# best_move_select

==> src/rtl/best_move_select.sv <==
// One-ply move picker: walks the all_moves RAM, keeps the best eval for the side to move, then releases all_moves.
// Latency 1 + N*(RAM_LATENCY+1) + 2 cycles from am_moves_ready to done; start is ignored while busy.
module best_move_select #(
  parameter int MAX_POSITIONS_LOG2 = 8,
  parameter int EVAL_WIDTH         = 22,
  parameter int UCI_WIDTH          = 16,
  parameter int RAM_LATENCY        = 2
) (
  input  logic                          clk,
  input  logic                          reset,
  input  logic                          start,
  input  logic                          white_to_move,
  input  logic                          am_moves_ready,
  input  logic [MAX_POSITIONS_LOG2-1:0] am_move_count,
  input  logic                          initial_mate,
  input  logic                          initial_stalemate,
  input  logic signed [EVAL_WIDTH-1:0]  initial_eval,
  input  logic signed [EVAL_WIDTH-1:0]  eval_out,
  input  logic [UCI_WIDTH-1:0]          uci_out,
  input  logic                          thrice_rep_out,
  input  logic                          fifty_move_out,
  output logic [MAX_POSITIONS_LOG2-1:0] am_move_index,
  output logic                          am_clear_moves,
  output logic                          busy,
  output logic                          done,
  output logic                          best_valid,
  output logic [MAX_POSITIONS_LOG2-1:0] best_index,
  output logic [UCI_WIDTH-1:0]          best_uci,
  output logic signed [EVAL_WIDTH-1:0]  best_eval,
  output logic [1:0]                    result
);

  localparam int IW    = MAX_POSITIONS_LOG2;
  localparam int LAT_W = $clog2(RAM_LATENCY + 1);
  localparam logic [LAT_W-1:0] LAT_INIT = LAT_W'(RAM_LATENCY);

  localparam logic [2:0] S_IDLE       = 3'd0;
  localparam logic [2:0] S_WAIT_READY = 3'd1;
  localparam logic [2:0] S_WAIT       = 3'd2;
  localparam logic [2:0] S_COMPARE    = 3'd3;
  localparam logic [2:0] S_CLEAR      = 3'd4;
  localparam logic [2:0] S_FLUSH      = 3'd5;

  logic [2:0]                   state_q, state_d;
  logic                         white_q, white_d;
  logic [IW-1:0]                idx_q, idx_d;
  logic [IW-1:0]                count_q, count_d;
  logic [LAT_W-1:0]             lat_q, lat_d;
  logic                         best_valid_q, best_valid_d;
  logic [IW-1:0]                best_index_q, best_index_d;
  logic [UCI_WIDTH-1:0]         best_uci_q, best_uci_d;
  logic signed [EVAL_WIDTH-1:0] best_eval_q, best_eval_d;
  logic [1:0]                   result_q, result_d;

  logic signed [EVAL_WIDTH-1:0] score;
  logic                         replace;
  logic [IW:0]                  idx_next;

  always_comb begin
    state_d      = state_q;
    white_d      = white_q;
    idx_d        = idx_q;
    count_d      = count_q;
    lat_d        = lat_q;
    best_valid_d = best_valid_q;
    best_index_d = best_index_q;
    best_uci_d   = best_uci_q;
    best_eval_d  = best_eval_q;
    result_d     = result_q;

    // Repetition and fifty-move draws are worth exactly zero to either side.
    score    = (thrice_rep_out || fifty_move_out) ? '0 : eval_out;
    replace  = (idx_q == '0) || (white_q ? (score > best_eval_q) : (score < best_eval_q));
    idx_next = {1'b0, idx_q} + (IW+1)'(1);

    case (state_q)
      S_IDLE: begin
        if (start) begin
          white_d      = white_to_move;
          best_valid_d = 1'b0;
          state_d      = S_WAIT_READY;
        end
      end
      S_WAIT_READY: begin
        idx_d = '0;
        if (am_moves_ready) begin
          count_d = am_move_count;
          if (am_move_count == '0) begin
            best_eval_d = initial_eval;
            result_d    = initial_mate ? 2'd1 : (initial_stalemate ? 2'd2 : 2'd3);
            state_d     = S_CLEAR;
          end else begin
            lat_d   = LAT_INIT;
            state_d = S_WAIT;
          end
        end
      end
      S_WAIT: begin
        lat_d = lat_q - 1'b1;
        if (lat_q == LAT_W'(1)) state_d = S_COMPARE;
      end
      S_COMPARE: begin
        if (replace) begin
          best_index_d = idx_q;
          best_uci_d   = uci_out;
          best_eval_d  = score;
          best_valid_d = 1'b1;
          result_d     = 2'd0;
        end
        if (idx_next < {1'b0, count_q}) begin
          idx_d   = idx_next[IW-1:0];
          lat_d   = LAT_INIT;
          state_d = S_WAIT;
        end else begin
          idx_d   = '0;
          state_d = S_CLEAR;
        end
      end
      S_CLEAR: state_d = S_FLUSH;
      S_FLUSH: state_d = S_IDLE;
      default: state_d = S_IDLE;
    endcase
  end

  always_ff @(posedge clk or negedge reset) begin
    if (!reset) begin
      state_q      <= S_IDLE;
      white_q      <= 1'b0;
      idx_q        <= '0;
      count_q      <= '0;
      lat_q        <= '0;
      best_valid_q <= 1'b0;
      best_index_q <= '0;
      best_uci_q   <= '0;
      best_eval_q  <= '0;
      result_q     <= '0;
    end else begin
      state_q      <= state_d;
      white_q      <= white_d;
      idx_q        <= idx_d;
      count_q      <= count_d;
      lat_q        <= lat_d;
      best_valid_q <= best_valid_d;
      best_index_q <= best_index_d;
      best_uci_q   <= best_uci_d;
      best_eval_q  <= best_eval_d;
      result_q     <= result_d;
    end
  end

  assign am_move_index  = idx_q;
  assign am_clear_moves = (state_q == S_CLEAR);
  assign done           = (state_q == S_FLUSH);
  assign busy           = (state_q == S_WAIT_READY) || (state_q == S_WAIT) ||
                          (state_q == S_COMPARE) || (state_q == S_CLEAR);
  assign best_valid     = best_valid_q;
  assign best_index     = best_index_q;
  assign best_uci       = best_uci_q;
  assign best_eval      = best_eval_q;
  assign result         = result_q;

endmodule

==> config.mk <==
export PLATFORM = sky130hd
export DESIGN_NAME = best_move_select
export DESIGN_NICKNAME = d
export VERILOG_FILES = /design/src/rtl/best_move_select.sv
export SDC_FILE = /design/constraint.sdc
export NUM_CORES = 1
export LEC_CHECK = 0
export CAP_MARGIN = 20
export CORE_ASPECT_RATIO = 1.5
export CORE_MARGIN = 4
export CORE_UTILIZATION = 30
export CTS_BUF_LIST = sky130_fd_sc_hd__clkbuf_4
export DETAILED_ROUTE_END_ITERATION = 8
export HOLD_SLACK_MARGIN = 0.15
export PLACE_DENSITY = 0.57
export SETUP_SLACK_MARGIN = 0.1
export SLEW_MARGIN = 20
export SYNTH_ARGS = -nofsm -noshare
export SYNTH_HDL_FRONTEND = slang
export SYNTH_SLANG_ARGS = --single-unit
==> constraint.sdc <==
create_clock -name clk -period 6.2 [get_ports clk]
set_input_delay 1.24 -clock clk [delete_from_list [all_inputs] [get_ports clk]]
set_output_delay 1.24 -clock clk [all_outputs]
set_load 0.1 [all_outputs]
best_move_select/pdn.png
Pins as bars on the die edge. Tap cells in grey.
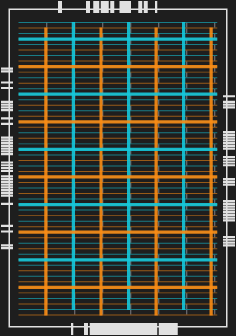
colour	net
cyan	VDD
orange	VSS
rows	53
met5 straps	10
die width: 106.5 um
die height: 155.7 um
Core Area: 14,120 sq um

best_move_select/cell_classes.png
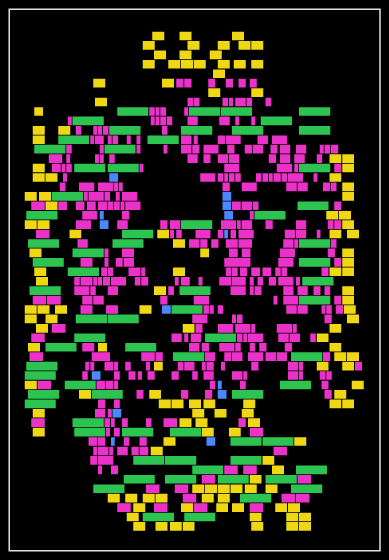
colour	class	cells	share of their area
magenta	all other logic	350	43%
blue	clock drivers and dummy loads	14	1.6%
green	flops	71	31%
yellow	other buffers and delay cells	139	24%

==> reports/metrics.yaml <==
status: "finished clean"
clock_skew_ns: 0.01639
clk_root_buffer_cell: "clkbuf_4"
syn_inst: 451
cts_buffers: 9
syn_area_per_cell_sq_um: 9.679
setup_tns_ns: 0
finalMaxSlewViolations: 0
ctsHoldBuffers: 0
lay_top_cells: "clkdlybuf4s50_1, dfrtp_1, o311ai_0"
r2r_slack_ns: 2.78
antenna_found_initial: 1
fin_nets: 680
grt.total_usage_pct: 16.14
tool_warnings: 27
cts_tree: "built"
hp-start: "best_valid"
==> sequential cells by signal (all words and copies together) (netlist names) <==
register	flops
best_eval	22
best_uci	16
am_move_index	8
best_index	8
count_q	8
state_q	3
lat_q	2
result	2
best_valid	1
white_q	1
==> per-layer routing <==
layer  share of wire, %  wire length (um)  vias to the layer above  GRT usage, %
met5                  0                 0                        -             0
met4                1.8               241                        0         5.606
met3                5.6               745                       16         4.513
met2                 54              7177                      100         29.83
met1                 39              5148                     1884         17.57
li1                   -                 -                     1911             -

# tpu_host_sequencer

## src/rtl/tpu_seq_pkg.sv

```systemverilog
// Shared types and constants for the TPU host sequencer.
// Optional done-wait watchdog is enabled by defining TPU_SEQ_TIMEOUT_EN.
package tpu_seq_pkg;

   localparam int unsigned N_DEF     = 16;
   localparam int unsigned ROW_CNT_W = $clog2(N_DEF);
   localparam int unsigned RES_W     = 16;
   localparam int unsigned TMO_W     = 11;

   typedef enum logic [1:0] {
      OP_LOAD_W  = 2'd0,
      OP_MATMUL  = 2'd1,
      OP_READOUT = 2'd2,
      OP_RSVD    = 2'd3
   } cmd_op_e;

   typedef enum logic [3:0] {
      IDLE     = 4'd0,
      WL_READ  = 4'd1,
      WL_WAIT  = 4'd2,
      WA_KICK  = 4'd3,
      WA_WAIT  = 4'd4,
      MM_KICK  = 4'd5,
      MM_WAIT  = 4'd6,
      RD_ISSUE = 4'd7,
      RD_DRAIN = 4'd8
   } state_e;

endpackage

```

## src/rtl/tpu_seq_skid_buf.sv

```systemverilog
// Two-entry FIFO carrying {last, data} result rows with valid/ready on both sides.
module tpu_seq_skid_buf #(
   parameter int unsigned DW = 256
) (
   input  logic          clk,
   input  logic          reset,
   input  logic          in_valid,
   output logic          in_ready,
   input  logic [DW-1:0] in_data,
   input  logic          in_last,
   output logic          out_valid,
   input  logic          out_ready,
   output logic [DW-1:0] out_data,
   output logic          out_last,
   output logic [1:0]    count
);

   logic [DW:0] mem_q [2];
   logic [DW:0] mem_d [2];
   logic        wr_ptr_q, wr_ptr_d;
   logic        rd_ptr_q, rd_ptr_d;
   logic [1:0]  cnt_q, cnt_d;
   logic        push, pop;

   assign in_ready  = (cnt_q != 2'd2);
   assign out_valid = (cnt_q != 2'd0);
   assign out_data  = mem_q[rd_ptr_q][DW-1:0];
   assign out_last  = mem_q[rd_ptr_q][DW];
   assign count     = cnt_q;
   assign push      = in_valid && in_ready;
   assign pop       = out_valid && out_ready;

   always_comb begin
      mem_d    = mem_q;
      wr_ptr_d = wr_ptr_q;
      rd_ptr_d = rd_ptr_q;
      if (push) begin
         mem_d[wr_ptr_q] = {in_last, in_data};
         wr_ptr_d        = ~wr_ptr_q;
      end
      if (pop) begin
         rd_ptr_d = ~rd_ptr_q;
      end
      cnt_d = cnt_q + 2'(push) - 2'(pop);
   end

   always_ff @(posedge clk or posedge reset) begin
      if (reset) begin
         mem_q[0] <= '0;
         mem_q[1] <= '0;
         wr_ptr_q <= 1'b0;
         rd_ptr_q <= 1'b0;
         cnt_q    <= 2'd0;
      end else begin
         mem_q    <= mem_d;
         wr_ptr_q <= wr_ptr_d;
         rd_ptr_q <= rd_ptr_d;
         cnt_q    <= cnt_d;
      end
   end

endmodule

```

## src/rtl/tpu_host_sequencer.sv

```systemverilog
// Host-side command sequencer for the TPU top: weight load, matmul kick and result readout.
// Define TPU_SEQ_TIMEOUT_EN to bound the done-flag waits with a watchdog that sets err.
module tpu_host_sequencer
   import tpu_seq_pkg::*;
#(
   parameter int unsigned WIDTH_HEIGHT = 16,
   parameter int unsigned ADDR_W       = 8,
   parameter int unsigned TIMEOUT      = 1024
) (
   input  logic                           clk,
   input  logic                           reset,
   input  logic                           cmd_valid,
   output logic                           cmd_ready,
   input  logic [1:0]                     cmd_op,
   input  logic [ADDR_W-1:0]              cmd_base,
   input  logic [ADDR_W-1:0]              cmd_out_base,
   output logic                           mem_to_fifo,
   output logic                           fifo_to_arr,
   output logic [WIDTH_HEIGHT-1:0]        weight_write,
   output logic                           active,
   output logic [WIDTH_HEIGHT-1:0]        weightMem_rd_en,
   output logic [WIDTH_HEIGHT*ADDR_W-1:0] weightMem_rd_addr,
   output logic [WIDTH_HEIGHT*ADDR_W-1:0] inputMem_rd_addr_base,
   output logic [WIDTH_HEIGHT*ADDR_W-1:0] outputMem_wr_addr_base,
   output logic [WIDTH_HEIGHT-1:0]        outputMem_rd_en,
   output logic [WIDTH_HEIGHT*ADDR_W-1:0] outputMem_rd_addr,
   input  logic                           mem_to_fifo_done,
   input  logic                           fifo_to_arr_done,
   input  logic                           output_done,
   input  logic [WIDTH_HEIGHT*RES_W-1:0]  outputMem_rd_data,
   output logic                           res_valid,
   input  logic                           res_ready,
   output logic [WIDTH_HEIGHT*RES_W-1:0]  res_data,
   output logic                           res_last,
   output logic                           busy,
   output logic                           err
);

   localparam int unsigned RW = (WIDTH_HEIGHT == N_DEF) ? ROW_CNT_W :
                                ((WIDTH_HEIGHT > 1) ? $clog2(WIDTH_HEIGHT) : 1);
   localparam int unsigned DW = WIDTH_HEIGHT * RES_W;

`ifdef TPU_SEQ_TIMEOUT_EN
   localparam bit TMO_EN = 1'b1;
`else
   localparam bit TMO_EN = 1'b0;
`endif

   state_e            state_q, state_d;
   logic [RW-1:0]     row_q, row_d;
   logic [ADDR_W-1:0] base_q, base_d;
   logic [ADDR_W-1:0] in_base_q, in_base_d;
   logic [ADDR_W-1:0] out_base_q, out_base_d;
   logic              m2f_q, m2f_d;
   logic              pend_q, pend_d;
   logic              pend_last_q, pend_last_d;
   logic              err_q, err_d;
   logic [TMO_W-1:0]  tmo_q, tmo_d;

   logic              rd_issue, row_last, in_wait, tmo_hit;
   logic [ADDR_W-1:0] row_addr;
   logic              buf_in_ready;
   logic [1:0]        buf_cnt;

   assign row_last = (row_q == RW'(WIDTH_HEIGHT - 1));
   assign row_addr = base_q + ADDR_W'(row_q);
   assign in_wait  = (state_q == WL_WAIT) || (state_q == WA_WAIT) || (state_q == MM_WAIT);
   assign tmo_hit  = TMO_EN && (tmo_q == TMO_W'(TIMEOUT - 1));

   // Issue a readout row only if the buffer can absorb it together with any read in flight.
   assign rd_issue = (state_q == RD_ISSUE) && buf_in_ready && !(pend_q && (buf_cnt == 2'd1));

   always_comb begin
      state_d     = state_q;
      row_d       = row_q;
      base_d      = base_q;
      in_base_d   = in_base_q;
      out_base_d  = out_base_q;
      err_d       = err_q;
      m2f_d       = 1'b0;
      pend_d      = rd_issue;
      pend_last_d = rd_issue && row_last;
      tmo_d       = (TMO_EN && in_wait) ? tmo_q + TMO_W'(1) : '0;
      case (state_q)
         IDLE: begin
            if (cmd_valid) begin
               case (cmd_op_e'(cmd_op))
                  OP_LOAD_W: begin
                     base_d  = cmd_base;
                     row_d   = '0;
                     state_d = WL_READ;
                  end
                  OP_MATMUL: begin
                     in_base_d  = cmd_base;
                     out_base_d = cmd_out_base;
                     state_d    = MM_KICK;
                  end
                  OP_READOUT: begin
                     base_d  = cmd_base;
                     row_d   = '0;
                     state_d = RD_ISSUE;
                  end
                  default: err_d = 1'b1;
               endcase
            end
         end
         WL_READ: begin
            m2f_d = (row_q == '0);
            row_d = row_q + RW'(1);
            if (row_last) state_d = WL_WAIT;
         end
         WL_WAIT: begin
            if (mem_to_fifo_done) state_d = WA_KICK;
            else if (tmo_hit) begin
               err_d   = 1'b1;
               state_d = IDLE;
            end
         end
         WA_KICK: state_d = WA_WAIT;
         WA_WAIT: begin
            if (fifo_to_arr_done) state_d = IDLE;
            else if (tmo_hit) begin
               err_d   = 1'b1;
               state_d = IDLE;
            end
         end
         MM_KICK: state_d = MM_WAIT;
         MM_WAIT: begin
            if (output_done) state_d = IDLE;
            else if (tmo_hit) begin
               err_d   = 1'b1;
               state_d = IDLE;
            end
         end
         RD_ISSUE: begin
            if (rd_issue) begin
               row_d = row_q + RW'(1);
               if (row_last) state_d = RD_DRAIN;
            end
         end
         RD_DRAIN: begin
            if (!pend_q && (buf_cnt == 2'd0)) state_d = IDLE;
         end
         default: state_d = IDLE;
      endcase
   end

   always_ff @(posedge clk or posedge reset) begin
      if (reset) begin
         state_q     <= IDLE;
         row_q       <= '0;
         base_q      <= '0;
         in_base_q   <= '0;
         out_base_q  <= '0;
         m2f_q       <= 1'b0;
         pend_q      <= 1'b0;
         pend_last_q <= 1'b0;
         err_q       <= 1'b0;
         tmo_q       <= '0;
      end else begin
         state_q     <= state_d;
         row_q       <= row_d;
         base_q      <= base_d;
         in_base_q   <= in_base_d;
         out_base_q  <= out_base_d;
         m2f_q       <= m2f_d;
         pend_q      <= pend_d;
         pend_last_q <= pend_last_d;
         err_q       <= err_d;
         tmo_q       <= tmo_d;
      end
   end

   tpu_seq_skid_buf #(.DW(DW)) u_skid (
      .clk       (clk),
      .reset     (reset),
      .in_valid  (pend_q),
      .in_ready  (buf_in_ready),
      .in_data   (outputMem_rd_data),
      .in_last   (pend_last_q),
      .out_valid (res_valid),
      .out_ready (res_ready),
      .out_data  (res_data),
      .out_last  (res_last),
      .count     (buf_cnt)
   );

   assign cmd_ready              = (state_q == IDLE);
   assign busy                   = (state_q != IDLE);
   assign err                    = err_q;
   assign mem_to_fifo            = m2f_q;
   assign fifo_to_arr            = (state_q == WA_KICK);
   assign active                 = (state_q == MM_KICK);
   assign weight_write           = ((state_q == WA_KICK) || (state_q == WA_WAIT)) ? '1 : '0;
   assign weightMem_rd_en        = (state_q == WL_READ) ? '1 : '0;
   assign weightMem_rd_addr      = (state_q == WL_READ) ? {WIDTH_HEIGHT{row_addr}} : '0;
   assign outputMem_rd_en        = rd_issue ? '1 : '0;
   assign outputMem_rd_addr      = rd_issue ? {WIDTH_HEIGHT{row_addr}} : '0;
   assign inputMem_rd_addr_base  = {WIDTH_HEIGHT{in_base_q}};
   assign outputMem_wr_addr_base = {WIDTH_HEIGHT{out_base_q}};

endmodule

```

## config.mk

```make
export PLATFORM = sky130hd
export DESIGN_NAME = tpu_host_sequencer
export DESIGN_NICKNAME = d
export VERILOG_FILES = /design/src/rtl/tpu_seq_pkg.sv /design/src/rtl/tpu_seq_skid_buf.sv /design/src/rtl/tpu_host_sequencer.sv
export SDC_FILE = /design/constraint.sdc
export NUM_CORES = 1
export LEC_CHECK = 0
export ABC_AREA = 1
export CAP_MARGIN = 20
export CORE_AREA = 5 5 423 425
export CTS_CLUSTER_SIZE = 16
export DETAILED_ROUTE_END_ITERATION = 10
export DIE_AREA = 0 0 428 430
export PLACE_DENSITY = 0.38
export SETUP_SLACK_MARGIN = 0.5
export SYNTH_ARGS = -nofsm -noshare
export SYNTH_HDL_FRONTEND = slang
export SYNTH_SLANG_ARGS = --single-unit
```

## constraint.sdc

```tcl
create_clock -name clk -period 27.9 [get_ports clk]
set_input_delay 2.79 -clock clk [delete_from_list [all_inputs] [get_ports clk]]
set_output_delay 2.79 -clock clk [all_outputs]
set_load 0.05 [all_outputs]
```

tpu_host_sequencer/cell_classes.png
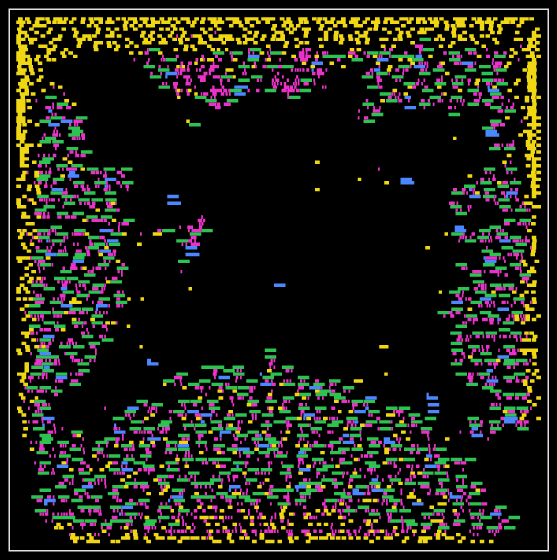
colour	class	cells	share of their area
yellow	other buffers and delay cells	1,144	30%
magenta	all other logic	2,302	27%
green	flops	554	36%
blue	clock drivers and dummy loads	130	6.6%

tpu_host_sequencer/pdn.png
Pins as bars on the die edge. Tap cells in grey.
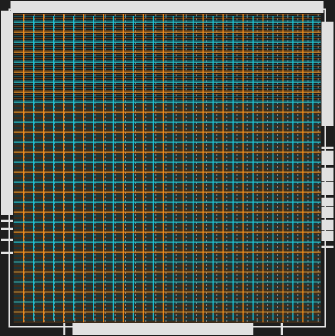
colour	net
cyan	VDD
orange	VSS
met1 rails	155
met5 straps	30

==> reports/metrics.yaml <==
fin_nets: 4372
crit_end: "res_data[230]"
logic_family: "buffers and inverters"
holdPathStages: 1
clock_skew_ns: 0.02726
cp.arrival_ns: 4.36
vias: 23450
hpwl_mm: 90.14
cts_resized: 0
drt_pre_antenna_iters: 5
grt_overflow: 0
syn_inst: 3559
maxCapViolations: 0
route.antenna.remaining_nets: 0
top_register: "u_skid.mem_q"
ys_area_sq_um: 29260
drt_iter0_markers: 1548
async_flop_share_pct: 100.0
clk_root_buffer_cell: "clkbuf_16"
use_met1_pct: 15.56
regArea_sq_um: 13870
lay_top_cells: "nand2_1, clkdlybuf4s50_1, dfrtp_1"
sh_comb_area_pct: 22.47
area_dominant_class: "sequential cells"
xor_share_pct: 0.2395
inverters_excl_clock: 297
worst_hold_slack_ns: 0.4574
ff_type: "dfrtp_1"
rsz0062_at_grt: "false"
ys_seq_share_pct: 47.38
busiest_layer: "met2"
clk_latency_ns: 0.65
status: "finished clean"
min_path_type: "flop to flop"
grt_pass1_wl_mm: 173.3
clk_pin_slew_ns: 0.06
syn_to_final_growth_pct: 40.80
hold_violations: 0
r2r_slack_ns: 23.66
-- layer usage --
| layer | up-vias | wire [um] |
|---|---|---|
| met5 | - | 25 |
| met4 | 4 | 4618 |
| met3 | 175 | 5851 |
| met2 | 668 | 58760 |
| met1 | 11140 | 51210 |
| li1 | 11470 | - |
-- critical path, cell delays in order, from the launching register on --
cell and delay, ns:
dfrtp_4 0.70, inv_8 0.45, buf_4 0.62, buf_4 0.71, nand2_1 0.13, nand2_1 0.10
clkdlybuf4s50_1 0.81

# ticket_vending_fsm

ticket_vending_fsm/pdn.png
Pins as bars on the die edge. Tap cells in grey.
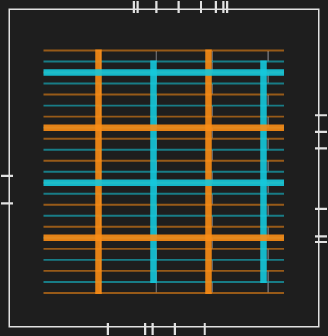
ticket_vending_fsm/cell_classes.png
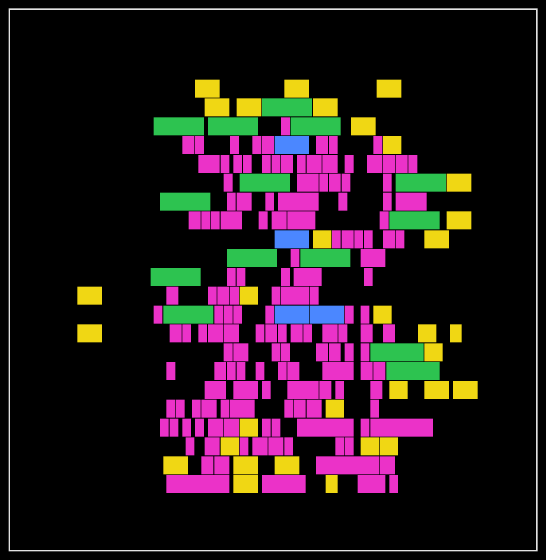
**config.mk**
```make
export PLATFORM = sky130hd
export DESIGN_NAME = ticket_vending_fsm
export DESIGN_NICKNAME = d
export VERILOG_FILES = /design/src/rtl/ticket_vending_fsm.sv
export SDC_FILE = /design/constraint.sdc
export NUM_CORES = 1
export LEC_CHECK = 0
export ABC_AREA = 1
export CAP_MARGIN = 15
export CORE_AREA = 8 8 68 70
export CTS_BUF_LIST = sky130_fd_sc_hd__clkbuf_8
export DETAILED_ROUTE_END_ITERATION = 10
export DIE_AREA = 0 0 76 78
export SLEW_MARGIN = 20
export SYNTH_ARGS = -nofsm -noshare
export SYNTH_HDL_FRONTEND = slang
export SYNTH_SLANG_ARGS = --single-unit
```
**constraint.sdc**
```tcl
create_clock -name clk -period 1.9 [get_ports clk]
set_input_delay 0.38 -clock clk [delete_from_list [all_inputs] [get_ports clk]]
set_output_delay 0.38 -clock clk [all_outputs]
set_load 0.005 [all_outputs]
```
**src/rtl/ticket_vending_fsm.sv**
```systemverilog
// Parametrised ticket vending controller: accumulates coin credit, dispenses one
// ticket at the configured price, refunds change or cancelled credit one unit per cycle.
module ticket_vending_fsm #(
  parameter int unsigned PRICE_UNITS  = 4,
  parameter int unsigned TEN_UNITS    = 1,
  parameter int unsigned TWENTY_UNITS = 2,
  parameter int unsigned CW           = 4,
  parameter int unsigned TW           = 8
) (
  input  logic          clk,
  input  logic          clear_n,
  input  logic          ten,
  input  logic          twenty,
  input  logic          cancel,
  output logic          ready,
  output logic          bill,
  output logic          dispense,
  output logic          return_sig,
  output logic [CW-1:0] credit,
  output logic [TW-1:0] tickets_sold
);

  // One extra bit so credit + coin can be compared against the price without wrapping.
  localparam int unsigned SW = CW + 1;

  typedef enum logic [1:0] {
    IDLE = 2'd0,
    BILL = 2'd1,
    DISP = 2'd2,
    RTN  = 2'd3
  } state_t;

  state_t        state, state_nxt;
  logic [CW-1:0] credit_nxt;
  logic [TW-1:0] tickets_nxt;
  logic [SW-1:0] coin;
  logic [SW-1:0] sum;
  logic [SW-1:0] price;

  assign price = SW'(PRICE_UNITS);

  // Coin value; ten wins when both pulses arrive together.
  always_comb begin
    coin = '0;
    if (ten) begin
      coin = SW'(TEN_UNITS);
    end else if (twenty) begin
      coin = SW'(TWENTY_UNITS);
    end
    sum = SW'(credit) + coin;
  end

  // State, credit and ticket counter registers.
  always_ff @(posedge clk) begin
    if (!clear_n) begin
      state        <= IDLE;
      credit       <= '0;
      tickets_sold <= '0;
    end else begin
      state        <= state_nxt;
      credit       <= credit_nxt;
      tickets_sold <= tickets_nxt;
    end
  end

  // Next-state, next-credit and ticket counter update.
  always_comb begin
    state_nxt   = state;
    credit_nxt  = credit;
    tickets_nxt = tickets_sold;
    unique case (state)
      IDLE: begin
        if (coin != '0) begin
          if (coin >= price) begin
            state_nxt  = DISP;
            credit_nxt = CW'(coin - price);
          end else begin
            state_nxt  = BILL;
            credit_nxt = CW'(coin);
          end
        end
      end
      BILL: begin
        if (cancel) begin
          state_nxt = RTN;
        end else if (sum >= price) begin
          state_nxt  = DISP;
          credit_nxt = CW'(sum - price);
        end else begin
          credit_nxt = CW'(sum);
        end
      end
      DISP: begin
        if (tickets_sold != {TW{1'b1}}) begin
          tickets_nxt = tickets_sold + TW'(1);
        end
        state_nxt = (credit == '0) ? IDLE : RTN;
      end
      RTN: begin
        credit_nxt = credit - CW'(1);
        if (credit <= CW'(1)) begin
          state_nxt  = IDLE;
          credit_nxt = '0;
        end
      end
      default: begin
        state_nxt  = IDLE;
        credit_nxt = '0;
      end
    endcase
  end

  // Moore outputs decoded from the state register.
  always_comb begin
    ready      = 1'b0;
    bill       = 1'b0;
    dispense   = 1'b0;
    return_sig = 1'b0;
    unique case (state)
      IDLE:    ready      = 1'b1;
      BILL:    bill       = 1'b1;
      DISP:    dispense   = 1'b1;
      RTN:     return_sig = 1'b1;
      default: ready      = 1'b0;
    endcase
  end

endmodule

```
==> reports/metrics.yaml <==
comb_area_sq_um: 719.4
total_leakage_power_uw: 0.0006893
syn_area_per_cell_sq_um: 6.340
drt_iter0_markers: 69
worst-slew-pin-transition_ns: 0.3419
place_ws_ns: -0.6904
largest_reg_flops: 8
holdPathStages: 2
nNonClkBuffers: 32
fin_nets: 211
cts.sinks: 14
area_dominant_class: "logic gates"
avgRoutedWirePerCell_um: 11.11
critPathMostFrequentCell: "inv_1"
top_register: "tickets_sold"
drive_above_1_share_pct: 27.78
ys_warn_count: 0
finalMaxSlewViolations: 0
wl_met3_um: 81
min_path_type: "flop to flop"
critPathLaunchType: "flop"
clkbuf_count: 4
setup_violations: 0
status: "finished clean"
regArea_sq_um: 282.8
syn_inst: 163
clk_pin_slew_ns: 0.06
hold_end: "tickets_sold[0]"
## Picture notes: ticket_vending_fsm/pdn.png
colour	net
cyan	VDD
orange	VSS
met1 rails	23
met4 straps	4
maximum VDD drop: 0.0003142 V
die width: 76 um
Core Area: 3551 sq um
die height: 78 um

## Picture notes: ticket_vending_fsm/cell_classes.png
colour	class	cells	share of their area
green	flops	14	19%
blue	clock drivers and dummy loads	4	3.8%
magenta	all other logic	148	58%
yellow	other buffers and delay cells	32	19%
sequential cell area share: 18.65%
Finished Cell Area: 1516 sq um
row count: 22
utilization after layout: 42.71%

[kinds of logic after synthesis]
logic type               Yosys count  synth area share [%]
adder cells (fa/ha/maj)            7                 9.201
buffers and inverters             32                 11.98
XOR/XNOR                           4                 3.390
flip-flops                        14                 27.12
AND-OR/OR-AND                     22                 10.65
AND/OR/NAND/NOR                   84                 37.65
[through the flow]
step                      hold slack [ns]  area [sq um]
after floorplan                    0.4828          1040
after global placement             0.4984          1370
after detailed placement           0.4973          1370
after CTS                          0.5086          1468
after global routing               0.5469          1516
final                              0.5063          1516

# keypad_scanner_flat

keypad_scanner_flat/pdn.png
Pins as bars on the die edge. Tap cells in grey.
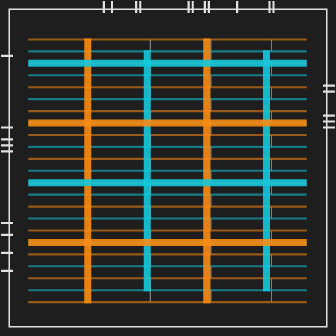
keypad_scanner_flat/cell_classes.png
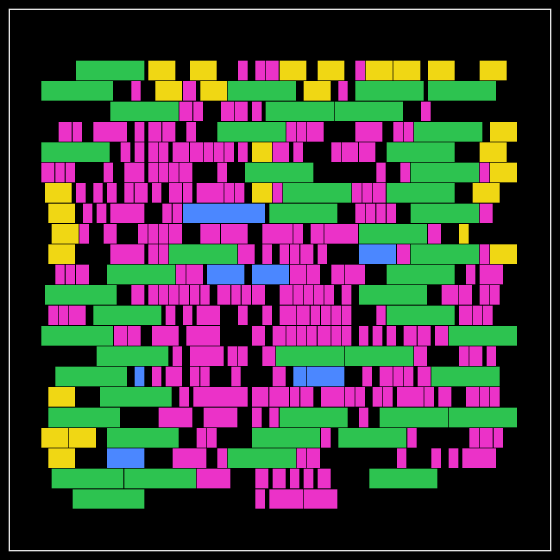
[config.mk]
export PLATFORM = sky130hd
export DESIGN_NAME = keypad_scanner_flat
export DESIGN_NICKNAME = d
export VERILOG_FILES = /design/src/rtl/calc_pkg.sv /design/src/rtl/keypad_scanner_if.sv /design/src/rtl/keypad_scanner_row_sync.sv /design/src/rtl/keypad_scanner.sv /design/src/flat_wrapper.sv
export SDC_FILE = /design/constraint.sdc
export NUM_CORES = 1
export LEC_CHECK = 0
export ABC_AREA = 1
export CORE_MARGIN = 4
export CORE_UTILIZATION = 58
export CTS_BUF_LIST = sky130_fd_sc_hd__clkbuf_8
export DETAILED_ROUTE_END_ITERATION = 7
export PLACE_DENSITY = 0.81
export RECOVER_POWER = 25
export SYNTH_ARGS = -nofsm -noshare
export SYNTH_HDL_FRONTEND = slang
export SYNTH_SLANG_ARGS = --single-unit
[constraint.sdc]
create_clock -name clk -period 3.2 [get_ports clk]
set_clock_uncertainty 0.2 [all_clocks]
set_input_delay 0.64 -clock clk [delete_from_list [all_inputs] [get_ports clk]]
set_output_delay 0.64 -clock clk [all_outputs]
set_load 0.02 [all_outputs]
[src/rtl/calc_pkg.sv]
// Shared key codes, operator codes, scanner state encoding and keypad lookup
// helpers for the calculator front end.
package calc_pkg;

    localparam logic [3:0] KEY_PLUS  = 4'd10;
    localparam logic [3:0] KEY_MINUS = 4'd11;
    localparam logic [3:0] KEY_MUL   = 4'd12;
    localparam logic [3:0] KEY_DIV   = 4'd13;
    localparam logic [3:0] KEY_CLR   = 4'd14;
    localparam logic [3:0] KEY_EQ    = 4'd15;

    localparam logic [1:0] OP_ADD = 2'd0;
    localparam logic [1:0] OP_SUB = 2'd1;
    localparam logic [1:0] OP_MUL = 2'd2;
    localparam logic [1:0] OP_DIV = 2'd3;

    typedef enum logic [1:0] {
        SCAN     = 2'd0,
        DEBOUNCE = 2'd1,
        HELD     = 2'd2
    } scan_state_e;

    // Physical keypad layout: row index 0..3 top to bottom, col index = low bit of col_out.
    function automatic logic [3:0] key_lookup(input logic [1:0] row, input logic [1:0] col);
        logic [3:0] code;
        code = 4'd0;
        case ({row, col})
            4'b00_00: code = 4'd1;
            4'b00_01: code = 4'd2;
            4'b00_10: code = 4'd3;
            4'b00_11: code = KEY_PLUS;
            4'b01_00: code = 4'd4;
            4'b01_01: code = 4'd5;
            4'b01_10: code = 4'd6;
            4'b01_11: code = KEY_MINUS;
            4'b10_00: code = 4'd7;
            4'b10_01: code = 4'd8;
            4'b10_10: code = 4'd9;
            4'b10_11: code = KEY_MUL;
            4'b11_00: code = KEY_CLR;
            4'b11_01: code = 4'd0;
            4'b11_10: code = KEY_EQ;
            default:  code = KEY_DIV;
        endcase
        return code;
    endfunction

    function automatic logic [1:0] low_index(input logic [3:0] v);
        logic [1:0] idx;
        idx = 2'd0;
        for (int i = 3; i >= 0; i--) begin
            if (!v[i]) idx = 2'(i);
        end
        return idx;
    endfunction

endpackage

[src/rtl/keypad_scanner_if.sv]
// Keypad matrix lines plus decoded key-event outputs toward the control FSM.
interface keypad_scanner_if;
    logic [3:0] row_in;
    logic [3:0] col_out;
    logic       key_valid;
    logic [3:0] key_code;
    logic       digit_valid;
    logic [3:0] digit;
    logic       op_recived;
    logic [1:0] op_code;
    logic       eq_recived;
    logic       clr_recived;

    modport master (
        input  row_in,
        output col_out, key_valid, key_code, digit_valid, digit,
               op_recived, op_code, eq_recived, clr_recived
    );

    modport slave (
        output row_in,
        input  col_out, key_valid, key_code, digit_valid, digit,
               op_recived, op_code, eq_recived, clr_recived
    );
endinterface

[src/rtl/keypad_scanner_row_sync.sv]
// Two-flop synchronizer for the asynchronous, pulled-up keypad rows.
module row_sync (
    input  logic       clk,
    input  logic       rst,
    input  logic [3:0] d_i,
    output logic [3:0] q_o
);
    logic [3:0] meta_q;
    logic [3:0] sync_q;

    always_ff @(posedge clk or posedge rst) begin
        if (rst) begin
            meta_q <= 4'hF;
            sync_q <= 4'hF;
        end else begin
            meta_q <= d_i;
            sync_q <= meta_q;
        end
    end

    assign q_o = sync_q;
endmodule

[src/rtl/keypad_scanner.sv]
// 4x4 keypad scanner: column rotation, press/release debounce and decode of
// each accepted key into one-cycle class pulses.
module keypad_scanner
    import calc_pkg::*;
#(
    parameter int SCAN_DIV       = 1000,
    parameter int DEBOUNCE_SCANS = 4
) (
    input logic               clk,
    input logic               rst,
    keypad_scanner_if.master  kp
);
    localparam int DIV_W = $clog2(SCAN_DIV);
    localparam int CNT_W = $clog2(DEBOUNCE_SCANS + 1);
    localparam logic [DIV_W-1:0] DIV_LAST = DIV_W'(SCAN_DIV - 1);
    localparam logic [CNT_W:0]   CNT_MAX  = (CNT_W+1)'(DEBOUNCE_SCANS);
    localparam bit               DEB_ONE  = (DEBOUNCE_SCANS == 1);

    scan_state_e      state_q;
    logic [DIV_W-1:0] div_cnt_q;
    logic [CNT_W-1:0] deb_cnt_q, rel_cnt_q;
    logic [3:0]       col_out_q;
    logic [1:0]       row_q;
    logic             key_valid_q, digit_valid_q, op_q, eq_q, clr_q;
    logic [3:0]       key_code_q, digit_q;
    logic [1:0]       op_code_q;

    logic [3:0] rows_s;
    logic       sample, single_low, same_row, accept;
    logic [1:0] row_idx, col_idx;
    logic [3:0] hit_code;
    logic [CNT_W:0] deb_next, rel_next;

    row_sync u_row_sync (
        .clk (clk),
        .rst (rst),
        .d_i (kp.row_in),
        .q_o (rows_s)
    );

    assign sample     = (div_cnt_q == DIV_LAST);
    assign single_low = $onehot(~rows_s);
    assign row_idx    = low_index(rows_s);
    assign col_idx    = low_index(col_out_q);
    assign hit_code   = key_lookup(row_idx, col_idx);
    assign same_row   = single_low && (row_idx == row_q);
    assign deb_next   = {1'b0, deb_cnt_q} + (CNT_W+1)'(1);
    assign rel_next   = {1'b0, rel_cnt_q} + (CNT_W+1)'(1);
    // The column is frozen outside SCAN, so the current col_idx is the latched column.
    assign accept = sample && single_low &&
                    ((state_q == SCAN && DEB_ONE) ||
                     (state_q == DEBOUNCE && same_row && deb_next == CNT_MAX));

    always_ff @(posedge clk or posedge rst) begin
        if (rst) begin
            state_q       <= SCAN;
            div_cnt_q     <= '0;
            deb_cnt_q     <= '0;
            rel_cnt_q     <= '0;
            col_out_q     <= 4'b1110;
            row_q         <= 2'd0;
            key_valid_q   <= 1'b0;
            digit_valid_q <= 1'b0;
            op_q          <= 1'b0;
            eq_q          <= 1'b0;
            clr_q         <= 1'b0;
            key_code_q    <= 4'd0;
            digit_q       <= 4'd0;
            op_code_q     <= OP_ADD;
        end else begin
            key_valid_q   <= 1'b0;
            digit_valid_q <= 1'b0;
            op_q          <= 1'b0;
            eq_q          <= 1'b0;
            clr_q         <= 1'b0;
            div_cnt_q     <= sample ? '0 : div_cnt_q + DIV_W'(1);

            if (accept) begin
                key_valid_q <= 1'b1;
                key_code_q  <= hit_code;
                if (hit_code <= 4'd9) begin
                    digit_valid_q <= 1'b1;
                    digit_q       <= hit_code;
                end else if (hit_code == KEY_CLR) begin
                    clr_q <= 1'b1;
                end else if (hit_code == KEY_EQ) begin
                    eq_q <= 1'b1;
                end else begin
                    op_q      <= 1'b1;
                    op_code_q <= 2'(hit_code - KEY_PLUS);
                end
            end

            if (sample) begin
                case (state_q)
                    SCAN: begin
                        if (single_low) begin
                            row_q     <= row_idx;
                            deb_cnt_q <= accept ? '0 : CNT_W'(1);
                            state_q   <= accept ? HELD : DEBOUNCE;
                        end else begin
                            col_out_q <= {col_out_q[2:0], col_out_q[3]};
                        end
                    end
                    DEBOUNCE: begin
                        if (accept) begin
                            deb_cnt_q <= '0;
                            state_q   <= HELD;
                        end else if (same_row) begin
                            deb_cnt_q <= deb_next[CNT_W-1:0];
                        end else begin
                            deb_cnt_q <= '0;
                            col_out_q <= {col_out_q[2:0], col_out_q[3]};
                            state_q   <= SCAN;
                        end
                    end
                    HELD: begin
                        if (rows_s != 4'hF) begin
                            rel_cnt_q <= '0;
                        end else if (rel_next == CNT_MAX) begin
                            rel_cnt_q <= '0;
                            col_out_q <= {col_out_q[2:0], col_out_q[3]};
                            state_q   <= SCAN;
                        end else begin
                            rel_cnt_q <= rel_next[CNT_W-1:0];
                        end
                    end
                    default: state_q <= SCAN;
                endcase
            end
        end
    end

    assign kp.col_out     = col_out_q;
    assign kp.key_valid   = key_valid_q;
    assign kp.key_code    = key_code_q;
    assign kp.digit_valid = digit_valid_q;
    assign kp.digit       = digit_q;
    assign kp.op_recived  = op_q;
    assign kp.op_code     = op_code_q;
    assign kp.eq_recived  = eq_q;
    assign kp.clr_recived = clr_q;
endmodule

[src/flat_wrapper.sv]
// flat-port wrapper written by rule: the top's interface ports become plain ports
module keypad_scanner_flat import calc_pkg::*;
#(
    parameter int SCAN_DIV       = 1000,
    parameter int DEBOUNCE_SCANS = 4
)
  (clk, rst, kp_row_in, kp_col_out, kp_key_valid, kp_key_code, kp_digit_valid, kp_digit, kp_op_recived, kp_op_code, kp_eq_recived, kp_clr_recived);
  keypad_scanner_if kp_i ();
  input logic clk;
  input logic rst;
  input wire logic [$bits(kp_i.row_in)-1:0] kp_row_in;
  output wire logic [$bits(kp_i.col_out)-1:0] kp_col_out;
  output wire logic [$bits(kp_i.key_valid)-1:0] kp_key_valid;
  output wire logic [$bits(kp_i.key_code)-1:0] kp_key_code;
  output wire logic [$bits(kp_i.digit_valid)-1:0] kp_digit_valid;
  output wire logic [$bits(kp_i.digit)-1:0] kp_digit;
  output wire logic [$bits(kp_i.op_recived)-1:0] kp_op_recived;
  output wire logic [$bits(kp_i.op_code)-1:0] kp_op_code;
  output wire logic [$bits(kp_i.eq_recived)-1:0] kp_eq_recived;
  output wire logic [$bits(kp_i.clr_recived)-1:0] kp_clr_recived;
  assign kp_i.row_in = kp_row_in;
  assign kp_col_out = kp_i.col_out;
  assign kp_key_valid = kp_i.key_valid;
  assign kp_key_code = kp_i.key_code;
  assign kp_digit_valid = kp_i.digit_valid;
  assign kp_digit = kp_i.digit;
  assign kp_op_recived = kp_i.op_recived;
  assign kp_op_code = kp_i.op_code;
  assign kp_eq_recived = kp_i.eq_recived;
  assign kp_clr_recived = kp_i.clr_recived;
  keypad_scanner #(.SCAN_DIV(SCAN_DIV), .DEBOUNCE_SCANS(DEBOUNCE_SCANS)) u_core (.clk(clk), .rst(rst), .kp(kp_i));
endmodule
==> reports/metrics.yaml <==
cts_tree: "built"
comb_power_share_pct: 5.5
p_seq_uw: 607
path_class: "flop to flop"
syn_area_per_cell_sq_um: 8.362
antenna-diode-count: 0
holdPathStages: 0
cp-startpoint: "u_core.u_row_sync.q_o[0]"
clk_latency_ns: 0.29
grt.total_usage_pct: 20.44
period_needed_ns: 3.033
ioPinCount: 25
synth_flops: 47
avgRoutedWirePerCell_um: 12.78
mux_area_share_pct: 0
status: "finished clean"
seq_area_share_pct: 42.44
sh_comb_area_pct: 36.72
synth.most_common_cell: "nand2_1"
area_leaders: "dfrtp_1, dfstp_2, nand2_1"
routed_wl_mm: 4.689
post-place-cells: 357
fin_cells: 367
slowest_stage: "dfstp_2"
chipArea_sq_um: 5182
About keypad_scanner_flat/pdn.png:
colour	net
orange	VSS
cyan	VDD
met1 rails	23
met5 straps	4

About keypad_scanner_flat/cell_classes.png:
colour	class	cells	share of their area
magenta	all other logic	237	43%
blue	clock drivers and dummy loads	8	3.9%
yellow	other buffers and delay cells	27	9.4%
green	flops	47	43%

layout by cell type (no fill, tap or decap), drive strengths merged, types with 6 or more instances in the layout:
| cell type | count |
|---|---|
| clkbuf | 6 |
| nand3 | 26 |
| inv | 42 |
| nor2 | 31 |
| clkdlybuf4s50 | 19 |
| o21ai | 16 |
| ha | 13 |
| dfrtp | 36 |
| dfstp | 11 |
| a21oi | 10 |
| nand4 | 6 |
| nand2 | 78 |
| nor3 | 7 |
worst reg2reg max path: cells and delay by family (launching register included):
family	cells	cell delay (ns)
simple gates	6	0.85
fa+ha+maj	3	0.93
buf+inv	3	0.27
flops	1	0.58
compound gates	1	0.10

# uart_rx_fifo_param

uart_rx_fifo_param/pdn.png
Pins as bars on the die edge. Tap cells in grey.
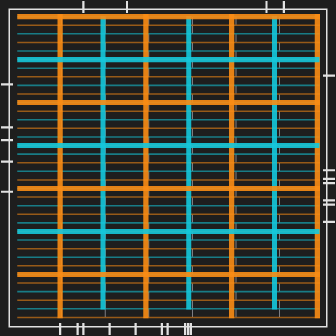
uart_rx_fifo_param/cell_classes.png
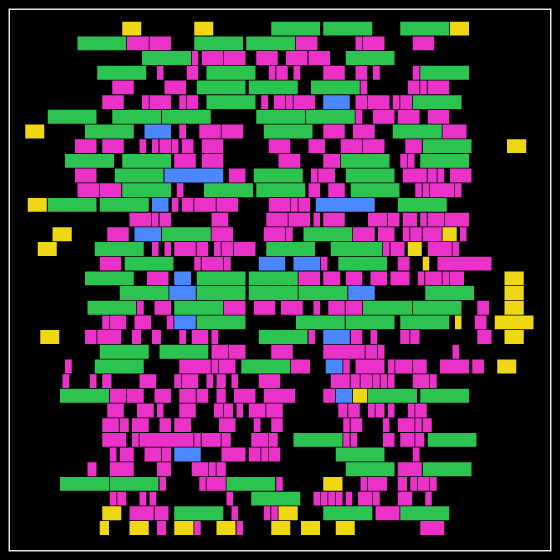
--- src/rtl/uart_rx_fifo_param.sv ---
// Oversampling UART receiver with 2-of-3 majority-vote bit sampling and a show-ahead receive FIFO.
// Frame format (prescale, parity, stop bits) is captured at each detected start edge.
module uart_rx_fifo_param #(
    parameter int DATA_WIDTH = 8,
    parameter int PRESCALE_W = 6,
    parameter int FIFO_DEPTH = 4
) (
    input  logic                  CLK,
    input  logic                  RST,
    input  logic                  RX_IN,
    input  logic [PRESCALE_W-1:0] Prescale,
    input  logic                  PAR_EN,
    input  logic                  PAR_TYP,
    input  logic                  STOP2,
    input  logic                  rd_en,
    output logic [DATA_WIDTH-1:0] rd_data,
    output logic                  empty,
    output logic                  full,
    output logic                  parity_error,
    output logic                  framing_error,
    output logic                  overrun
);
    localparam int AW  = $clog2(FIFO_DEPTH);
    localparam int PTW = AW + 1;
    localparam int BCW = $clog2(DATA_WIDTH);
    localparam logic [PRESCALE_W-1:0] CNT_ZERO = {PRESCALE_W{1'b0}};
    localparam logic [PRESCALE_W-1:0] CNT_ONE  = PRESCALE_W'(1);
    localparam logic [BCW-1:0]        BIT_ZERO = {BCW{1'b0}};
    localparam logic [BCW-1:0]        BIT_ONE  = BCW'(1);
    localparam logic [BCW-1:0]        LAST_BIT = BCW'(DATA_WIDTH - 1);
    localparam logic [PTW-1:0]        PTR_ONE  = PTW'(1);

    typedef enum logic [2:0] {
        S_IDLE   = 3'd0,
        S_START  = 3'd1,
        S_DATA   = 3'd2,
        S_PARITY = 3'd3,
        S_STOP   = 3'd4,
        S_PUSH   = 3'd5
    } state_t;

    function automatic logic expected_parity(input logic [DATA_WIDTH-1:0] data, input logic odd);
        return (^data) ^ odd;
    endfunction

    state_t                  state_q, state_d;
    logic [PRESCALE_W-1:0]   edge_cnt_q, edge_cnt_d;
    logic [BCW-1:0]          bit_cnt_q, bit_cnt_d;
    logic [DATA_WIDTH-1:0]   shift_q, shift_d;
    logic                    samp0_q, samp0_d, samp1_q, samp1_d;
    logic                    par_bad_q, par_bad_d, stop_bad_q, stop_bad_d;
    logic [PRESCALE_W-1:0]   presc_q, presc_d;
    logic                    par_en_q, par_en_d, par_typ_q, par_typ_d, stop2_q, stop2_d;
    logic                    rx_prev_q;

    logic [DATA_WIDTH-1:0]   mem_q [FIFO_DEPTH];
    logic [PTW-1:0]          wr_ptr_q, wr_ptr_d, rd_ptr_q, rd_ptr_d;
    logic [DATA_WIDTH-1:0]   rd_data_q, rd_data_d;
    logic                    empty_q, empty_d, full_q, full_d;

    logic [PRESCALE_W-1:0]   half_s, samp_lo_s, samp_hi_s, last_s;
    logic                    vote_s, at_vote_s, at_end_s;
    logic                    push_s, do_wr_s, do_rd_s;

    assign half_s    = {1'b0, presc_q[PRESCALE_W-1:1]};
    assign samp_lo_s = half_s - CNT_ONE;
    assign samp_hi_s = half_s + CNT_ONE;
    assign last_s    = presc_q - CNT_ONE;
    assign at_vote_s = (edge_cnt_q == samp_hi_s);
    assign at_end_s  = (edge_cnt_q == last_s);
    assign vote_s    = (samp0_q & samp1_q) | (samp0_q & RX_IN) | (samp1_q & RX_IN);

    // Receiver next-state, bit timing and frame assembly
    always_comb begin
        state_d    = state_q;
        edge_cnt_d = edge_cnt_q + CNT_ONE;
        bit_cnt_d  = bit_cnt_q;
        shift_d    = shift_q;
        par_bad_d  = par_bad_q;
        stop_bad_d = stop_bad_q;
        presc_d    = presc_q;
        par_en_d   = par_en_q;
        par_typ_d  = par_typ_q;
        stop2_d    = stop2_q;
        samp0_d    = (edge_cnt_q == samp_lo_s) ? RX_IN : samp0_q;
        samp1_d    = (edge_cnt_q == half_s)    ? RX_IN : samp1_q;
        case (state_q)
            S_IDLE: begin
                edge_cnt_d = CNT_ZERO;
                // A start needs a high-to-low transition, so a line held low after reset is ignored
                if (rx_prev_q && !RX_IN) begin
                    state_d    = S_START;
                    edge_cnt_d = CNT_ONE;
                    bit_cnt_d  = BIT_ZERO;
                    par_bad_d  = 1'b0;
                    stop_bad_d = 1'b0;
                    presc_d    = Prescale;
                    par_en_d   = PAR_EN;
                    par_typ_d  = PAR_TYP;
                    stop2_d    = STOP2;
                end else begin
                    state_d = S_IDLE;
                end
            end
            S_START: begin
                if (at_vote_s && vote_s) begin
                    state_d    = S_IDLE;
                    edge_cnt_d = CNT_ZERO;
                end else if (at_end_s) begin
                    state_d    = S_DATA;
                    edge_cnt_d = CNT_ZERO;
                end else begin
                    state_d = S_START;
                end
            end
            S_DATA: begin
                shift_d = at_vote_s ? {vote_s, shift_q[DATA_WIDTH-1:1]} : shift_q;
                if (at_end_s) begin
                    edge_cnt_d = CNT_ZERO;
                    if (bit_cnt_q == LAST_BIT) begin
                        bit_cnt_d = BIT_ZERO;
                        state_d   = par_en_q ? S_PARITY : S_STOP;
                    end else begin
                        bit_cnt_d = bit_cnt_q + BIT_ONE;
                    end
                end else begin
                    state_d = S_DATA;
                end
            end
            S_PARITY: begin
                par_bad_d = at_vote_s ? (vote_s != expected_parity(shift_q, par_typ_q)) : par_bad_q;
                if (at_end_s) begin
                    state_d    = S_STOP;
                    edge_cnt_d = CNT_ZERO;
                end else begin
                    state_d = S_PARITY;
                end
            end
            S_STOP: begin
                if (at_vote_s) begin
                    stop_bad_d = stop_bad_q | ~vote_s;
                    if (!stop2_q || (bit_cnt_q != BIT_ZERO)) begin
                        state_d    = S_PUSH;
                        edge_cnt_d = CNT_ZERO;
                    end else begin
                        state_d = S_STOP;
                    end
                end else if (at_end_s) begin
                    edge_cnt_d = CNT_ZERO;
                    bit_cnt_d  = bit_cnt_q + BIT_ONE;
                end else begin
                    state_d = S_STOP;
                end
            end
            S_PUSH: begin
                state_d    = S_IDLE;
                edge_cnt_d = CNT_ZERO;
            end
            default: begin
                state_d    = S_IDLE;
                edge_cnt_d = CNT_ZERO;
            end
        endcase
    end

    // Receiver state registers
    always_ff @(posedge CLK or negedge RST) begin
        if (!RST) begin
            state_q    <= S_IDLE;
            edge_cnt_q <= CNT_ZERO;
            bit_cnt_q  <= BIT_ZERO;
            shift_q    <= {DATA_WIDTH{1'b0}};
            samp0_q    <= 1'b0;
            samp1_q    <= 1'b0;
            par_bad_q  <= 1'b0;
            stop_bad_q <= 1'b0;
            presc_q    <= CNT_ZERO;
            par_en_q   <= 1'b0;
            par_typ_q  <= 1'b0;
            stop2_q    <= 1'b0;
            rx_prev_q  <= 1'b0;
        end else begin
            state_q    <= state_d;
            edge_cnt_q <= edge_cnt_d;
            bit_cnt_q  <= bit_cnt_d;
            shift_q    <= shift_d;
            samp0_q    <= samp0_d;
            samp1_q    <= samp1_d;
            par_bad_q  <= par_bad_d;
            stop_bad_q <= stop_bad_d;
            presc_q    <= presc_d;
            par_en_q   <= par_en_d;
            par_typ_q  <= par_typ_d;
            stop2_q    <= stop2_d;
            rx_prev_q  <= RX_IN;
        end
    end

    assign push_s  = (state_q == S_PUSH) && !stop_bad_q && !par_bad_q;
    assign do_rd_s = rd_en && !empty_q;
    assign do_wr_s = push_s && (!full_q || rd_en);

    assign framing_error = (state_q == S_PUSH) && stop_bad_q;
    assign parity_error  = (state_q == S_PUSH) && !stop_bad_q && par_bad_q;
    assign overrun       = push_s && full_q && !rd_en;

    // FIFO pointer, flag and show-ahead head computation
    always_comb begin
        wr_ptr_d = do_wr_s ? (wr_ptr_q + PTR_ONE) : wr_ptr_q;
        rd_ptr_d = do_rd_s ? (rd_ptr_q + PTR_ONE) : rd_ptr_q;
        empty_d  = (wr_ptr_d == rd_ptr_d);
        full_d   = (wr_ptr_d[AW] != rd_ptr_d[AW]) && (wr_ptr_d[AW-1:0] == rd_ptr_d[AW-1:0]);
        if (empty_d) begin
            rd_data_d = rd_data_q;
        end else if (do_wr_s && (wr_ptr_q == rd_ptr_d)) begin
            rd_data_d = shift_q;
        end else begin
            rd_data_d = mem_q[rd_ptr_d[AW-1:0]];
        end
    end

    // FIFO storage and registered outputs
    always_ff @(posedge CLK or negedge RST) begin
        if (!RST) begin
            for (int i = 0; i < FIFO_DEPTH; i++) begin
                mem_q[i] <= {DATA_WIDTH{1'b0}};
            end
            wr_ptr_q  <= {PTW{1'b0}};
            rd_ptr_q  <= {PTW{1'b0}};
            rd_data_q <= {DATA_WIDTH{1'b0}};
            empty_q   <= 1'b1;
            full_q    <= 1'b0;
        end else begin
            if (do_wr_s) begin
                mem_q[wr_ptr_q[AW-1:0]] <= shift_q;
            end
            wr_ptr_q  <= wr_ptr_d;
            rd_ptr_q  <= rd_ptr_d;
            rd_data_q <= rd_data_d;
            empty_q   <= empty_d;
            full_q    <= full_d;
        end
    end

    assign rd_data = rd_data_q;
    assign empty   = empty_q;
    assign full    = full_q;

endmodule

--- config.mk ---
export PLATFORM = sky130hd
export DESIGN_NAME = uart_rx_fifo_param
export DESIGN_NICKNAME = d
export VERILOG_FILES = /design/src/rtl/uart_rx_fifo_param.sv
export SDC_FILE = /design/constraint.sdc
export NUM_CORES = 1
export LEC_CHECK = 0
export CELL_PAD_IN_SITES_DETAIL_PLACEMENT = 0
export CELL_PAD_IN_SITES_GLOBAL_PLACEMENT = 1
export CORE_MARGIN = 2
export CORE_UTILIZATION = 48
export CTS_BUF_LIST = sky130_fd_sc_hd__clkbuf_4 sky130_fd_sc_hd__clkbuf_8 sky130_fd_sc_hd__clkbuf_16
export CTS_CLUSTER_SIZE = 28
export DETAILED_ROUTE_END_ITERATION = 16
export GPL_ROUTABILITY_DRIVEN = 0
export MAX_ROUTING_LAYER = met4
export PLACE_DENSITY = 0.86
export RECOVER_POWER = 50
export SLEW_MARGIN = 10
export SYNTH_ARGS = -nofsm -noshare
export SYNTH_HDL_FRONTEND = slang
export SYNTH_SLANG_ARGS = --single-unit
--- constraint.sdc ---
create_clock -name CLK -period 3.6 [get_ports CLK]
set_clock_uncertainty 0.15 [all_clocks]
set_input_delay 0.9 -clock CLK [delete_from_list [all_inputs] [get_ports CLK]]
set_output_delay 0.9 -clock CLK [all_outputs]
set_load 0.05 [all_outputs]
==> reports/metrics.yaml <==
avgViaCountPerCell: 5.380
ys_seq_share_pct: 46.40
critPathMostFrequentCell: "mux2_2"
cts_resized: 0
ioPinCount: 26
synth.net_count: 434
critPathLaunchType: "input port"
dieHeight_um: 100.0
syn_inst: 408
min_path_type: "flop to flop"
fillers: 779
worst_hold_slack_ns: 0.3392
hpwl_mm: 5.858
ys_warn_count: 0
grtUsageMet3_pct: 2.786
logic_family: "simple AND/OR/NAND/NOR gates"
grt_overflow: 0
tool_warnings: 32
status: "finished, violations left"
synth.most_common_cell: "dfrtp_1"
timing.final.crit_share_pct: 90.30
mux_area_share_pct: 15.66
cpPeakStageDelay_ns: 0.57
hold_end: "stop2_q"
finalMaxSlewViolations: 83
power_density_nw_per_um2: 770.4
clk_root_buffer_cell: "clkbuf_8"
area_leaders: "dfrtp_1, mux2_2, nand2_1"
drive_above_1_share_pct: 20.50
end_kind: "flop"
clk_pin_slew_ns: 0.09
crit_end: "rd_data[0]"
maxCapViolations: 1
ir_worst_vdd_v: 0.0002752
period_needed_ns: 3.251
violations: "max-capacitance violations, max-slew violations"
comb_area_sq_um: 2228
cts_buffer_depth: 2
synth_area_sq_um: 4425
regArea_sq_um: 2053
portBuffers: 25
clk_latency_ns: 0.36
## Picture notes: uart_rx_fifo_param/pdn.png
colour	net
cyan	VDD
orange	VSS
rows	35
met4 straps	7
tap cells	111

## Picture notes: uart_rx_fifo_param/cell_classes.png
colour	class	cells	share of their area
yellow	other buffers and delay cells	30	5.9%
magenta	all other logic	311	47%
blue	clock drivers and dummy loads	16	4.7%
green	flops	82	42%

==> where the power goes <==
part | internal, uW | total [uW] | switching (uW)
clock | 404 | 776 | 372
combinational | 768 | 1720 | 956
sequential | 1100 | 1340 | 242
==> cell type report <==
type                    count  area share [%]
flip-flops and latches     82           41.16
clock buffers               9           2.483
well taps                 111           2.784
clock inverters             7           2.132
multi-input cells         297           44.67
inverters                  14           1.053
repair buffers             30           5.719
==> kinds of logic (layout without fill, tap and decap cells) <==
logic type	Yosys count	in the layout
xor+xnor	39	39
simple gates	143	143
flops	82	82
fa+ha+maj	14	14
buf+inv	29	60
compound gates	39	39
mux	62	62

# arm_inst_classify_fifo_flat

arm_inst_classify_fifo_flat/pdn.png
Pins as bars on the die edge. Tap cells in grey.
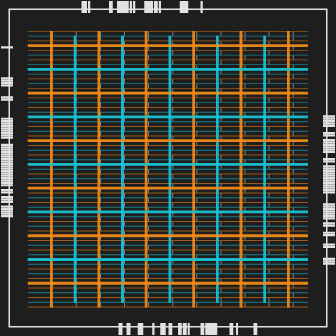
arm_inst_classify_fifo_flat/cell_classes.png
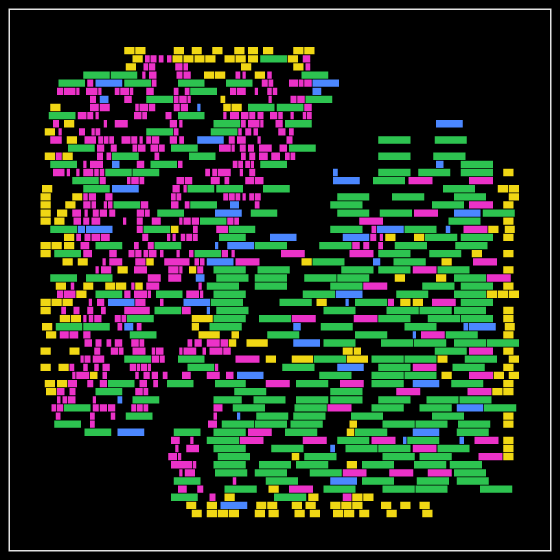
`src/rtl/arm_inst_classify_fifo_if.sv`:
```
// Purpose: producer/consumer handshake bundle for arm_inst_classify_fifo.
// Ports: in_* carry the instruction word in; out_* carry the classified head out.
// The master modport is the producer/consumer side; the slave modport is the classifier FIFO.
interface arm_inst_classify_fifo_if;
  logic        in_valid;
  logic        in_ready;
  logic [31:0] in_inst;
  logic        out_valid;
  logic        out_ready;
  logic [31:0] out_inst;
  logic [1:0]  out_instype;
  logic [2:0]  out_datainstype;
  logic [3:0]  out_cond;
  logic        out_nv;

  modport master (
    output in_valid, in_inst, out_ready,
    input  in_ready, out_valid, out_inst, out_instype, out_datainstype, out_cond, out_nv
  );

  modport slave (
    input  in_valid, in_inst, out_ready,
    output in_ready, out_valid, out_inst, out_instype, out_datainstype, out_cond, out_nv
  );
endinterface

```
`src/rtl/arm_inst_classify_fifo.sv`:
```
// Purpose: classifies 32-bit ARM instruction words, queues them in a DEPTH-entry FIFO and
//          keeps saturating per-class counters. Ports: clk/rst, bus (slave handshake), count_clr,
//          cnt_dp/cnt_ls/cnt_br/cnt_other, level. Latency: 1 cycle push-to-head.
// Backpressure: in_ready drops when level == DEPTH (no full-bypass); head holds while out_ready=0.
module arm_inst_classify_fifo #(
  parameter int DEPTH = 4,
  parameter int CNT_W = 16,
  parameter int LVL_W = $clog2(DEPTH + 1)
) (
  input  logic                   clk,
  input  logic                   rst,
  arm_inst_classify_fifo_if.slave bus,
  input  logic                   count_clr,
  output logic [CNT_W-1:0]       cnt_dp,
  output logic [CNT_W-1:0]       cnt_ls,
  output logic [CNT_W-1:0]       cnt_br,
  output logic [CNT_W-1:0]       cnt_other,
  output logic [LVL_W-1:0]       level
);

  localparam int PTR_W = $clog2(DEPTH);
  localparam logic [LVL_W-1:0] FULL_LVL = LVL_W'(DEPTH);

  // Classification of the incoming word (stored at push only)
  logic [1:0] w_instype;
  logic [2:0] w_datainstype;

  always_comb begin
    w_instype     = 2'd0;
    w_datainstype = 3'd0;
    unique case (bus.in_inst[27:26])
      2'b00: w_instype = 2'd1;
      2'b01: w_instype = 2'd2;
      2'b10: w_instype = 2'd3;
      default: w_instype = 2'd0;
    endcase
    // Subtype only meaningful for data processing; forced to 0 otherwise
    if (w_instype == 2'd1) begin
      if (bus.in_inst[25])
        w_datainstype = 3'd1;
      else if (!bus.in_inst[4])
        w_datainstype = 3'd2;
      else if (!bus.in_inst[7])
        w_datainstype = 3'd3;
      else if (!bus.in_inst[24] && (bus.in_inst[6:5] == 2'b00))
        w_datainstype = 3'd4;
      else
        w_datainstype = 3'd0;
    end
  end

  // FIFO state
  logic [31:0]      r_mem_inst  [DEPTH];
  logic [1:0]       r_mem_type  [DEPTH];
  logic [2:0]       r_mem_dtype [DEPTH];
  logic [PTR_W-1:0] r_wr_ptr;
  logic [PTR_W-1:0] r_rd_ptr;
  logic [LVL_W-1:0] r_level;
  // Holds in_ready low until the first clock edge after reset release
  logic             r_live;

  logic w_push;
  logic w_pop;

  assign bus.in_ready  = r_live && (r_level < FULL_LVL);
  assign bus.out_valid = (r_level != '0);
  assign w_push        = bus.in_valid && bus.in_ready;
  assign w_pop         = bus.out_valid && bus.out_ready;

  always_ff @(posedge clk or posedge rst) begin
    if (rst) begin
      r_live   <= 1'b0;
      r_wr_ptr <= '0;
      r_rd_ptr <= '0;
      r_level  <= '0;
    end else begin
      r_live <= 1'b1;
      if (w_push) r_wr_ptr <= r_wr_ptr + PTR_W'(1);
      if (w_pop)  r_rd_ptr <= r_rd_ptr + PTR_W'(1);
      case ({w_push, w_pop})
        2'b10:   r_level <= r_level + LVL_W'(1);
        2'b01:   r_level <= r_level - LVL_W'(1);
        default: r_level <= r_level;
      endcase
    end
  end

  // Storage carries no reset: contents are meaningless once the pointers are cleared
  always_ff @(posedge clk) begin
    if (w_push) begin
      r_mem_inst[r_wr_ptr]  <= bus.in_inst;
      r_mem_type[r_wr_ptr]  <= w_instype;
      r_mem_dtype[r_wr_ptr] <= w_datainstype;
    end
  end

  assign bus.out_inst        = r_mem_inst[r_rd_ptr];
  assign bus.out_instype     = r_mem_type[r_rd_ptr];
  assign bus.out_datainstype = r_mem_dtype[r_rd_ptr];
  assign bus.out_cond        = r_mem_inst[r_rd_ptr][31:28];
  assign bus.out_nv          = (r_mem_inst[r_rd_ptr][31:28] == 4'hF);
  assign level               = r_level;

  // Saturating instruction-mix counters; clear wins over a same-cycle push
  logic [CNT_W-1:0] r_cnt_dp;
  logic [CNT_W-1:0] r_cnt_ls;
  logic [CNT_W-1:0] r_cnt_br;
  logic [CNT_W-1:0] r_cnt_other;

  always_ff @(posedge clk or posedge rst) begin
    if (rst) begin
      r_cnt_dp    <= '0;
      r_cnt_ls    <= '0;
      r_cnt_br    <= '0;
      r_cnt_other <= '0;
    end else if (count_clr) begin
      r_cnt_dp    <= '0;
      r_cnt_ls    <= '0;
      r_cnt_br    <= '0;
      r_cnt_other <= '0;
    end else if (w_push) begin
      case (w_instype)
        2'd1:    if (r_cnt_dp    != '1) r_cnt_dp    <= r_cnt_dp    + CNT_W'(1);
        2'd2:    if (r_cnt_ls    != '1) r_cnt_ls    <= r_cnt_ls    + CNT_W'(1);
        2'd3:    if (r_cnt_br    != '1) r_cnt_br    <= r_cnt_br    + CNT_W'(1);
        default: if (r_cnt_other != '1) r_cnt_other <= r_cnt_other + CNT_W'(1);
      endcase
    end
  end

  assign cnt_dp    = r_cnt_dp;
  assign cnt_ls    = r_cnt_ls;
  assign cnt_br    = r_cnt_br;
  assign cnt_other = r_cnt_other;

endmodule

```
`src/flat_wrapper.sv`:
```
// flat-port wrapper written by rule: the top's interface ports become plain ports
module arm_inst_classify_fifo_flat 
#(
  parameter int DEPTH = 4,
  parameter int CNT_W = 16,
  parameter int LVL_W = $clog2(DEPTH + 1)
)
  (clk, rst, count_clr, cnt_dp, cnt_ls, cnt_br, cnt_other, level, bus_in_valid, bus_in_inst, bus_out_ready, bus_in_ready, bus_out_valid, bus_out_inst, bus_out_instype, bus_out_datainstype, bus_out_cond, bus_out_nv);
  arm_inst_classify_fifo_if bus_i ();
  input  logic clk;
  input  logic rst;
  input  logic count_clr;
  output logic [CNT_W-1:0] cnt_dp;
  output logic [CNT_W-1:0] cnt_ls;
  output logic [CNT_W-1:0] cnt_br;
  output logic [CNT_W-1:0] cnt_other;
  output logic [LVL_W-1:0] level;
  input wire logic [$bits(bus_i.in_valid)-1:0] bus_in_valid;
  input wire logic [$bits(bus_i.in_inst)-1:0] bus_in_inst;
  input wire logic [$bits(bus_i.out_ready)-1:0] bus_out_ready;
  output wire logic [$bits(bus_i.in_ready)-1:0] bus_in_ready;
  output wire logic [$bits(bus_i.out_valid)-1:0] bus_out_valid;
  output wire logic [$bits(bus_i.out_inst)-1:0] bus_out_inst;
  output wire logic [$bits(bus_i.out_instype)-1:0] bus_out_instype;
  output wire logic [$bits(bus_i.out_datainstype)-1:0] bus_out_datainstype;
  output wire logic [$bits(bus_i.out_cond)-1:0] bus_out_cond;
  output wire logic [$bits(bus_i.out_nv)-1:0] bus_out_nv;
  assign bus_i.in_valid = bus_in_valid;
  assign bus_i.in_inst = bus_in_inst;
  assign bus_i.out_ready = bus_out_ready;
  assign bus_in_ready = bus_i.in_ready;
  assign bus_out_valid = bus_i.out_valid;
  assign bus_out_inst = bus_i.out_inst;
  assign bus_out_instype = bus_i.out_instype;
  assign bus_out_datainstype = bus_i.out_datainstype;
  assign bus_out_cond = bus_i.out_cond;
  assign bus_out_nv = bus_i.out_nv;
  arm_inst_classify_fifo #(.DEPTH(DEPTH), .CNT_W(CNT_W), .LVL_W(LVL_W)) u_core (.clk(clk), .rst(rst), .bus(bus_i), .count_clr(count_clr), .cnt_dp(cnt_dp), .cnt_ls(cnt_ls), .cnt_br(cnt_br), .cnt_other(cnt_other), .level(level));
endmodule
```
`config.mk`:
```
export PLATFORM = sky130hd
export DESIGN_NAME = arm_inst_classify_fifo_flat
export DESIGN_NICKNAME = d
export VERILOG_FILES = /design/src/rtl/arm_inst_classify_fifo_if.sv /design/src/rtl/arm_inst_classify_fifo.sv /design/src/flat_wrapper.sv
export SDC_FILE = /design/constraint.sdc
export NUM_CORES = 1
export LEC_CHECK = 0
export CORE_MARGIN = 10
export CORE_UTILIZATION = 37
export CTS_CLUSTER_DIAMETER = 50
export DETAILED_ROUTE_END_ITERATION = 6
export GPL_ROUTABILITY_DRIVEN = 0
export HOLD_SLACK_MARGIN = 0.1
export SYNTH_ARGS = -nofsm -noshare
export SYNTH_HDL_FRONTEND = slang
export SYNTH_SLANG_ARGS = --single-unit
export TNS_END_PERCENT = 10
```
`constraint.sdc`:
```
create_clock -name clk -period 3 [get_ports clk]
set_input_delay 0.3 -clock clk [delete_from_list [all_inputs] [get_ports clk]]
set_output_delay 0.3 -clock clk [all_outputs]
set_load 0.02 [all_outputs]
```
==> reports/metrics.yaml <==
status: "finished clean"
hpwl_mm: 15.01
nWellTaps: 330
chipArea_sq_um: 32730
wl_met2_mm: 10.35
swShare_pct: 29.29
ctsHoldBuffers: 0
grtUsageMet3_pct: 3.596
cts_buffers: 27
seq_area_share_pct: 50.59
grt_max_degree: 71
worst-slew-pin-transition_ns: 0.9579
vias: 6323
powerComb_uw: 2470
grt_pass1_vias: 6392
crit_buf_inv: 1
p_seq_uw: 3640
fin_nets: 868
period_needed_ns: 2.814
cp_top_family: "multiplexers"
clk_pin_slew_ns: 0.06
syn_inst: 649
xor_share_pct: 0.5485
drt_pre_antenna_iters: 4
edf_count: 148
Notes on arm_inst_classify_fifo_flat/pdn.png above:
colour	net
cyan	VDD
orange	VSS
met5 straps	11
rows	58
met4 straps	11
maximum VDD drop: 0.0004730 V
Core Area: 25,330 sq um
die height: 180.9 um
die width: 180.9 um

Notes on arm_inst_classify_fifo_flat/cell_classes.png above:
colour	class	cells	share of their area
yellow	other buffers and delay cells	165	14%
blue	clock drivers and dummy loads	50	6.8%
magenta	all other logic	401	27%
green	flops	220	52%
Finished Cell Area: 12,360 sq um
row count: 58
utilization after layout: 48.78%

[worst paths after layout]
path | end | slack (ns) | cells after the start
setup reg to reg | u_core.cnt_dp[15] | 0.86 | 4
hold reg to reg | u_core.level[0] | 0.51 | 1
max in group asynchronous | u_core.cnt_dp[3] | 2.18 | 3
setup / recovery | bus_out_nv | 0.19 | 3
min in group clk | u_core.cnt_other[13] | 0.31 | 3
hold / removal | u_core.level[1] | 0.14 | 2

# des_msg_ctrl

File: src/rtl/des_msg_ctrl.sv
// Front-end controller for the DES core: button debounce, ROM fetch, timed launch, result display.
// Optional auto-scroll of the displayed word in DONE is enabled by defining DES_DISP_AUTOSCROLL_EN.
module des_msg_ctrl #(
    parameter int DATA_W     = 64,
    parameter int DISP_W     = 16,
    parameter int SEL_W      = 8,
    parameter int LATENCY    = 17,
    parameter int DB_CYC     = 16,
    parameter int SCROLL_CYC = 50000000
) (
    input  logic                       clk,
    input  logic                       rst,
    input  logic [SEL_W-1:0]           sel,
    input  logic                       btn_start,
    input  logic                       btn_next,
    input  logic                       btn_clr,
    output logic [SEL_W-1:0]           msg_idx,
    input  logic [DATA_W-1:0]          msg_data,
    output logic [DATA_W-1:0]          core_in,
    output logic                       core_rst,
    input  logic [DATA_W-1:0]          core_out,
    output logic [DISP_W-1:0]          disp_data,
    output logic [DATA_W/DISP_W-1:0]   disp_dp,
    output logic                       busy,
    output logic                       done
);

    localparam int NWORDS = DATA_W / DISP_W;
    localparam int WSEL_W = $clog2(NWORDS);
    localparam int DB_W   = $clog2(DB_CYC);
    localparam int CNT_W  = $clog2(LATENCY + 1);

    localparam logic [DB_W-1:0]  DB_LAST  = DB_W'(DB_CYC - 1);
    localparam logic [CNT_W-1:0] CNT_LOAD = CNT_W'(LATENCY - 1);

    localparam int BTN_START = 0;
    localparam int BTN_NEXT  = 1;
    localparam int BTN_CLR   = 2;

    if (DATA_W % DISP_W != 0 || NWORDS < 2 || (NWORDS & (NWORDS - 1)) != 0 ||
        LATENCY < 1 || DB_CYC < 2 || SCROLL_CYC < 1) begin : g_param_check
        $error("des_msg_ctrl: illegal parameter combination");
    end

    typedef enum logic [2:0] {
        S_IDLE,
        S_FETCH,
        S_LOAD,
        S_RUN,
        S_DONE
    } state_t;

    logic [SEL_W-1:0]               sel_meta, sel_sync;
    logic [2:0]                     btn_meta, btn_sync;
    logic [2:0]                     btn_level, btn_pulse;
    logic [DB_W-1:0]                db_cnt [3];

    state_t                         state;
    logic [CNT_W-1:0]               cnt;
    logic [NWORDS-1:0][DISP_W-1:0]  ct;
    logic [WSEL_W-1:0]              word_sel;

`ifdef DES_DISP_AUTOSCROLL_EN
    localparam int SCR_W = $clog2(SCROLL_CYC + 1);
    localparam logic [SCR_W-1:0] SCR_LAST = SCR_W'(SCROLL_CYC - 1);
    logic [SCR_W-1:0]               scroll_cnt;
`endif

    // Two-flop synchronisers for the asynchronous switches and buttons.
    // NOTE: sequential state always uses non-blocking assignments so every flop samples pre-edge values.
    always_ff @(posedge clk or negedge rst) begin
        if (!rst) begin
            sel_meta <= '0;
            sel_sync <= '0;
            btn_meta <= '0;
            btn_sync <= '0;
        end else begin
            sel_meta <= sel;
            sel_sync <= sel_meta;
            btn_meta <= {btn_clr, btn_next, btn_start};
            btn_sync <= btn_meta;
        end
    end

    // The level flips after DB_CYC consecutive differing samples; a rising flip yields a 1-cycle pulse.
    // NOTE: the small counter array is reset element by element; this is flops, not a RAM.
    always_ff @(posedge clk or negedge rst) begin
        if (!rst) begin
            btn_level <= '0;
            btn_pulse <= '0;
            for (int i = 0; i < 3; i++) db_cnt[i] <= '0;
        end else begin
            for (int i = 0; i < 3; i++) begin
                btn_pulse[i] <= 1'b0;
                if (btn_sync[i] == btn_level[i]) begin
                    db_cnt[i] <= '0;
                end else if (db_cnt[i] == DB_LAST) begin
                    btn_level[i] <= btn_sync[i];
                    btn_pulse[i] <= btn_sync[i];
                    db_cnt[i]    <= '0;
                end else begin
                    db_cnt[i] <= db_cnt[i] + DB_W'(1);
                end
            end
        end
    end

    always_ff @(posedge clk or negedge rst) begin
        if (!rst) begin
            state    <= S_IDLE;
            msg_idx  <= '0;
            core_in  <= '0;
            core_rst <= 1'b1;
            cnt      <= '0;
            ct       <= '0;
            word_sel <= '0;
            busy     <= 1'b0;
            done     <= 1'b0;
`ifdef DES_DISP_AUTOSCROLL_EN
            scroll_cnt <= '0;
`endif
        end else begin
            core_rst <= 1'b0;
            if (btn_pulse[BTN_CLR]) begin
                state    <= S_IDLE;
                core_in  <= '0;
                core_rst <= 1'b1;
                ct       <= '0;
                word_sel <= '0;
                busy     <= 1'b0;
                done     <= 1'b0;
`ifdef DES_DISP_AUTOSCROLL_EN
                scroll_cnt <= '0;
`endif
            end else begin
`ifdef DES_DISP_AUTOSCROLL_EN
                if (btn_pulse[BTN_NEXT]) begin
                    word_sel   <= word_sel + WSEL_W'(1);
                    scroll_cnt <= '0;
                end else if (state == S_DONE) begin
                    if (scroll_cnt == SCR_LAST) begin
                        word_sel   <= word_sel + WSEL_W'(1);
                        scroll_cnt <= '0;
                    end else begin
                        scroll_cnt <= scroll_cnt + SCR_W'(1);
                    end
                end
`else
                if (btn_pulse[BTN_NEXT]) word_sel <= word_sel + WSEL_W'(1);
`endif
                case (state)
                    S_IDLE, S_DONE: begin
                        if (btn_pulse[BTN_START]) begin
                            msg_idx <= sel_sync;
                            state   <= S_FETCH;
                            busy    <= 1'b1;
                            done    <= 1'b0;
                        end
                    end
                    S_FETCH: state <= S_LOAD;
                    S_LOAD: begin
                        // ROM data is valid now: msg_idx was registered one cycle ago.
                        core_in <= msg_data;
                        cnt     <= CNT_LOAD;
                        state   <= S_RUN;
                    end
                    S_RUN: begin
                        if (cnt == '0) begin
                            ct    <= core_out;
                            state <= S_DONE;
                            busy  <= 1'b0;
                            done  <= 1'b1;
`ifdef DES_DISP_AUTOSCROLL_EN
                            scroll_cnt <= '0;
`endif
                        end else begin
                            cnt <= cnt - CNT_W'(1);
                        end
                    end
                    default: state <= S_IDLE;
                endcase
            end
        end
    end

    assign disp_data = ct[word_sel];
    assign disp_dp   = ~(NWORDS'(1) << word_sel);

endmodule
File: config.mk
export PLATFORM = sky130hd
export DESIGN_NAME = des_msg_ctrl
export DESIGN_NICKNAME = d
export VERILOG_FILES = /design/src/rtl/des_msg_ctrl.sv
export SDC_FILE = /design/constraint.sdc
export NUM_CORES = 1
export LEC_CHECK = 0
export CORE_UTILIZATION = 48
export DETAILED_ROUTE_END_ITERATION = 8
export GPL_TIMING_DRIVEN = 0
export PLACE_DENSITY = 0.87
export SLEW_MARGIN = 15
export SYNTH_ARGS = -nofsm -noshare
export SYNTH_HDL_FRONTEND = slang
export SYNTH_SLANG_ARGS = --single-unit
File: constraint.sdc
create_clock -name clk -period 2.2 [get_ports clk]
set_input_delay 0.44 -clock clk [delete_from_list [all_inputs] [get_ports clk]]
set_output_delay 0.44 -clock clk [all_outputs]
set_load 0.05 [all_outputs]
des_msg_ctrl/final_congestion.png
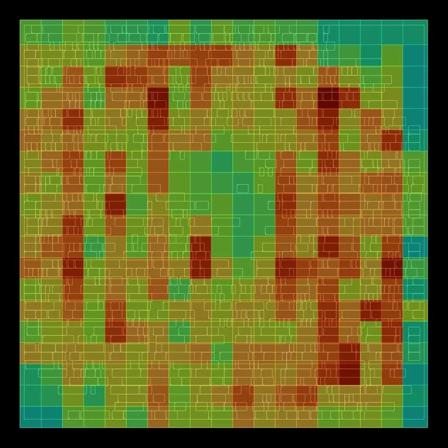
utilization after layout: 69.49%
met3 Track Usage GR: 7.574%

des_msg_ctrl/clock_map.png
Bar = 50 um.
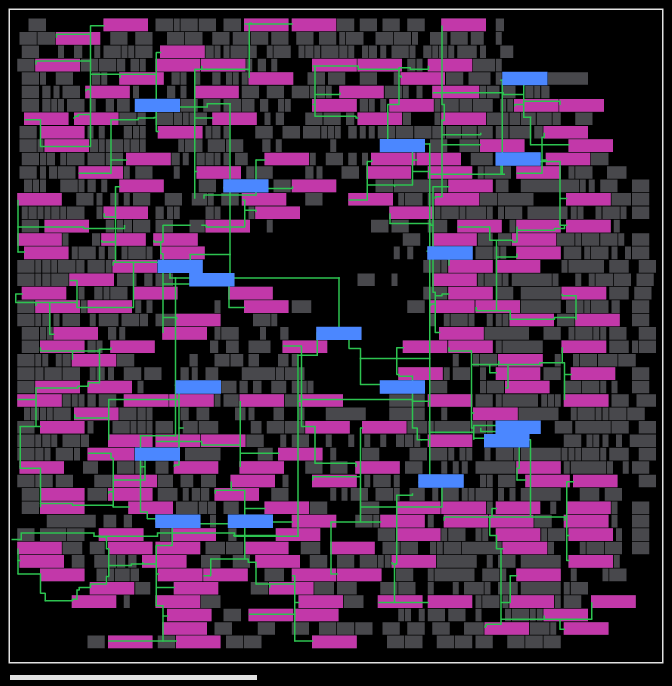
[blue] cells driving clock nets | count: 17
[green] clock wires | length: 2,110 um
[magenta] flip-flops | count: 189
flops lie	widely spread
Clock Power Share: 19.0%
skew final: 0.01112 ns
Latency at later pin: 0.43 ns
Power Clock: 2970 uW

==> reports/metrics.yaml <==
status: "finished, violations left"
violations: "negative hold slack, negative setup slack"
worst-slew-pin-transition_ns: 0.6863
antenna_found_initial: 0
clkbuf_count: 18
grt_pass1_vias: 6563
core_area_sq_um: 16580
cts_resized: 136
floorplan.core_util_pct: 49.09
cts_tree: "built"
cp_data_required_time_ns: 1.76
setup_violations: 16
worst_hold_slack_ns: -0.001956
routed.top_layer: "met4"
layout_top_cell: "nand2_1"
comb_area_sq_um: 3000
ioPinCount: 236
yosysUniqueCellTypes: 41
yosys.area.top_type: "dfrtp_1"
edf_count: 0
hold_violations: 3
r2r-end: "ct[38]"
cts.sinks: 189
syn_inst: 741
busiest_layer: "met2"
worst_slack_ns: -0.05215
power_density_nw_per_um2: 1352
ys_seq_share_pct: 58.12
route.antenna.remaining_nets: 0
total_power_uw: 15580
## worst max-delay path, stage by stage (launching register included)
cell	delay, ns
dfrtp_2	0.40
buf_8	0.13
buf_12	0.12
mux4_2	0.54
buf_8	0.18
## registers in the layout, indices dropped and copies added (netlist names)
name	count
busy	1
btn_pulse	3
cnt	5
btn_sync	3
sel_sync	8
db_cnt	12
core_in	64
done	1
state	3
ct	64
btn_meta	3
sel_meta	8
core_rst	1
msg_idx	8
word_sel	2
btn_level	3
## report_power, final
group / switching, uW / internal (uW)
Clock: 1380 / 1590
Sequential: 714 / 4680
Combinational: 4430 / 2800

# pri_encode_n

pri_encode_n/pdn.png
Pins as bars on the die edge. Tap cells in grey.
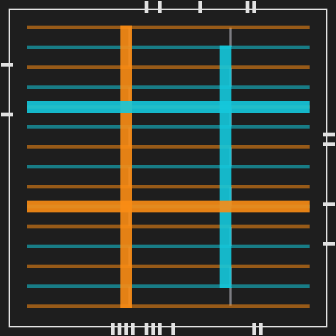
pri_encode_n/cell_classes.png
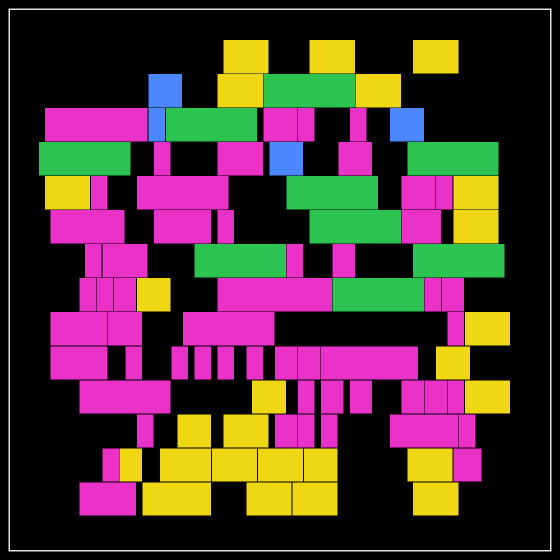
**config.mk**
```make
export PLATFORM = sky130hd
export DESIGN_NAME = pri_encode_n
export DESIGN_NICKNAME = d
export VERILOG_FILES = /design/src/rtl/pri_encode_pkg.sv /design/src/rtl/pri_encode_core.sv /design/src/rtl/pri_encode_n.sv
export SDC_FILE = /design/constraint.sdc
export NUM_CORES = 1
export LEC_CHECK = 0
export CORE_MARGIN = 2
export CORE_UTILIZATION = 38
export DETAILED_ROUTE_END_ITERATION = 8
export HOLD_SLACK_MARGIN = 0.08
export PLACE_DENSITY_LB_ADDON = 0.12
export SLEW_MARGIN = 20
export SYNTH_ARGS = -nofsm -noshare
export SYNTH_HDL_FRONTEND = slang
export SYNTH_SLANG_ARGS = --single-unit
```
**constraint.sdc**
```tcl
create_clock -name clk -period 3.1 [get_ports clk]
set_input_delay 0.62 -clock clk [delete_from_list [all_inputs] [get_ports clk]]
set_output_delay 0.62 -clock clk [all_outputs]
set_load 0.01 [all_outputs]
```
**src/rtl/pri_encode_pkg.sv**
```systemverilog
// Shared types and helpers for the pri_encode_n priority encoder.
// Holds the output FSM state encoding and a popcount helper.
package pri_encode_pkg;

   typedef enum logic {
      EMPTY = 1'b0,
      FULL  = 1'b1
   } state_t;

   localparam int MAX_N = 64;

   // Callers zero-extend their request vector to MAX_N bits.
   function automatic logic [6:0] popcount(input logic [MAX_N-1:0] v);
      logic [6:0] c;
      c = '0;
      for (int i = 0; i < MAX_N; i++) begin
         c = c + 7'(v[i]);
      end
      return c;
   endfunction

endpackage

```
**src/rtl/pri_encode_core.sv**
```systemverilog
// Combinational wrap-around priority search: starts at 'start', descends
// with wrap, and reports the first set request as 'index' (hit = any set).
module pri_encode_core #(
   parameter  int N = 8,
   localparam int W = $clog2(N)
) (
   input  logic [N-1:0] x,
   input  logic [W-1:0] start,
   output logic [W-1:0] index,
   output logic         hit
);

   logic [N-1:0] rot;
   logic [W-1:0] rot_idx [N];

   // rot[gi] is the request visited gi steps after 'start' in the search order.
   for (genvar gi = 0; gi < N; gi++) begin : g_rot
      logic [W:0] diff;
      logic [W:0] wrapped;
      assign diff       = {1'b0, start} + (W+1)'(N) - (W+1)'(gi);
      assign wrapped    = (diff >= (W+1)'(N)) ? diff - (W+1)'(N) : diff;
      assign rot_idx[gi] = wrapped[W-1:0];
      assign rot[gi]     = x[wrapped[W-1:0]];
   end

   always_comb begin
      index = '0;
      hit   = 1'b0;
      for (int i = N-1; i >= 0; i--) begin
         if (rot[i]) begin
            index = rot_idx[i];
            hit   = 1'b1;
         end
      end
   end

endmodule

```
**src/rtl/pri_encode_n.sv**
```systemverilog
// Registered N-bit priority encoder with valid/ready output handshake.
// Define PRI_ENCODE_RR_EN for round-robin arbitration instead of fixed priority.
module pri_encode_n
   import pri_encode_pkg::*;
#(
   parameter  int N = 8,
   localparam int W = $clog2(N)
) (
   input  logic         clk,
   input  logic         rst,
   input  logic         en,
   input  logic [N-1:0] x,
   input  logic         out_ready,
   output logic         valid,
   output logic [W-1:0] y,
   output logic [W:0]   cnt,
   output logic         idc
);

   state_t         state_reg, state_next;
   logic [W-1:0]   y_reg;
   logic [W:0]     cnt_reg;
   logic           idc_reg;
   logic [W-1:0]   start;
   logic [W-1:0]   win;
   logic           hit;
   logic           capture;
   logic [MAX_N-1:0] x_ext;

`ifdef PRI_ENCODE_RR_EN
   logic [W-1:0] p_reg;

   // Search begins just below the last winner, so it gets lowest priority.
   assign start = (p_reg == '0) ? W'(N-1) : p_reg - W'(1);

   always_ff @(posedge clk) begin
      if (rst) begin
         p_reg <= '0;
      end else if (capture) begin
         p_reg <= win;
      end
   end
`else
   assign start = W'(N-1);
`endif

   pri_encode_core #(.N(N)) u_core (
      .x     (x),
      .start (start),
      .index (win),
      .hit   (hit)
   );

   always_comb begin
      x_ext        = '0;
      x_ext[N-1:0] = x;
   end

   // A new result may enter when the slot is empty or being drained this cycle.
   assign capture = en && hit && ((state_reg == EMPTY) || out_ready);

   always_comb begin
      state_next = state_reg;
      case (state_reg)
         EMPTY: if (capture) state_next = FULL;
         FULL:  if (out_ready && !capture) state_next = EMPTY;
         default: state_next = EMPTY;
      endcase
   end

   always_ff @(posedge clk) begin
      if (rst) begin
         state_reg <= EMPTY;
      end else begin
         state_reg <= state_next;
      end
   end

   always_ff @(posedge clk) begin
      if (rst) begin
         y_reg   <= '0;
         cnt_reg <= '0;
         idc_reg <= 1'b0;
      end else begin
         if (capture) begin
            y_reg   <= win;
            cnt_reg <= (W+1)'(popcount(x_ext));
         end
         if (en) begin
            idc_reg <= hit;
         end
      end
   end

   assign valid = (state_reg == FULL);
   assign y     = y_reg;
   assign cnt   = cnt_reg;
   assign idc   = idc_reg;

endmodule

```
==> reports/metrics.yaml <==
status: "finished clean"
ioPinCount: 21
setup_violations: 0
cts_tree: "built"
reg2reg_depth: 5
drt_pre_antenna_iters: 2
period_needed_ns: 3.003
p_int_uw: 266.5
cpPeakStageDelay_ns: 0.54
max_freq_mhz: 333.0
ff_type: "dfxtp_1"
synth_flops: 9
cp.arrival_ns: 3.14
clkbuf_count: 4
cts_buffer_depth: 2
worst-slew-pin-transition_ns: 0.3393
syn_inst: 65
antenna_found_initial: 0
ys_cells: 65
timing.final.crit_share_pct: 96.87
use_met1_pct: 19.00
route.antenna.remaining_nets: 0
logic_family: "adder cells"
met1_length_um: 510
clk-power_uw: 88.7
clk_pin_slew_ns: 0.06
switching_power_uw: 116.1
hold_violations: 0
rsz0062_at_grt: "true"
clk_root_buffer_cell: "clkbuf_4"
place_ws_ns: -0.6088
chipArea_sq_um: 1864
wl_met3_um: 58
synth_area_sq_um: 583.1
cp_data_required_time_ns: 3.24
r2r_slack_ns: 1.80
regArea_sq_um: 180.2
Notes on pri_encode_n/pdn.png above:
colour	net
cyan	VDD
orange	VSS
tap cells	16
met4 straps	2
met5 straps	2

Notes on pri_encode_n/cell_classes.png above:
colour	class	cells	share of their area
blue	clock drivers and dummy loads	4	3.1%
magenta	all other logic	54	48%
green	flops	9	21%
yellow	other buffers and delay cells	25	28%

==> per-stage QoR <==
step	std cells	power, uW	util [%]	cell area [sq um]	setup TNS (ns)
after global routing	108	414.1	59.86	880.8	-0.005090
final	108	382.6	59.86	880.8	0
after floorplan	65	212.1	-	583.1	0
after detailed placement	104	278.6	56.12	825.8	-1.635
after CTS	108	376.6	57.99	853.3	-0.005502
after global placement	104	272.3	56.12	825.8	-1.389

# ps2kbd_decoder_flat

ps2kbd_decoder_flat/metal_stack.png
Bar = 20 um.
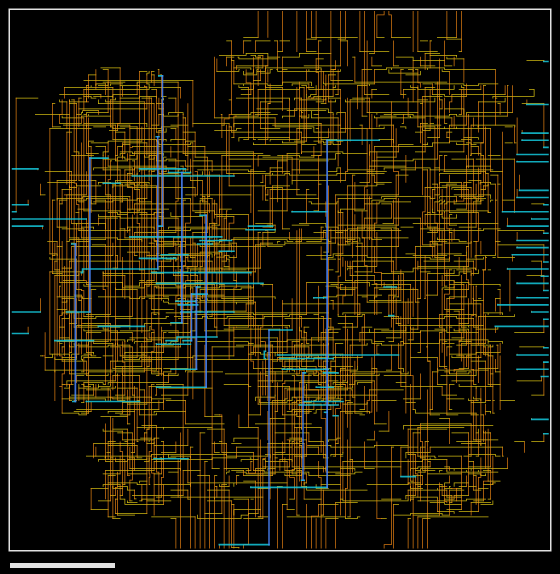
ps2kbd_decoder_flat/cell_classes.png
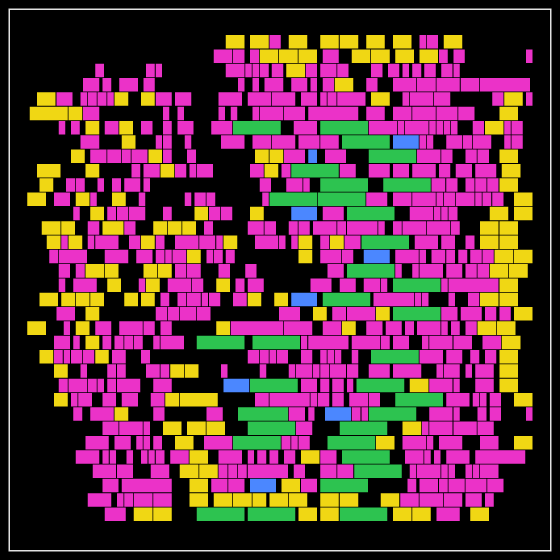
**src/rtl/ps2kbd_pkg.sv**
```systemverilog
// rtl/ps2kbd_pkg.sv - shared parser states, scan-code constants and display helpers
package ps2kbd_pkg;

  // Parser position within a set-2 make/break/extended sequence
  typedef enum logic [1:0] {
    NORMAL  = 2'd0,
    EXT     = 2'd1,
    BRK     = 2'd2,
    EXT_BRK = 2'd3
  } parse_state_t;

  localparam logic [7:0] PS2_BRK     = 8'hF0;
  localparam logic [7:0] PS2_EXT     = 8'hE0;
  localparam logic [7:0] PS2_PAUSE   = 8'hE1;
  localparam logic [7:0] PS2_OVERRUN = 8'h00;
  localparam logic [7:0] PS2_ERROR   = 8'hFF;
  localparam logic [7:0] LSHIFT      = 8'h12;
  localparam logic [7:0] RSHIFT      = 8'h59;
  localparam logic [7:0] CAPS        = 8'h58;

  // All segments dark for the given drive polarity
  function automatic logic [7:0] seg_blank(input bit active_low);
    return active_low ? 8'hFF : 8'h00;
  endfunction

endpackage

```
**src/rtl/ps2kbd_decoder_if.sv**
```systemverilog
// rtl/ps2kbd_decoder_if.sv - PS/2 receiver FIFO pop handshake
interface ps2kbd_decoder_if;

  logic [7:0] data;
  logic       ready;
  logic       nextdata_n;

  // FIFO side presents the head byte; decoder side pops it
  modport master (output data, output ready, input nextdata_n);
  modport slave  (input data, input ready, output nextdata_n);

endinterface

```
**src/rtl/bcd8seg.sv**
```systemverilog
// rtl/bcd8seg.sv - hex nibble to 7-segment plus dp encoding
module bcd8seg #(
  parameter bit ACTIVE_LOW = 1'b1
) (
  input  logic [3:0] bcd,
  output logic [7:0] seg
);

  logic [7:0] seg_al;

  // Active-low pattern {dp,g,f,e,d,c,b,a}; dp always dark
  always_comb begin
    seg_al = 8'hFF;
    case (bcd)
      4'h0: seg_al = 8'hC0;  4'h1: seg_al = 8'hF9;  4'h2: seg_al = 8'hA4;
      4'h3: seg_al = 8'hB0;  4'h4: seg_al = 8'h99;  4'h5: seg_al = 8'h92;
      4'h6: seg_al = 8'h82;  4'h7: seg_al = 8'hF8;  4'h8: seg_al = 8'h80;
      4'h9: seg_al = 8'h90;  4'hA: seg_al = 8'h88;  4'hB: seg_al = 8'h83;
      4'hC: seg_al = 8'hC6;  4'hD: seg_al = 8'hA1;  4'hE: seg_al = 8'h86;
      4'hF: seg_al = 8'h8E;
      default: seg_al = 8'hFF;
    endcase
  end

  assign seg = ACTIVE_LOW ? seg_al : ~seg_al;

endmodule

```
**src/rtl/ps2kbd_ascii_rom.sv**
```systemverilog
// rtl/ps2kbd_ascii_rom.sv - set-2 scan code to lower-case ASCII lookup
module ps2kbd_ascii_rom (
  input  logic [7:0] code,
  output logic [7:0] ascii
);

  // Unmapped codes read as 00 so the display shows a neutral value
  always_comb begin
    ascii = 8'h00;
    case (code)
      8'h1C: ascii = 8'h61;  8'h32: ascii = 8'h62;  8'h21: ascii = 8'h63;
      8'h23: ascii = 8'h64;  8'h24: ascii = 8'h65;  8'h2B: ascii = 8'h66;
      8'h34: ascii = 8'h67;  8'h33: ascii = 8'h68;  8'h43: ascii = 8'h69;
      8'h3B: ascii = 8'h6A;  8'h42: ascii = 8'h6B;  8'h4B: ascii = 8'h6C;
      8'h3A: ascii = 8'h6D;  8'h31: ascii = 8'h6E;  8'h44: ascii = 8'h6F;
      8'h4D: ascii = 8'h70;  8'h15: ascii = 8'h71;  8'h2D: ascii = 8'h72;
      8'h1B: ascii = 8'h73;  8'h2C: ascii = 8'h74;  8'h3C: ascii = 8'h75;
      8'h2A: ascii = 8'h76;  8'h1D: ascii = 8'h77;  8'h22: ascii = 8'h78;
      8'h35: ascii = 8'h79;  8'h1A: ascii = 8'h7A;
      8'h45: ascii = 8'h30;  8'h16: ascii = 8'h31;  8'h1E: ascii = 8'h32;
      8'h26: ascii = 8'h33;  8'h25: ascii = 8'h34;  8'h2E: ascii = 8'h35;
      8'h36: ascii = 8'h36;  8'h3D: ascii = 8'h37;  8'h3E: ascii = 8'h38;
      8'h46: ascii = 8'h39;
      8'h29: ascii = 8'h20;  8'h5A: ascii = 8'h0D;  8'h66: ascii = 8'h08;
      8'h0D: ascii = 8'h09;  8'h76: ascii = 8'h1B;  8'h4E: ascii = 8'h2D;
      8'h55: ascii = 8'h3D;  8'h54: ascii = 8'h5B;  8'h5B: ascii = 8'h5D;
      8'h5D: ascii = 8'h5C;  8'h4C: ascii = 8'h3B;  8'h52: ascii = 8'h27;
      8'h41: ascii = 8'h2C;  8'h49: ascii = 8'h2E;  8'h4A: ascii = 8'h2F;
      8'h0E: ascii = 8'h60;
      default: ascii = 8'h00;
    endcase
  end

endmodule

```
**src/rtl/ps2kbd_decoder.sv**
```systemverilog
// rtl/ps2kbd_decoder.sv - PS/2 set-2 key decoder with 7-segment output; PS2KBD_REPEAT_EN reports typematic repeats
module ps2kbd_decoder
  import ps2kbd_pkg::*;
#(
  parameter int NUM_DIGITS     = 6,
  parameter bit SEG_ACTIVE_LOW = 1'b1
) (
  input  logic                        clk,
  input  logic                        clrn,
  ps2kbd_decoder_if.slave             fifo,
  output logic                        key_valid,
  output logic [7:0]                  key_code,
  output logic                        key_ext,
  output logic [7:0]                  key_ascii,
  output logic                        key_pressed,
  output logic                        key_repeat,
  output logic                        shift,
  output logic                        caps,
  output logic [4*(NUM_DIGITS-4)-1:0] key_cnt,
  output logic [8*NUM_DIGITS-1:0]     hex_o
);

  localparam int CNT_W = 4 * (NUM_DIGITS - 4);

  if (NUM_DIGITS < 5) begin : g_param_check
    $error("ps2kbd_decoder: NUM_DIGITS must be at least 5");
  end

  logic         nextdata_n_r;
  logic         consume;
  parse_state_t state, state_next;
  logic         ev_make, ev_break, ev_ext;
  logic         is_held, is_repeat, is_new, rep_pulse;
  logic         lshift, rshift;
  logic [7:0]   ascii_lc, ascii_cased;
  logic         is_letter;

  // A byte is taken only on a high strobe cycle, so each byte is popped once
  assign consume         = fifo.ready && nextdata_n_r;
  assign fifo.nextdata_n = nextdata_n_r;

  // Pop strobe: low for the cycle after a sample, then forced high again
  always_ff @(posedge clk or negedge clrn) begin
    if (!clrn) nextdata_n_r <= 1'b1;
    else       nextdata_n_r <= !consume;
  end

  // Parser state register, advanced once per consumed byte
  always_ff @(posedge clk or negedge clrn) begin
    if (!clrn) state <= NORMAL;
    else       state <= state_next;
  end

  // Prefix tracking: E0 marks extended, F0 marks break
  always_comb begin
    state_next = state;
    if (consume) begin
      case (state)
        NORMAL: begin
          if (fifo.data == PS2_EXT)      state_next = EXT;
          else if (fifo.data == PS2_BRK) state_next = BRK;
          else                           state_next = NORMAL;
        end
        EXT: begin
          if (fifo.data == PS2_BRK)      state_next = EXT_BRK;
          else if (fifo.data == PS2_EXT) state_next = EXT;
          else                           state_next = NORMAL;
        end
        default: state_next = NORMAL;
      endcase
    end
  end

  // Classify the consumed byte as a make or break event for the datapath
  always_comb begin
    ev_make  = 1'b0;
    ev_break = 1'b0;
    ev_ext   = 1'b0;
    if (consume) begin
      case (state)
        NORMAL: ev_make = !(fifo.data inside {PS2_EXT, PS2_BRK, PS2_PAUSE,
                                              PS2_OVERRUN, PS2_ERROR});
        EXT: begin
          ev_make = (fifo.data != PS2_BRK) && (fifo.data != PS2_EXT);
          ev_ext  = 1'b1;
        end
        BRK: ev_break = 1'b1;
        default: begin
          ev_break = 1'b1;
          ev_ext   = 1'b1;
        end
      endcase
    end
  end

  assign is_held   = key_pressed && (fifo.data == key_code) && (ev_ext == key_ext);
  assign is_repeat = ev_make && is_held;
  assign is_new    = ev_make && !is_held;

`ifdef PS2KBD_REPEAT_EN
  assign rep_pulse = is_repeat;
`else
  assign rep_pulse = 1'b0;
`endif

  ps2kbd_ascii_rom u_ascii_rom (
    .code  (fifo.data),
    .ascii (ascii_lc)
  );

  // Case is resolved at make time so a release keeps the character shown
  assign is_letter   = (ascii_lc >= 8'h61) && (ascii_lc <= 8'h7A);
  assign ascii_cased = (is_letter && (shift ^ caps)) ? (ascii_lc - 8'h20) : ascii_lc;
  assign shift       = lshift | rshift;

  // Modifier flags: shifts follow make/break, Caps Lock toggles on fresh press
  always_ff @(posedge clk or negedge clrn) begin
    if (!clrn) begin
      lshift <= 1'b0;
      rshift <= 1'b0;
      caps   <= 1'b0;
    end else begin
      if (!ev_ext && fifo.data == LSHIFT) begin
        if (ev_make)       lshift <= 1'b1;
        else if (ev_break) lshift <= 1'b0;
      end
      if (!ev_ext && fifo.data == RSHIFT) begin
        if (ev_make)       rshift <= 1'b1;
        else if (ev_break) rshift <= 1'b0;
      end
      if (ev_make && !ev_ext && fifo.data == CAPS && !is_repeat) caps <= ~caps;
    end
  end

  // Held-key record, distinct-press counter and event pulses
  always_ff @(posedge clk or negedge clrn) begin
    if (!clrn) begin
      key_code    <= 8'h00;
      key_ext     <= 1'b0;
      key_ascii   <= 8'h00;
      key_pressed <= 1'b0;
      key_cnt     <= '0;
      key_valid   <= 1'b0;
      key_repeat  <= 1'b0;
    end else begin
      key_valid  <= is_new | rep_pulse;
      key_repeat <= rep_pulse;
      if (is_new) begin
        key_code    <= fifo.data;
        key_ext     <= ev_ext;
        key_ascii   <= ascii_cased;
        key_pressed <= 1'b1;
        key_cnt     <= key_cnt + CNT_W'(1);
      end else if (ev_break && is_held) begin
        key_pressed <= 1'b0;
      end
    end
  end

  for (genvar d = 0; d < NUM_DIGITS; d++) begin : g_digit
    logic [3:0] nib;
    logic [7:0] seg;
    if (d < 2) begin : g_code
      assign nib = key_code[4*d +: 4];
    end else if (d < 4) begin : g_ascii
      assign nib = key_ascii[4*(d-2) +: 4];
    end else begin : g_cnt
      assign nib = key_cnt[4*(d-4) +: 4];
    end
    bcd8seg #(.ACTIVE_LOW(SEG_ACTIVE_LOW)) u_seg (
      .bcd (nib),
      .seg (seg)
    );
    if (d < 4) begin : g_blank
      assign hex_o[8*d +: 8] = key_pressed ? seg : seg_blank(SEG_ACTIVE_LOW);
    end else begin : g_show
      assign hex_o[8*d +: 8] = seg;
    end
  end

endmodule

```
**src/flat_wrapper.sv**
```systemverilog
// flat-port wrapper written by rule: the top's interface ports become plain ports
module ps2kbd_decoder_flat import ps2kbd_pkg::*;
#(
  parameter int NUM_DIGITS     = 6,
  parameter bit SEG_ACTIVE_LOW = 1'b1
)
  (clk, clrn, key_valid, key_code, key_ext, key_ascii, key_pressed, key_repeat, shift, caps, key_cnt, hex_o, fifo_data, fifo_ready, fifo_nextdata_n);
  ps2kbd_decoder_if fifo_i ();
  input  logic clk;
  input  logic clrn;
  output logic key_valid;
  output logic [7:0] key_code;
  output logic key_ext;
  output logic [7:0] key_ascii;
  output logic key_pressed;
  output logic key_repeat;
  output logic shift;
  output logic caps;
  output logic [4*(NUM_DIGITS-4)-1:0] key_cnt;
  output logic [8*NUM_DIGITS-1:0] hex_o;
  input wire logic [$bits(fifo_i.data)-1:0] fifo_data;
  input wire logic [$bits(fifo_i.ready)-1:0] fifo_ready;
  output wire logic [$bits(fifo_i.nextdata_n)-1:0] fifo_nextdata_n;
  assign fifo_i.data = fifo_data;
  assign fifo_i.ready = fifo_ready;
  assign fifo_nextdata_n = fifo_i.nextdata_n;
  ps2kbd_decoder #(.NUM_DIGITS(NUM_DIGITS), .SEG_ACTIVE_LOW(SEG_ACTIVE_LOW)) u_core (.clk(clk), .clrn(clrn), .fifo(fifo_i), .key_valid(key_valid), .key_code(key_code), .key_ext(key_ext), .key_ascii(key_ascii), .key_pressed(key_pressed), .key_repeat(key_repeat), .shift(shift), .caps(caps), .key_cnt(key_cnt), .hex_o(hex_o));
endmodule
```
**config.mk**
```make
export PLATFORM = sky130hd
export DESIGN_NAME = ps2kbd_decoder_flat
export DESIGN_NICKNAME = d
export VERILOG_FILES = /design/src/rtl/ps2kbd_pkg.sv /design/src/rtl/ps2kbd_decoder_if.sv /design/src/rtl/bcd8seg.sv /design/src/rtl/ps2kbd_ascii_rom.sv /design/src/rtl/ps2kbd_decoder.sv /design/src/flat_wrapper.sv
export SDC_FILE = /design/constraint.sdc
export NUM_CORES = 1
export LEC_CHECK = 0
export CAP_MARGIN = 20
export CORE_MARGIN = 3
export CORE_UTILIZATION = 50
export CTS_BUF_LIST = sky130_fd_sc_hd__clkbuf_8
export DETAILED_ROUTE_END_ITERATION = 7
export PLACE_DENSITY = 0.83
export SLEW_MARGIN = 5
export SYNTH_ARGS = -nofsm -noshare
export SYNTH_HDL_FRONTEND = slang
export SYNTH_HIERARCHICAL = 1
export SYNTH_SLANG_ARGS = --single-unit
```
**constraint.sdc**
```tcl
create_clock -name clk -period 3.2 [get_ports clk]
set_input_delay 0.32 -clock clk [delete_from_list [all_inputs] [get_ports clk]]
set_output_delay 0.32 -clock clk [all_outputs]
set_load 0.02 [all_outputs]
```
==> reports/metrics.yaml <==
grt.total_usage_pct: 24.64
route.antenna.remaining_nets: 0
finalMaxSlewViolations: 0
cts_buffers: 5
antenna-diode-count: 0
cts_buffer_depth: 2
syn_inst: 547
clk_pin_slew_ns: 0.07
total_leakage_power_uw: 0.002699
ys_sh_aoi_pct: 17.86
nWellTaps: 108
cpPeakStageDelay_ns: 0.48
syn_area_per_cell_sq_um: 8.532
end_kind: "flop"
core_area_sq_um: 8891
synth_flops: 33
ys_cells: 547
fin_cells: 765
edf_count: 0
ioPinCount: 90
status: "finished clean"
ys_sh_simple_pct: 22.95
grt_pass1_vias: 4170
synth.most_common_cell: "ha_1"
power_density_nw_per_um2: 514.1
clk_latency_ns: 0.29
Notes on ps2kbd_decoder_flat/metal_stack.png above:
colour	layer	wire length
cyan	met3	538 um
blue	met4	326 um
yellow	met1	5,610 um
orange	met2	6,480 um

Notes on ps2kbd_decoder_flat/cell_classes.png above:
colour	class	cells	share of their area
yellow	other buffers and delay cells	145	23%
green	flops	33	14%
magenta	all other logic	471	61%
blue	clock drivers and dummy loads	8	1.8%
utilization after layout: 66.65%
Finished Cell Area: 5926 sq um
row count: 34
sequential cell area share: 13.96%

## where the power goes
| part | internal [uW] | switching (uW) | total (uW) |
|---|---|---|---|
| combinational | 994 | 975 | 1970 |
| sequential | 485 | 248 | 733 |
| clock | 194 | 151 | 345 |
| total | 1670 | 1370 | 3050 |
## sequential cells by signal, indices dropped and copies added (netlist names), 2 cells and up
register and count:
u_core/key_ascii 8, u_core/state 2, u_core/key_code 8, u_core/key_cnt 8
## routing by layer
layer  track usage [%]  vias to the layer above
met3             2.300                       25
met2             42.06                      140
met1             32.17                     2130
met5                 0                        -
li1                  -                     2140
met4             9.485                        0

# keypad_scanner

File: src/rtl/keypad_scanner.sv
// 4x4 keypad scanner: column drive, row debounce, registered key events.
// Optional KEYPAD_AUTOREPEAT_EN macro adds a key_valid repeat every 16 ticks while a key is held.
module keypad_scanner #(
  parameter int DEBOUNCE_TICKS = 4
) (
  input  logic       CLK,
  input  logic       RST,
  input  logic       scan_clk,
  input  logic [3:0] row_n,
  output logic [3:0] col_n,
  output logic [3:0] key_code,
  output logic       key_valid,
  output logic       key_held
);

  typedef enum logic [1:0] {SCAN, DEBOUNCE, HELD, RELEASE} state_t;

  localparam logic [4:0] DB_TH = 5'(DEBOUNCE_TICKS);

  logic [3:0] row_s1_q, row_s1_d;
  logic [3:0] row_s2_q, row_s2_d;
  logic       scan_prev_q, scan_prev_d;
  logic       armed_q, armed_d;
  logic       tick_q, tick_d;
  state_t     state_q, state_d;
  logic [3:0] col_n_q, col_n_d;
  logic [1:0] row_idx_q, row_idx_d;
  logic [3:0] cnt_q, cnt_d;
  logic [3:0] key_code_q, key_code_d;
  logic       key_valid_q, key_valid_d;
  logic       key_held_q, key_held_d;
`ifdef KEYPAD_AUTOREPEAT_EN
  logic [3:0] rep_q, rep_d;
`endif

  logic       row_lat_low;
  logic [4:0] cnt_inc;
  logic       cnt_done;

  function automatic logic [1:0] lowest_low(input logic [3:0] r);
    if (!r[0])      return 2'd0;
    else if (!r[1]) return 2'd1;
    else if (!r[2]) return 2'd2;
    else            return 2'd3;
  endfunction

  function automatic logic [1:0] col_index(input logic [3:0] c);
    if (!c[0])      return 2'd0;
    else if (!c[1]) return 2'd1;
    else if (!c[2]) return 2'd2;
    else            return 2'd3;
  endfunction

  function automatic logic [3:0] next_col(input logic [3:0] c);
    return {c[2:0], c[3]};
  endfunction

  always_comb begin
    // Stage 0: row synchronizer and scan tick edge detect
    row_s1_d    = row_n;
    row_s2_d    = row_s1_q;
    scan_prev_d = scan_clk;
    // A tick requires a low level seen since reset, so releasing RST with scan_clk high is not an edge.
    armed_d     = armed_q | ~scan_clk;
    tick_d      = scan_clk & ~scan_prev_q & armed_q;

    state_d     = state_q;
    col_n_d     = col_n_q;
    row_idx_d   = row_idx_q;
    cnt_d       = cnt_q;
    key_code_d  = key_code_q;
    key_valid_d = 1'b0;
    key_held_d  = key_held_q;
`ifdef KEYPAD_AUTOREPEAT_EN
    rep_d       = rep_q;
`endif

    row_lat_low = ~row_s2_q[row_idx_q];
    cnt_inc     = {1'b0, cnt_q} + 5'd1;
    cnt_done    = (cnt_inc >= DB_TH);

    // Stage 1: scan FSM, acting only on tick cycles
    if (tick_q) begin
      case (state_q)
        SCAN: begin
          if (row_s2_q != 4'hF) begin
            row_idx_d = lowest_low(row_s2_q);
            cnt_d     = 4'd1;
            state_d   = DEBOUNCE;
          end else begin
            col_n_d = next_col(col_n_q);
          end
        end
        DEBOUNCE: begin
          if (row_lat_low) begin
            if (cnt_done) begin
              key_code_d  = {row_idx_q, col_index(col_n_q)};
              key_valid_d = 1'b1;
              key_held_d  = 1'b1;
              cnt_d       = 4'd0;
              state_d     = HELD;
`ifdef KEYPAD_AUTOREPEAT_EN
              rep_d       = 4'd0;
`endif
            end else begin
              cnt_d = cnt_inc[3:0];
            end
          end else begin
            cnt_d   = 4'd0;
            col_n_d = next_col(col_n_q);
            state_d = SCAN;
          end
        end
        HELD: begin
          if (!row_lat_low) begin
            cnt_d   = 4'd1;
            state_d = RELEASE;
          end
`ifdef KEYPAD_AUTOREPEAT_EN
          else begin
            // Wrap of the 4-bit counter marks 16 held ticks since the last event.
            rep_d = rep_q + 4'd1;
            if (rep_q == 4'hF) key_valid_d = 1'b1;
          end
`endif
        end
        RELEASE: begin
          if (row_lat_low) begin
            cnt_d   = 4'd0;
            state_d = HELD;
          end else if (cnt_done) begin
            key_held_d = 1'b0;
            cnt_d      = 4'd0;
            col_n_d    = next_col(col_n_q);
            state_d    = SCAN;
          end else begin
            cnt_d = cnt_inc[3:0];
          end
        end
        default: state_d = SCAN;
      endcase
    end
  end

  // Stage 2: state and registered outputs
  always_ff @(posedge CLK) begin
    if (RST) begin
      row_s1_q    <= 4'hF;
      row_s2_q    <= 4'hF;
      scan_prev_q <= 1'b0;
      armed_q     <= 1'b0;
      tick_q      <= 1'b0;
      state_q     <= SCAN;
      col_n_q     <= 4'b1110;
      row_idx_q   <= 2'd0;
      cnt_q       <= 4'd0;
      key_code_q  <= 4'd0;
      key_valid_q <= 1'b0;
      key_held_q  <= 1'b0;
`ifdef KEYPAD_AUTOREPEAT_EN
      rep_q       <= 4'd0;
`endif
    end else begin
      row_s1_q    <= row_s1_d;
      row_s2_q    <= row_s2_d;
      scan_prev_q <= scan_prev_d;
      armed_q     <= armed_d;
      tick_q      <= tick_d;
      state_q     <= state_d;
      col_n_q     <= col_n_d;
      row_idx_q   <= row_idx_d;
      cnt_q       <= cnt_d;
      key_code_q  <= key_code_d;
      key_valid_q <= key_valid_d;
      key_held_q  <= key_held_d;
`ifdef KEYPAD_AUTOREPEAT_EN
      rep_q       <= rep_d;
`endif
    end
  end

  assign col_n     = col_n_q;
  assign key_code  = key_code_q;
  assign key_valid = key_valid_q;
  assign key_held  = key_held_q;

endmodule

File: config.mk
export PLATFORM = sky130hd
export DESIGN_NAME = keypad_scanner
export DESIGN_NICKNAME = d
export VERILOG_FILES = /design/src/rtl/keypad_scanner.sv
export SDC_FILE = /design/constraint.sdc
export NUM_CORES = 1
export LEC_CHECK = 0
export CAP_MARGIN = 40
export CORE_MARGIN = 10
export CORE_UTILIZATION = 49
export CTS_CLUSTER_DIAMETER = 200
export DETAILED_ROUTE_END_ITERATION = 8
export GPL_TIMING_DRIVEN = 0
export PLACE_DENSITY = 0.8
export SYNTH_ARGS = -nofsm -noshare
export SYNTH_HDL_FRONTEND = slang
export SYNTH_SLANG_ARGS = --single-unit
File: constraint.sdc
create_clock -name CLK -period 2.5 [get_ports CLK]
set_clock_uncertainty 0.05 [all_clocks]
set_input_delay 0.25 -clock CLK [delete_from_list [all_inputs] [get_ports CLK]]
set_output_delay 0.25 -clock CLK [all_outputs]
set_load 0.02 [all_outputs]
==> reports/metrics.yaml <==
synth_area_sq_um: 1207
drt_iter0_markers: 75
synth_flops: 29
total_power_uw: 1008
grt_pass1_vias: 951
drt_pre_antenna_iters: 4
stdcell_area_sq_um: 1505
cts-htree-levels: 2
cts.sinks: 29
cp.arrival_ns: 2.22
logic_family: "simple AND/OR/NAND/NOR gates"
switching_power_uw: 201.8
cts_buffer_depth: 2
ys_warn_count: 0
lay_top_cells: "dfxtp_1, clkdlybuf4s50_1, nor2_1"
ir_worst_vdd_v: 0.0006575
power_leader: "registers"
synth.net_count: 136
tool_warnings: 31
area_dominant_class: "logic gates"
r2r-end: "cnt_q[0]"
rr_startpoint: "row_idx_q[0]"
status: "finished clean"
setup_violations: 0
swShare_pct: 20.01
drcViolationCount: 0
use_met1_pct: 10.67
r2r_slack_ns: 0.48
routing by layer:
| metal | share of wire (%) | up-vias |
|---|---|---|
| met3 | 7.4 | 9 |
| li1 | - | 469 |
| met4 | 2.7 | 0 |
| met5 | 0 | - |
| met1 | 42 | 423 |
| met2 | 48 | 33 |
cells in the mapped netlist (6+ instances only):
master | count | area, sq um
or2_2 | 8 | 50.05
mux2i_1 | 6 | 60.06
o21ai_0 | 6 | 30.03
a21oi_1 | 8 | 40.04
nand2_1 | 9 | 33.78
dfxtp_1 | 29 | 580.6
inv_1 | 9 | 33.78
ha_1 | 6 | 75.07
nor2_1 | 13 | 48.80
keypad_scanner/pdn.png
Pins as bars on the die edge. Tap cells in grey.
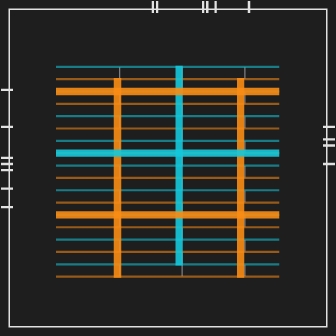
colour	net
cyan	VDD
orange	VSS
met4 straps	3
signal pins	17
rows	17
die width: 69.64 um
Core Area: 2276 sq um
die height: 69.64 um

keypad_scanner/cell_classes.png
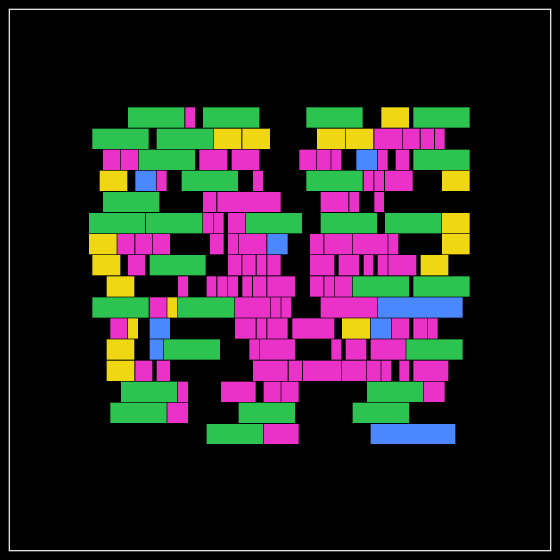
colour	class	cells	share of their area
blue	clock drivers and dummy loads	8	7.0%
magenta	all other logic	92	42%
yellow	other buffers and delay cells	18	11%
green	flops	29	39%


# uart_tx_scheduler

[src/rtl/uart_tx_scheduler.sv]
// rtl/uart_tx_scheduler.sv - two-requester round-robin UART transmitter; parity bit enabled by UART_TX_SCHEDULER_PARITY_EN
module uart_tx_scheduler #(
    parameter int SYSCLK_RATE = 100000000,
    parameter int BAUD_RATE   = 9600
) (
    input  logic       SysClk,
    input  logic       Rst,
    input  logic       Req0,
    input  logic [7:0] Data0,
    output logic       Ack0,
    input  logic       Req1,
    input  logic [7:0] Data1,
    output logic       Ack1,
    output logic       Tx,
    output logic       Busy,
    output logic       Owner
);

    // Guard the division so a zero baud rate reaches the error below instead of dividing by zero
    localparam int BIT_DIV = (BAUD_RATE == 0) ? 0 : SYSCLK_RATE / BAUD_RATE;
    localparam int CW      = (BIT_DIV < 2) ? 1 : $clog2(BIT_DIV);
    localparam logic [CW-1:0] CNT_LAST = CW'(BIT_DIV - 1);

    generate
        if (BAUD_RATE == 0 || BIT_DIV < 2) begin : g_bad_cfg
            $error("uart_tx_scheduler: SYSCLK_RATE/BAUD_RATE must be at least 2 and BAUD_RATE nonzero");
        end
    endgenerate

`ifdef UART_TX_SCHEDULER_PARITY_EN
    typedef enum logic [2:0] {S_IDLE, S_START, S_DATA, S_PARITY, S_STOP} state_t;
`else
    typedef enum logic [2:0] {S_IDLE, S_START, S_DATA, S_STOP} state_t;
`endif

    state_t         state;
    state_t         next_state;
    logic [CW-1:0]  cnt;
    logic [2:0]     bit_idx;
    logic [7:0]     shift_reg;
    logic           bit_end;
    logic           grant_any;
    logic           winner;

    assign bit_end   = (cnt == CNT_LAST);
    assign grant_any = (state == S_IDLE) && (Req0 || Req1);
    // A tie goes to the requester that did not send last; otherwise the lone requester wins
    assign winner    = (Req0 && Req1) ? ~Owner : Req1;

    // State register; reset drops straight to IDLE, abandoning any frame in flight
    always_ff @(posedge SysClk or posedge Rst) begin
        if (Rst) begin
            state <= S_IDLE;
        end else begin
            state <= next_state;
        end
    end

    // Next-state logic: every non-idle state lasts whole bit periods
    always_comb begin
        next_state = state;
        case (state)
            S_IDLE: begin
                if (Req0 || Req1) begin
                    next_state = S_START;
                end
            end
            S_START: begin
                if (bit_end) begin
                    next_state = S_DATA;
                end
            end
            S_DATA: begin
                if (bit_end && (bit_idx == 3'd7)) begin
`ifdef UART_TX_SCHEDULER_PARITY_EN
                    next_state = S_PARITY;
`else
                    next_state = S_STOP;
`endif
                end
            end
`ifdef UART_TX_SCHEDULER_PARITY_EN
            S_PARITY: begin
                if (bit_end) begin
                    next_state = S_STOP;
                end
            end
`endif
            S_STOP: begin
                if (bit_end) begin
                    next_state = S_IDLE;
                end
            end
            default: next_state = S_IDLE;
        endcase
    end

    // Output decode: line level and busy flag follow the current state directly
    always_comb begin
        Tx   = 1'b1;
        Busy = 1'b1;
        case (state)
            S_IDLE:   Busy = 1'b0;
            S_START:  Tx   = 1'b0;
            S_DATA:   Tx   = shift_reg[bit_idx];
`ifdef UART_TX_SCHEDULER_PARITY_EN
            S_PARITY: Tx   = ^shift_reg;
`endif
            S_STOP:   Tx   = 1'b1;
            default: begin
                Tx   = 1'b1;
                Busy = 1'b0;
            end
        endcase
    end

    // Datapath: baud counter, bit index, byte capture, grant pulses and owner tracking
    always_ff @(posedge SysClk or posedge Rst) begin
        if (Rst) begin
            cnt       <= '0;
            bit_idx   <= 3'd0;
            shift_reg <= 8'h00;
            Ack0      <= 1'b0;
            Ack1      <= 1'b0;
            Owner     <= 1'b1;
        end else begin
            if (state == S_IDLE || bit_end) begin
                cnt <= '0;
            end else begin
                cnt <= cnt + 1'b1;
            end
            // The index wraps from 7 back to 0 as DATA finishes, ready for the next frame
            if (state == S_DATA && bit_end) begin
                bit_idx <= bit_idx + 3'd1;
            end
            Ack0 <= grant_any && !winner;
            Ack1 <= grant_any && winner;
            if (grant_any) begin
                shift_reg <= winner ? Data1 : Data0;
                Owner     <= winner;
            end
        end
    end

endmodule

[config.mk]
export PLATFORM = sky130hd
export DESIGN_NAME = uart_tx_scheduler
export DESIGN_NICKNAME = d
export VERILOG_FILES = /design/src/rtl/uart_tx_scheduler.sv
export SDC_FILE = /design/constraint.sdc
export NUM_CORES = 1
export LEC_CHECK = 0
export CAP_MARGIN = 20
export CELL_PAD_IN_SITES_DETAIL_PLACEMENT = 0
export CELL_PAD_IN_SITES_GLOBAL_PLACEMENT = 2
export CORE_MARGIN = 8
export CORE_UTILIZATION = 37
export DETAILED_ROUTE_END_ITERATION = 8
export HOLD_SLACK_MARGIN = 0.12
export PLACE_DENSITY = 0.92
export SKIP_CTS_REPAIR_TIMING = 1
export SYNTH_ARGS = -nofsm -noshare
export SYNTH_HDL_FRONTEND = slang
export SYNTH_SLANG_ARGS = --single-unit
[constraint.sdc]
create_clock -name SysClk -period 4.3 [get_ports SysClk]
set_input_delay 0.645 -clock SysClk [delete_from_list [all_inputs] [get_ports SysClk]]
set_output_delay 0.645 -clock SysClk [all_outputs]
set_load 0.05 [all_outputs]
==> reports/metrics.yaml <==
status: "finished clean"
cp_top_family: "multiplexers"
worst-slew-pin-transition_ns: 0.7567
comb_power_share_pct: 4.5
setup_violations: 0
cts_buffers: 5
floorplan.core_util_pct: 38.88
period_needed_ns: 2.864
cp.arrival_ns: 2.22
max_freq_mhz: 349.1
total_power_uw: 540.4
routed_wl_mm: 3.347
r2r-end: "state[1]"
grt_pass1_wl_mm: 5.830
drive_above_1_share_pct: 12.00
antenna_found_initial: 0
avgViaCountPerCell: 5.120
cts_buffer_depth: 2
tool_warnings: 30
synth.net_count: 171
syn_area_per_cell_sq_um: 10.95
power_density_nw_per_um2: 275.3
worst_slack_ns: 1.436
end_kind: "output pin"
routing by layer:
layer	wire [um]	part of all wire (%)	track usage (%)
met1	1460	44	12.67
met2	1619	48	18.36
met3	185	5.5	4.967
met4	81	2.4	5.357
met5	0	0	0
final cells by class:
cell class | count | share of cell area (%)
inverters | 17 | 3.250
multi-input cells | 95 | 37.99
clock inverters | 1 | 0.2549
clock buffers | 7 | 4.398
repair buffers | 25 | 12.62
flip-flops and latches | 30 | 38.30
well taps | 50 | 3.187
uart_tx_scheduler/clock_map.png
Bar = 20 um.
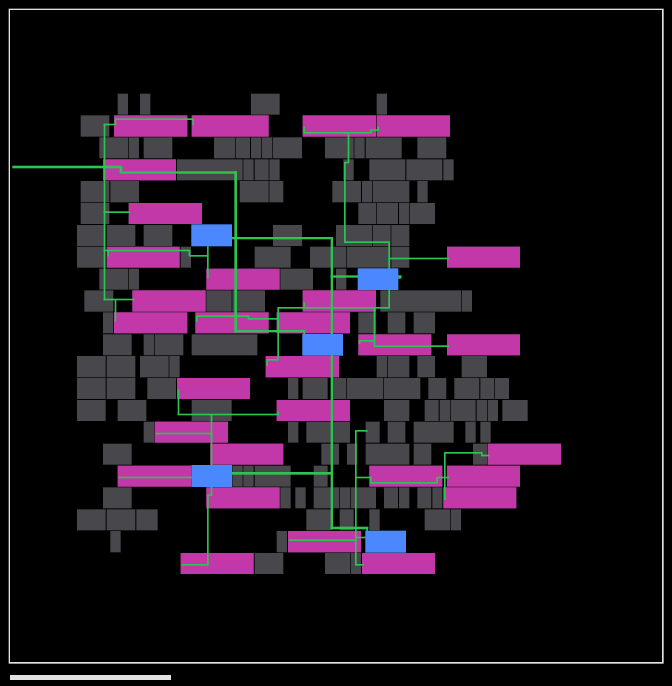
[green] clock wires | length: 427 um
[blue] cells driving clock nets | count: 5
[magenta] flip-flops | count: 30
routed clock nets	6
Clock Power Share: 43.3%
Latency at later pin: 0.29 ns

uart_tx_scheduler/pdn.png
Pins as bars on the die edge. Tap cells in grey.
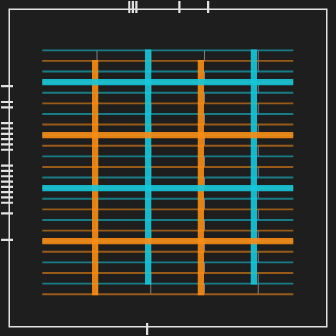
colour	net
orange	VSS
cyan	VDD
met4 straps	4
met1 rails	24
signal pins	25
die width: 81.07 um
maximum VDD drop: 0.0001728 V
Core Area: 4029 sq um

uart_tx_scheduler/metal_stack.png
Bar = 20 um.
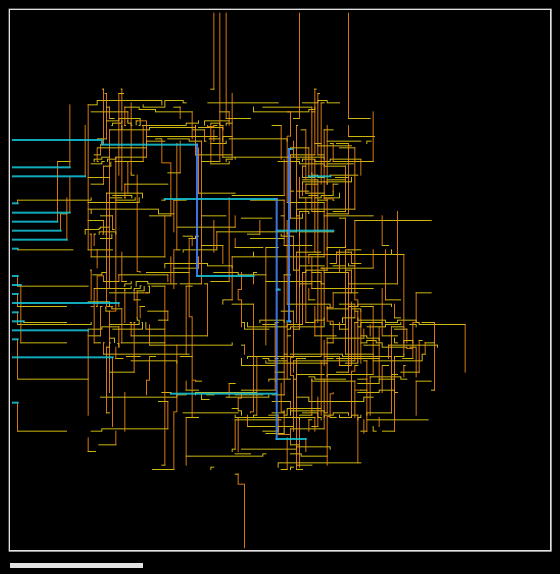
colour	layer	wire length
yellow	met1	1,460 um
orange	met2	1,620 um
cyan	met3	186 um
blue	met4	81.6 um


# write_buffer

`config.mk`:
```
export PLATFORM = sky130hd
export DESIGN_NAME = write_buffer
export DESIGN_NICKNAME = d
export VERILOG_FILES = /design/src/rtl/write_buffer.sv
export SDC_FILE = /design/constraint.sdc
export NUM_CORES = 1
export LEC_CHECK = 0
export ABC_AREA = 1
export CAP_MARGIN = 5
export CORE_MARGIN = 2
export CORE_UTILIZATION = 59
export CTS_CLUSTER_DIAMETER = 100
export DETAILED_ROUTE_END_ITERATION = 10
export PLACE_DENSITY_LB_ADDON = 0.3
export SYNTH_ARGS = -nofsm -noshare
export SYNTH_HDL_FRONTEND = slang
export SYNTH_SLANG_ARGS = --single-unit
```
`constraint.sdc`:
```
create_clock -name clk -period 13.9 [get_ports clk]
set_input_delay 3.475 -clock clk [delete_from_list [all_inputs] [get_ports clk]]
set_output_delay 3.475 -clock clk [all_outputs]
set_load 0.02 [all_outputs]
```
`src/rtl/write_buffer.sv`:
```
// Store write buffer: DEPTH-entry FIFO between the D-cache and the bus, with line-match probe for read-miss refills.
// Push to empty is presented on mem_req_out next cycle; a push at full without a same-cycle ack is dropped and flagged.
module write_buffer #(
  parameter int DEPTH = 4
) (
  input  logic        clk,
  input  logic        rst,
  input  logic        wb_req_in,
  input  logic [31:0] wb_addr_in,
  input  logic [31:0] wb_data_in,
  input  logic [3:0]  wb_byte_en_in,
  output logic        wb_full_out,
  output logic        wb_empty_out,
  input  logic [31:0] chk_addr_in,
  output logic        chk_match_out,
  output logic        mem_req_out,
  output logic [31:0] mem_addr_out,
  output logic [31:0] mem_data_out,
  output logic [3:0]  mem_byte_en_out,
  input  logic        mem_ack_in,
  output logic        overflow_err_out
);

  localparam int PW = $clog2(DEPTH);

  typedef enum logic {IDLE = 1'b0, BUSY = 1'b1} state_t;

  state_t        state;
  logic [PW-1:0] head;
  logic [PW-1:0] tail;
  logic [PW:0]   count;
  logic [PW:0]   count_next;
  logic          push;
  logic          pop;
  logic [PW-1:0] slot_off;
  logic          chk_addr_unused;

  logic [31:0] addr_q [DEPTH];
  logic [31:0] data_q [DEPTH];
  logic [3:0]  be_q   [DEPTH];

  assign wb_full_out  = (count == (PW+1)'(DEPTH));
  assign wb_empty_out = (count == '0);

  assign pop        = mem_ack_in && (state == BUSY);
  assign push       = wb_req_in && (!wb_full_out || pop);
  assign count_next = count + {{PW{1'b0}}, push} - {{PW{1'b0}}, pop};

  always_ff @(posedge clk) begin
    if (rst) begin
      state            <= IDLE;
      mem_req_out      <= 1'b0;
      head             <= '0;
      tail             <= '0;
      count            <= '0;
      overflow_err_out <= 1'b0;
    end else begin
      if (push) tail <= tail + PW'(1);
      if (pop)  head <= head + PW'(1);
      count <= count_next;
      if (wb_req_in && !push) overflow_err_out <= 1'b1;
      case (state)
        IDLE: begin
          if (!wb_empty_out || push) begin
            state       <= BUSY;
            mem_req_out <= 1'b1;
          end
        end
        BUSY: begin
          if (pop && count_next == '0) begin
            state       <= IDLE;
            mem_req_out <= 1'b0;
          end
        end
      endcase
    end
  end

  // Storage is never reset; an entry is live only while it lies inside [head, head+count).
  always_ff @(posedge clk) begin
    if (push) begin
      addr_q[tail] <= wb_addr_in;
      data_q[tail] <= wb_data_in;
      be_q[tail]   <= wb_byte_en_in;
    end
  end

  assign mem_addr_out    = mem_req_out ? addr_q[head] : '0;
  assign mem_data_out    = mem_req_out ? data_q[head] : '0;
  assign mem_byte_en_out = mem_req_out ? be_q[head]   : '0;

  // Only registered entries are probed, so a same-cycle push never matches.
  always_comb begin
    chk_match_out = 1'b0;
    slot_off      = '0;
    for (int i = 0; i < DEPTH; i++) begin
      slot_off = PW'(i) - head;
      if (({1'b0, slot_off} < count) && (addr_q[i][31:5] == chk_addr_in[31:5]))
        chk_match_out = 1'b1;
    end
  end

  assign chk_addr_unused = ^chk_addr_in[4:0];

endmodule

```
write_buffer/pdn.png
Pins as bars on the die edge. Tap cells in grey.
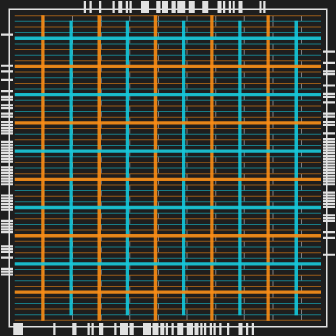
colour	net
cyan	VDD
orange	VSS
signal pins	177
rows	54
met1 rails	55
met4 straps	10
met5 straps	10
die height: 152.3 um
die width: 152.3 um
maximum VDD drop: 0.0001393 V

write_buffer/cell_classes.png
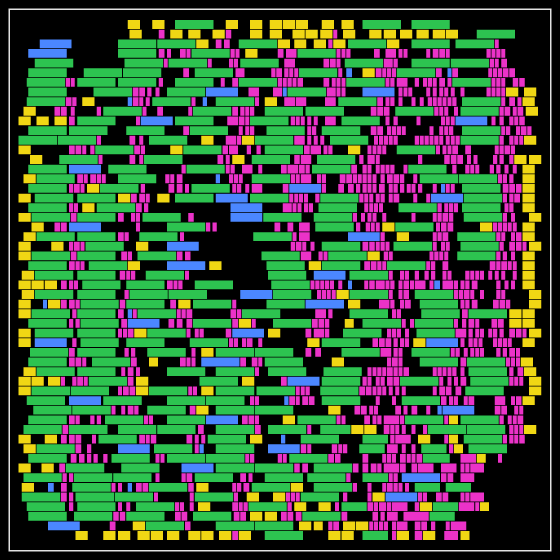
colour	class	cells	share of their area
blue	clock drivers and dummy loads	51	6.1%
magenta	all other logic	987	28%
green	flops	284	54%
yellow	other buffers and delay cells	180	11%

==> reports/metrics.yaml <==
status: "finished clean"
cts_buffers: 28
drcViolationCount: 0
fin_util_pct: 73.05
cts_setup_buffers: 0
synth.net_count: 1439
worst_hold_slack_ns: 0.4595
syn_inst: 1325
path_class: "input port to output pin"
rsz0062_at_grt: "false"
max_freq_mhz: 110.0
drt_pre_antenna_iters: 5
setup_violations: 0
ff_type: "edfxtp_1"
grt_overflow: 0
grtUsageMet3_pct: 4.750
relSlewSlack_pct: 21.64
async_flop_share_pct: 0
cp-startpoint: "chk_addr_in[11]"
write_buffer/clock_map.png
Bar = 50 um.
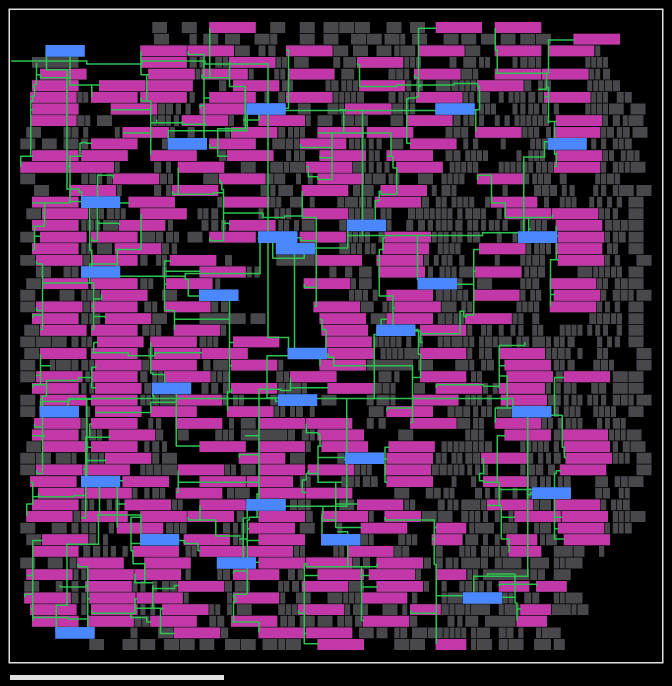
[green] clock wires | length: 2,880 um
[magenta] flip-flops | count: 284
[blue] cells driving clock nets | count: 28
flops lie	widely spread
routed clock nets	29

[layout make-up]
cell class              count  area [sq um]  area share (%)
diodes                      1         2.502         0.01579
multi-input cells         855          3859           24.35
clock buffers              32         737.0           4.651
repair buffers            180          1779           11.23
inverters                 132         496.7           3.135
flip-flops and latches    284          8413           53.10
clock inverters            19         206.4           1.303
well taps                 280         350.3           2.211
[worst min-delay path: stages, from the launching register on]
cell and delay (ns):
dfxtp_1 0.31, inv_1 0.05, a21oi_1 0.05

# chrom_serial_loader

chrom_serial_loader/pdn.png
Pins as bars on the die edge. Tap cells in grey.
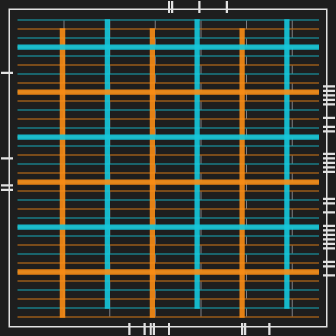
chrom_serial_loader/cell_classes.png
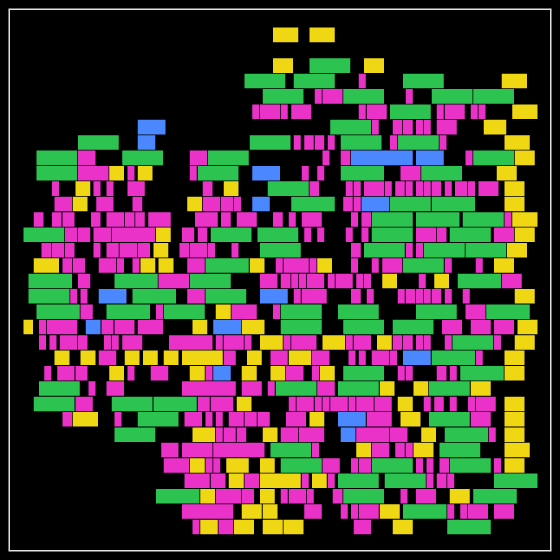
[src/rtl/chrom_serial_loader.sv]
// ---------------------------------------------------------------------------
// chrom_serial_loader
//   Receives a chromosome as a byte frame (HEADER, NBYTES payload bytes,
//   XOR checksum) over a valid/ready stream. The payload is assembled in a
//   shadow register and copied to the chrom bus in one step only after the
//   checksum matches, so the evolvable circuit never sees a partial or
//   corrupted chromosome.
//
// Ports
//   clk           in   1           rising-edge clock
//   rst           in   1           synchronous active-high reset
//   rx_data       in   8           incoming byte
//   rx_valid      in   1           rx_data valid
//   rx_ready      out  1           byte taken on cycles with rx_valid && rx_ready
//   chrom         out  CHROM_BITS  committed chromosome (bit 0 = LSB of payload byte 0)
//   chrom_valid   out  1           high once any frame has committed since reset
//   chrom_update  out  1           one-cycle pulse in the cycle chrom takes a new value
//   err_pulse     out  1           one-cycle pulse on checksum failure or timeout
//   busy          out  1           high whenever the FSM is not idle
// ---------------------------------------------------------------------------
module chrom_serial_loader #(
    parameter int             CHROM_BITS  = 25,
    parameter logic [7:0]     HEADER      = 8'hA5,
    parameter int             TIMEOUT_CYC = 1_000_000
) (
    input  logic                  clk,
    input  logic                  rst,
    input  logic [7:0]            rx_data,
    input  logic                  rx_valid,
    output logic                  rx_ready,
    output logic [CHROM_BITS-1:0] chrom,
    output logic                  chrom_valid,
    output logic                  chrom_update,
    output logic                  err_pulse,
    output logic                  busy
);

    localparam int NBYTES = (CHROM_BITS + 7) / 8;
    localparam int IDX_W  = (NBYTES > 1) ? $clog2(NBYTES) : 1;
    localparam int TO_W   = $clog2(TIMEOUT_CYC + 1);

    localparam logic [IDX_W-1:0] LAST_IDX = IDX_W'(NBYTES - 1);
    localparam logic [TO_W-1:0]  TO_LAST  = TO_W'(TIMEOUT_CYC - 1);

    typedef enum logic [1:0] {
        ST_IDLE   = 2'd0,
        ST_LOAD   = 2'd1,
        ST_CHECK  = 2'd2,
        ST_COMMIT = 2'd3
    } state_t;

    // Running checksum update: every received payload byte folds in,
    // including pad bits above CHROM_BITS in the last byte.
    function automatic logic [7:0] xor_accum(input logic [7:0] acc, input logic [7:0] data);
        return acc ^ data;
    endfunction

    state_t                  state_r;
    state_t                  state_next_s;
    logic [IDX_W-1:0]        byte_idx_r;
    logic [7:0]              xor_r;
    logic [TO_W-1:0]         tcnt_r;
    logic [CHROM_BITS-1:0]   shadow_r;
    logic [CHROM_BITS-1:0]   shadow_next_s;
    logic [CHROM_BITS-1:0]   chrom_r;
    logic                    chrom_valid_r;
    logic                    chrom_update_r;
    logic                    err_pulse_r;

    logic                    accept_s;
    logic                    in_frame_s;
    logic                    timeout_s;
    logic                    start_s;
    logic                    load_byte_s;
    logic                    commit_s;
    logic                    err_set_s;

    // Handshake and frame-level qualifiers.
    always_comb begin
        accept_s   = rx_valid && (state_r != ST_COMMIT);
        in_frame_s = (state_r == ST_LOAD) || (state_r == ST_CHECK);
        timeout_s  = in_frame_s && !accept_s && (tcnt_r == TO_LAST);
    end

    // Next-state and per-cycle control decode.
    always_comb begin
        state_next_s = state_r;
        start_s      = 1'b0;
        load_byte_s  = 1'b0;
        commit_s     = 1'b0;
        err_set_s    = 1'b0;
        case (state_r)
            ST_IDLE: begin
                // Non-header bytes while idle are dropped without an error.
                if (accept_s && (rx_data == HEADER)) begin
                    state_next_s = ST_LOAD;
                    start_s      = 1'b1;
                end else begin
                    state_next_s = ST_IDLE;
                end
            end
            ST_LOAD: begin
                // A header value here is ordinary payload, never a resync.
                if (accept_s) begin
                    load_byte_s = 1'b1;
                    if (byte_idx_r == LAST_IDX) begin
                        state_next_s = ST_CHECK;
                    end else begin
                        state_next_s = ST_LOAD;
                    end
                end else if (timeout_s) begin
                    state_next_s = ST_IDLE;
                    err_set_s    = 1'b1;
                end else begin
                    state_next_s = ST_LOAD;
                end
            end
            ST_CHECK: begin
                if (accept_s) begin
                    if (rx_data == xor_r) begin
                        state_next_s = ST_COMMIT;
                    end else begin
                        state_next_s = ST_IDLE;
                        err_set_s    = 1'b1;
                    end
                end else if (timeout_s) begin
                    state_next_s = ST_IDLE;
                    err_set_s    = 1'b1;
                end else begin
                    state_next_s = ST_CHECK;
                end
            end
            ST_COMMIT: begin
                state_next_s = ST_IDLE;
                commit_s     = 1'b1;
            end
            default: begin
                state_next_s = ST_IDLE;
            end
        endcase
    end

    // Shadow write: only bits below CHROM_BITS are stored; pad bits are
    // seen by the checksum alone.
    always_comb begin
        shadow_next_s = shadow_r;
        if (load_byte_s) begin
            for (int b = 0; b < CHROM_BITS; b++) begin
                if (byte_idx_r == IDX_W'(b / 8)) begin
                    shadow_next_s[b] = rx_data[b % 8];
                end else begin
                    shadow_next_s[b] = shadow_r[b];
                end
            end
        end else begin
            shadow_next_s = shadow_r;
        end
    end

    // FSM state register.
    always_ff @(posedge clk) begin
        if (rst) begin
            state_r <= ST_IDLE;
        end else begin
            state_r <= state_next_s;
        end
    end

    // Byte index, checksum accumulator and shadow register.
    always_ff @(posedge clk) begin
        if (rst) begin
            byte_idx_r <= '0;
            xor_r      <= 8'h00;
            shadow_r   <= '0;
        end else begin
            shadow_r <= shadow_next_s;
            if (start_s) begin
                byte_idx_r <= '0;
                xor_r      <= 8'h00;
            end else if (load_byte_s) begin
                byte_idx_r <= byte_idx_r + IDX_W'(1);
                xor_r      <= xor_accum(xor_r, rx_data);
            end
        end
    end

    // Inter-byte idle counter; only runs while a frame is open.
    always_ff @(posedge clk) begin
        if (rst) begin
            tcnt_r <= '0;
        end else if (!in_frame_s || accept_s || timeout_s) begin
            tcnt_r <= '0;
        end else begin
            tcnt_r <= tcnt_r + TO_W'(1);
        end
    end

    // Committed chromosome and status pulses; chrom moves only on commit.
    always_ff @(posedge clk) begin
        if (rst) begin
            chrom_r        <= '0;
            chrom_valid_r  <= 1'b0;
            chrom_update_r <= 1'b0;
            err_pulse_r    <= 1'b0;
        end else begin
            chrom_update_r <= commit_s;
            err_pulse_r    <= err_set_s;
            if (commit_s) begin
                chrom_r       <= shadow_r;
                chrom_valid_r <= 1'b1;
            end
        end
    end

    assign chrom        = chrom_r;
    assign chrom_valid  = chrom_valid_r;
    assign chrom_update = chrom_update_r;
    assign err_pulse    = err_pulse_r;
    assign rx_ready     = (state_r != ST_COMMIT);
    assign busy         = (state_r != ST_IDLE);

endmodule
[config.mk]
export PLATFORM = sky130hd
export DESIGN_NAME = chrom_serial_loader
export DESIGN_NICKNAME = d
export VERILOG_FILES = /design/src/rtl/chrom_serial_loader.sv
export SDC_FILE = /design/constraint.sdc
export NUM_CORES = 1
export LEC_CHECK = 0
export CAP_MARGIN = 0
export CORE_MARGIN = 2
export CORE_UTILIZATION = 42
export DETAILED_ROUTE_END_ITERATION = 16
export PLACE_DENSITY = 0.71
export SLEW_MARGIN = 30
export SYNTH_ARGS = -nofsm -noshare
export SYNTH_HDL_FRONTEND = slang
export SYNTH_SLANG_ARGS = --single-unit
[constraint.sdc]
create_clock -name clk -period 1.8 [get_ports clk]
set_clock_uncertainty 0.1 [all_clocks]
set_input_delay 0.45 -clock clk [delete_from_list [all_inputs] [get_ports clk]]
set_output_delay 0.45 -clock clk [all_outputs]
set_load 0.005 [all_outputs]
==> reports/metrics.yaml <==
status: "finished clean"
comb_power_share_pct: 3.4
reg2reg_depth: 6
syn_area_per_cell_sq_um: 8.953
swShare_pct: 22.75
cp.arrival_ns: 1.24
cpPeakStageDelay_ns: 0.34
place_ws_ns: -0.4235
r2r_slack_ns: 0.05
busiest_layer: "met2"
powerComb_uw: 112
flops: 85
syn_to_final_growth_pct: 35.60
chipArea_sq_um: 9125
grt_max_degree: 42
comb_cells: 280
yosysUniqueCellTypes: 41
cp-startpoint: "state_r[0]"
cp_data_required_time_ns: 1.25
ctsHoldBuffers: 0
fp.dieW_um: 95.53
syn_inst: 393
cts_buffers: 9
async_flop_share_pct: 0
power_leader: "registers"
comb_area_sq_um: 1828
ys_area_sq_um: 3518
synth_area_sq_um: 3518
ys_seq_share_pct: 48.36
clk_pin_slew_ns: 0.08
wl_met2_mm: 3.824
About chrom_serial_loader/pdn.png:
colour	net
orange	VSS
cyan	VDD
signal pins	41
met4 straps	6
rows	33
met1 rails	34
tap cells	105

About chrom_serial_loader/cell_classes.png:
colour	class	cells	share of their area
magenta	all other logic	290	40%
green	flops	85	37%
blue	clock drivers and dummy loads	15	4.2%
yellow	other buffers and delay cells	91	18%
utilization after layout: 58.36%
row count: 33
Finished Cell Area: 4771 sq um
Core Area: 8175 sq um

## cells in the mapped netlist (5+ instances only)
library cell | n | area, sq um
nand2_1 | 65 | 244.0
a21oi_1 | 29 | 145.1
xnor2_1 | 6 | 52.55
mux2i_1 | 26 | 260.3
ha_1 | 10 | 125.1
nand3_1 | 7 | 35.03
clkbuf_1 | 11 | 41.29
dfxtp_1 | 85 | 1702
nand4_1 | 9 | 56.30
nor2_1 | 57 | 214.0
buf_2 | 5 | 25.02
inv_1 | 10 | 37.54
xor2_1 | 24 | 210.2

# elevator_request_scheduler

$ cat src/rtl/elevator_request_scheduler.sv
// Four-floor elevator request latch and collective-scheduling FSM with a door dwell timer.
// Defining ELEVATOR_IDLE_HOME_EN adds an idle timeout that returns the empty car to F1.
module elevator_request_scheduler #(
    parameter int DWELL_CYCLES = 3
`ifdef ELEVATOR_IDLE_HOME_EN
    ,
    parameter int HOME_TIMEOUT = 8
`endif
) (
    input  logic       clk,
    input  logic       reset,
    input  logic [2:0] button_up,
    input  logic [2:0] button_down,
    input  logic [3:0] button_in,
    input  logic [2:0] position,
    output logic [1:0] move_cmd,
    output logic       open,
    output logic [1:0] direction,
    output logic [2:0] pend_up,
    output logic [2:0] pend_down,
    output logic [3:0] pend_in,
    output logic       busy,
    output logic [1:0] o_state
);
    typedef enum logic [1:0] {S_IDLE = 2'd0, S_UP = 2'd1, S_DOWN = 2'd2, S_DWELL = 2'd3} state_t;

    localparam logic [1:0] DIR_NONE = 2'b00;
    localparam logic [1:0] DIR_UP   = 2'b01;
    localparam logic [1:0] DIR_DN   = 2'b10;
    localparam int CW = (DWELL_CYCLES > 1) ? $clog2(DWELL_CYCLES) : 1;
    localparam logic [CW-1:0] DWELL_LOAD = CW'(DWELL_CYCLES - 1);

    state_t        r_state, w_state_nxt;
    logic [1:0]    r_dir, w_dir_nxt;
    logic [1:0]    r_move, w_move_nxt;
    logic          r_open, w_open_nxt;
    logic [CW-1:0] r_cnt, w_cnt_nxt;
    logic [2:0]    r_pend_up, r_pend_dn;
    logic [3:0]    r_pend_in;
    logic [3:0]    w_up4, w_dn4, w_req4, w_oh, w_above_m, w_below_m;
    logic [1:0]    w_f;
    logic          w_any, w_above, w_below, w_here, w_stop;
    logic          w_clr_en, w_clr_up, w_clr_dn, w_homing, w_home_go;

    // Per-floor views of the hall calls; absent buttons (up at F4, down at F1) are zero.
    assign w_up4  = {1'b0, r_pend_up};
    assign w_dn4  = {r_pend_dn, 1'b0};
    assign w_req4 = w_up4 | w_dn4 | r_pend_in;
    assign w_any  = |w_req4;

    // Between floors, decisions are made for the floor the car is about to enter.
    assign w_f       = (position[0] && r_state == S_UP) ? position[2:1] + 2'd1 : position[2:1];
    assign w_oh      = 4'b0001 << w_f;
    assign w_above_m = 4'b1110 << w_f;
    assign w_below_m = w_oh - 4'd1;
    assign w_above   = |(w_req4 & w_above_m);
    assign w_below   = |(w_req4 & w_below_m);
    assign w_here    = |(w_req4 & w_oh);

    assign w_clr_en = w_stop || (r_state == S_DWELL);
    assign w_clr_up = w_clr_en && (r_dir != DIR_DN || !w_below);
    assign w_clr_dn = w_clr_en && (r_dir != DIR_UP || !w_above);

    always_comb begin
        w_state_nxt = r_state;
        w_dir_nxt   = r_dir;
        w_move_nxt  = r_move;
        w_open_nxt  = r_open;
        w_cnt_nxt   = r_cnt;
        w_stop      = 1'b0;
        case (r_state)
            S_IDLE: begin
                if (w_here) begin
                    w_stop = 1'b1;
                end else if (w_above) begin
                    w_state_nxt = S_UP;
                    w_dir_nxt   = DIR_UP;
                    w_move_nxt  = DIR_UP;
                end else if (w_below || w_home_go) begin
                    w_state_nxt = S_DOWN;
                    w_dir_nxt   = DIR_DN;
                    w_move_nxt  = DIR_DN;
                end
            end
            S_UP: begin
                // F4 has nothing above it, so !w_above also forces the top-floor stop.
                if (position[0] && (r_pend_in[w_f] || w_up4[w_f] || !w_above)) begin
                    w_stop = 1'b1;
                end
            end
            S_DOWN: begin
                if (position[0]) begin
                    if (w_homing && !w_any) begin
                        if (w_f == 2'd0) begin
                            w_state_nxt = S_IDLE;
                            w_dir_nxt   = DIR_NONE;
                            w_move_nxt  = DIR_NONE;
                        end
                    end else if (r_pend_in[w_f] || w_dn4[w_f] || !w_below) begin
                        w_stop = 1'b1;
                    end
                end
            end
            default: begin
                if (r_cnt != '0) begin
                    w_cnt_nxt = r_cnt - 1'b1;
                end else begin
                    w_open_nxt = 1'b0;
                    if (w_above && (r_dir != DIR_DN || !w_below)) begin
                        w_state_nxt = S_UP;
                        w_dir_nxt   = DIR_UP;
                        w_move_nxt  = DIR_UP;
                    end else if (w_below) begin
                        w_state_nxt = S_DOWN;
                        w_dir_nxt   = DIR_DN;
                        w_move_nxt  = DIR_DN;
                    end else begin
                        w_state_nxt = S_IDLE;
                        w_dir_nxt   = DIR_NONE;
                    end
                end
            end
        endcase
        if (w_stop) begin
            w_state_nxt = S_DWELL;
            w_move_nxt  = DIR_NONE;
            w_open_nxt  = 1'b1;
            w_cnt_nxt   = DWELL_LOAD;
        end
    end

    always_ff @(posedge clk) begin
        if (reset) begin
            r_state   <= S_IDLE;
            r_dir     <= DIR_NONE;
            r_move    <= DIR_NONE;
            r_open    <= 1'b0;
            r_cnt     <= '0;
            r_pend_up <= '0;
            r_pend_dn <= '0;
            r_pend_in <= '0;
        end else begin
            r_state   <= w_state_nxt;
            r_dir     <= w_dir_nxt;
            r_move    <= w_move_nxt;
            r_open    <= w_open_nxt;
            r_cnt     <= w_cnt_nxt;
            // Service clear wins over a press of the same bit on the same edge.
            r_pend_up <= (r_pend_up | button_up) & ~(w_clr_up ? w_oh[2:0] : 3'b000);
            r_pend_dn <= (r_pend_dn | button_down) & ~(w_clr_dn ? w_oh[3:1] : 3'b000);
            r_pend_in <= (r_pend_in | button_in) & ~(w_clr_en ? w_oh : 4'b0000);
        end
    end

`ifdef ELEVATOR_IDLE_HOME_EN
    localparam int HW = $clog2(HOME_TIMEOUT + 1);
    logic [HW-1:0] r_idle_cnt;
    logic          r_homing;

    assign w_homing  = r_homing;
    assign w_home_go = (r_state == S_IDLE) && !w_any && (position != 3'b000) &&
                       (r_idle_cnt == HW'(HOME_TIMEOUT - 1));

    always_ff @(posedge clk) begin
        if (reset) begin
            r_idle_cnt <= '0;
            r_homing   <= 1'b0;
        end else begin
            if (r_state == S_IDLE && !w_any && !w_home_go) begin
                if (r_idle_cnt != HW'(HOME_TIMEOUT - 1)) r_idle_cnt <= r_idle_cnt + 1'b1;
            end else begin
                r_idle_cnt <= '0;
            end
            if (w_home_go) begin
                r_homing <= 1'b1;
            end else if (r_state == S_DOWN && position[0] && (w_any || w_f == 2'd0)) begin
                r_homing <= 1'b0;
            end
        end
    end
`else
    assign w_homing  = 1'b0;
    assign w_home_go = 1'b0;
`endif

    assign move_cmd  = r_move;
    assign open      = r_open;
    assign direction = r_dir;
    assign pend_up   = r_pend_up;
    assign pend_down = r_pend_dn;
    assign pend_in   = r_pend_in;
    assign busy      = (r_state != S_IDLE) || w_any;
    assign o_state   = r_state;
endmodule

$ cat config.mk
export PLATFORM = sky130hd
export DESIGN_NAME = elevator_request_scheduler
export DESIGN_NICKNAME = d
export VERILOG_FILES = /design/src/rtl/elevator_request_scheduler.sv
export SDC_FILE = /design/constraint.sdc
export NUM_CORES = 1
export LEC_CHECK = 0
export CAP_MARGIN = 20
export CORE_MARGIN = 2
export CORE_UTILIZATION = 40
export DETAILED_ROUTE_END_ITERATION = 8
export PLACE_DENSITY = 0.76
export SLEW_MARGIN = 30
export SYNTH_ARGS = -nofsm -noshare
export SYNTH_HDL_FRONTEND = slang
export SYNTH_SLANG_ARGS = --single-unit
$ cat constraint.sdc
create_clock -name clk -period 2.72 [get_ports clk]
set_clock_uncertainty 0.1 [all_clocks]
set_input_delay 0.544 -clock clk [delete_from_list [all_inputs] [get_ports clk]]
set_output_delay 0.544 -clock clk [all_outputs]
set_load 0.02 [all_outputs]
elevator_request_scheduler/pdn.png
Pins as bars on the die edge. Tap cells in grey.
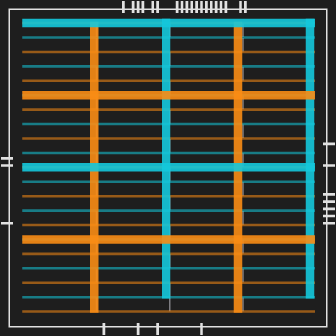
colour	net
orange	VSS
cyan	VDD
met5 straps	4
met1 rails	21

elevator_request_scheduler/cell_classes.png
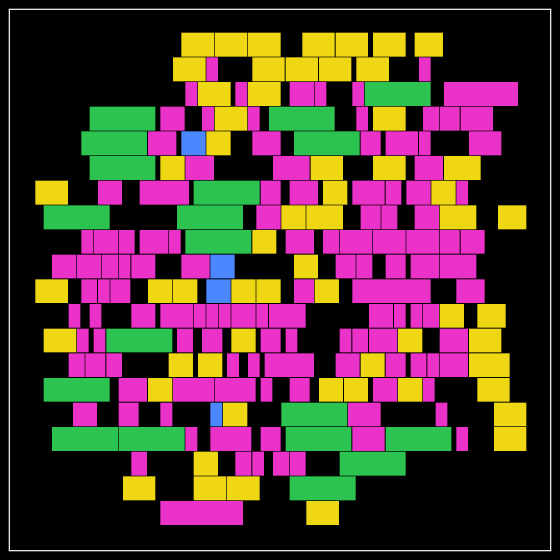
colour	class	cells	share of their area
blue	clock drivers and dummy loads	4	1.5%
yellow	other buffers and delay cells	59	30%
green	flops	19	21%
magenta	all other logic	123	48%

==> reports/metrics.yaml <==
status: "finished clean"
grt.total_usage_pct: 21.58
rows: 20
worst-slew-pin-transition_ns: 0.7331
fin_nets: 225
largest_reg_flops: 4
power_leader: "combinational cells"
floorplan.core_util_pct: 41.17
antenna-diode-count: 0
avgViaCountPerCell: 5.735
swShare_pct: 42.36
grtUsageMet3_pct: 3.930
maxCapViolations: 0
r2r-end: "pend_up[0]"
setup_violations: 0
wl_met3_um: 126
globalRouteMet2Util_pct: 34.22
[area by class of cell]
class,count,share of cell area [%]
inverters,5,1.024
repair buffers,59,29.08
well taps,33,2.253
multi-input cells,118,45.46
flip-flops and latches,19,20.75
clock buffers,4,1.433
[metrics by stage]
stage	area [sq um]	cells	worst slack (ns)	hold slack [ns]	power [uW]
floorplan	1236	149	0.001058	0.3596	1025
global placement	1769	234	-0.4434	0.3448	1456
detailed placement	1769	234	-0.4674	0.3556	1478
CTS	1814	238	0.05415	0.3752	1651
global route	1833	238	0.007801	0.4062	1777
finish	1833	238	0.1493	0.3698	1666

# porta_ctrl_uart_tx

<file path="config.mk">
export PLATFORM = sky130hd
export DESIGN_NAME = porta_ctrl_uart_tx
export DESIGN_NICKNAME = d
export VERILOG_FILES = /design/src/rtl/porta_ctrl_uart_tx.sv
export SDC_FILE = /design/constraint.sdc
export NUM_CORES = 1
export LEC_CHECK = 0
export ABC_AREA = 1
export CELL_PAD_IN_SITES_DETAIL_PLACEMENT = 1
export CELL_PAD_IN_SITES_GLOBAL_PLACEMENT = 1
export CORE_MARGIN = 2
export CORE_UTILIZATION = 30
export DETAILED_ROUTE_END_ITERATION = 8
export PLACE_DENSITY_LB_ADDON = 0.1
export SYNTH_ARGS = -nofsm -noshare
export SYNTH_HDL_FRONTEND = slang
export SYNTH_SLANG_ARGS = --single-unit
</file>
<file path="constraint.sdc">
create_clock -name clk -period 3.3 [get_ports clk]
set_clock_uncertainty 0.2 [all_clocks]
set_input_delay 0.66 -clock clk [delete_from_list [all_inputs] [get_ports clk]]
set_output_delay 0.66 -clock clk [all_outputs]
set_load 0.03 [all_outputs]
</file>
<file path="src/rtl/porta_ctrl_uart_tx.sv">
// porta_ctrl_uart_tx
// Snapshots both joystick pads at a fixed interval and sends them as a
// 4-byte UART packet: A5, {0,C1P}, {0,C2P}, checksum (XOR of the first three).
// Frames are 8N1, LSB first, BAUD_DIV clocks per bit, bytes back to back.
// Optional build macro PORTA_CTRL_UART_PARITY_EN inserts an even-parity bit
// between data bit 7 and the stop bit (11-bit frames).
module porta_ctrl_uart_tx #(
  parameter int BAUD_DIV     = 31,
  parameter int PKT_INTERVAL = 59659
) (
  input  logic       clk,
  input  logic       rst,
  input  logic       EN,
  input  logic [6:0] C1P,
  input  logic [6:0] C2P,
  output logic       TX,
  output logic       BUSY,
  output logic       FRAME_DONE
);

  localparam int CNT_W  = $clog2(PKT_INTERVAL);
  localparam int BAUD_W = $clog2(BAUD_DIV);

  localparam logic [2:0] ST_IDLE  = 3'd0;
  localparam logic [2:0] ST_START = 3'd1;
  localparam logic [2:0] ST_DATA  = 3'd2;
  localparam logic [2:0] ST_STOP  = 3'd3;
`ifdef PORTA_CTRL_UART_PARITY_EN
  localparam logic [2:0] ST_PAR   = 3'd4;
`endif

  // Packet byte selected by index from the latched pad snapshot
  // (snap[6:0] = player 1, snap[13:7] = player 2).
  function automatic logic [7:0] pkt_byte(input logic [1:0] idx, input logic [13:0] snap);
    logic [7:0] b1;
    logic [7:0] b2;
    b1 = {1'b0, snap[6:0]};
    b2 = {1'b0, snap[13:7]};
    case (idx)
      2'd0:    pkt_byte = 8'hA5;
      2'd1:    pkt_byte = b1;
      2'd2:    pkt_byte = b2;
      default: pkt_byte = 8'hA5 ^ b1 ^ b2;
    endcase
  endfunction

  logic [6:0]        c1_s1_q, c1_s2_q, c2_s1_q, c2_s2_q;
  logic [CNT_W-1:0]  cnt_q, cnt_d;
  logic [2:0]        state_q, state_d;
  logic [BAUD_W-1:0] baud_q, baud_d;
  logic [2:0]        bit_q, bit_d;
  logic [1:0]        byte_q, byte_d;
  logic              pend_q, pend_d;
  logic [13:0]       snap_q, snap_d;
  logic              tx_q, tx_d;
  logic              req;
  logic              bit_end;
  logic              start_now;
  logic [7:0]        cur_byte;

  // Two-flop synchronizers for the raw pad pins (idle level is high).
  always_ff @(posedge clk) begin
    if (rst) begin
      c1_s1_q <= '1;
      c1_s2_q <= '1;
      c2_s1_q <= '1;
      c2_s2_q <= '1;
    end else begin
      c1_s1_q <= C1P;
      c1_s2_q <= c1_s1_q;
      c2_s1_q <= C2P;
      c2_s2_q <= c2_s1_q;
    end
  end

  assign req       = EN && (cnt_q == CNT_W'(PKT_INTERVAL - 1));
  assign bit_end   = (baud_q == BAUD_W'(BAUD_DIV - 1));
  assign start_now = (state_q == ST_IDLE) && EN && (req || pend_q);

  // Free-running interval counter, parked at zero while disabled.
  always_comb begin
    cnt_d = cnt_q;
    if (!EN)
      cnt_d = '0;
    else if (cnt_q == CNT_W'(PKT_INTERVAL - 1))
      cnt_d = '0;
    else
      cnt_d = cnt_q + 1'b1;
  end

  // Single-entry pending request: set when a request lands mid-packet,
  // dropped when served from IDLE or when the interface is disabled.
  always_comb begin
    pend_d = pend_q;
    if (!EN)
      pend_d = 1'b0;
    else if (req && (state_q != ST_IDLE))
      pend_d = 1'b1;
    else if (state_q == ST_IDLE)
      pend_d = 1'b0;
  end

  // Transmit FSM next state and the registered line level for that state.
  always_comb begin
    state_d  = state_q;
    baud_d   = baud_q;
    bit_d    = bit_q;
    byte_d   = byte_q;
    snap_d   = snap_q;
    cur_byte = 8'h00;
    tx_d     = 1'b1;
    case (state_q)
      ST_IDLE: begin
        if (start_now) begin
          state_d = ST_START;
          baud_d  = '0;
          bit_d   = 3'd0;
          byte_d  = 2'd0;
          snap_d  = {c2_s2_q, c1_s2_q};
        end
      end
      ST_START: begin
        if (bit_end) begin
          baud_d  = '0;
          bit_d   = 3'd0;
          state_d = ST_DATA;
        end else begin
          baud_d = baud_q + 1'b1;
        end
      end
      ST_DATA: begin
        if (bit_end) begin
          baud_d = '0;
          if (bit_q == 3'd7) begin
`ifdef PORTA_CTRL_UART_PARITY_EN
            state_d = ST_PAR;
`else
            state_d = ST_STOP;
`endif
          end else begin
            bit_d = bit_q + 1'b1;
          end
        end else begin
          baud_d = baud_q + 1'b1;
        end
      end
`ifdef PORTA_CTRL_UART_PARITY_EN
      ST_PAR: begin
        if (bit_end) begin
          baud_d  = '0;
          state_d = ST_STOP;
        end else begin
          baud_d = baud_q + 1'b1;
        end
      end
`endif
      ST_STOP: begin
        if (bit_end) begin
          baud_d = '0;
          if (byte_q == 2'd3) begin
            state_d = ST_IDLE;
          end else begin
            byte_d  = byte_q + 1'b1;
            state_d = ST_START;
          end
        end else begin
          baud_d = baud_q + 1'b1;
        end
      end
      default: state_d = ST_IDLE;
    endcase

    cur_byte = pkt_byte(byte_d, snap_d);
    case (state_d)
      ST_START: tx_d = 1'b0;
      ST_DATA:  tx_d = cur_byte[bit_d];
`ifdef PORTA_CTRL_UART_PARITY_EN
      ST_PAR:   tx_d = ^cur_byte;
`endif
      default:  tx_d = 1'b1;
    endcase
  end

  // Control and datapath registers; reset aborts any packet in flight.
  always_ff @(posedge clk) begin
    if (rst) begin
      cnt_q   <= '0;
      state_q <= ST_IDLE;
      baud_q  <= '0;
      bit_q   <= 3'd0;
      byte_q  <= 2'd0;
      pend_q  <= 1'b0;
      snap_q  <= '0;
      tx_q    <= 1'b1;
    end else begin
      cnt_q   <= cnt_d;
      state_q <= state_d;
      baud_q  <= baud_d;
      bit_q   <= bit_d;
      byte_q  <= byte_d;
      pend_q  <= pend_d;
      snap_q  <= snap_d;
      tx_q    <= tx_d;
    end
  end

  assign TX         = tx_q;
  assign BUSY       = (state_q != ST_IDLE);
  assign FRAME_DONE = (state_q == ST_STOP) && (byte_q == 2'd3) && bit_end;

endmodule
</file>
porta_ctrl_uart_tx/pdn.png
Pins as bars on the die edge. Tap cells in grey.
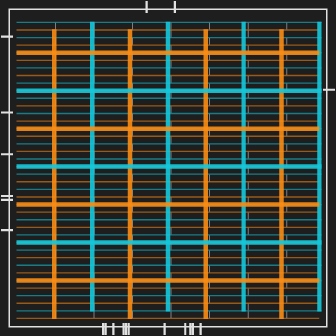
colour	net
cyan	VDD
orange	VSS
met4 straps	8
rows	39
signal pins	20
die width: 113.2 um
maximum VDD drop: 0.0003086 V
Core Area: 11,520 sq um

porta_ctrl_uart_tx/cell_classes.png
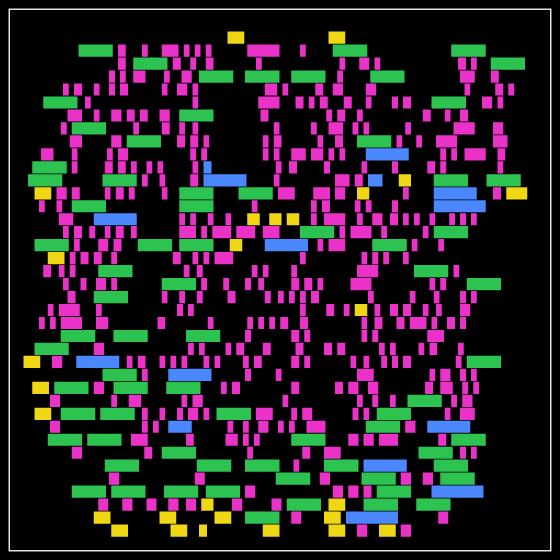
colour	class	cells	share of their area
blue	clock drivers and dummy loads	15	8.4%
yellow	other buffers and delay cells	27	6.1%
magenta	all other logic	398	50%
green	flops	73	36%

==> reports/metrics.yaml <==
status: "finished clean"
cp_max_fo: 7
avgViaCountPerCell: 4.601
ys_area_sq_um: 3580
end_kind: "flop"
antenna-diode-count: 0
setup_tns_ns: 0
relSlewSlack_pct: 60.40
grt_max_degree: 55
buf_share_pct: 5.837
comb_power_share_pct: 3.6
ioPinCount: 20
portBuffers: 19
async_flop_share_pct: 0
maxCapViolations: 0
timing.final.crit_share_pct: 86.32
wl_met3_um: 184
rsz0062_at_grt: "false"
powerComb_uw: 76.9
[critical path, delay by kind of cell (launching register included)]
family                   cells  cell delay [ns]
adder cells (fa/ha/maj)      2             0.49
AND/OR/NAND/NOR             15             1.28
flip-flops                   1             0.34
buffers and inverters        5             0.44
[kinds of logic after synthesis]
kind of cell	count (synthesis)	synth area share (%)
DFF	73	40.82
buffers and inverters	79	9.856
AOI/OAI and AO/OA	36	6.082
other	1	0.1048
adders and majority gates	9	3.146
xor gates and xnor gates	4	0.9789
and+or+nand+nor	282	39.01

# inv_sub_bytes_unit

**src/rtl/inv_sub_bytes_unit.sv**
```systemverilog
// inv_sub_bytes_unit: iterative AES InvSubBytes engine, LANES bytes substituted per cycle in place.
module inv_sub_bytes_unit #(
  parameter int LANES = 4
) (
  input  logic         clk,
  input  logic         reset,
  input  logic         in_valid,
  output logic         in_ready,
  input  logic [127:0] data_in,
  output logic         out_valid,
  input  logic         out_ready,
  output logic [127:0] data_out,
  output logic         busy
);
  localparam int ITER = 16 / LANES;
  localparam int CW = (ITER > 1) ? $clog2(ITER) : 1;
  typedef enum logic [1:0] {IDLE, BUSY, DONE} state_t;
  state_t        state_q, state_d;
  logic [CW-1:0] cnt_q, cnt_d;
  logic [127:0]  data_q, data_d;
  logic          last;

  function automatic logic [7:0] xtime(input logic [7:0] a);
    return {a[6:0], 1'b0} ^ (a[7] ? 8'h1b : 8'h00);
  endfunction

  function automatic logic [7:0] gmul(input logic [7:0] a, input logic [7:0] b);
    logic [7:0] r, p;
    r = '0;
    p = a;
    for (int i = 0; i < 8; i++) begin
      r = b[i] ? r ^ p : r;
      p = xtime(p);
    end
    return r;
  endfunction

  // inverse affine map, then x^254 which is the GF(2^8) inverse and sends 0 to 0
  function automatic logic [7:0] inv_sbox(input logic [7:0] b);
    logic [7:0] y, p, r;
    y = {b[6:0], b[7]} ^ {b[4:0], b[7:5]} ^ {b[1:0], b[7:2]} ^ 8'h05;
    p = y;
    r = 8'h01;
    for (int k = 1; k < 8; k++) begin
      p = gmul(p, p);
      r = gmul(r, p);
    end
    return r;
  endfunction

  always_comb begin
    state_d = state_q;
    cnt_d   = cnt_q;
    data_d  = data_q;
    last    = cnt_q == CW'(ITER - 1);
    case (state_q)
      IDLE: begin
        data_d  = in_valid ? data_in : data_q;
        cnt_d   = in_valid ? '0 : cnt_q;
        state_d = in_valid ? BUSY : IDLE;
      end
      BUSY: begin
        for (int l = 0; l < LANES; l++)
          data_d[127-8*(LANES*int'(cnt_q)+l) -: 8] = inv_sbox(data_q[127-8*(LANES*int'(cnt_q)+l) -: 8]);
        cnt_d   = last ? '0 : cnt_q + CW'(1);
        state_d = last ? DONE : BUSY;
      end
      DONE:    state_d = out_ready ? IDLE : DONE;
      default: state_d = IDLE;
    endcase
  end

  always_ff @(posedge clk or negedge reset) begin
    if (!reset) begin
      state_q <= IDLE;
      cnt_q   <= '0;
      data_q  <= '0;
    end else begin
      state_q <= state_d;
      cnt_q   <= cnt_d;
      data_q  <= data_d;
    end
  end

  assign in_ready  = state_q == IDLE;
  assign out_valid = state_q == DONE;
  assign busy      = state_q == BUSY;
  assign data_out  = out_valid ? data_q : '0;
endmodule

```
**config.mk**
```make
export PLATFORM = sky130hd
export DESIGN_NAME = inv_sub_bytes_unit
export DESIGN_NICKNAME = d
export VERILOG_FILES = /design/src/rtl/inv_sub_bytes_unit.sv
export SDC_FILE = /design/constraint.sdc
export NUM_CORES = 2
export LEC_CHECK = 0
export CORE_AREA = 5 5 551 417
export CTS_BUF_LIST = sky130_fd_sc_hd__clkbuf_16
export CTS_CLUSTER_DIAMETER = 100
export DETAILED_ROUTE_END_ITERATION = 16
export DIE_AREA = 0 0 556 422
export PLACE_DENSITY = 0.49
export SYNTH_ARGS = -nofsm -noshare
export SYNTH_HDL_FRONTEND = slang
export SYNTH_SLANG_ARGS = --single-unit
```
**constraint.sdc**
```tcl
create_clock -name clk -period 17.7 [get_ports clk]
set_input_delay 3.54 -clock clk [delete_from_list [all_inputs] [get_ports clk]]
set_output_delay 3.54 -clock clk [all_outputs]
set_load 0.005 [all_outputs]
```
inv_sub_bytes_unit/metal_stack.png
Bar = 200 um.
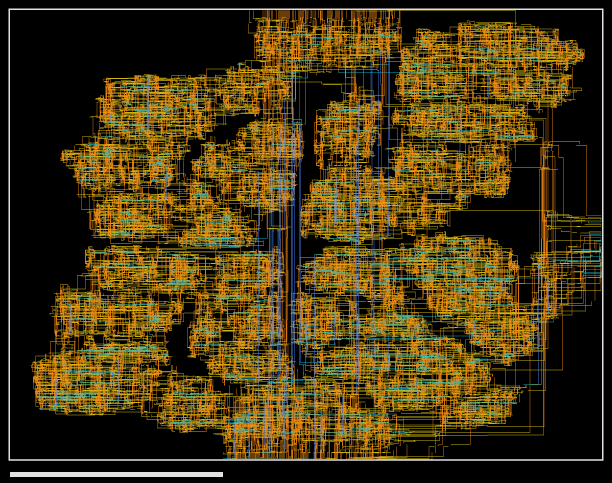
colour	layer	wire length
yellow	met1	120 mm
orange	met2	108 mm
cyan	met3	14,400 um
blue	met4	6,890 um
vias after detailed routing: 67,210
Overall Global Routing Usage: 20.18%

==> reports/metrics.yaml <==
status: "finished clean"
cp-startpoint: "cnt_q[0]"
cp.arrival_ns: 17.32
inverters_excl_clock: 108
period_needed_ns: 16.94
ys_area_sq_um: 66620
area_leaders: "xnor2_1, xnor3_1, nor2_1"
met1_length_mm: 120.2
regArea_sq_um: 3311
ys_sh_simple_pct: 21.72
synthTopCellsByCount: "xnor2_1, nor2_1, nand2_1, a21oi_1, clkbuf_1"
fin_nets: 9530
r2r-end: "data_q[109]"
worst_slack_ns: 0.7554
min_path_type: "flop to flop"
cts_resized: 10
busiest_layer: "met2"
==> worst max-delay path: cells and delay by family (launching register included) <==
kind	cells	cell delay, ns
AND-OR/OR-AND	10	2.56
XOR/XNOR	26	8.42
adder cells (fa/ha/maj)	2	0.77
buffers and inverters	7	1.37
flip-flops	1	0.60
multiplexers	6	1.88
AND/OR/NAND/NOR	8	1.12

# bcd_sevenseg_scanner

bcd_sevenseg_scanner/final_congestion.png
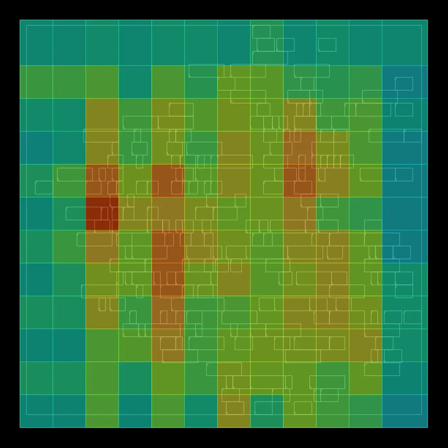
bcd_sevenseg_scanner/pdn.png
Pins as bars on the die edge. Tap cells in grey.
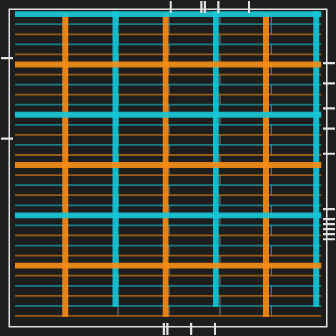
===== src/rtl/sevenseg_pkg.sv =====
// Shared 7-segment constants and the BCD-to-segment decode function.
// Patterns are active-high, ordered {a,b,c,d,e,f,g} with a in bit 6.
package sevenseg_pkg;

   localparam logic [6:0] SEG_0    = 7'h7E;
   localparam logic [6:0] SEG_1    = 7'h30;
   localparam logic [6:0] SEG_2    = 7'h6D;
   localparam logic [6:0] SEG_3    = 7'h79;
   localparam logic [6:0] SEG_4    = 7'h33;
   localparam logic [6:0] SEG_5    = 7'h5B;
   localparam logic [6:0] SEG_6    = 7'h5F;
   localparam logic [6:0] SEG_7    = 7'h70;
   localparam logic [6:0] SEG_8    = 7'h7F;
   localparam logic [6:0] SEG_9    = 7'h7B;
   localparam logic [6:0] SEG_DASH = 7'h01;
   localparam logic [6:0] SEG_OFF  = 7'h00;

   // Non-decimal codes show a dash so a bad upstream value is visible.
   function automatic logic [6:0] bcd_to_seg(input logic [3:0] d);
      logic [6:0] s;
      case (d)
         4'd0:    s = SEG_0;
         4'd1:    s = SEG_1;
         4'd2:    s = SEG_2;
         4'd3:    s = SEG_3;
         4'd4:    s = SEG_4;
         4'd5:    s = SEG_5;
         4'd6:    s = SEG_6;
         4'd7:    s = SEG_7;
         4'd8:    s = SEG_8;
         4'd9:    s = SEG_9;
         default: s = SEG_DASH;
      endcase
      return s;
   endfunction

endpackage


===== src/rtl/bcd_to_seg7.sv =====
// Combinational BCD digit to active-high 7-segment pattern.
module bcd_to_seg7
   import sevenseg_pkg::*;
(
   input  logic [3:0] digit,
   output logic [6:0] seg
);

   assign seg = bcd_to_seg(digit);

endmodule


===== src/rtl/bcd_sevenseg_scanner.sv =====
// Multiplexed 7-segment scanner: double-buffered BCD value, per-slot dead
// time, leading-zero blanking, registered pin outputs.
module bcd_sevenseg_scanner
   import sevenseg_pkg::*;
#(
   parameter int NUM_DIGITS   = 2,
   parameter int REFRESH_DIV  = 50000,
   parameter int DEAD_CYCLES  = 4,
   parameter bit COMMON_ANODE = 1'b1
) (
   input  logic                    clk,
   input  logic                    rst,
   input  logic [4*NUM_DIGITS-1:0] bcd,
   input  logic                    load,
   input  logic                    blank,
   output logic [6:0]              seg,
   output logic [NUM_DIGITS-1:0]   an,
   output logic                    frame_done
);

   localparam int PW = $clog2(REFRESH_DIV);
   localparam int IW = (NUM_DIGITS > 1) ? $clog2(NUM_DIGITS) : 1;
   localparam logic [PW-1:0] LAST_P = PW'(REFRESH_DIV - 1);
   localparam logic [PW-1:0] DEAD_P = PW'(DEAD_CYCLES);
   localparam logic [IW-1:0] LAST_D = IW'(NUM_DIGITS - 1);
   // XOR masks turn the active-high internal view into pin polarity.
   localparam logic [6:0]            SEG_MASK = {7{COMMON_ANODE}};
   localparam logic [NUM_DIGITS-1:0] AN_MASK  = {NUM_DIGITS{COMMON_ANODE}};

   logic [PW-1:0]           prescaler;
   logic [IW-1:0]           digit_idx;
   logic [4*NUM_DIGITS-1:0] shadow;
   logic [4*NUM_DIGITS-1:0] active;
   logic                    slot_end;
   logic                    frame_end;
   logic [3:0]              cur_digit;
   logic [6:0]              seg_raw;
   logic [NUM_DIGITS-1:0]   an_raw;
   logic [NUM_DIGITS-1:0]   lz;

   assign slot_end  = (prescaler == LAST_P);
   assign frame_end = slot_end && (digit_idx == LAST_D);

   // Slot timer and digit counter; the last slot's end wraps to digit 0.
   always_ff @(posedge clk) begin
      if (rst) begin
         prescaler <= '0;
         digit_idx <= '0;
      end else if (slot_end) begin
         prescaler <= '0;
         digit_idx <= (digit_idx == LAST_D) ? '0 : digit_idx + 1'b1;
      end else begin
         prescaler <= prescaler + 1'b1;
      end
   end

   // Double buffer: shadow takes loads anytime, active only at frame wrap,
   // so a frame never mixes old and new digits.
   always_ff @(posedge clk) begin
      if (rst) begin
         shadow     <= '0;
         active     <= '0;
         frame_done <= 1'b0;
      end else begin
         if (load)
            shadow <= bcd;
         if (frame_end)
            active <= shadow;
         frame_done <= frame_end;
      end
   end

   // Select the scanned digit and work out leading-zero blanking top-down.
   always_comb begin
      logic higher_zero;
      cur_digit   = active[3:0];
      lz          = '0;
      higher_zero = 1'b1;
      for (int i = 0; i < NUM_DIGITS; i++)
         if (digit_idx == IW'(i))
            cur_digit = active[4*i +: 4];
      for (int i = NUM_DIGITS - 1; i > 0; i--) begin
         higher_zero = higher_zero && (active[4*i +: 4] == 4'd0);
         lz[i]       = higher_zero;
      end
   end

   // One-hot enable outside the dead window unless blanked.
   always_comb begin
      an_raw = '0;
      for (int i = 0; i < NUM_DIGITS; i++)
         an_raw[i] = (digit_idx == IW'(i)) && (prescaler >= DEAD_P) &&
                     !blank && !lz[i];
   end

   bcd_to_seg7 u_dec (
      .digit (cur_digit),
      .seg   (seg_raw)
   );

   // Pin registers; seg carries the pattern even while enables are off.
   always_ff @(posedge clk) begin
      if (rst) begin
         seg <= SEG_OFF ^ SEG_MASK;
         an  <= AN_MASK;
      end else begin
         seg <= seg_raw ^ SEG_MASK;
         an  <= an_raw ^ AN_MASK;
      end
   end

endmodule


===== config.mk =====
export PLATFORM = sky130hd
export DESIGN_NAME = bcd_sevenseg_scanner
export DESIGN_NICKNAME = d
export VERILOG_FILES = /design/src/rtl/sevenseg_pkg.sv /design/src/rtl/bcd_to_seg7.sv /design/src/rtl/bcd_sevenseg_scanner.sv
export SDC_FILE = /design/constraint.sdc
export NUM_CORES = 1
export LEC_CHECK = 0
export CORE_UTILIZATION = 26
export DETAILED_ROUTE_END_ITERATION = 8
export PLACE_DENSITY = 0.47
export REMOVE_ABC_BUFFERS = 1
export SYNTH_ARGS = -nofsm -noshare
export SYNTH_HDL_FRONTEND = slang
export SYNTH_SLANG_ARGS = --single-unit

===== constraint.sdc =====
create_clock -name clk -period 2.2 [get_ports clk]
set_input_delay 0.44 -clock clk [delete_from_list [all_inputs] [get_ports clk]]
set_output_delay 0.44 -clock clk [all_outputs]
set_load 0.05 [all_outputs]

==> reports/metrics.yaml <==
vias: 1329
area_dominant_class: "logic gates"
route.antenna.remaining_nets: 0
total_power_uw: 1536
cp_data_required_time_ns: 2.44
syn_to_final_growth_pct: 23.64
cp_max_fo: 9
ys_cells: 187
hold_violations: 0
grt_max_degree: 16
lay_top_cells: "dfxtp_1, nor2_1, clkdlybuf4s50_1"
mux_area_share_pct: 8.500
status: "finished clean"
grt.total_usage_pct: 10.95
grt_overflow: 0
synthTopCellsByCount: "dfxtp_1, nor2_1, mux2i_1, xnor2_1, nand2_1"
power_density_nw_per_um2: 686.0
clk_pin_slew_ns: 0.09
r2r-end: "active[5]"
place_ws_ns: 0.3121
yosys.area.top_type: "dfxtp_1"
power_frac_clock_pct: 40.7
holdPathStages: 1
comb_area_sq_um: 903.4
critPathLaunchType: "flop"
largest_registers: "prescaler (16), active (8), shadow (8)"
ioPinCount: 22
grt_pass1_wl_mm: 6.216
flops: 43
setup_violations: 0
drcViolationCount: 0
nWellTaps: 80
ys_seq_share_pct: 47.55
layout_top_cell: "dfxtp_1"
path_class: "flop to flop"
comb_power_share_pct: 6.7
About bcd_sevenseg_scanner/final_congestion.png:
routed len/inst: 11.97 um
met3 Track Usage GR: 3.405%

About bcd_sevenseg_scanner/pdn.png:
colour	net
orange	VSS
cyan	VDD
met5 straps	6
signal pins	22
tap cells	80

==> how the worst max path moves through the flow <==
| stage | startpoint | end | slack (ns) | cells after the start |
|---|---|---|---|---|
| finish | prescaler[0] | active[5] | 0.29 | 5 |
| global placement | prescaler[0] | active[3] | 0.36 | 5 |
| global route | prescaler[0] | active[1] | 0.14 | 5 |
| CTS | prescaler[0] | active[3] | 0.29 | 5 |
| detailed placement | rst | active[3] | 0.31 | 3 |
| floorplan | prescaler[0] | active[0] | 0.51 | 5 |

# muldiv_unit

muldiv_unit/pdn.png
Pins as bars on the die edge. Tap cells in grey.
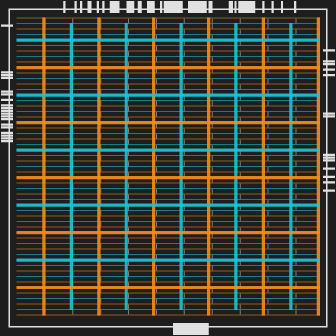
muldiv_unit/cell_classes.png
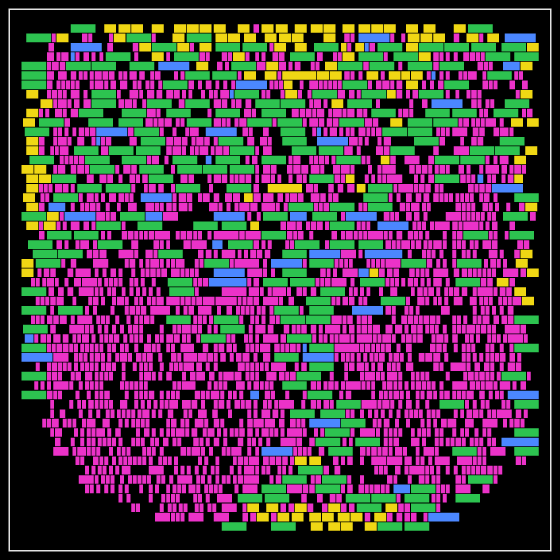
$ cat config.mk
export PLATFORM = sky130hd
export DESIGN_NAME = muldiv_unit
export DESIGN_NICKNAME = d
export VERILOG_FILES = /design/src/rtl/muldiv_unit.sv
export SDC_FILE = /design/constraint.sdc
export NUM_CORES = 1
export LEC_CHECK = 0
export ABC_AREA = 1
export ABC_CLOCK_PERIOD_IN_PS = 5000
export CAP_MARGIN = 30
export CORE_MARGIN = 3
export CORE_UTILIZATION = 62
export DETAILED_ROUTE_END_ITERATION = 8
export GPL_ROUTABILITY_DRIVEN = 0
export PLACE_DENSITY = 0.84
export SYNTH_ARGS = -nofsm -noshare
export SYNTH_HDL_FRONTEND = slang
export SYNTH_SLANG_ARGS = --single-unit
$ cat constraint.sdc
create_clock -name clk -period 5 [get_ports clk]
set_input_delay 0.5 -clock clk [delete_from_list [all_inputs] [get_ports clk]]
set_output_delay 0.5 -clock clk [all_outputs]
set_load 0.02 [all_outputs]
$ cat src/rtl/muldiv_unit.sv
// rtl/muldiv_unit.sv - iterative MUL/DIVU/REMU execute unit with register-file write port
module muldiv_unit #(
    parameter int XLEN = 32,
    parameter int AW   = 5
) (
    input  logic            clk,
    input  logic            rst,
    input  logic            start,
    input  logic [1:0]      op,
    input  logic [AW-1:0]   rd_addr,
    input  logic [XLEN-1:0] op_a,
    input  logic [XLEN-1:0] op_b,
    output logic            busy,
    output logic            wr_en,
    output logic [AW-1:0]   wr_addr,
    output logic [XLEN-1:0] wr_data
);

    localparam int CW = $clog2(XLEN + 1);

    localparam logic [1:0] OP_MUL  = 2'b00;
    localparam logic [1:0] OP_DIVU = 2'b01;
    localparam logic [1:0] OP_REMU = 2'b10;

    typedef enum logic [1:0] {
        S_IDLE = 2'd0,
        S_BUSY = 2'd1,
        S_DONE = 2'd2
    } state_t;

    state_t state_q, state_d;

    logic [CW-1:0]     cnt_q;
    logic [1:0]        op_q;
    logic [AW-1:0]     rd_q;
    logic [XLEN-1:0]   b_q;     // multiplicand for MUL, divisor for DIVU/REMU
    logic [2*XLEN-1:0] acc_q;   // product accumulator; low half starts as the multiplier
    logic [XLEN-1:0]   rem_q;   // partial remainder (stays below the divisor)
    logic [XLEN-1:0]   quo_q;   // dividend shifts out the top, quotient bits shift in

    logic              done_iter;
    logic [XLEN:0]     mul_sum;
    logic [2*XLEN-1:0] acc_next;
    logic [XLEN:0]     rem_shift;
    logic [XLEN:0]     rem_trial;
    logic              q_bit;
    logic [XLEN-1:0]   rem_next;
    logic [XLEN-1:0]   result;

    // After XLEN iterations the counter sits at XLEN for one cycle while the result is registered.
    assign done_iter = (cnt_q == CW'(XLEN));
    assign busy      = (state_q != S_IDLE);

    // State register.
    always_ff @(posedge clk) begin
        if (rst) begin
            state_q <= S_IDLE;
        end else begin
            state_q <= state_d;
        end
    end

    // Next-state logic: start only matters in IDLE; DONE always returns to IDLE.
    always_comb begin
        state_d = state_q;
        case (state_q)
            S_IDLE:  if (start) state_d = S_BUSY;
            S_BUSY:  if (done_iter) state_d = S_DONE;
            S_DONE:  state_d = S_IDLE;
            default: state_d = S_IDLE;
        endcase
    end

    // One iteration of shift-add multiply and restoring divide, plus final result select.
    always_comb begin
        mul_sum   = {1'b0, acc_q[2*XLEN-1:XLEN]} + (acc_q[0] ? {1'b0, b_q} : '0);
        acc_next  = {mul_sum, acc_q[XLEN-1:1]};
        rem_shift = {rem_q, quo_q[XLEN-1]};
        rem_trial = rem_shift - {1'b0, b_q};
        q_bit     = ~rem_trial[XLEN];
        rem_next  = q_bit ? rem_trial[XLEN-1:0] : rem_shift[XLEN-1:0];
        result    = '0;
        case (op_q)
            OP_MUL:  result = acc_q[XLEN-1:0];
            OP_DIVU: result = quo_q;
            OP_REMU: result = rem_q;
            default: result = '0;
        endcase
    end

    // Datapath: capture operands on issue, iterate while busy, publish result on the way into DONE.
    always_ff @(posedge clk) begin
        if (rst) begin
            cnt_q   <= '0;
            op_q    <= '0;
            rd_q    <= '0;
            b_q     <= '0;
            acc_q   <= '0;
            rem_q   <= '0;
            quo_q   <= '0;
            wr_en   <= 1'b0;
            wr_addr <= '0;
            wr_data <= '0;
        end else begin
            wr_en <= 1'b0;
            case (state_q)
                S_IDLE: begin
                    if (start) begin
                        op_q  <= op;
                        rd_q  <= rd_addr;
                        b_q   <= op_b;
                        acc_q <= {{XLEN{1'b0}}, op_a};
                        rem_q <= '0;
                        quo_q <= op_a;
                        cnt_q <= '0;
                    end
                end
                S_BUSY: begin
                    if (!done_iter) begin
                        cnt_q <= cnt_q + 1'b1;
                        acc_q <= acc_next;
                        rem_q <= rem_next;
                        quo_q <= {quo_q[XLEN-2:0], q_bit};
                    end else begin
                        wr_data <= result;
                        wr_addr <= rd_q;
                        wr_en   <= (rd_q != '0);
                    end
                end
                default: begin
                end
            endcase
        end
    end

endmodule

==> reports/metrics.yaml <==
status: "finished clean"
avgViaCountPerCell: 5.664
clk_share_pct: 5.302
cts_resized: 0
antenna-diode-count: 0
clk_latency_ns: 0.54
cts_setup_buffers: 0
buf_share_pct: 7.789
r2r-end: "acc_q[22]"
comb_power_share_pct: 27.4
powerComb_uw: 1430
nNonClkBuffers: 125
fin_nets: 2494
grt.total_usage_pct: 34.25
p_seq_uw: 1900
About muldiv_unit/pdn.png:
colour	net
cyan	VDD
orange	VSS
tap cells	280
signal pins	113
die width: 156.3 um
Core Area: 22,030 sq um
die height: 156.3 um

About muldiv_unit/cell_classes.png:
colour	class	cells	share of their area
magenta	all other logic	1,987	60%
yellow	other buffers and delay cells	125	8.0%
blue	clock drivers and dummy loads	46	5.4%
green	flops	213	27%
utilization after layout: 73.07%
Finished Cell Area: 16,100 sq um
sequential cell area share: 26.49%
row count: 54

==> stage by stage <==
stage | std cells | total power [uW] | worst slack [ns]
after CTS | 2651 | 5200 | 2.066
after global placement | 2603 | 3285 | 2.176
after global routing | 2651 | 5470 | 1.724
after floorplan | 2288 | 2956 | 2.541
final | 2651 | 5230 | 1.980
after detailed placement | 2605 | 3319 | 2.104
==> sequential cells by signal, indices dropped and copies added (netlist names), 5 cells and up <==
name     count
acc_q       64
b_q         32
cnt_q        6
quo_q       32
rd_q         5
rem_q       32
wr_addr      5
wr_data     32

# botao_debounce_counter

botao_debounce_counter/pdn.png
Pins as bars on the die edge. Tap cells in grey.
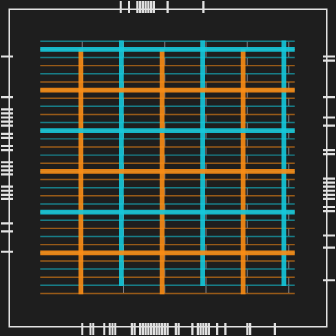
--- src/rtl/botao_debounce_counter.sv ---
// Debounced key -> event counter -> single-address req/ack memory write port.
// Optional hold-repeat timer is compiled in when BTN_AUTO_REPEAT_EN is defined.
module botao_debounce_counter #(
    parameter int unsigned           DATA_WIDTH      = 32,
    parameter int unsigned           ADDR_WIDTH      = 12,
    parameter logic [ADDR_WIDTH-1:0] WR_ADDR         = {ADDR_WIDTH{1'b0}},
    parameter int unsigned           DEBOUNCE_CYCLES = 50000,
    parameter bit                    BTN_ACTIVE_LOW  = 1'b1,
    parameter int unsigned           REPEAT_CYCLES   = 25000000
) (
    input  logic                  clk,
    input  logic                  reset,
    input  logic                  btn_raw,
    input  logic                  cnt_clr,
    output logic                  btn_level,
    output logic                  press_pulse,
    output logic [DATA_WIDTH-1:0] count,
    output logic                  wr_req,
    output logic [ADDR_WIDTH-1:0] wr_addr,
    output logic [DATA_WIDTH-1:0] wr_data,
    input  logic                  wr_ack
);

    localparam int unsigned      DBC_W        = (DEBOUNCE_CYCLES > 1) ? $clog2(DEBOUNCE_CYCLES) : 1;
    localparam logic [DBC_W-1:0] DBC_MAX      = DBC_W'(DEBOUNCE_CYCLES - 1);
    localparam logic             RAW_RELEASED = BTN_ACTIVE_LOW;

    if (DEBOUNCE_CYCLES < 2 || REPEAT_CYCLES < 2) begin : g_bad_params
        $error("botao_debounce_counter: DEBOUNCE_CYCLES and REPEAT_CYCLES must be >= 2");
    end

    typedef enum logic [1:0] {
        ST_IDLE         = 2'd0,
        ST_PRESS_WAIT   = 2'd1,
        ST_PRESSED      = 2'd2,
        ST_RELEASE_WAIT = 2'd3
    } state_e;

    state_e                state_q, state_d;
    logic                  sync1_q, sync1_d;
    logic                  sync2_q, sync2_d;
    logic [DBC_W-1:0]      dbc_q, dbc_d;
    logic                  btn_level_q, btn_level_d;
    logic                  press_pulse_q, press_pulse_d;
    logic [DATA_WIDTH-1:0] count_q, count_d;
    logic                  cnt_upd_q, cnt_upd_d;
    logic                  wr_req_q, wr_req_d;
    logic [DATA_WIDTH-1:0] wr_data_q, wr_data_d;

    logic s_btn;
    logic dbc_done;
    logic press_acc;
    logic rpt_fire;

    // Synchronizer, polarity fix and debounce counter next-state.
    always_comb begin
        sync1_d  = btn_raw;
        sync2_d  = sync1_q;
        s_btn    = BTN_ACTIVE_LOW ? ~sync2_q : sync2_q;
        dbc_done = (s_btn != btn_level_q) && (dbc_q == DBC_MAX);
        if (s_btn == btn_level_q) begin
            dbc_d       = {DBC_W{1'b0}};
            btn_level_d = btn_level_q;
        end else if (dbc_done) begin
            dbc_d       = {DBC_W{1'b0}};
            btn_level_d = ~btn_level_q;
        end else begin
            dbc_d       = dbc_q + DBC_W'(1);
            btn_level_d = btn_level_q;
        end
    end

    // Synchronizer and debounce registers; sync flops reset to the released level.
    always_ff @(posedge clk) begin
        if (reset) begin
            sync1_q     <= RAW_RELEASED;
            sync2_q     <= RAW_RELEASED;
            dbc_q       <= {DBC_W{1'b0}};
            btn_level_q <= 1'b0;
        end else begin
            sync1_q     <= sync1_d;
            sync2_q     <= sync2_d;
            dbc_q       <= dbc_d;
            btn_level_q <= btn_level_d;
        end
    end

    // Key FSM next-state: a press is accepted only when the debounce count completes.
    always_comb begin
        state_d   = state_q;
        press_acc = 1'b0;
        case (state_q)
            ST_IDLE: begin
                if (s_btn) begin
                    state_d = ST_PRESS_WAIT;
                end else begin
                    state_d = ST_IDLE;
                end
            end
            ST_PRESS_WAIT: begin
                if (!s_btn) begin
                    state_d = ST_IDLE;
                end else if (dbc_done) begin
                    state_d   = ST_PRESSED;
                    press_acc = 1'b1;
                end else begin
                    state_d = ST_PRESS_WAIT;
                end
            end
            ST_PRESSED: begin
                if (!s_btn) begin
                    state_d = ST_RELEASE_WAIT;
                end else begin
                    state_d = ST_PRESSED;
                end
            end
            ST_RELEASE_WAIT: begin
                if (s_btn) begin
                    state_d = ST_PRESSED;
                end else if (dbc_done) begin
                    state_d = ST_IDLE;
                end else begin
                    state_d = ST_RELEASE_WAIT;
                end
            end
            default: begin
                state_d = ST_IDLE;
            end
        endcase
    end

    // FSM state register.
    always_ff @(posedge clk) begin
        if (reset) begin
            state_q <= ST_IDLE;
        end else begin
            state_q <= state_d;
        end
    end

`ifdef BTN_AUTO_REPEAT_EN
    localparam int unsigned      RPT_W   = (REPEAT_CYCLES > 1) ? $clog2(REPEAT_CYCLES) : 1;
    localparam logic [RPT_W-1:0] RPT_MAX = RPT_W'(REPEAT_CYCLES - 1);

    logic [RPT_W-1:0] rpt_q, rpt_d;

    // Repeat timer: runs only while staying in PRESSED, so entry always starts from zero.
    always_comb begin
        rpt_d    = {RPT_W{1'b0}};
        rpt_fire = 1'b0;
        if ((state_q == ST_PRESSED) && s_btn) begin
            if (rpt_q == RPT_MAX) begin
                rpt_fire = 1'b1;
                rpt_d    = {RPT_W{1'b0}};
            end else begin
                rpt_d = rpt_q + RPT_W'(1);
            end
        end else begin
            rpt_d = {RPT_W{1'b0}};
        end
    end

    // Repeat timer register.
    always_ff @(posedge clk) begin
        if (reset) begin
            rpt_q <= {RPT_W{1'b0}};
        end else begin
            rpt_q <= rpt_d;
        end
    end
`else
    assign rpt_fire = 1'b0;
`endif

    // Event counter and write port: clear beats a press; a newer count overrides a pending write.
    always_comb begin
        press_pulse_d = press_acc | rpt_fire;
        if (cnt_clr) begin
            count_d   = {DATA_WIDTH{1'b0}};
            cnt_upd_d = 1'b1;
        end else if (press_pulse_d) begin
            count_d   = count_q + DATA_WIDTH'(1);
            cnt_upd_d = 1'b1;
        end else begin
            count_d   = count_q;
            cnt_upd_d = 1'b0;
        end
        wr_req_d  = wr_req_q;
        wr_data_d = wr_data_q;
        if (cnt_upd_q) begin
            wr_req_d  = 1'b1;
            wr_data_d = count_q;
        end else if (wr_req_q && wr_ack) begin
            wr_req_d = 1'b0;
        end else begin
            wr_req_d  = wr_req_q;
            wr_data_d = wr_data_q;
        end
    end

    // Counter and write-port registers.
    always_ff @(posedge clk) begin
        if (reset) begin
            press_pulse_q <= 1'b0;
            count_q       <= {DATA_WIDTH{1'b0}};
            cnt_upd_q     <= 1'b0;
            wr_req_q      <= 1'b0;
            wr_data_q     <= {DATA_WIDTH{1'b0}};
        end else begin
            press_pulse_q <= press_pulse_d;
            count_q       <= count_d;
            cnt_upd_q     <= cnt_upd_d;
            wr_req_q      <= wr_req_d;
            wr_data_q     <= wr_data_d;
        end
    end

    assign btn_level   = btn_level_q;
    assign press_pulse = press_pulse_q;
    assign count       = count_q;
    assign wr_req      = wr_req_q;
    assign wr_addr     = WR_ADDR;
    assign wr_data     = wr_data_q;

endmodule
--- config.mk ---
export PLATFORM = sky130hd
export DESIGN_NAME = botao_debounce_counter
export DESIGN_NICKNAME = d
export VERILOG_FILES = /design/src/rtl/botao_debounce_counter.sv
export SDC_FILE = /design/constraint.sdc
export NUM_CORES = 1
export LEC_CHECK = 0
export CAP_MARGIN = 20
export CORE_MARGIN = 10
export CORE_UTILIZATION = 55
export CTS_CLUSTER_DIAMETER = 30
export CTS_CLUSTER_SIZE = 8
export DETAILED_ROUTE_END_ITERATION = 8
export PLACE_DENSITY = 0.9
export SYNTH_ARGS = -nofsm -noshare
export SYNTH_HDL_FRONTEND = slang
export SYNTH_SLANG_ARGS = --single-unit
export TNS_END_PERCENT = 1
--- constraint.sdc ---
create_clock -name clk -period 4.8 [get_ports clk]
set_input_delay 0.96 -clock clk [delete_from_list [all_inputs] [get_ports clk]]
set_output_delay 0.96 -clock clk [all_outputs]
set_load 0.02 [all_outputs]
==> reports/metrics.yaml <==
ys_area_sq_um: 4034
r2r_slack_ns: 2.34
cts_buffers: 9
rows: 31
clk_share_pct: 4.489
rsz0062_at_grt: "false"
ctsHoldBuffers: 0
finalMaxSlewViolations: 0
clkbuf_count: 10
syn_inst: 451
end_kind: "flop"
cts_setup_buffers: 0
reg2reg_depth: 5
timing.final.crit_share_pct: 56.91
crit_end: "count[22]"
status: "finished clean"
## Picture notes: botao_debounce_counter/pdn.png
colour	net
cyan	VDD
orange	VSS
met5 straps	6
met1 rails	32
rows	31

==> power by group through the flow <==
stage | Clock, uW | Sequential [uW] | Combinational (uW)
floorplan | 0 | 750 | 52.0
CTS | 593 | 740 | 48.5
global route | 624 | 741 | 55.9
finish | 589 | 740 | 51.4
detailed placement | 0 | 757 | 48.3
global placement | 0 | 757 | 47.2
==> per-layer routing <==
metal  share of wire, %  vias up  global-route usage (%)
met5                  0        -                       0
met2                 51      111                   28.75
li1                   -     1693                       -
met1                 40     1680                   19.37
met4                2.3        0                   8.027
met3                6.5       18                   4.811

# bfu_pipe

bfu_pipe/pdn.png
Pins as bars on the die edge. Tap cells in grey.
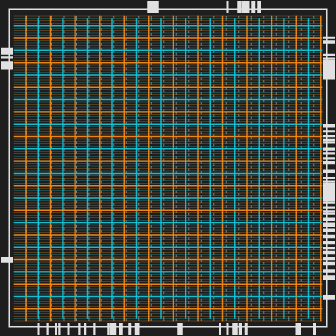
bfu_pipe/cell_classes.png
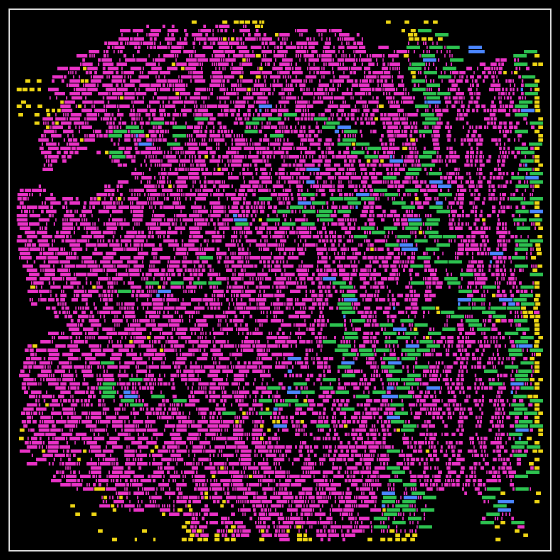
bfu_pipe/clock_map.png
Bar = 100 um.
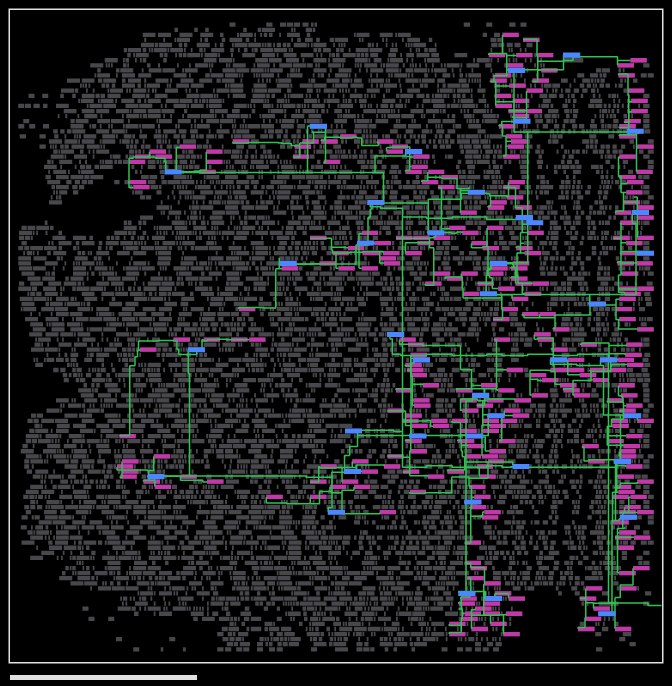
===== src/rtl/bfu_pkg.sv =====
// Shared constants and fixed-point helpers for the radix-2 butterfly datapath.
package bfu_pkg;

    localparam int DW_DEF = 16;
    localparam int TW_DEF = 16;

    typedef struct packed {
        logic                ovf;
        logic signed [63:0]  val;
    } sat_res_t;

    // Half-LSB of the product after the Q1.(TW-1) renormalising shift.
    function automatic logic signed [63:0] rnd_const(input int tw);
        return 64'sd1 <<< (tw - 2);
    endfunction

    function automatic sat_res_t sat(input logic signed [63:0] x, input int dw);
        sat_res_t           r;
        logic signed [63:0] hi;
        logic signed [63:0] lo;
        hi    = (64'sd1 <<< (dw - 1)) - 64'sd1;
        lo    = -(64'sd1 <<< (dw - 1));
        r.ovf = 1'b1;
        if (x > hi) begin
            r.val = hi;
        end else if (x < lo) begin
            r.val = lo;
        end else begin
            r.val = x;
            r.ovf = 1'b0;
        end
        return r;
    endfunction

endpackage


===== src/rtl/bfu_pipe_cmul_pipe.sv =====
// Two-stage complex multiplier W*B with optional twiddle conjugation and
// round-half-up back to DW+2 bits; advances only when the shared enable is high.
module cmul_pipe
    import bfu_pkg::*;
#(
    parameter int DW = DW_DEF,
    parameter int TW = TW_DEF
) (
    input  logic                 clk,
    input  logic                 rst,
    input  logic                 i_en,
    input  logic signed [DW-1:0] i_b_r,
    input  logic signed [DW-1:0] i_b_i,
    input  logic signed [TW-1:0] i_cos,
    input  logic signed [TW-1:0] i_sin,
    input  logic                 i_inverse,
    output logic signed [DW+1:0] o_wb_r,
    output logic signed [DW+1:0] o_wb_i
);

    localparam int PW = DW + TW + 1;
    localparam int SW = PW + 1;
    localparam int OW = DW + 2;

    logic signed [TW:0]   w_cos_x;
    logic signed [TW:0]   w_sin_x;
    logic signed [TW:0]   w_s;
    logic signed [PW-1:0] w_p_rc, w_p_is, w_p_rs, w_p_ic;
    logic signed [SW-1:0] w_sum_r, w_sum_i;

    logic signed [PW-1:0] r_p_rc, r_p_is, r_p_rs, r_p_ic;
    logic signed [OW-1:0] r_wb_r, r_wb_i;

    // One extra bit so that negating the most-negative sine stays exact.
    assign w_cos_x = {i_cos[TW-1], i_cos};
    assign w_sin_x = {i_sin[TW-1], i_sin};
    assign w_s     = i_inverse ? -w_sin_x : w_sin_x;

    assign w_p_rc = PW'(i_b_r) * PW'(w_cos_x);
    assign w_p_is = PW'(i_b_i) * PW'(w_s);
    assign w_p_rs = PW'(i_b_r) * PW'(w_s);
    assign w_p_ic = PW'(i_b_i) * PW'(w_cos_x);

    assign w_sum_r = SW'(r_p_rc) - SW'(r_p_is) + SW'(rnd_const(TW));
    assign w_sum_i = SW'(r_p_rs) + SW'(r_p_ic) + SW'(rnd_const(TW));

    // NOTE: state is updated only with non-blocking assignments so every
    // stage samples its predecessor's pre-edge value.
    always_ff @(posedge clk or posedge rst) begin
        if (rst) begin
            r_p_rc <= '0;
            r_p_is <= '0;
            r_p_rs <= '0;
            r_p_ic <= '0;
            r_wb_r <= '0;
            r_wb_i <= '0;
        end else if (i_en) begin
            r_p_rc <= w_p_rc;
            r_p_is <= w_p_is;
            r_p_rs <= w_p_rs;
            r_p_ic <= w_p_ic;
            r_wb_r <= OW'(w_sum_r >>> (TW - 1));
            r_wb_i <= OW'(w_sum_i >>> (TW - 1));
        end
    end

    assign o_wb_r = r_wb_r;
    assign o_wb_i = r_wb_i;

endmodule


===== src/rtl/bfu_pipe.sv =====
// Pipelined radix-2 DIT butterfly: A' = A + W*B, B' = A - W*B, with
// valid/ready stalling, optional divide-by-2 and saturation with ovf flag.
module bfu_pipe
    import bfu_pkg::*;
#(
    parameter int DW = DW_DEF,
    parameter int TW = TW_DEF
) (
    input  logic                 clk,
    input  logic                 rst,
    input  logic                 in_valid,
    output logic                 in_ready,
    input  logic signed [DW-1:0] a_r_in,
    input  logic signed [DW-1:0] a_i_in,
    input  logic signed [DW-1:0] b_r_in,
    input  logic signed [DW-1:0] b_i_in,
    input  logic signed [TW-1:0] cos_k,
    input  logic signed [TW-1:0] sin_k,
    input  logic                 inverse,
    input  logic                 scale,
    output logic                 out_valid,
    input  logic                 out_ready,
    output logic signed [DW-1:0] a_r_out,
    output logic signed [DW-1:0] a_i_out,
    output logic signed [DW-1:0] b_r_out,
    output logic signed [DW-1:0] b_i_out,
    output logic                 ovf
);

    localparam int AW = DW + 3;

    logic                 w_en;
    logic signed [DW+1:0] w_wb_r, w_wb_i;
    logic signed [AW-1:0] w_sc_ar, w_sc_ai, w_sc_br, w_sc_bi;
    sat_res_t             w_sat_ar, w_sat_ai, w_sat_br, w_sat_bi;

    logic                 r_v1, r_v2, r_v3;
    logic                 r_scale1, r_scale2;
    logic signed [DW-1:0] r_a_r1, r_a_i1, r_a_r2, r_a_i2;
    logic signed [DW-1:0] r_a_r_out, r_a_i_out, r_b_r_out, r_b_i_out;
    logic                 r_ovf;

    // All stages move together; a result waiting at the output freezes the pipe.
    assign w_en     = !r_v3 || out_ready;
    assign in_ready = w_en;

    cmul_pipe #(.DW(DW), .TW(TW)) u_cmul (
        .clk       (clk),
        .rst       (rst),
        .i_en      (w_en),
        .i_b_r     (b_r_in),
        .i_b_i     (b_i_in),
        .i_cos     (cos_k),
        .i_sin     (sin_k),
        .i_inverse (inverse),
        .o_wb_r    (w_wb_r),
        .o_wb_i    (w_wb_i)
    );

    function automatic logic signed [AW-1:0] half(input logic signed [AW-1:0] x,
                                                  input logic en);
        return en ? (x + AW'(1)) >>> 1 : x;
    endfunction

    assign w_sc_ar = half(AW'(r_a_r2) + AW'(w_wb_r), r_scale2);
    assign w_sc_ai = half(AW'(r_a_i2) + AW'(w_wb_i), r_scale2);
    assign w_sc_br = half(AW'(r_a_r2) - AW'(w_wb_r), r_scale2);
    assign w_sc_bi = half(AW'(r_a_i2) - AW'(w_wb_i), r_scale2);

    assign w_sat_ar = sat(64'(w_sc_ar), DW);
    assign w_sat_ai = sat(64'(w_sc_ai), DW);
    assign w_sat_br = sat(64'(w_sc_br), DW);
    assign w_sat_bi = sat(64'(w_sc_bi), DW);

    always_ff @(posedge clk or posedge rst) begin
        if (rst) begin
            r_v1      <= 1'b0;
            r_v2      <= 1'b0;
            r_v3      <= 1'b0;
            r_scale1  <= 1'b0;
            r_scale2  <= 1'b0;
            r_a_r1    <= '0;
            r_a_i1    <= '0;
            r_a_r2    <= '0;
            r_a_i2    <= '0;
            r_a_r_out <= '0;
            r_a_i_out <= '0;
            r_b_r_out <= '0;
            r_b_i_out <= '0;
            r_ovf     <= 1'b0;
        end else if (w_en) begin
            r_v1      <= in_valid;
            r_scale1  <= scale;
            r_a_r1    <= a_r_in;
            r_a_i1    <= a_i_in;
            r_v2      <= r_v1;
            r_scale2  <= r_scale1;
            r_a_r2    <= r_a_r1;
            r_a_i2    <= r_a_i1;
            r_v3      <= r_v2;
            r_a_r_out <= DW'(w_sat_ar.val);
            r_a_i_out <= DW'(w_sat_ai.val);
            r_b_r_out <= DW'(w_sat_br.val);
            r_b_i_out <= DW'(w_sat_bi.val);
            r_ovf     <= w_sat_ar.ovf | w_sat_ai.ovf | w_sat_br.ovf | w_sat_bi.ovf;
        end
    end

    assign out_valid = r_v3;
    assign a_r_out   = r_a_r_out;
    assign a_i_out   = r_a_i_out;
    assign b_r_out   = r_b_r_out;
    assign b_i_out   = r_b_i_out;
    assign ovf       = r_ovf;

endmodule


===== config.mk =====
export PLATFORM = sky130hd
export DESIGN_NAME = bfu_pipe
export DESIGN_NICKNAME = d
export VERILOG_FILES = /design/src/rtl/bfu_pkg.sv /design/src/rtl/bfu_pipe_cmul_pipe.sv /design/src/rtl/bfu_pipe.sv
export SDC_FILE = /design/constraint.sdc
export NUM_CORES = 2
export LEC_CHECK = 0
export CAP_MARGIN = 10
export CORE_MARGIN = 4
export CORE_UTILIZATION = 52
export DETAILED_ROUTE_END_ITERATION = 16
export MAX_ROUTING_LAYER = met4
export PLACE_DENSITY_LB_ADDON = 0.2
export REMOVE_ABC_BUFFERS = 1
export SKIP_LAST_GASP = 1
export SYNTH_ARGS = -nofsm -noshare
export SYNTH_HDL_FRONTEND = slang
export SYNTH_SLANG_ARGS = --single-unit

===== constraint.sdc =====
create_clock -name clk -period 12.6 [get_ports clk]
set_clock_uncertainty 0.2 [all_clocks]
set_input_delay 2.52 -clock clk [delete_from_list [all_inputs] [get_ports clk]]
set_output_delay 2.52 -clock clk [all_outputs]
set_load 0.01 [all_outputs]

==> reports/metrics.yaml <==
ys_seq_share_pct: 12.40
fa_ha_area_share_pct: 46.68
rr_startpoint: "u_cmul.r_p_rc[8]"
drt_iter0_markers: 2611
clk_root_buffer_cell: "clkbuf_16"
synth_flops: 300
syn_area_per_cell_sq_um: 8.816
worst_hold_slack_ns: 0.2601
grt_max_degree: 135
buf_share_pct: 3.655
top_area_share_pct: 35.71
largest_registers: "u_cmul.r_p_is (33), u_cmul.r_p_rs (33)"
r2r-end: "u_cmul.o_wb_r[16]"
clk_share_pct: 2.016
end_kind: "flop"
finalMaxSlewViolations: 0
cts_resized: 0
inverters_excl_clock: 1383
cp-startpoint: "sin_k[8]"
seq_area_share_pct: 11.56
fin_util_pct: 56.52
hp-start: "u_cmul.r_p_ic[0]"
setup_violations: 0
hpwl_mm: 129.2
stdcell_area_sq_um: 64980
status: "finished clean"
min_path_type: "flop to flop"
clkbuf_count: 52
cp_max_fo: 16
routed.top_layer: "met4"
cts.sinks: 300
post-place-cells: 8319
async_flop_share_pct: 100.0
cpPeakStageDelay_ns: 0.61
worst-slew-pin-transition_ns: 1.243
busiest_layer: "met2"
relSlewSlack_pct: 16.87
About bfu_pipe/pdn.png:
colour	net
cyan	VDD
orange	VSS
signal pins	169
rows	124
met1 rails	125
tap cells	1,512
met4 straps	25

About bfu_pipe/cell_classes.png:
colour	class	cells	share of their area
magenta	all other logic	6,245	82%
yellow	other buffers and delay cells	262	3.8%
green	flops	300	12%
blue	clock drivers and dummy loads	70	2.1%

About bfu_pipe/clock_map.png:
[magenta] flip-flops | count: 300
[blue] cells driving clock nets | count: 40
[green] clock wires | length: 5,310 um
routed clock nets	41
Latency at later pin: 0.58 ns

## cells in the final DEF (no fill, tap or decap), types with 153 or more instances in the layout
| master | n |
|---|---|
| a21oi_1 | 236 |
| o21ai_0 | 184 |
| dfrtp_1 | 299 |
| and2_1 | 445 |
| ha_1 | 531 |
| clkdlybuf4s50_1 | 163 |
| fa_1 | 1080 |
| xnor2_1 | 153 |
| nor2_1 | 282 |
| inv_1 | 1380 |
| nand2_1 | 987 |

# alu_operand_collector

alu_operand_collector/pdn.png
Pins as bars on the die edge. Tap cells in grey.
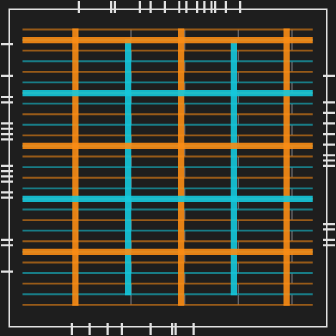
alu_operand_collector/cell_classes.png
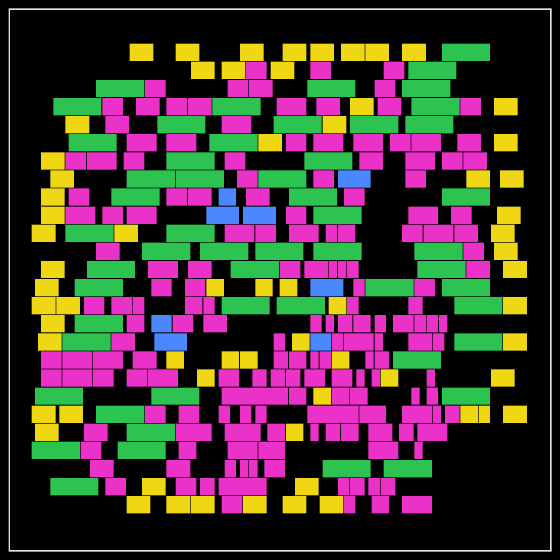
alu_operand_collector/clock_map.png
Bar = 20 um.
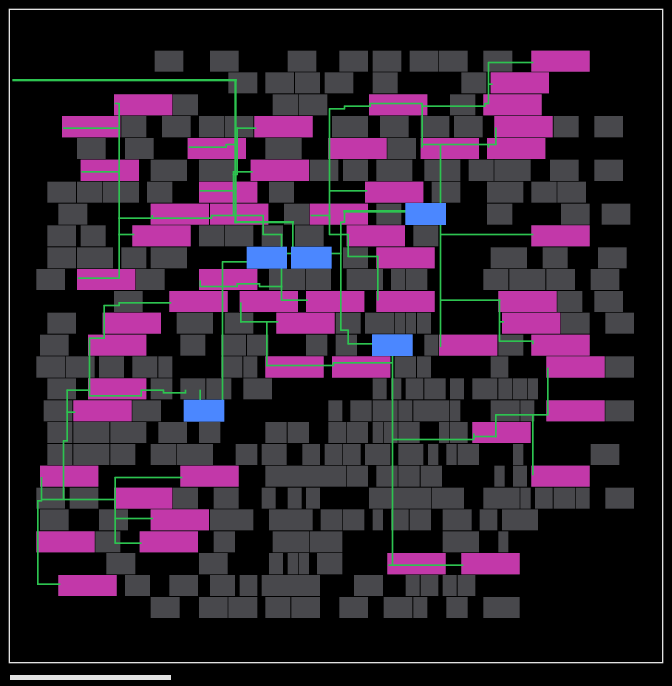
$ cat src/rtl/alu_operand_collector.sv
// alu_operand_collector: merges split OPA/OPB deliveries of the ALU operand
// protocol into one complete operation and presents it to the execute core
// as a single-cycle op_valid pulse. A wait that sees no arrival for TIMEOUT
// CE-high cycles, or an illegal MODE/CMD pair, produces a one-cycle ERR pulse.
// Optional build macro COLLECT_STATS_EN adds the saturating timeout_cnt output.
module alu_operand_collector #(
  parameter int DATA_WIDTH = 8,
  parameter int CMD_WIDTH  = 4,
  parameter int TIMEOUT    = 16
) (
  input  logic                  clk,
  input  logic                  reset,
  input  logic                  CE,
  input  logic [DATA_WIDTH-1:0] OPA,
  input  logic [DATA_WIDTH-1:0] OPB,
  input  logic                  CIN,
  input  logic                  MODE,
  input  logic [CMD_WIDTH-1:0]  CMD,
  input  logic [1:0]            INP_VALID,
  output logic                  op_valid,
  output logic [DATA_WIDTH-1:0] op_a,
  output logic [DATA_WIDTH-1:0] op_b,
  output logic                  op_cin,
  output logic                  op_mode,
  output logic [CMD_WIDTH-1:0]  op_cmd,
  output logic                  ERR,
  output logic                  waiting
`ifdef COLLECT_STATS_EN
  ,
  output logic [7:0]            timeout_cnt
`endif
);

  localparam int CNT_W = $clog2(TIMEOUT + 1);

  typedef enum logic [1:0] {IDLE = 2'd0, WAIT_A = 2'd1, WAIT_B = 2'd2} state_t;

  // Operand requirement {need_b, need_a}; 2'b00 marks an illegal command.
  function automatic logic [1:0] need_ops(input logic mode, input logic [CMD_WIDTH-1:0] cmd);
    int unsigned c;
    logic [1:0]  n;
    c = 32'(cmd);
    n = 2'b00;
    if (mode) begin
      case (c) inside
        [0:3], [8:10]: n = 2'b11;
        [4:5]:         n = 2'b01;
        [6:7]:         n = 2'b10;
        default:       n = 2'b00;
      endcase
    end else begin
      case (c) inside
        [0:5], [12:13]: n = 2'b11;
        6, 8, 9:        n = 2'b01;
        7, 10, 11:      n = 2'b10;
        default:        n = 2'b00;
      endcase
    end
    return n;
  endfunction

`ifdef COLLECT_STATS_EN
  function automatic logic [7:0] sat_inc8(input logic [7:0] v);
    return (v == 8'hFF) ? v : v + 8'd1;
  endfunction
`endif

  state_t                state_q, state_d;
  logic [CNT_W-1:0]      cnt_q, cnt_d;
  logic [DATA_WIDTH-1:0] lat_a_q, lat_a_d, lat_b_q, lat_b_d;
  logic [CMD_WIDTH-1:0]  lat_cmd_q, lat_cmd_d;
  logic                  lat_mode_q, lat_mode_d, lat_cin_q, lat_cin_d;
  logic                  op_valid_q, op_valid_d, err_q, err_d;
  logic [DATA_WIDTH-1:0] op_a_q, op_a_d, op_b_q, op_b_d;
  logic [CMD_WIDTH-1:0]  op_cmd_q, op_cmd_d;
  logic                  op_cin_q, op_cin_d, op_mode_q, op_mode_d;
  logic [7:0]            tcnt_q, tcnt_d;
  logic [1:0]            need;
  logic                  timed_out;

  // Next-state, capture and pulse generation; everything holds while CE is low.
  always_comb begin
    state_d    = state_q;
    cnt_d      = cnt_q;
    lat_a_d    = lat_a_q;
    lat_b_d    = lat_b_q;
    lat_cmd_d  = lat_cmd_q;
    lat_mode_d = lat_mode_q;
    lat_cin_d  = lat_cin_q;
    op_a_d     = op_a_q;
    op_b_d     = op_b_q;
    op_cmd_d   = op_cmd_q;
    op_cin_d   = op_cin_q;
    op_mode_d  = op_mode_q;
    op_valid_d = 1'b0;
    err_d      = 1'b0;
    tcnt_d     = tcnt_q;
    timed_out  = 1'b0;
    need       = need_ops(MODE, CMD);
    if (CE) begin
      case (state_q)
        IDLE: begin
          if (INP_VALID != 2'b00) begin
            if (need == 2'b00) begin
              err_d = 1'b1;
            end else if ((INP_VALID & need) == need) begin
              op_a_d     = OPA;
              op_b_d     = OPB;
              op_cmd_d   = CMD;
              op_mode_d  = MODE;
              op_cin_d   = CIN;
              op_valid_d = 1'b1;
            end else if (need == 2'b11) begin
              // Half of a two-operand op: hold it until the partner shows up.
              lat_a_d    = OPA;
              lat_b_d    = OPB;
              lat_cmd_d  = CMD;
              lat_mode_d = MODE;
              lat_cin_d  = CIN;
              cnt_d      = '0;
              state_d    = INP_VALID[0] ? WAIT_B : WAIT_A;
            end
          end
        end
        WAIT_A, WAIT_B: begin
          if ((state_q == WAIT_B) ? INP_VALID[1] : INP_VALID[0]) begin
            // Arrival wins even on the cycle that would otherwise time out.
            op_a_d     = (state_q == WAIT_A) ? OPA : lat_a_q;
            op_b_d     = (state_q == WAIT_B) ? OPB : lat_b_q;
            op_cmd_d   = lat_cmd_q;
            op_mode_d  = lat_mode_q;
            op_cin_d   = lat_cin_q;
            op_valid_d = 1'b1;
            cnt_d      = '0;
            state_d    = IDLE;
          end else if (cnt_q == CNT_W'(TIMEOUT - 1)) begin
            err_d      = 1'b1;
            timed_out  = 1'b1;
            cnt_d      = '0;
            lat_a_d    = '0;
            lat_b_d    = '0;
            lat_cmd_d  = '0;
            lat_mode_d = 1'b0;
            lat_cin_d  = 1'b0;
            state_d    = IDLE;
          end else begin
            cnt_d = cnt_q + CNT_W'(1);
          end
        end
        default: state_d = IDLE;
      endcase
    end
`ifdef COLLECT_STATS_EN
    if (timed_out) tcnt_d = sat_inc8(tcnt_q);
`else
    tcnt_d = tcnt_q & {8{timed_out}};
`endif
  end

  // All state registers; reset clears control, latches and outputs alike.
  always_ff @(posedge clk) begin
    if (reset) begin
      state_q    <= IDLE;
      cnt_q      <= '0;
      lat_a_q    <= '0;
      lat_b_q    <= '0;
      lat_cmd_q  <= '0;
      lat_mode_q <= 1'b0;
      lat_cin_q  <= 1'b0;
      op_a_q     <= '0;
      op_b_q     <= '0;
      op_cmd_q   <= '0;
      op_cin_q   <= 1'b0;
      op_mode_q  <= 1'b0;
      op_valid_q <= 1'b0;
      err_q      <= 1'b0;
      tcnt_q     <= '0;
    end else begin
      state_q    <= state_d;
      cnt_q      <= cnt_d;
      lat_a_q    <= lat_a_d;
      lat_b_q    <= lat_b_d;
      lat_cmd_q  <= lat_cmd_d;
      lat_mode_q <= lat_mode_d;
      lat_cin_q  <= lat_cin_d;
      op_a_q     <= op_a_d;
      op_b_q     <= op_b_d;
      op_cmd_q   <= op_cmd_d;
      op_cin_q   <= op_cin_d;
      op_mode_q  <= op_mode_d;
      op_valid_q <= op_valid_d;
      err_q      <= err_d;
      tcnt_q     <= tcnt_d;
    end
  end

  assign op_valid = op_valid_q;
  assign ERR      = err_q;
  assign op_a     = op_a_q;
  assign op_b     = op_b_q;
  assign op_cmd   = op_cmd_q;
  assign op_cin   = op_cin_q;
  assign op_mode  = op_mode_q;
  assign waiting  = (state_q == WAIT_A) || (state_q == WAIT_B);
`ifdef COLLECT_STATS_EN
  assign timeout_cnt = tcnt_q;
`endif

endmodule

$ cat config.mk
export PLATFORM = sky130hd
export DESIGN_NAME = alu_operand_collector
export DESIGN_NICKNAME = d
export VERILOG_FILES = /design/src/rtl/alu_operand_collector.sv
export SDC_FILE = /design/constraint.sdc
export NUM_CORES = 1
export LEC_CHECK = 0
export CAP_MARGIN = 15
export CORE_MARGIN = 3
export CORE_UTILIZATION = 47
export DETAILED_ROUTE_END_ITERATION = 6
export PLACE_DENSITY_LB_ADDON = 0.15
export SLEW_MARGIN = 20
export SYNTH_ARGS = -nofsm -noshare
export SYNTH_HDL_FRONTEND = slang
export SYNTH_SLANG_ARGS = --single-unit
$ cat constraint.sdc
create_clock -name clk -period 2.82 [get_ports clk]
set_input_delay 0.564 -clock clk [delete_from_list [all_inputs] [get_ports clk]]
set_output_delay 0.564 -clock clk [all_outputs]
set_load 0.03 [all_outputs]
==> reports/metrics.yaml <==
fillers: 471
use_met1_pct: 27.76
syn_inst: 244
edf_count: 0
ioPinCount: 52
setup_violations: 0
busiest_layer: "met2"
p_seq_uw: 838
vias: 2027
floorplan.core_util_pct: 50.38
buf_share_pct: 18.44
min_path_type: "flop to flop"
clkbuf_count: 5
place.gp.congestion: 0.8205
drive_above_1_share_pct: 25.08
cp_cell_sequence: "clkdlybuf4s50_1, and4bb_2, a311oi_2, o41ai_4, buf_4, a21oi_1, a211oi_1"
drcViolationCount: 0
status: "finished clean"
ys_seq_share_pct: 39.96
syn_to_final_growth_pct: 24.69
yosysUniqueCellTypes: 45
nWellTaps: 70
Notes on alu_operand_collector/pdn.png above:
colour	net
cyan	VDD
orange	VSS
tap cells	70
signal pins	52
met4 straps	5
rows	26
met1 rails	27
Core Area: 5270 sq um
die width: 81.16 um
die height: 81.16 um
maximum VDD drop: 0.0003569 V

Notes on alu_operand_collector/cell_classes.png above:
colour	class	cells	share of their area
yellow	other buffers and delay cells	65	19%
magenta	all other logic	169	45%
blue	clock drivers and dummy loads	8	2.9%
green	flops	53	33%
utilization after layout: 62.82%
row count: 26
Finished Cell Area: 3311 sq um
sequential cell area share: 32.05%

Notes on alu_operand_collector/clock_map.png above:
[green] clock wires | length: 590 um
[magenta] flip-flops | count: 53
[blue] cells driving clock nets | count: 5
routed clock nets	6
Clock Power Share: 24.1%
Power Clock: 444 uW
skew final: 0.007945 ns

==> worst min path at each step <==
stage	startpoint	to	slack [ns]	depth (start not counted)
CTS	cnt_q[4]	cnt_q[4]	0.46	2
detailed placement	cnt_q[4]	cnt_q[4]	0.45	2
global placement	cnt_q[4]	cnt_q[4]	0.44	2
floorplan	cnt_q[4]	cnt_q[4]	0.42	2
finish	cnt_q[4]	cnt_q[4]	0.46	2
global route	cnt_q[4]	cnt_q[4]	0.50	2

# axi_lite_cmd_master

axi_lite_cmd_master/pdn.png
Pins as bars on the die edge. Tap cells in grey.
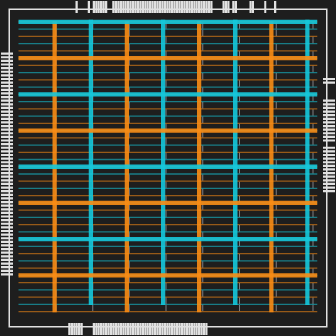
axi_lite_cmd_master/cell_classes.png
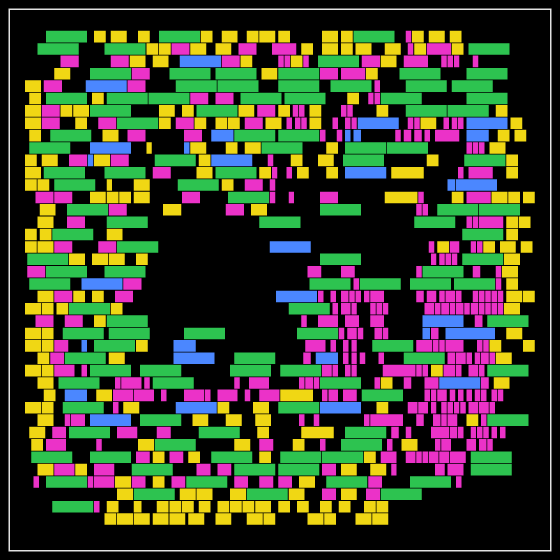
axi_lite_cmd_master/clock_map.png
Bar = 20 um.
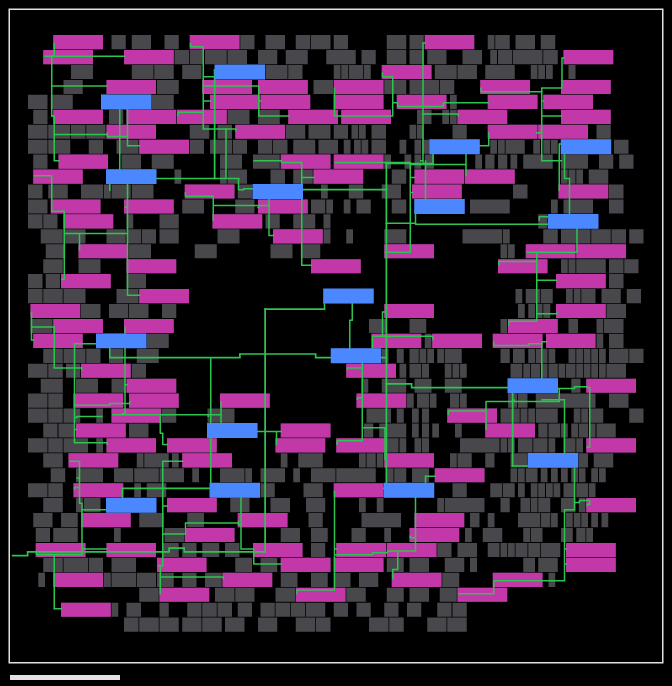
===== config.mk =====
export PLATFORM = sky130hd
export DESIGN_NAME = axi_lite_cmd_master
export DESIGN_NICKNAME = d
export VERILOG_FILES = /design/src/rtl/axi_lite_cmd_master.sv
export SDC_FILE = /design/constraint.sdc
export NUM_CORES = 1
export LEC_CHECK = 0
export ABC_AREA = 1
export ABC_CLOCK_PERIOD_IN_PS = 2090
export CAP_MARGIN = 20
export CORE_MARGIN = 3
export CORE_UTILIZATION = 39
export DETAILED_ROUTE_END_ITERATION = 16
export HOLD_SLACK_MARGIN = 0.02
export PLACE_DENSITY = 0.73
export RECOVER_POWER = 25
export REMOVE_ABC_BUFFERS = 1
export SLEW_MARGIN = 15
export SYNTH_ARGS = -nofsm -noshare
export SYNTH_HDL_FRONTEND = slang
export SYNTH_SLANG_ARGS = --single-unit

===== constraint.sdc =====
create_clock -name aclk -period 2.09 [get_ports aclk]
set_clock_uncertainty 0.05 [all_clocks]
set_input_delay 0.418 -clock aclk [delete_from_list [all_inputs] [get_ports aclk]]
set_output_delay 0.418 -clock aclk [all_outputs]
set_load 0.1 [all_outputs]

===== src/rtl/axi_lite_cmd_master.sv =====
// ---------------------------------------------------------------------------
// axi_lite_cmd_master
//
// This is an AXI4-Lite master that handles one transaction at a time. It
// turns a valid/ready command stream into single-beat AXI4-Lite writes or
// reads, and returns exactly one response per command on a valid/ready
// response stream.
//
// A watchdog limits how long the master waits in each AXI waiting state.
// If the limit is reached, the transaction is aborted and reported as a
// timeout.
//
// Ports
//   aclk, aresetn          clock (rising edge), asynchronous active-low reset
//
//   cmd_valid/cmd_ready    command handshake
//   cmd_write              1 = write, 0 = read
//   cmd_addr               target address
//   cmd_wdata              write data (not used for reads)
//
//   rsp_valid/rsp_ready    response handshake
//   rsp_rdata              read data (0 for writes and timeouts)
//   rsp_resp               AXI response (2'b10 on timeout)
//   rsp_timeout            1 = transaction aborted by the watchdog
//
//   m_axi_aw*/w*/b*        AXI4-Lite write address, write data and write
//                          response channels
//   m_axi_ar*/r*           AXI4-Lite read address and read data channels
// ---------------------------------------------------------------------------
module axi_lite_cmd_master #(
    parameter int ADDR_W  = 16,
    parameter int DATA_W  = 32,
    parameter int TIMEOUT = 255
) (
    input  logic              aclk,
    input  logic              aresetn,
    input  logic              cmd_valid,
    output logic              cmd_ready,
    input  logic              cmd_write,
    input  logic [ADDR_W-1:0] cmd_addr,
    input  logic [DATA_W-1:0] cmd_wdata,
    output logic              rsp_valid,
    input  logic              rsp_ready,
    output logic [DATA_W-1:0] rsp_rdata,
    output logic [1:0]        rsp_resp,
    output logic              rsp_timeout,
    output logic              m_axi_awvalid,
    input  logic              m_axi_awready,
    output logic [ADDR_W-1:0] m_axi_awaddr,
    output logic              m_axi_wvalid,
    input  logic              m_axi_wready,
    output logic [DATA_W-1:0] m_axi_wdata,
    input  logic              m_axi_bvalid,
    output logic              m_axi_bready,
    input  logic [1:0]        m_axi_bresp,
    output logic              m_axi_arvalid,
    input  logic              m_axi_arready,
    output logic [ADDR_W-1:0] m_axi_araddr,
    input  logic              m_axi_rvalid,
    output logic              m_axi_rready,
    input  logic [DATA_W-1:0] m_axi_rdata,
    input  logic [1:0]        m_axi_rresp
);

    localparam logic [2:0] ST_IDLE    = 3'd0;
    localparam logic [2:0] ST_WR_REQ  = 3'd1;
    localparam logic [2:0] ST_WR_RESP = 3'd2;
    localparam logic [2:0] ST_RD_REQ  = 3'd3;
    localparam logic [2:0] ST_RD_DATA = 3'd4;
    localparam logic [2:0] ST_RSP     = 3'd5;

    localparam int WDOG_W = (TIMEOUT > 1) ? $clog2(TIMEOUT + 1) : 1;

    // The abort fires on the edge where the counter would reach TIMEOUT.
    // As a result, a valid that is never accepted stays high for exactly
    // TIMEOUT cycles.
    localparam logic [WDOG_W-1:0] WDOG_LAST = (TIMEOUT > 0) ? WDOG_W'(TIMEOUT - 1) : '0;

    logic [2:0]        r_state;
    logic [WDOG_W-1:0] r_wdog;
    logic              r_cmdReady;
    logic              r_awValid;
    logic              r_wValid;
    logic              r_bReady;
    logic              r_arValid;
    logic              r_rReady;
    logic [ADDR_W-1:0] r_awAddr;
    logic [DATA_W-1:0] r_wData;
    logic [ADDR_W-1:0] r_arAddr;
    logic              r_rspValid;
    logic [DATA_W-1:0] r_rspRdata;
    logic [1:0]        r_rspResp;
    logic              r_rspTimeout;

    logic w_awDone;
    logic w_wDone;
    logic w_waiting;
    logic w_advance;
    logic w_expire;

    // Each write channel counts as done once its handshake has happened,
    // either on an earlier edge or on the current one.
    assign w_awDone = !r_awValid || m_axi_awready;
    assign w_wDone  = !r_wValid  || m_axi_wready;

    assign w_waiting = (r_state == ST_WR_REQ)  || (r_state == ST_WR_RESP) ||
                       (r_state == ST_RD_REQ)  || (r_state == ST_RD_DATA);

    // A state that makes progress on this edge takes priority over the
    // watchdog. A handshake that lands on the final allowed cycle is
    // therefore still honoured.
    always_comb begin
        w_advance = 1'b0;
        case (r_state)
            ST_WR_REQ:  w_advance = w_awDone && w_wDone;
            ST_WR_RESP: w_advance = m_axi_bvalid && r_bReady;
            ST_RD_REQ:  w_advance = m_axi_arready && r_arValid;
            ST_RD_DATA: w_advance = m_axi_rvalid && r_rReady;
            default:    w_advance = 1'b0;
        endcase
    end

    assign w_expire = (TIMEOUT != 0) && w_waiting && (r_wdog == WDOG_LAST);

    // Main control state machine.
    //
    // The watchdog counts every cycle spent in a waiting state. It saturates
    // instead of wrapping. Every state transition clears it, which is why the
    // clear appears in each transition branch below; a later non-blocking
    // assignment in the same cycle overrides the earlier increment.
    always_ff @(posedge aclk or negedge aresetn) begin
        if (!aresetn) begin
            r_state      <= ST_IDLE;
            r_wdog       <= '0;
            r_cmdReady   <= 1'b0;
            r_awValid    <= 1'b0;
            r_wValid     <= 1'b0;
            r_bReady     <= 1'b0;
            r_arValid    <= 1'b0;
            r_rReady     <= 1'b0;
            r_awAddr     <= '0;
            r_wData      <= '0;
            r_arAddr     <= '0;
            r_rspValid   <= 1'b0;
            r_rspRdata   <= '0;
            r_rspResp    <= 2'b00;
            r_rspTimeout <= 1'b0;
        end else begin
            if (!w_waiting) begin
                r_wdog <= '0;
            end else if (r_wdog != {WDOG_W{1'b1}}) begin
                r_wdog <= r_wdog + WDOG_W'(1);
            end

            if (w_expire && !w_advance) begin
                // Abort: drop every AXI valid and ready. Because RSP never
                // looks at the slave, any handshake the slave makes late is
                // ignored.
                r_awValid    <= 1'b0;
                r_wValid     <= 1'b0;
                r_bReady     <= 1'b0;
                r_arValid    <= 1'b0;
                r_rReady     <= 1'b0;
                r_rspValid   <= 1'b1;
                r_rspRdata   <= '0;
                r_rspResp    <= 2'b10;
                r_rspTimeout <= 1'b1;
                r_wdog       <= '0;
                r_state      <= ST_RSP;
            end else begin
                case (r_state)
                    ST_IDLE: begin
                        if (cmd_valid && r_cmdReady) begin
                            r_cmdReady <= 1'b0;
                            r_wdog     <= '0;
                            if (cmd_write) begin
                                r_awAddr  <= cmd_addr;
                                r_wData   <= cmd_wdata;
                                r_awValid <= 1'b1;
                                r_wValid  <= 1'b1;
                                r_state   <= ST_WR_REQ;
                            end else begin
                                r_arAddr  <= cmd_addr;
                                r_arValid <= 1'b1;
                                r_state   <= ST_RD_REQ;
                            end
                        end else begin
                            r_cmdReady <= 1'b1;
                        end
                    end
                    ST_WR_REQ: begin
                        if (w_advance) begin
                            r_awValid <= 1'b0;
                            r_wValid  <= 1'b0;
                            r_bReady  <= 1'b1;
                            r_wdog    <= '0;
                            r_state   <= ST_WR_RESP;
                        end else begin
                            if (r_awValid && m_axi_awready) begin
                                r_awValid <= 1'b0;
                            end
                            if (r_wValid && m_axi_wready) begin
                                r_wValid <= 1'b0;
                            end
                        end
                    end
                    ST_WR_RESP: begin
                        if (w_advance) begin
                            r_bReady     <= 1'b0;
                            r_rspValid   <= 1'b1;
                            r_rspRdata   <= '0;
                            r_rspResp    <= m_axi_bresp;
                            r_rspTimeout <= 1'b0;
                            r_wdog       <= '0;
                            r_state      <= ST_RSP;
                        end
                    end
                    ST_RD_REQ: begin
                        if (w_advance) begin
                            r_arValid <= 1'b0;
                            r_rReady  <= 1'b1;
                            r_wdog    <= '0;
                            r_state   <= ST_RD_DATA;
                        end
                    end
                    ST_RD_DATA: begin
                        if (w_advance) begin
                            r_rReady     <= 1'b0;
                            r_rspValid   <= 1'b1;
                            r_rspRdata   <= m_axi_rdata;
                            r_rspResp    <= m_axi_rresp;
                            r_rspTimeout <= 1'b0;
                            r_wdog       <= '0;
                            r_state      <= ST_RSP;
                        end
                    end
                    ST_RSP: begin
                        // cmd_ready rises together with the return to IDLE,
                        // so the next command can be accepted on the very
                        // next edge.
                        if (rsp_ready) begin
                            r_rspValid <= 1'b0;
                            r_cmdReady <= 1'b1;
                            r_wdog     <= '0;
                            r_state    <= ST_IDLE;
                        end
                    end
                    default: begin
                        r_state <= ST_IDLE;
                    end
                endcase
            end
        end
    end

    assign cmd_ready     = r_cmdReady;
    assign rsp_valid     = r_rspValid;
    assign rsp_rdata     = r_rspRdata;
    assign rsp_resp      = r_rspResp;
    assign rsp_timeout   = r_rspTimeout;
    assign m_axi_awvalid = r_awValid;
    assign m_axi_awaddr  = r_awAddr;
    assign m_axi_wvalid  = r_wValid;
    assign m_axi_wdata   = r_wData;
    assign m_axi_bready  = r_bReady;
    assign m_axi_arvalid = r_arValid;
    assign m_axi_araddr  = r_arAddr;
    assign m_axi_rready  = r_rReady;

endmodule


==> reports/metrics.yaml <==
timing.final.crit_share_pct: 91.00
critPathMostFrequentCell: "nand2_1"
fin_nets: 745
ctsHoldBuffers: 1
path_class: "flop to flop"
chipArea_sq_um: 14100
min_path_type: "flop to flop"
status: "finished clean"
yosys.area.top_type: "dfrtp_1"
place.gp.congestion: 0.8861
cp_max_fo: 8
grt_pass1_vias: 4203
area_leaders: "dfrtp_1, mux2_2, nand2_1"
Notes on axi_lite_cmd_master/pdn.png above:
colour	net
orange	VSS
cyan	VDD
met5 straps	8
signal pins	200
rows	40
met1 rails	41

Notes on axi_lite_cmd_master/cell_classes.png above:
colour	class	cells	share of their area
blue	clock drivers and dummy loads	30	7.6%
magenta	all other logic	299	26%
yellow	other buffers and delay cells	214	26%
green	flops	117	40%
row count: 40
Core Area: 12,210 sq um
sequential cell area share: 39.03%
Finished Cell Area: 7501 sq um

Notes on axi_lite_cmd_master/clock_map.png above:
[magenta] flip-flops | count: 117
[blue] cells driving clock nets | count: 17
[green] clock wires | length: 1,540 um
routed clock nets	18
Latency at later pin: 0.41 ns

==> final timing paths <==
check,endpoint,depth (start not counted)
worst min register to register,rsp_valid,2
max in group asynchronous,m_axi_araddr[14],3
min in group asynchronous,rsp_rdata[28],2
worst min-delay path,rsp_valid,2
worst max-delay path,r_state[2],12
worst max register to register,r_state[2],12
==> layout make-up <==
type                            count  share of cell area [%]
Clock inverter                      4                  0.6005
Sequential cell                   117                   39.03
Clock buffer                       26                   6.789
Tap cell                          168                   2.802
Timing Repair Buffer              214                   25.10
Inverter                           37                   1.852
Multi-Input combinational cell    262                   23.82

# mem_arbiter

## src/rtl/mem_arb_pkg.sv

```systemverilog
// Shared types and bounds for the fetch/data memory arbiter.
// Tags identify which requester owns a read that is still in flight.
package mem_arb_pkg;

    typedef enum logic [1:0] {
        TAG_NONE = 2'd0,
        TAG_IF   = 2'd1,
        TAG_D    = 2'd2
    } tag_t;

    localparam int READ_LATENCY_MIN = 1;
    localparam int READ_LATENCY_MAX = 4;
    localparam int MAX_STREAK_MIN   = 1;
    localparam int MAX_STREAK_MAX   = 15;
    localparam int STREAK_W         = 4;

endpackage

```

## src/rtl/resp_tag_pipe.sv

```systemverilog
// Shift register of requester tags that mirrors the memory read latency,
// so the head entry names the owner of the data currently on mem_rdata.
module resp_tag_pipe
    import mem_arb_pkg::*;
#(
    parameter int DEPTH = 1
) (
    input  logic clk,
    input  logic clear_i,
    input  tag_t tag_i,
    output tag_t head_o,
    output logic busy_o
);

    tag_t tag_q [DEPTH];

    // Clearing drops every outstanding read so no stale response escapes.
    always_ff @(posedge clk) begin
        if (clear_i) begin
            for (int i = 0; i < DEPTH; i++) begin
                tag_q[i] <= TAG_NONE;
            end
        end else begin
            tag_q[0] <= tag_i;
            for (int i = 1; i < DEPTH; i++) begin
                tag_q[i] <= tag_q[i-1];
            end
        end
    end

    assign head_o = tag_q[DEPTH-1];

    always_comb begin
        busy_o = 1'b0;
        for (int i = 0; i < DEPTH; i++) begin
            if (tag_q[i] != TAG_NONE) begin
                busy_o = 1'b1;
            end
        end
    end

endmodule

```

## src/rtl/mem_arbiter.sv

```systemverilog
// Shares one single-ported synchronous memory between instruction fetch and
// the execute-stage data port; data wins unless fetch has waited too long.
module mem_arbiter
    import mem_arb_pkg::*;
#(
    parameter int ADDR_W       = 32,
    parameter int DATA_W       = 32,
    parameter int READ_LATENCY = 1,
    parameter int MAX_STREAK   = 4
) (
    input  logic              clk,
    input  logic              rst,
    input  logic              if_req,
    input  logic [ADDR_W-1:0] if_addr,
    output logic              if_gnt,
    output logic              if_rvalid,
    output logic [DATA_W-1:0] if_rdata,
    input  logic              d_req,
    input  logic              d_we,
    input  logic [ADDR_W-1:0] d_addr,
    input  logic [DATA_W-1:0] d_wdata,
    output logic              d_gnt,
    output logic              d_rvalid,
    output logic [DATA_W-1:0] d_rdata,
    output logic              mem_en,
    output logic              mem_we,
    output logic [ADDR_W-1:0] mem_addr,
    output logic [DATA_W-1:0] mem_wdata,
    input  logic [DATA_W-1:0] mem_rdata,
    output logic              busy
);

    // Out-of-range parameters saturate to the nearest legal value.
    localparam int PIPE_DEPTH =
        (READ_LATENCY < READ_LATENCY_MIN) ? READ_LATENCY_MIN :
        (READ_LATENCY > READ_LATENCY_MAX) ? READ_LATENCY_MAX : READ_LATENCY;
    localparam int STREAK_LIM =
        (MAX_STREAK < MAX_STREAK_MIN) ? MAX_STREAK_MIN :
        (MAX_STREAK > MAX_STREAK_MAX) ? MAX_STREAK_MAX : MAX_STREAK;
    localparam logic [STREAK_W-1:0] STREAK_CAP = STREAK_W'(STREAK_LIM);

    logic [STREAK_W-1:0] streak_q;
    logic [STREAK_W-1:0] streak_d;
    tag_t                push_tag;
    tag_t                head_tag;
    logic                pipe_busy;

    // Data normally wins; once fetch has watched STREAK_CAP data grants go by,
    // fetch takes the next slot.
    always_comb begin
        if_gnt = 1'b0;
        d_gnt  = 1'b0;
        if (!rst) begin
            if (d_req && (!if_req || streak_q != STREAK_CAP)) begin
                d_gnt = 1'b1;
            end else if (if_req) begin
                if_gnt = 1'b1;
            end
        end
    end

    always_comb begin
        streak_d = streak_q;
        if (!if_req || if_gnt) begin
            streak_d = '0;
        end else if (d_gnt && streak_q != STREAK_CAP) begin
            streak_d = streak_q + STREAK_W'(1);
        end
    end

    always_ff @(posedge clk) begin
        if (rst) begin
            streak_q <= '0;
        end else begin
            streak_q <= streak_d;
        end
    end

    always_comb begin
        mem_en    = 1'b0;
        mem_we    = 1'b0;
        mem_addr  = '0;
        mem_wdata = '0;
        push_tag  = TAG_NONE;
        if (d_gnt) begin
            mem_en    = 1'b1;
            mem_we    = d_we;
            mem_addr  = d_addr;
            mem_wdata = d_wdata;
            push_tag  = d_we ? TAG_NONE : TAG_D;
        end else if (if_gnt) begin
            mem_en   = 1'b1;
            mem_addr = if_addr;
            push_tag = TAG_IF;
        end
    end

    resp_tag_pipe #(
        .DEPTH (PIPE_DEPTH)
    ) u_tag_pipe (
        .clk     (clk),
        .clear_i (rst),
        .tag_i   (push_tag),
        .head_o  (head_tag),
        .busy_o  (pipe_busy)
    );

    // The pipe only clears at the end of a reset cycle, so responses are
    // also masked while rst is high.
    always_comb begin
        if_rvalid = 1'b0;
        if_rdata  = '0;
        d_rvalid  = 1'b0;
        d_rdata   = '0;
        if (!rst) begin
            case (head_tag)
                TAG_IF: begin
                    if_rvalid = 1'b1;
                    if_rdata  = mem_rdata;
                end
                TAG_D: begin
                    d_rvalid = 1'b1;
                    d_rdata  = mem_rdata;
                end
                default: ;
            endcase
        end
    end

    assign busy = pipe_busy & ~rst;

endmodule

```

## config.mk

```make
export PLATFORM = sky130hd
export DESIGN_NAME = mem_arbiter
export DESIGN_NICKNAME = d
export VERILOG_FILES = /design/src/rtl/mem_arb_pkg.sv /design/src/rtl/resp_tag_pipe.sv /design/src/rtl/mem_arbiter.sv
export SDC_FILE = /design/constraint.sdc
export NUM_CORES = 1
export LEC_CHECK = 0
export CORE_AREA = 2 2 104 106
export DETAILED_ROUTE_END_ITERATION = 8
export DIE_AREA = 0 0 106 108
export DONT_BUFFER_PORTS = 1
export SLEW_MARGIN = 0
export SYNTH_ARGS = -nofsm -noshare
export SYNTH_HDL_FRONTEND = slang
export SYNTH_HIERARCHICAL = 1
export SYNTH_SLANG_ARGS = --single-unit
```

## constraint.sdc

```tcl
create_clock -name clk -period 2.4 [get_ports clk]
set_input_delay 0.72 -clock clk [delete_from_list [all_inputs] [get_ports clk]]
set_output_delay 0.72 -clock clk [all_outputs]
set_load 0.03 [all_outputs]
```

==> reports/metrics.yaml <==
crit_buf_inv: 5
async_flop_share_pct: 0
ys_warn_count: 6
setup_violations: 67
violations: "negative setup slack"
cp_max_fo: 8
worst_slack_ns: -0.1464
setup_tns_ns: -6.844
fp.dieW_um: 106
critPathLaunchType: "flop"
reg2reg_depth: 9
xor_share_pct: 0.6836
r2r_slack_ns: 0.81
synthTopCellsByCount: "and2_1, a22o_1, clkbuf_1, buf_2"
cts_buffers: 3
syn_inst: 182
status: "finished, violations left"
-- power groups by stage --
stage / Combinational, uW / Clock (uW) / Sequential, uW
after global routing: 519 / 159 / 104
after floorplan: 240 / 0 / 105
after CTS: 497 / 149 / 104
after global placement: 392 / 0 / 105
final: 502 / 148 / 104
after detailed placement: 398 / 0 / 105
-- layer usage --
metal	GRT usage (%)	wire length [um]	up-vias
met3	2.049	445	14
met2	20.97	4189	112
met1	13.54	2992	790
met5	0	0	-
met4	4.887	215	0
li1	-	-	774
mem_arbiter/clock_map.png
Bar = 20 um.
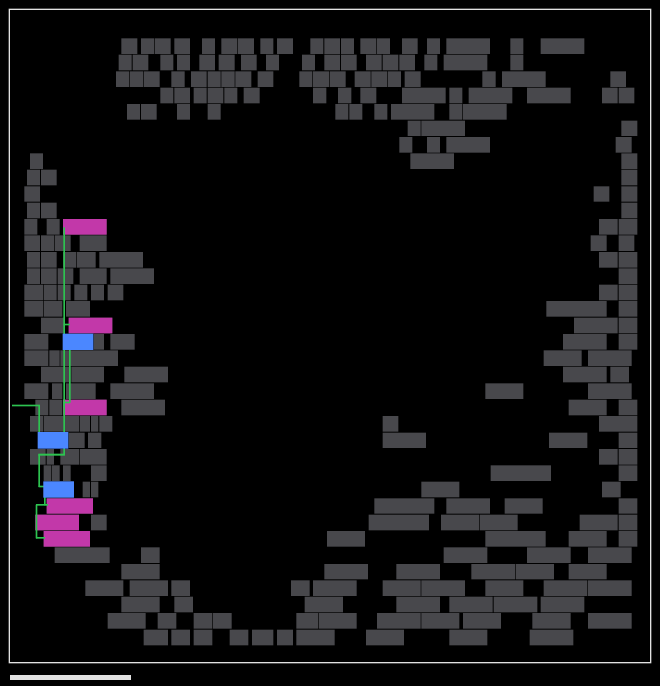
[blue] cells driving clock nets | count: 3
[green] clock wires | length: 89.0 um
[magenta] flip-flops | count: 6
routed clock nets	4
skew final: 0.004885 ns
Power Clock: 148 uW
Clock Power Share: 19.6%
Latency at later pin: 0.22 ns

mem_arbiter/metal_stack.png
Bar = 20 um.
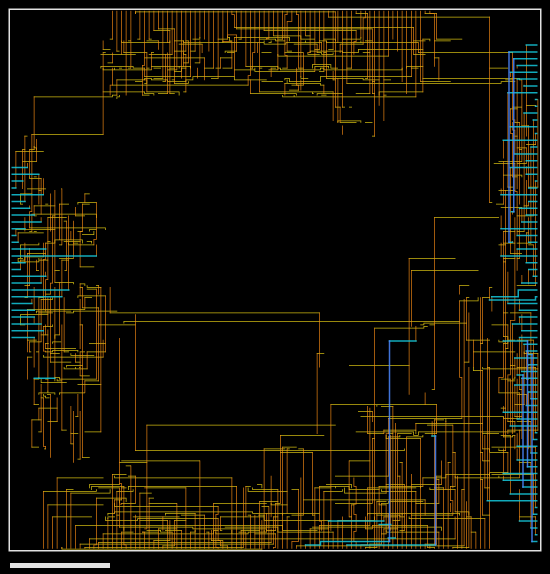
colour	layer	wire length
cyan	met3	446 um
blue	met4	216 um
yellow	met1	2,990 um
orange	met2	4,190 um
Overall Global Routing Usage: 11.61%
vias after detailed routing: 1,690
final wirelength: 7.842 mm


# serial_adder

### config.mk
export PLATFORM = sky130hd
export DESIGN_NAME = serial_adder
export DESIGN_NICKNAME = d
export VERILOG_FILES = /design/src/rtl/ser_add_pkg.sv /design/src/rtl/fa_cell.sv /design/src/rtl/serial_adder.sv
export SDC_FILE = /design/constraint.sdc
export NUM_CORES = 1
export LEC_CHECK = 0
export CORE_MARGIN = 1
export CORE_UTILIZATION = 47
export CTS_CLUSTER_DIAMETER = 50
export DETAILED_ROUTE_END_ITERATION = 12
export GPL_TIMING_DRIVEN = 0
export PLACE_DENSITY = 0.73
export RECOVER_POWER = 25
export SLEW_MARGIN = 10
export SYNTH_ARGS = -nofsm -noshare
export SYNTH_HDL_FRONTEND = slang
export SYNTH_HIERARCHICAL = 1
export SYNTH_SLANG_ARGS = --single-unit
### constraint.sdc
create_clock -name clk -period 2.4 [get_ports clk]
set_input_delay 0.6 -clock clk [delete_from_list [all_inputs] [get_ports clk]]
set_output_delay 0.6 -clock clk [all_outputs]
set_load 0.005 [all_outputs]
### src/rtl/ser_add_pkg.sv
// ser_add_pkg: shared state encoding and default width for the serial adder
// Exports: state_e (IDLE/RUN/DONE), SER_ADD_WIDTH
package ser_add_pkg;
  typedef enum logic [1:0] {
    IDLE = 2'b00,
    RUN  = 2'b01,
    DONE = 2'b10
  } state_e;
  localparam int SER_ADD_WIDTH = 8;
endpackage

### src/rtl/fa_cell.sv
// fa_cell: combinational 1-bit full adder
// Ports: x, y, ci in; s = sum bit, co = carry out
module fa_cell (
  input  logic x,
  input  logic y,
  input  logic ci,
  output logic s,
  output logic co
);
  assign s  = x ^ y ^ ci;
  assign co = (x & y) | (x & ci) | (y & ci);
endmodule

### src/rtl/serial_adder.sv
// serial_adder: bit-serial LSB-first adder, one result bit per RUN cycle
// Ports: clk, rst_n (sync, active-low); start/a/b/cin captured in IDLE;
//        busy in RUN/DONE, done one-cycle pulse, sum/cout registered result
module serial_adder
  import ser_add_pkg::*;
#(
  parameter int WIDTH = SER_ADD_WIDTH
) (
  input  logic             clk,
  input  logic             rst_n,
  input  logic             start,
  input  logic [WIDTH-1:0] a,
  input  logic [WIDTH-1:0] b,
  input  logic             cin,
  output logic             busy,
  output logic             done,
  output logic [WIDTH-1:0] sum,
  output logic             cout
);
  localparam int CW = $clog2(WIDTH + 1);
  state_e           state_q, state_d;
  logic [WIDTH-1:0] a_q, a_d, b_q, b_d, res_q, res_d, sum_q, sum_d;
  logic [CW-1:0]    cnt_q, cnt_d;
  logic             carry_q, carry_d, cout_q, cout_d;
  logic             s, co;
  fa_cell u_fa (
    .x (a_q[0]),
    .y (b_q[0]),
    .ci(carry_q),
    .s (s),
    .co(co)
  );
  always_comb begin
    state_d = state_q;
    a_d     = a_q;
    b_d     = b_q;
    res_d   = res_q;
    cnt_d   = cnt_q;
    carry_d = carry_q;
    sum_d   = sum_q;
    cout_d  = cout_q;
    case (state_q)
      IDLE: if (start) begin
        state_d = RUN;
        a_d     = a;
        b_d     = b;
        carry_d = cin;
        cnt_d   = '0;
      end
      RUN: begin
        a_d     = a_q >> 1;
        b_d     = b_q >> 1;
        carry_d = co;
        res_d   = {s, res_q[WIDTH-1:1]};
        cnt_d   = cnt_q + 1'b1;
        // last bit: publish the completed result together with the final carry
        if (cnt_q == CW'(WIDTH - 1)) begin
          state_d = DONE;
          sum_d   = res_d;
          cout_d  = co;
        end
      end
      DONE:    state_d = IDLE;
      default: state_d = IDLE;
    endcase
  end
  always_ff @(posedge clk) begin
    if (!rst_n) begin
      state_q <= IDLE;
      a_q     <= '0;
      b_q     <= '0;
      res_q   <= '0;
      cnt_q   <= '0;
      carry_q <= 1'b0;
      sum_q   <= '0;
      cout_q  <= 1'b0;
    end else begin
      state_q <= state_d;
      a_q     <= a_d;
      b_q     <= b_d;
      res_q   <= res_d;
      cnt_q   <= cnt_d;
      carry_q <= carry_d;
      sum_q   <= sum_d;
      cout_q  <= cout_d;
    end
  end
  assign busy = (state_q == RUN) || (state_q == DONE);
  assign done = state_q == DONE;
  assign sum  = sum_q;
  assign cout = cout_q;
endmodule
serial_adder/pdn.png
Pins as bars on the die edge. Tap cells in grey.
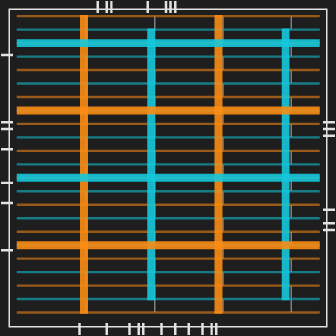
colour	net
orange	VSS
cyan	VDD
tap cells	48
signal pins	31
met1 rails	23
met4 straps	4
Core Area: 3661 sq um
die width: 63.81 um
maximum VDD drop: 0.0004060 V
die height: 63.81 um

==> reports/metrics.yaml <==
grt_pass1_wl_mm: 6.423
critPathLaunchType: "input port"
fillers: 319
clk_root_buffer_cell: "clkbuf_8"
hold_end: "sum[0]"
total_power_uw: 1538
max_freq_mhz: 463.6
synth_flops: 39
layout_top_cell: "dfxtp_1"
fa_ha_area_share_pct: 3.902
status: "finished clean"
finalMaxSlewViolations: 0
power_frac_clock_pct: 36.5
yosys.area.top_type: "dfxtp_1"
ys_cells: 178
reg2reg_depth: 6
cts_buffer_depth: 2
hp-start: "res_q[1]"
grtUsageMet3_pct: 5.714
cp.arrival_ns: 2.35
holdPathStages: 2
wl_met2_mm: 1.769
place_ws_ns: 0.4032
min_path_type: "flop to flop"
clock_skew_ns: 0.005506
avgViaCountPerCell: 5.398
setup_tns_ns: 0
maxCapViolations: 0
syn_to_final_growth_pct: 25.37
routed.top_layer: "met4"
end_kind: "flop"
async_flop_share_pct: 0
cts-htree-levels: 2
rsz0062_at_grt: "false"
drt_iter0_markers: 56
fin_nets: 240
total_leakage_power_uw: 0.0008519
cpPeakStageDelay_ns: 0.62
serial_adder/cell_classes.png
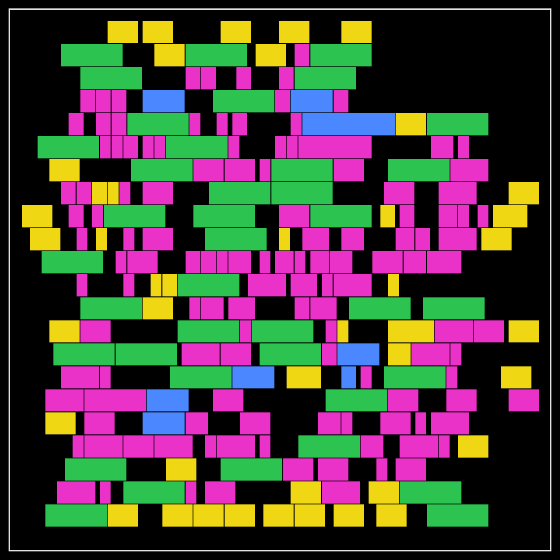
colour	class	cells	share of their area
magenta	all other logic	126	42%
yellow	other buffers and delay cells	43	17%
green	flops	39	36%
blue	clock drivers and dummy loads	8	5.4%
sequential cell area share: 34.69%
row count: 22
Finished Cell Area: 2251 sq um
utilization after layout: 61.48%

## layout make-up
cell class              instances  area (sq um)  area share, %
multi-input cells             123         898.4          39.91
flip-flops and latches         39         780.7          34.69
well taps                      48         60.06          2.668
repair buffers                 30         300.3          13.34
clock buffers                   6         82.58          3.669
clock inverters                 2         35.03          1.556
inverters                       3         11.26         0.5003
plain buffers                  13         82.58          3.669
## critical path: cells and delay by family
family / cells / cell delay, ns
AOI/OAI and AO/OA: 1 / 0.26
buffers and inverters: 2 / 1.06
muxes: 1 / 0.35
and+or+nand+nor: 1 / 0.08

# fetch_ctrl

fetch_ctrl/pdn.png
Pins as bars on the die edge. Tap cells in grey.
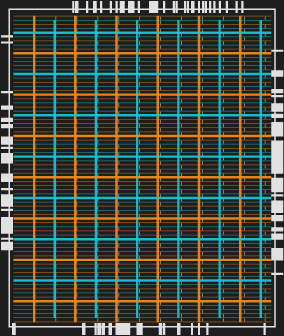
fetch_ctrl/cell_classes.png
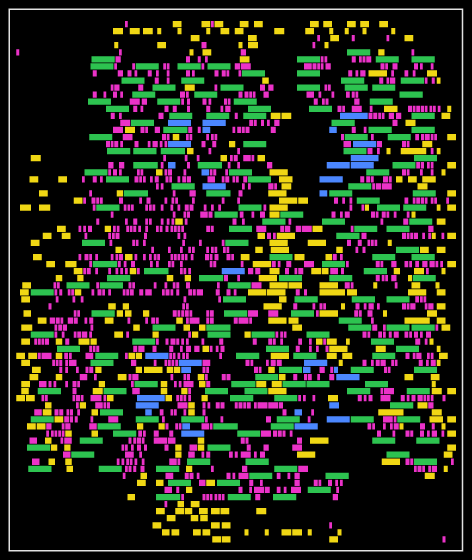
===== config.mk =====
export PLATFORM = sky130hd
export DESIGN_NAME = fetch_ctrl
export DESIGN_NICKNAME = d
export VERILOG_FILES = /design/src/rtl/fetch_ctrl.sv
export SDC_FILE = /design/constraint.sdc
export NUM_CORES = 1
export LEC_CHECK = 0
export ABC_AREA = 1
export CAP_MARGIN = 20
export CORE_ASPECT_RATIO = 1.2
export CORE_MARGIN = 2
export CORE_UTILIZATION = 25
export DETAILED_ROUTE_END_ITERATION = 6
export PLACE_DENSITY = 0.44
export SYNTH_ARGS = -nofsm -noshare
export SYNTH_HDL_FRONTEND = slang
export SYNTH_SLANG_ARGS = --single-unit

===== constraint.sdc =====
create_clock -name clk -period 1.75 [get_ports clk]
set_input_delay 0.35 -clock clk [delete_from_list [all_inputs] [get_ports clk]]
set_output_delay 0.35 -clock clk [all_outputs]
set_load 0.005 [all_outputs]

===== src/rtl/fetch_ctrl.sv =====
// Instruction fetch sequencer: owns the PC, drives the ICache address, and
// buffers {pc, instr} pairs in a small FIFO drained by decode.
module fetch_ctrl #(
    parameter logic [31:0] RESET_PC = 32'h0000_0000,
    parameter int unsigned DEPTH    = 2
) (
    input  logic        clk,
    input  logic        reset,
    input  logic        fetch_en,
    output logic [31:0] icache_addr,
    input  logic [31:0] icache_instr,
    input  logic        redirect_valid,
    input  logic [31:0] redirect_pc,
    output logic        out_valid,
    input  logic        out_ready,
    output logic [31:0] out_pc,
    output logic [31:0] out_instr,
    output logic [15:0] fetched_cnt
);

    localparam int unsigned PTR_W = (DEPTH > 1) ? $clog2(DEPTH) : 1;
    localparam int unsigned CNT_W = $clog2(DEPTH + 1);
    localparam logic [CNT_W-1:0] FULL_CNT = CNT_W'(DEPTH);

    typedef struct packed {
        logic [31:0] pc;
        logic [31:0] instr;
    } fetch_entry_t;

    logic [31:0]      r_pc;
    fetch_entry_t     r_mem [DEPTH];
    logic [PTR_W-1:0] r_rd_ptr;
    logic [PTR_W-1:0] r_wr_ptr;
    logic [CNT_W-1:0] r_count;
    logic [15:0]      r_fetched_cnt;

    logic         w_valid;
    logic         w_full;
    logic         w_pop;
    logic         w_push;
    fetch_entry_t w_head;

    // Handshake qualifiers; a full FIFO still accepts a push when the head leaves.
    always_comb begin
        w_valid = (r_count != '0);
        w_full  = (r_count == FULL_CNT);
        w_pop   = w_valid & out_ready;
        w_push  = fetch_en & ~redirect_valid & (~w_full | w_pop);
        w_head  = r_mem[r_rd_ptr];
    end

    // Program counter: redirect wins, otherwise advance by one word per push.
    always_ff @(posedge clk or negedge reset) begin
        if (!reset) begin
            r_pc <= RESET_PC;
        end else if (redirect_valid) begin
            r_pc <= {redirect_pc[31:2], 2'b00};
        end else if (w_push) begin
            r_pc <= r_pc + 32'd4;
        end
    end

    // FIFO pointers and occupancy; a redirect discards every entry.
    always_ff @(posedge clk or negedge reset) begin
        if (!reset) begin
            r_rd_ptr <= '0;
            r_wr_ptr <= '0;
            r_count  <= '0;
        end else if (redirect_valid) begin
            r_rd_ptr <= '0;
            r_wr_ptr <= '0;
            r_count  <= '0;
        end else begin
            if (w_pop) begin
                r_rd_ptr <= r_rd_ptr + PTR_W'(1);
            end
            if (w_push) begin
                r_wr_ptr <= r_wr_ptr + PTR_W'(1);
            end
            if (w_push && !w_pop) begin
                r_count <= r_count + CNT_W'(1);
            end else if (w_pop && !w_push) begin
                r_count <= r_count - CNT_W'(1);
            end
        end
    end

    // Entry storage, cleared on reset so the head never reads X.
    always_ff @(posedge clk or negedge reset) begin
        if (!reset) begin
            for (int unsigned i = 0; i < DEPTH; i++) begin
                r_mem[i] <= '0;
            end
        end else if (w_push) begin
            r_mem[r_wr_ptr] <= '{pc: r_pc, instr: icache_instr};
        end
    end

    // Count of pushes since reset, wrapping at 2^16.
    always_ff @(posedge clk or negedge reset) begin
        if (!reset) begin
            r_fetched_cnt <= '0;
        end else if (w_push) begin
            r_fetched_cnt <= r_fetched_cnt + 16'd1;
        end
    end

    // Outputs are straight reads of state.
    always_comb begin
        icache_addr = r_pc;
        out_valid   = w_valid;
        out_pc      = w_head.pc;
        out_instr   = w_head.instr;
        fetched_cnt = r_fetched_cnt;
    end

endmodule

==> reports/metrics.yaml <==
status: "finished, violations left"
violations: "negative setup slack"
layout_top_cell: "nand2_1"
ys_seq_share_pct: 50.19
fillers: 3564
place.gp.congestion: 0.8374
wl_met2_mm: 14.22
power_frac_clock_pct: 26.4
buf_share_pct: 23.64
p_int_uw: 10360
cp_max_fo: 6
grt_overflow: 0
synthTopCellsByCount: "nand2_1, dfrtp_1, o21ai_1, inv_1, nor2_1"
nNonClkBuffers: 308
place_area_sq_um: 11250
cts_buffer_depth: 2
worst_slack_ns: -0.2551
synth_flops: 174
routed.top_layer: "met4"
end_kind: "output pin"
drt_pre_antenna_iters: 5
globalRouteMet2Util_pct: 28.23
syn_to_final_growth_pct: 50.44
worst_hold_slack_ns: 0.2986
clock_skew_ns: 0.01476
setup_tns_ns: -10.21
finalMaxSlewViolations: 0
r2r_slack_ns: 0.16
comb_area_sq_um: 3981
edf_count: 0
ctsHoldBuffers: 1
setup_violations: 62
synth_area_sq_um: 8675
cts_setup_buffers: 62
ys_warn_count: 0
nWellTaps: 456
grt.total_usage_pct: 16.53
cts_tree: "built"
top_area_share_pct: 50.19
syn_area_per_cell_sq_um: 7.491
area_leaders: "dfrtp_1, nand2_1, o21ai_1"
route.antenna.remaining_nets: 0
total_power_uw: 15670
grt_max_degree: 67
ioPinCount: 182
Notes on fetch_ctrl/pdn.png above:
colour	net
cyan	VDD
orange	VSS
met4 straps	12
met5 straps	14
rows	74
tap cells	456
met1 rails	75
Core Area: 34,170 sq um
maximum VDD drop: 0.0004689 V
die height: 208.1 um

Notes on fetch_ctrl/cell_classes.png above:
colour	class	cells	share of their area
magenta	all other logic	934	35%
green	flops	174	35%
blue	clock drivers and dummy loads	32	5.0%
yellow	other buffers and delay cells	308	25%
utilization after layout: 38.20%
row count: 74
sequential cell area share: 33.49%
Finished Cell Area: 13,050 sq um

## cells by family (layout without fill, tap and decap cells)
| kind of cell | Yosys count | after routing | share of synthesized area [%] |
|---|---|---|---|
| AOI/OAI and AO/OA | 174 | 174 | 10.60 |
| xor gates and xnor gates | 17 | 17 | 1.716 |
| adders and majority gates | 2 | 2 | 0.2884 |
| buffers and inverters | 162 | 449 | 8.597 |
| DFF | 174 | 174 | 50.19 |
| other | 1 | 4 | 0.04323 |
| and+or+nand+nor | 628 | 628 | 28.56 |


## Gallery

Cell classes on the final placement.
shot_01.png
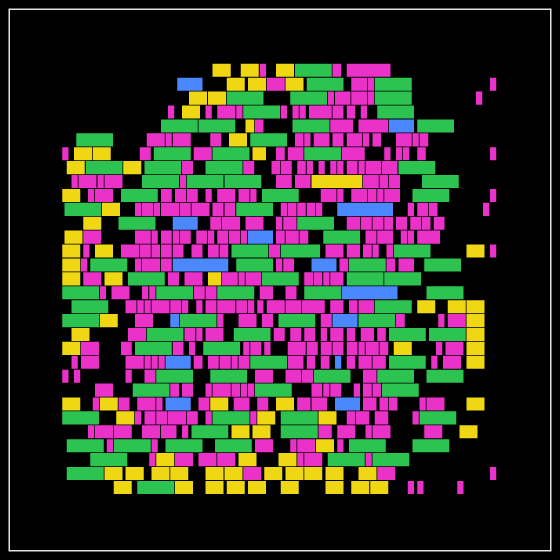
shot_02.png
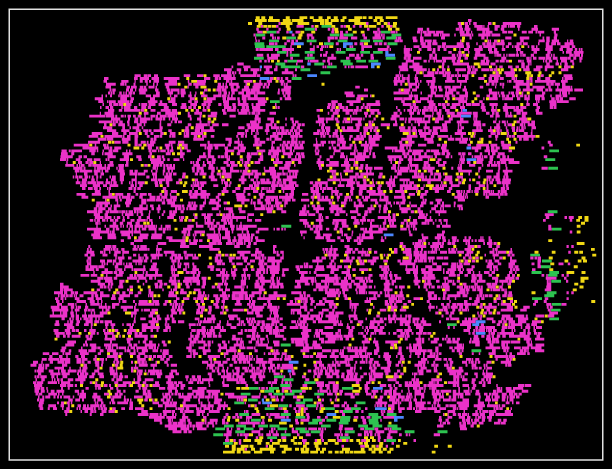
shot_03.png
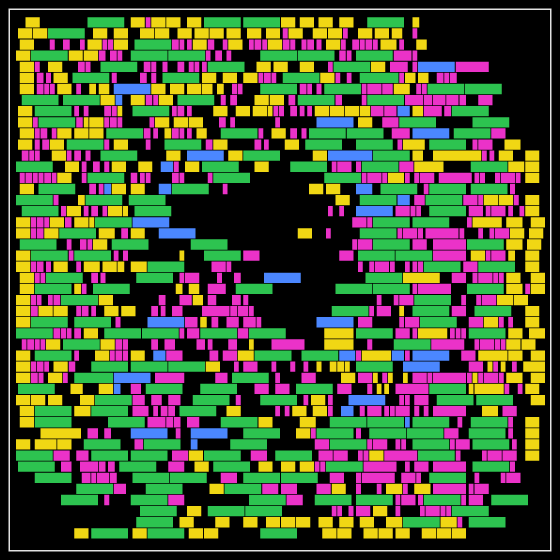
shot_04.png
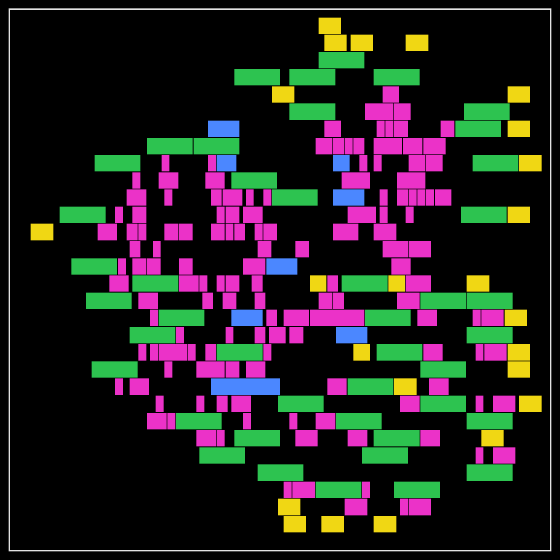
shot_05.png
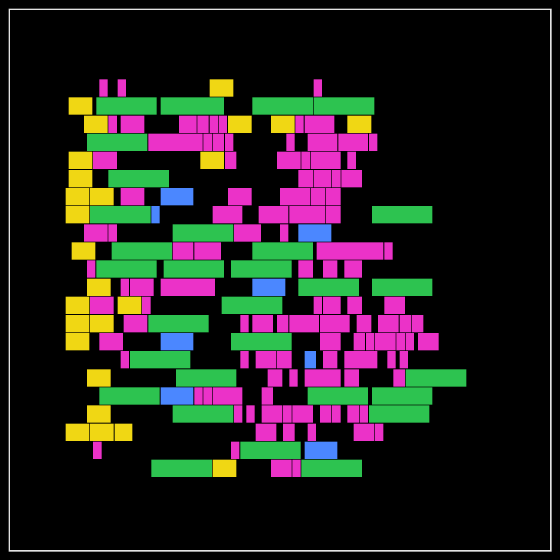
shot_06.png
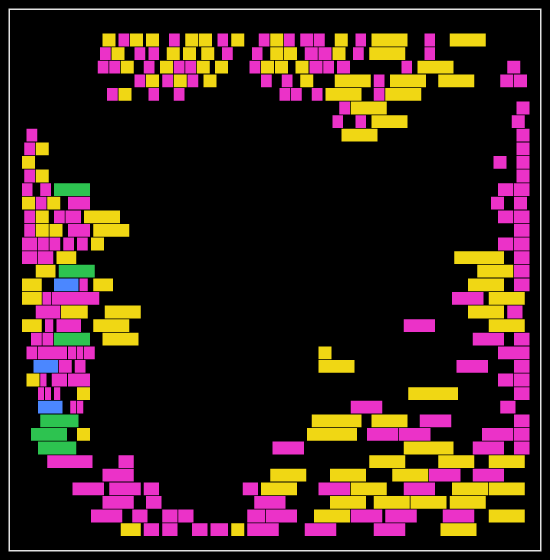
- bcd_sevenseg_scanner = shot_04.png
- uart_tx_scheduler = shot_05.png
- botao_debounce_counter = shot_01.png
- mem_arbiter = shot_06.png
- inv_sub_bytes_unit = shot_02.png
- des_msg_ctrl = shot_03.png
Of these, most cells: shot_02.png
Of these, fewest sequential cells: shot_06.png


==> layout pictures side by side <==
Signal wires by layer.
(a)
Bar = 20 um.
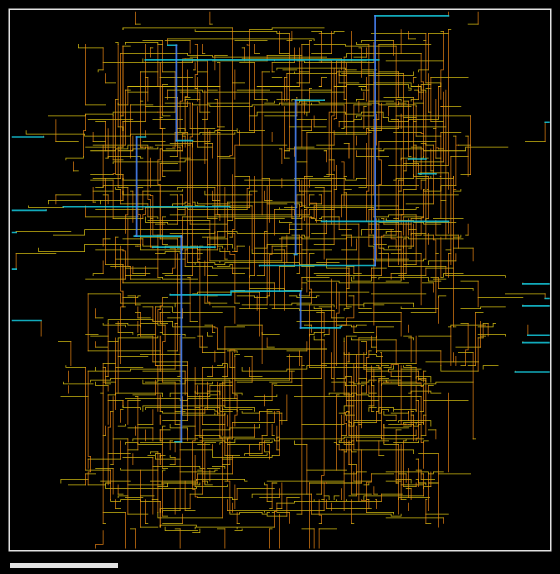
(b)
Bar = 20 um.
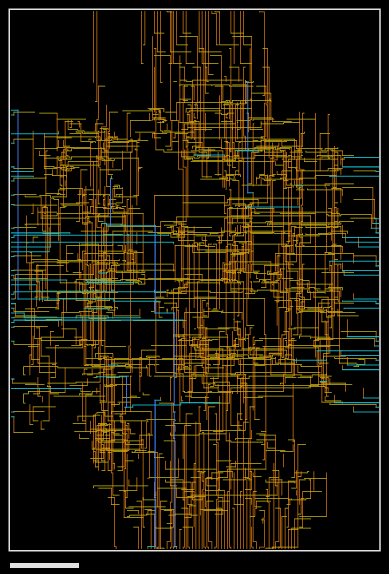
(c)
Bar = 20 um.
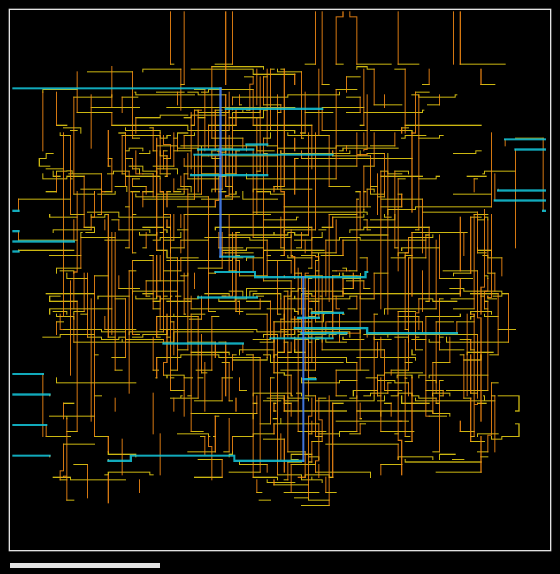
Of these, largest die: (b)
Of these, most wire: (b)
(c): keypad_scanner_flat
(a): uart_rx_fifo_param
(b): best_move_select

Key to (b):
colour	layer	wire length
orange	met2	7,180 um
blue	met4	241 um
cyan	met3	746 um
yellow	met1	5,150 um

Power and IR drop assume default switching activity.
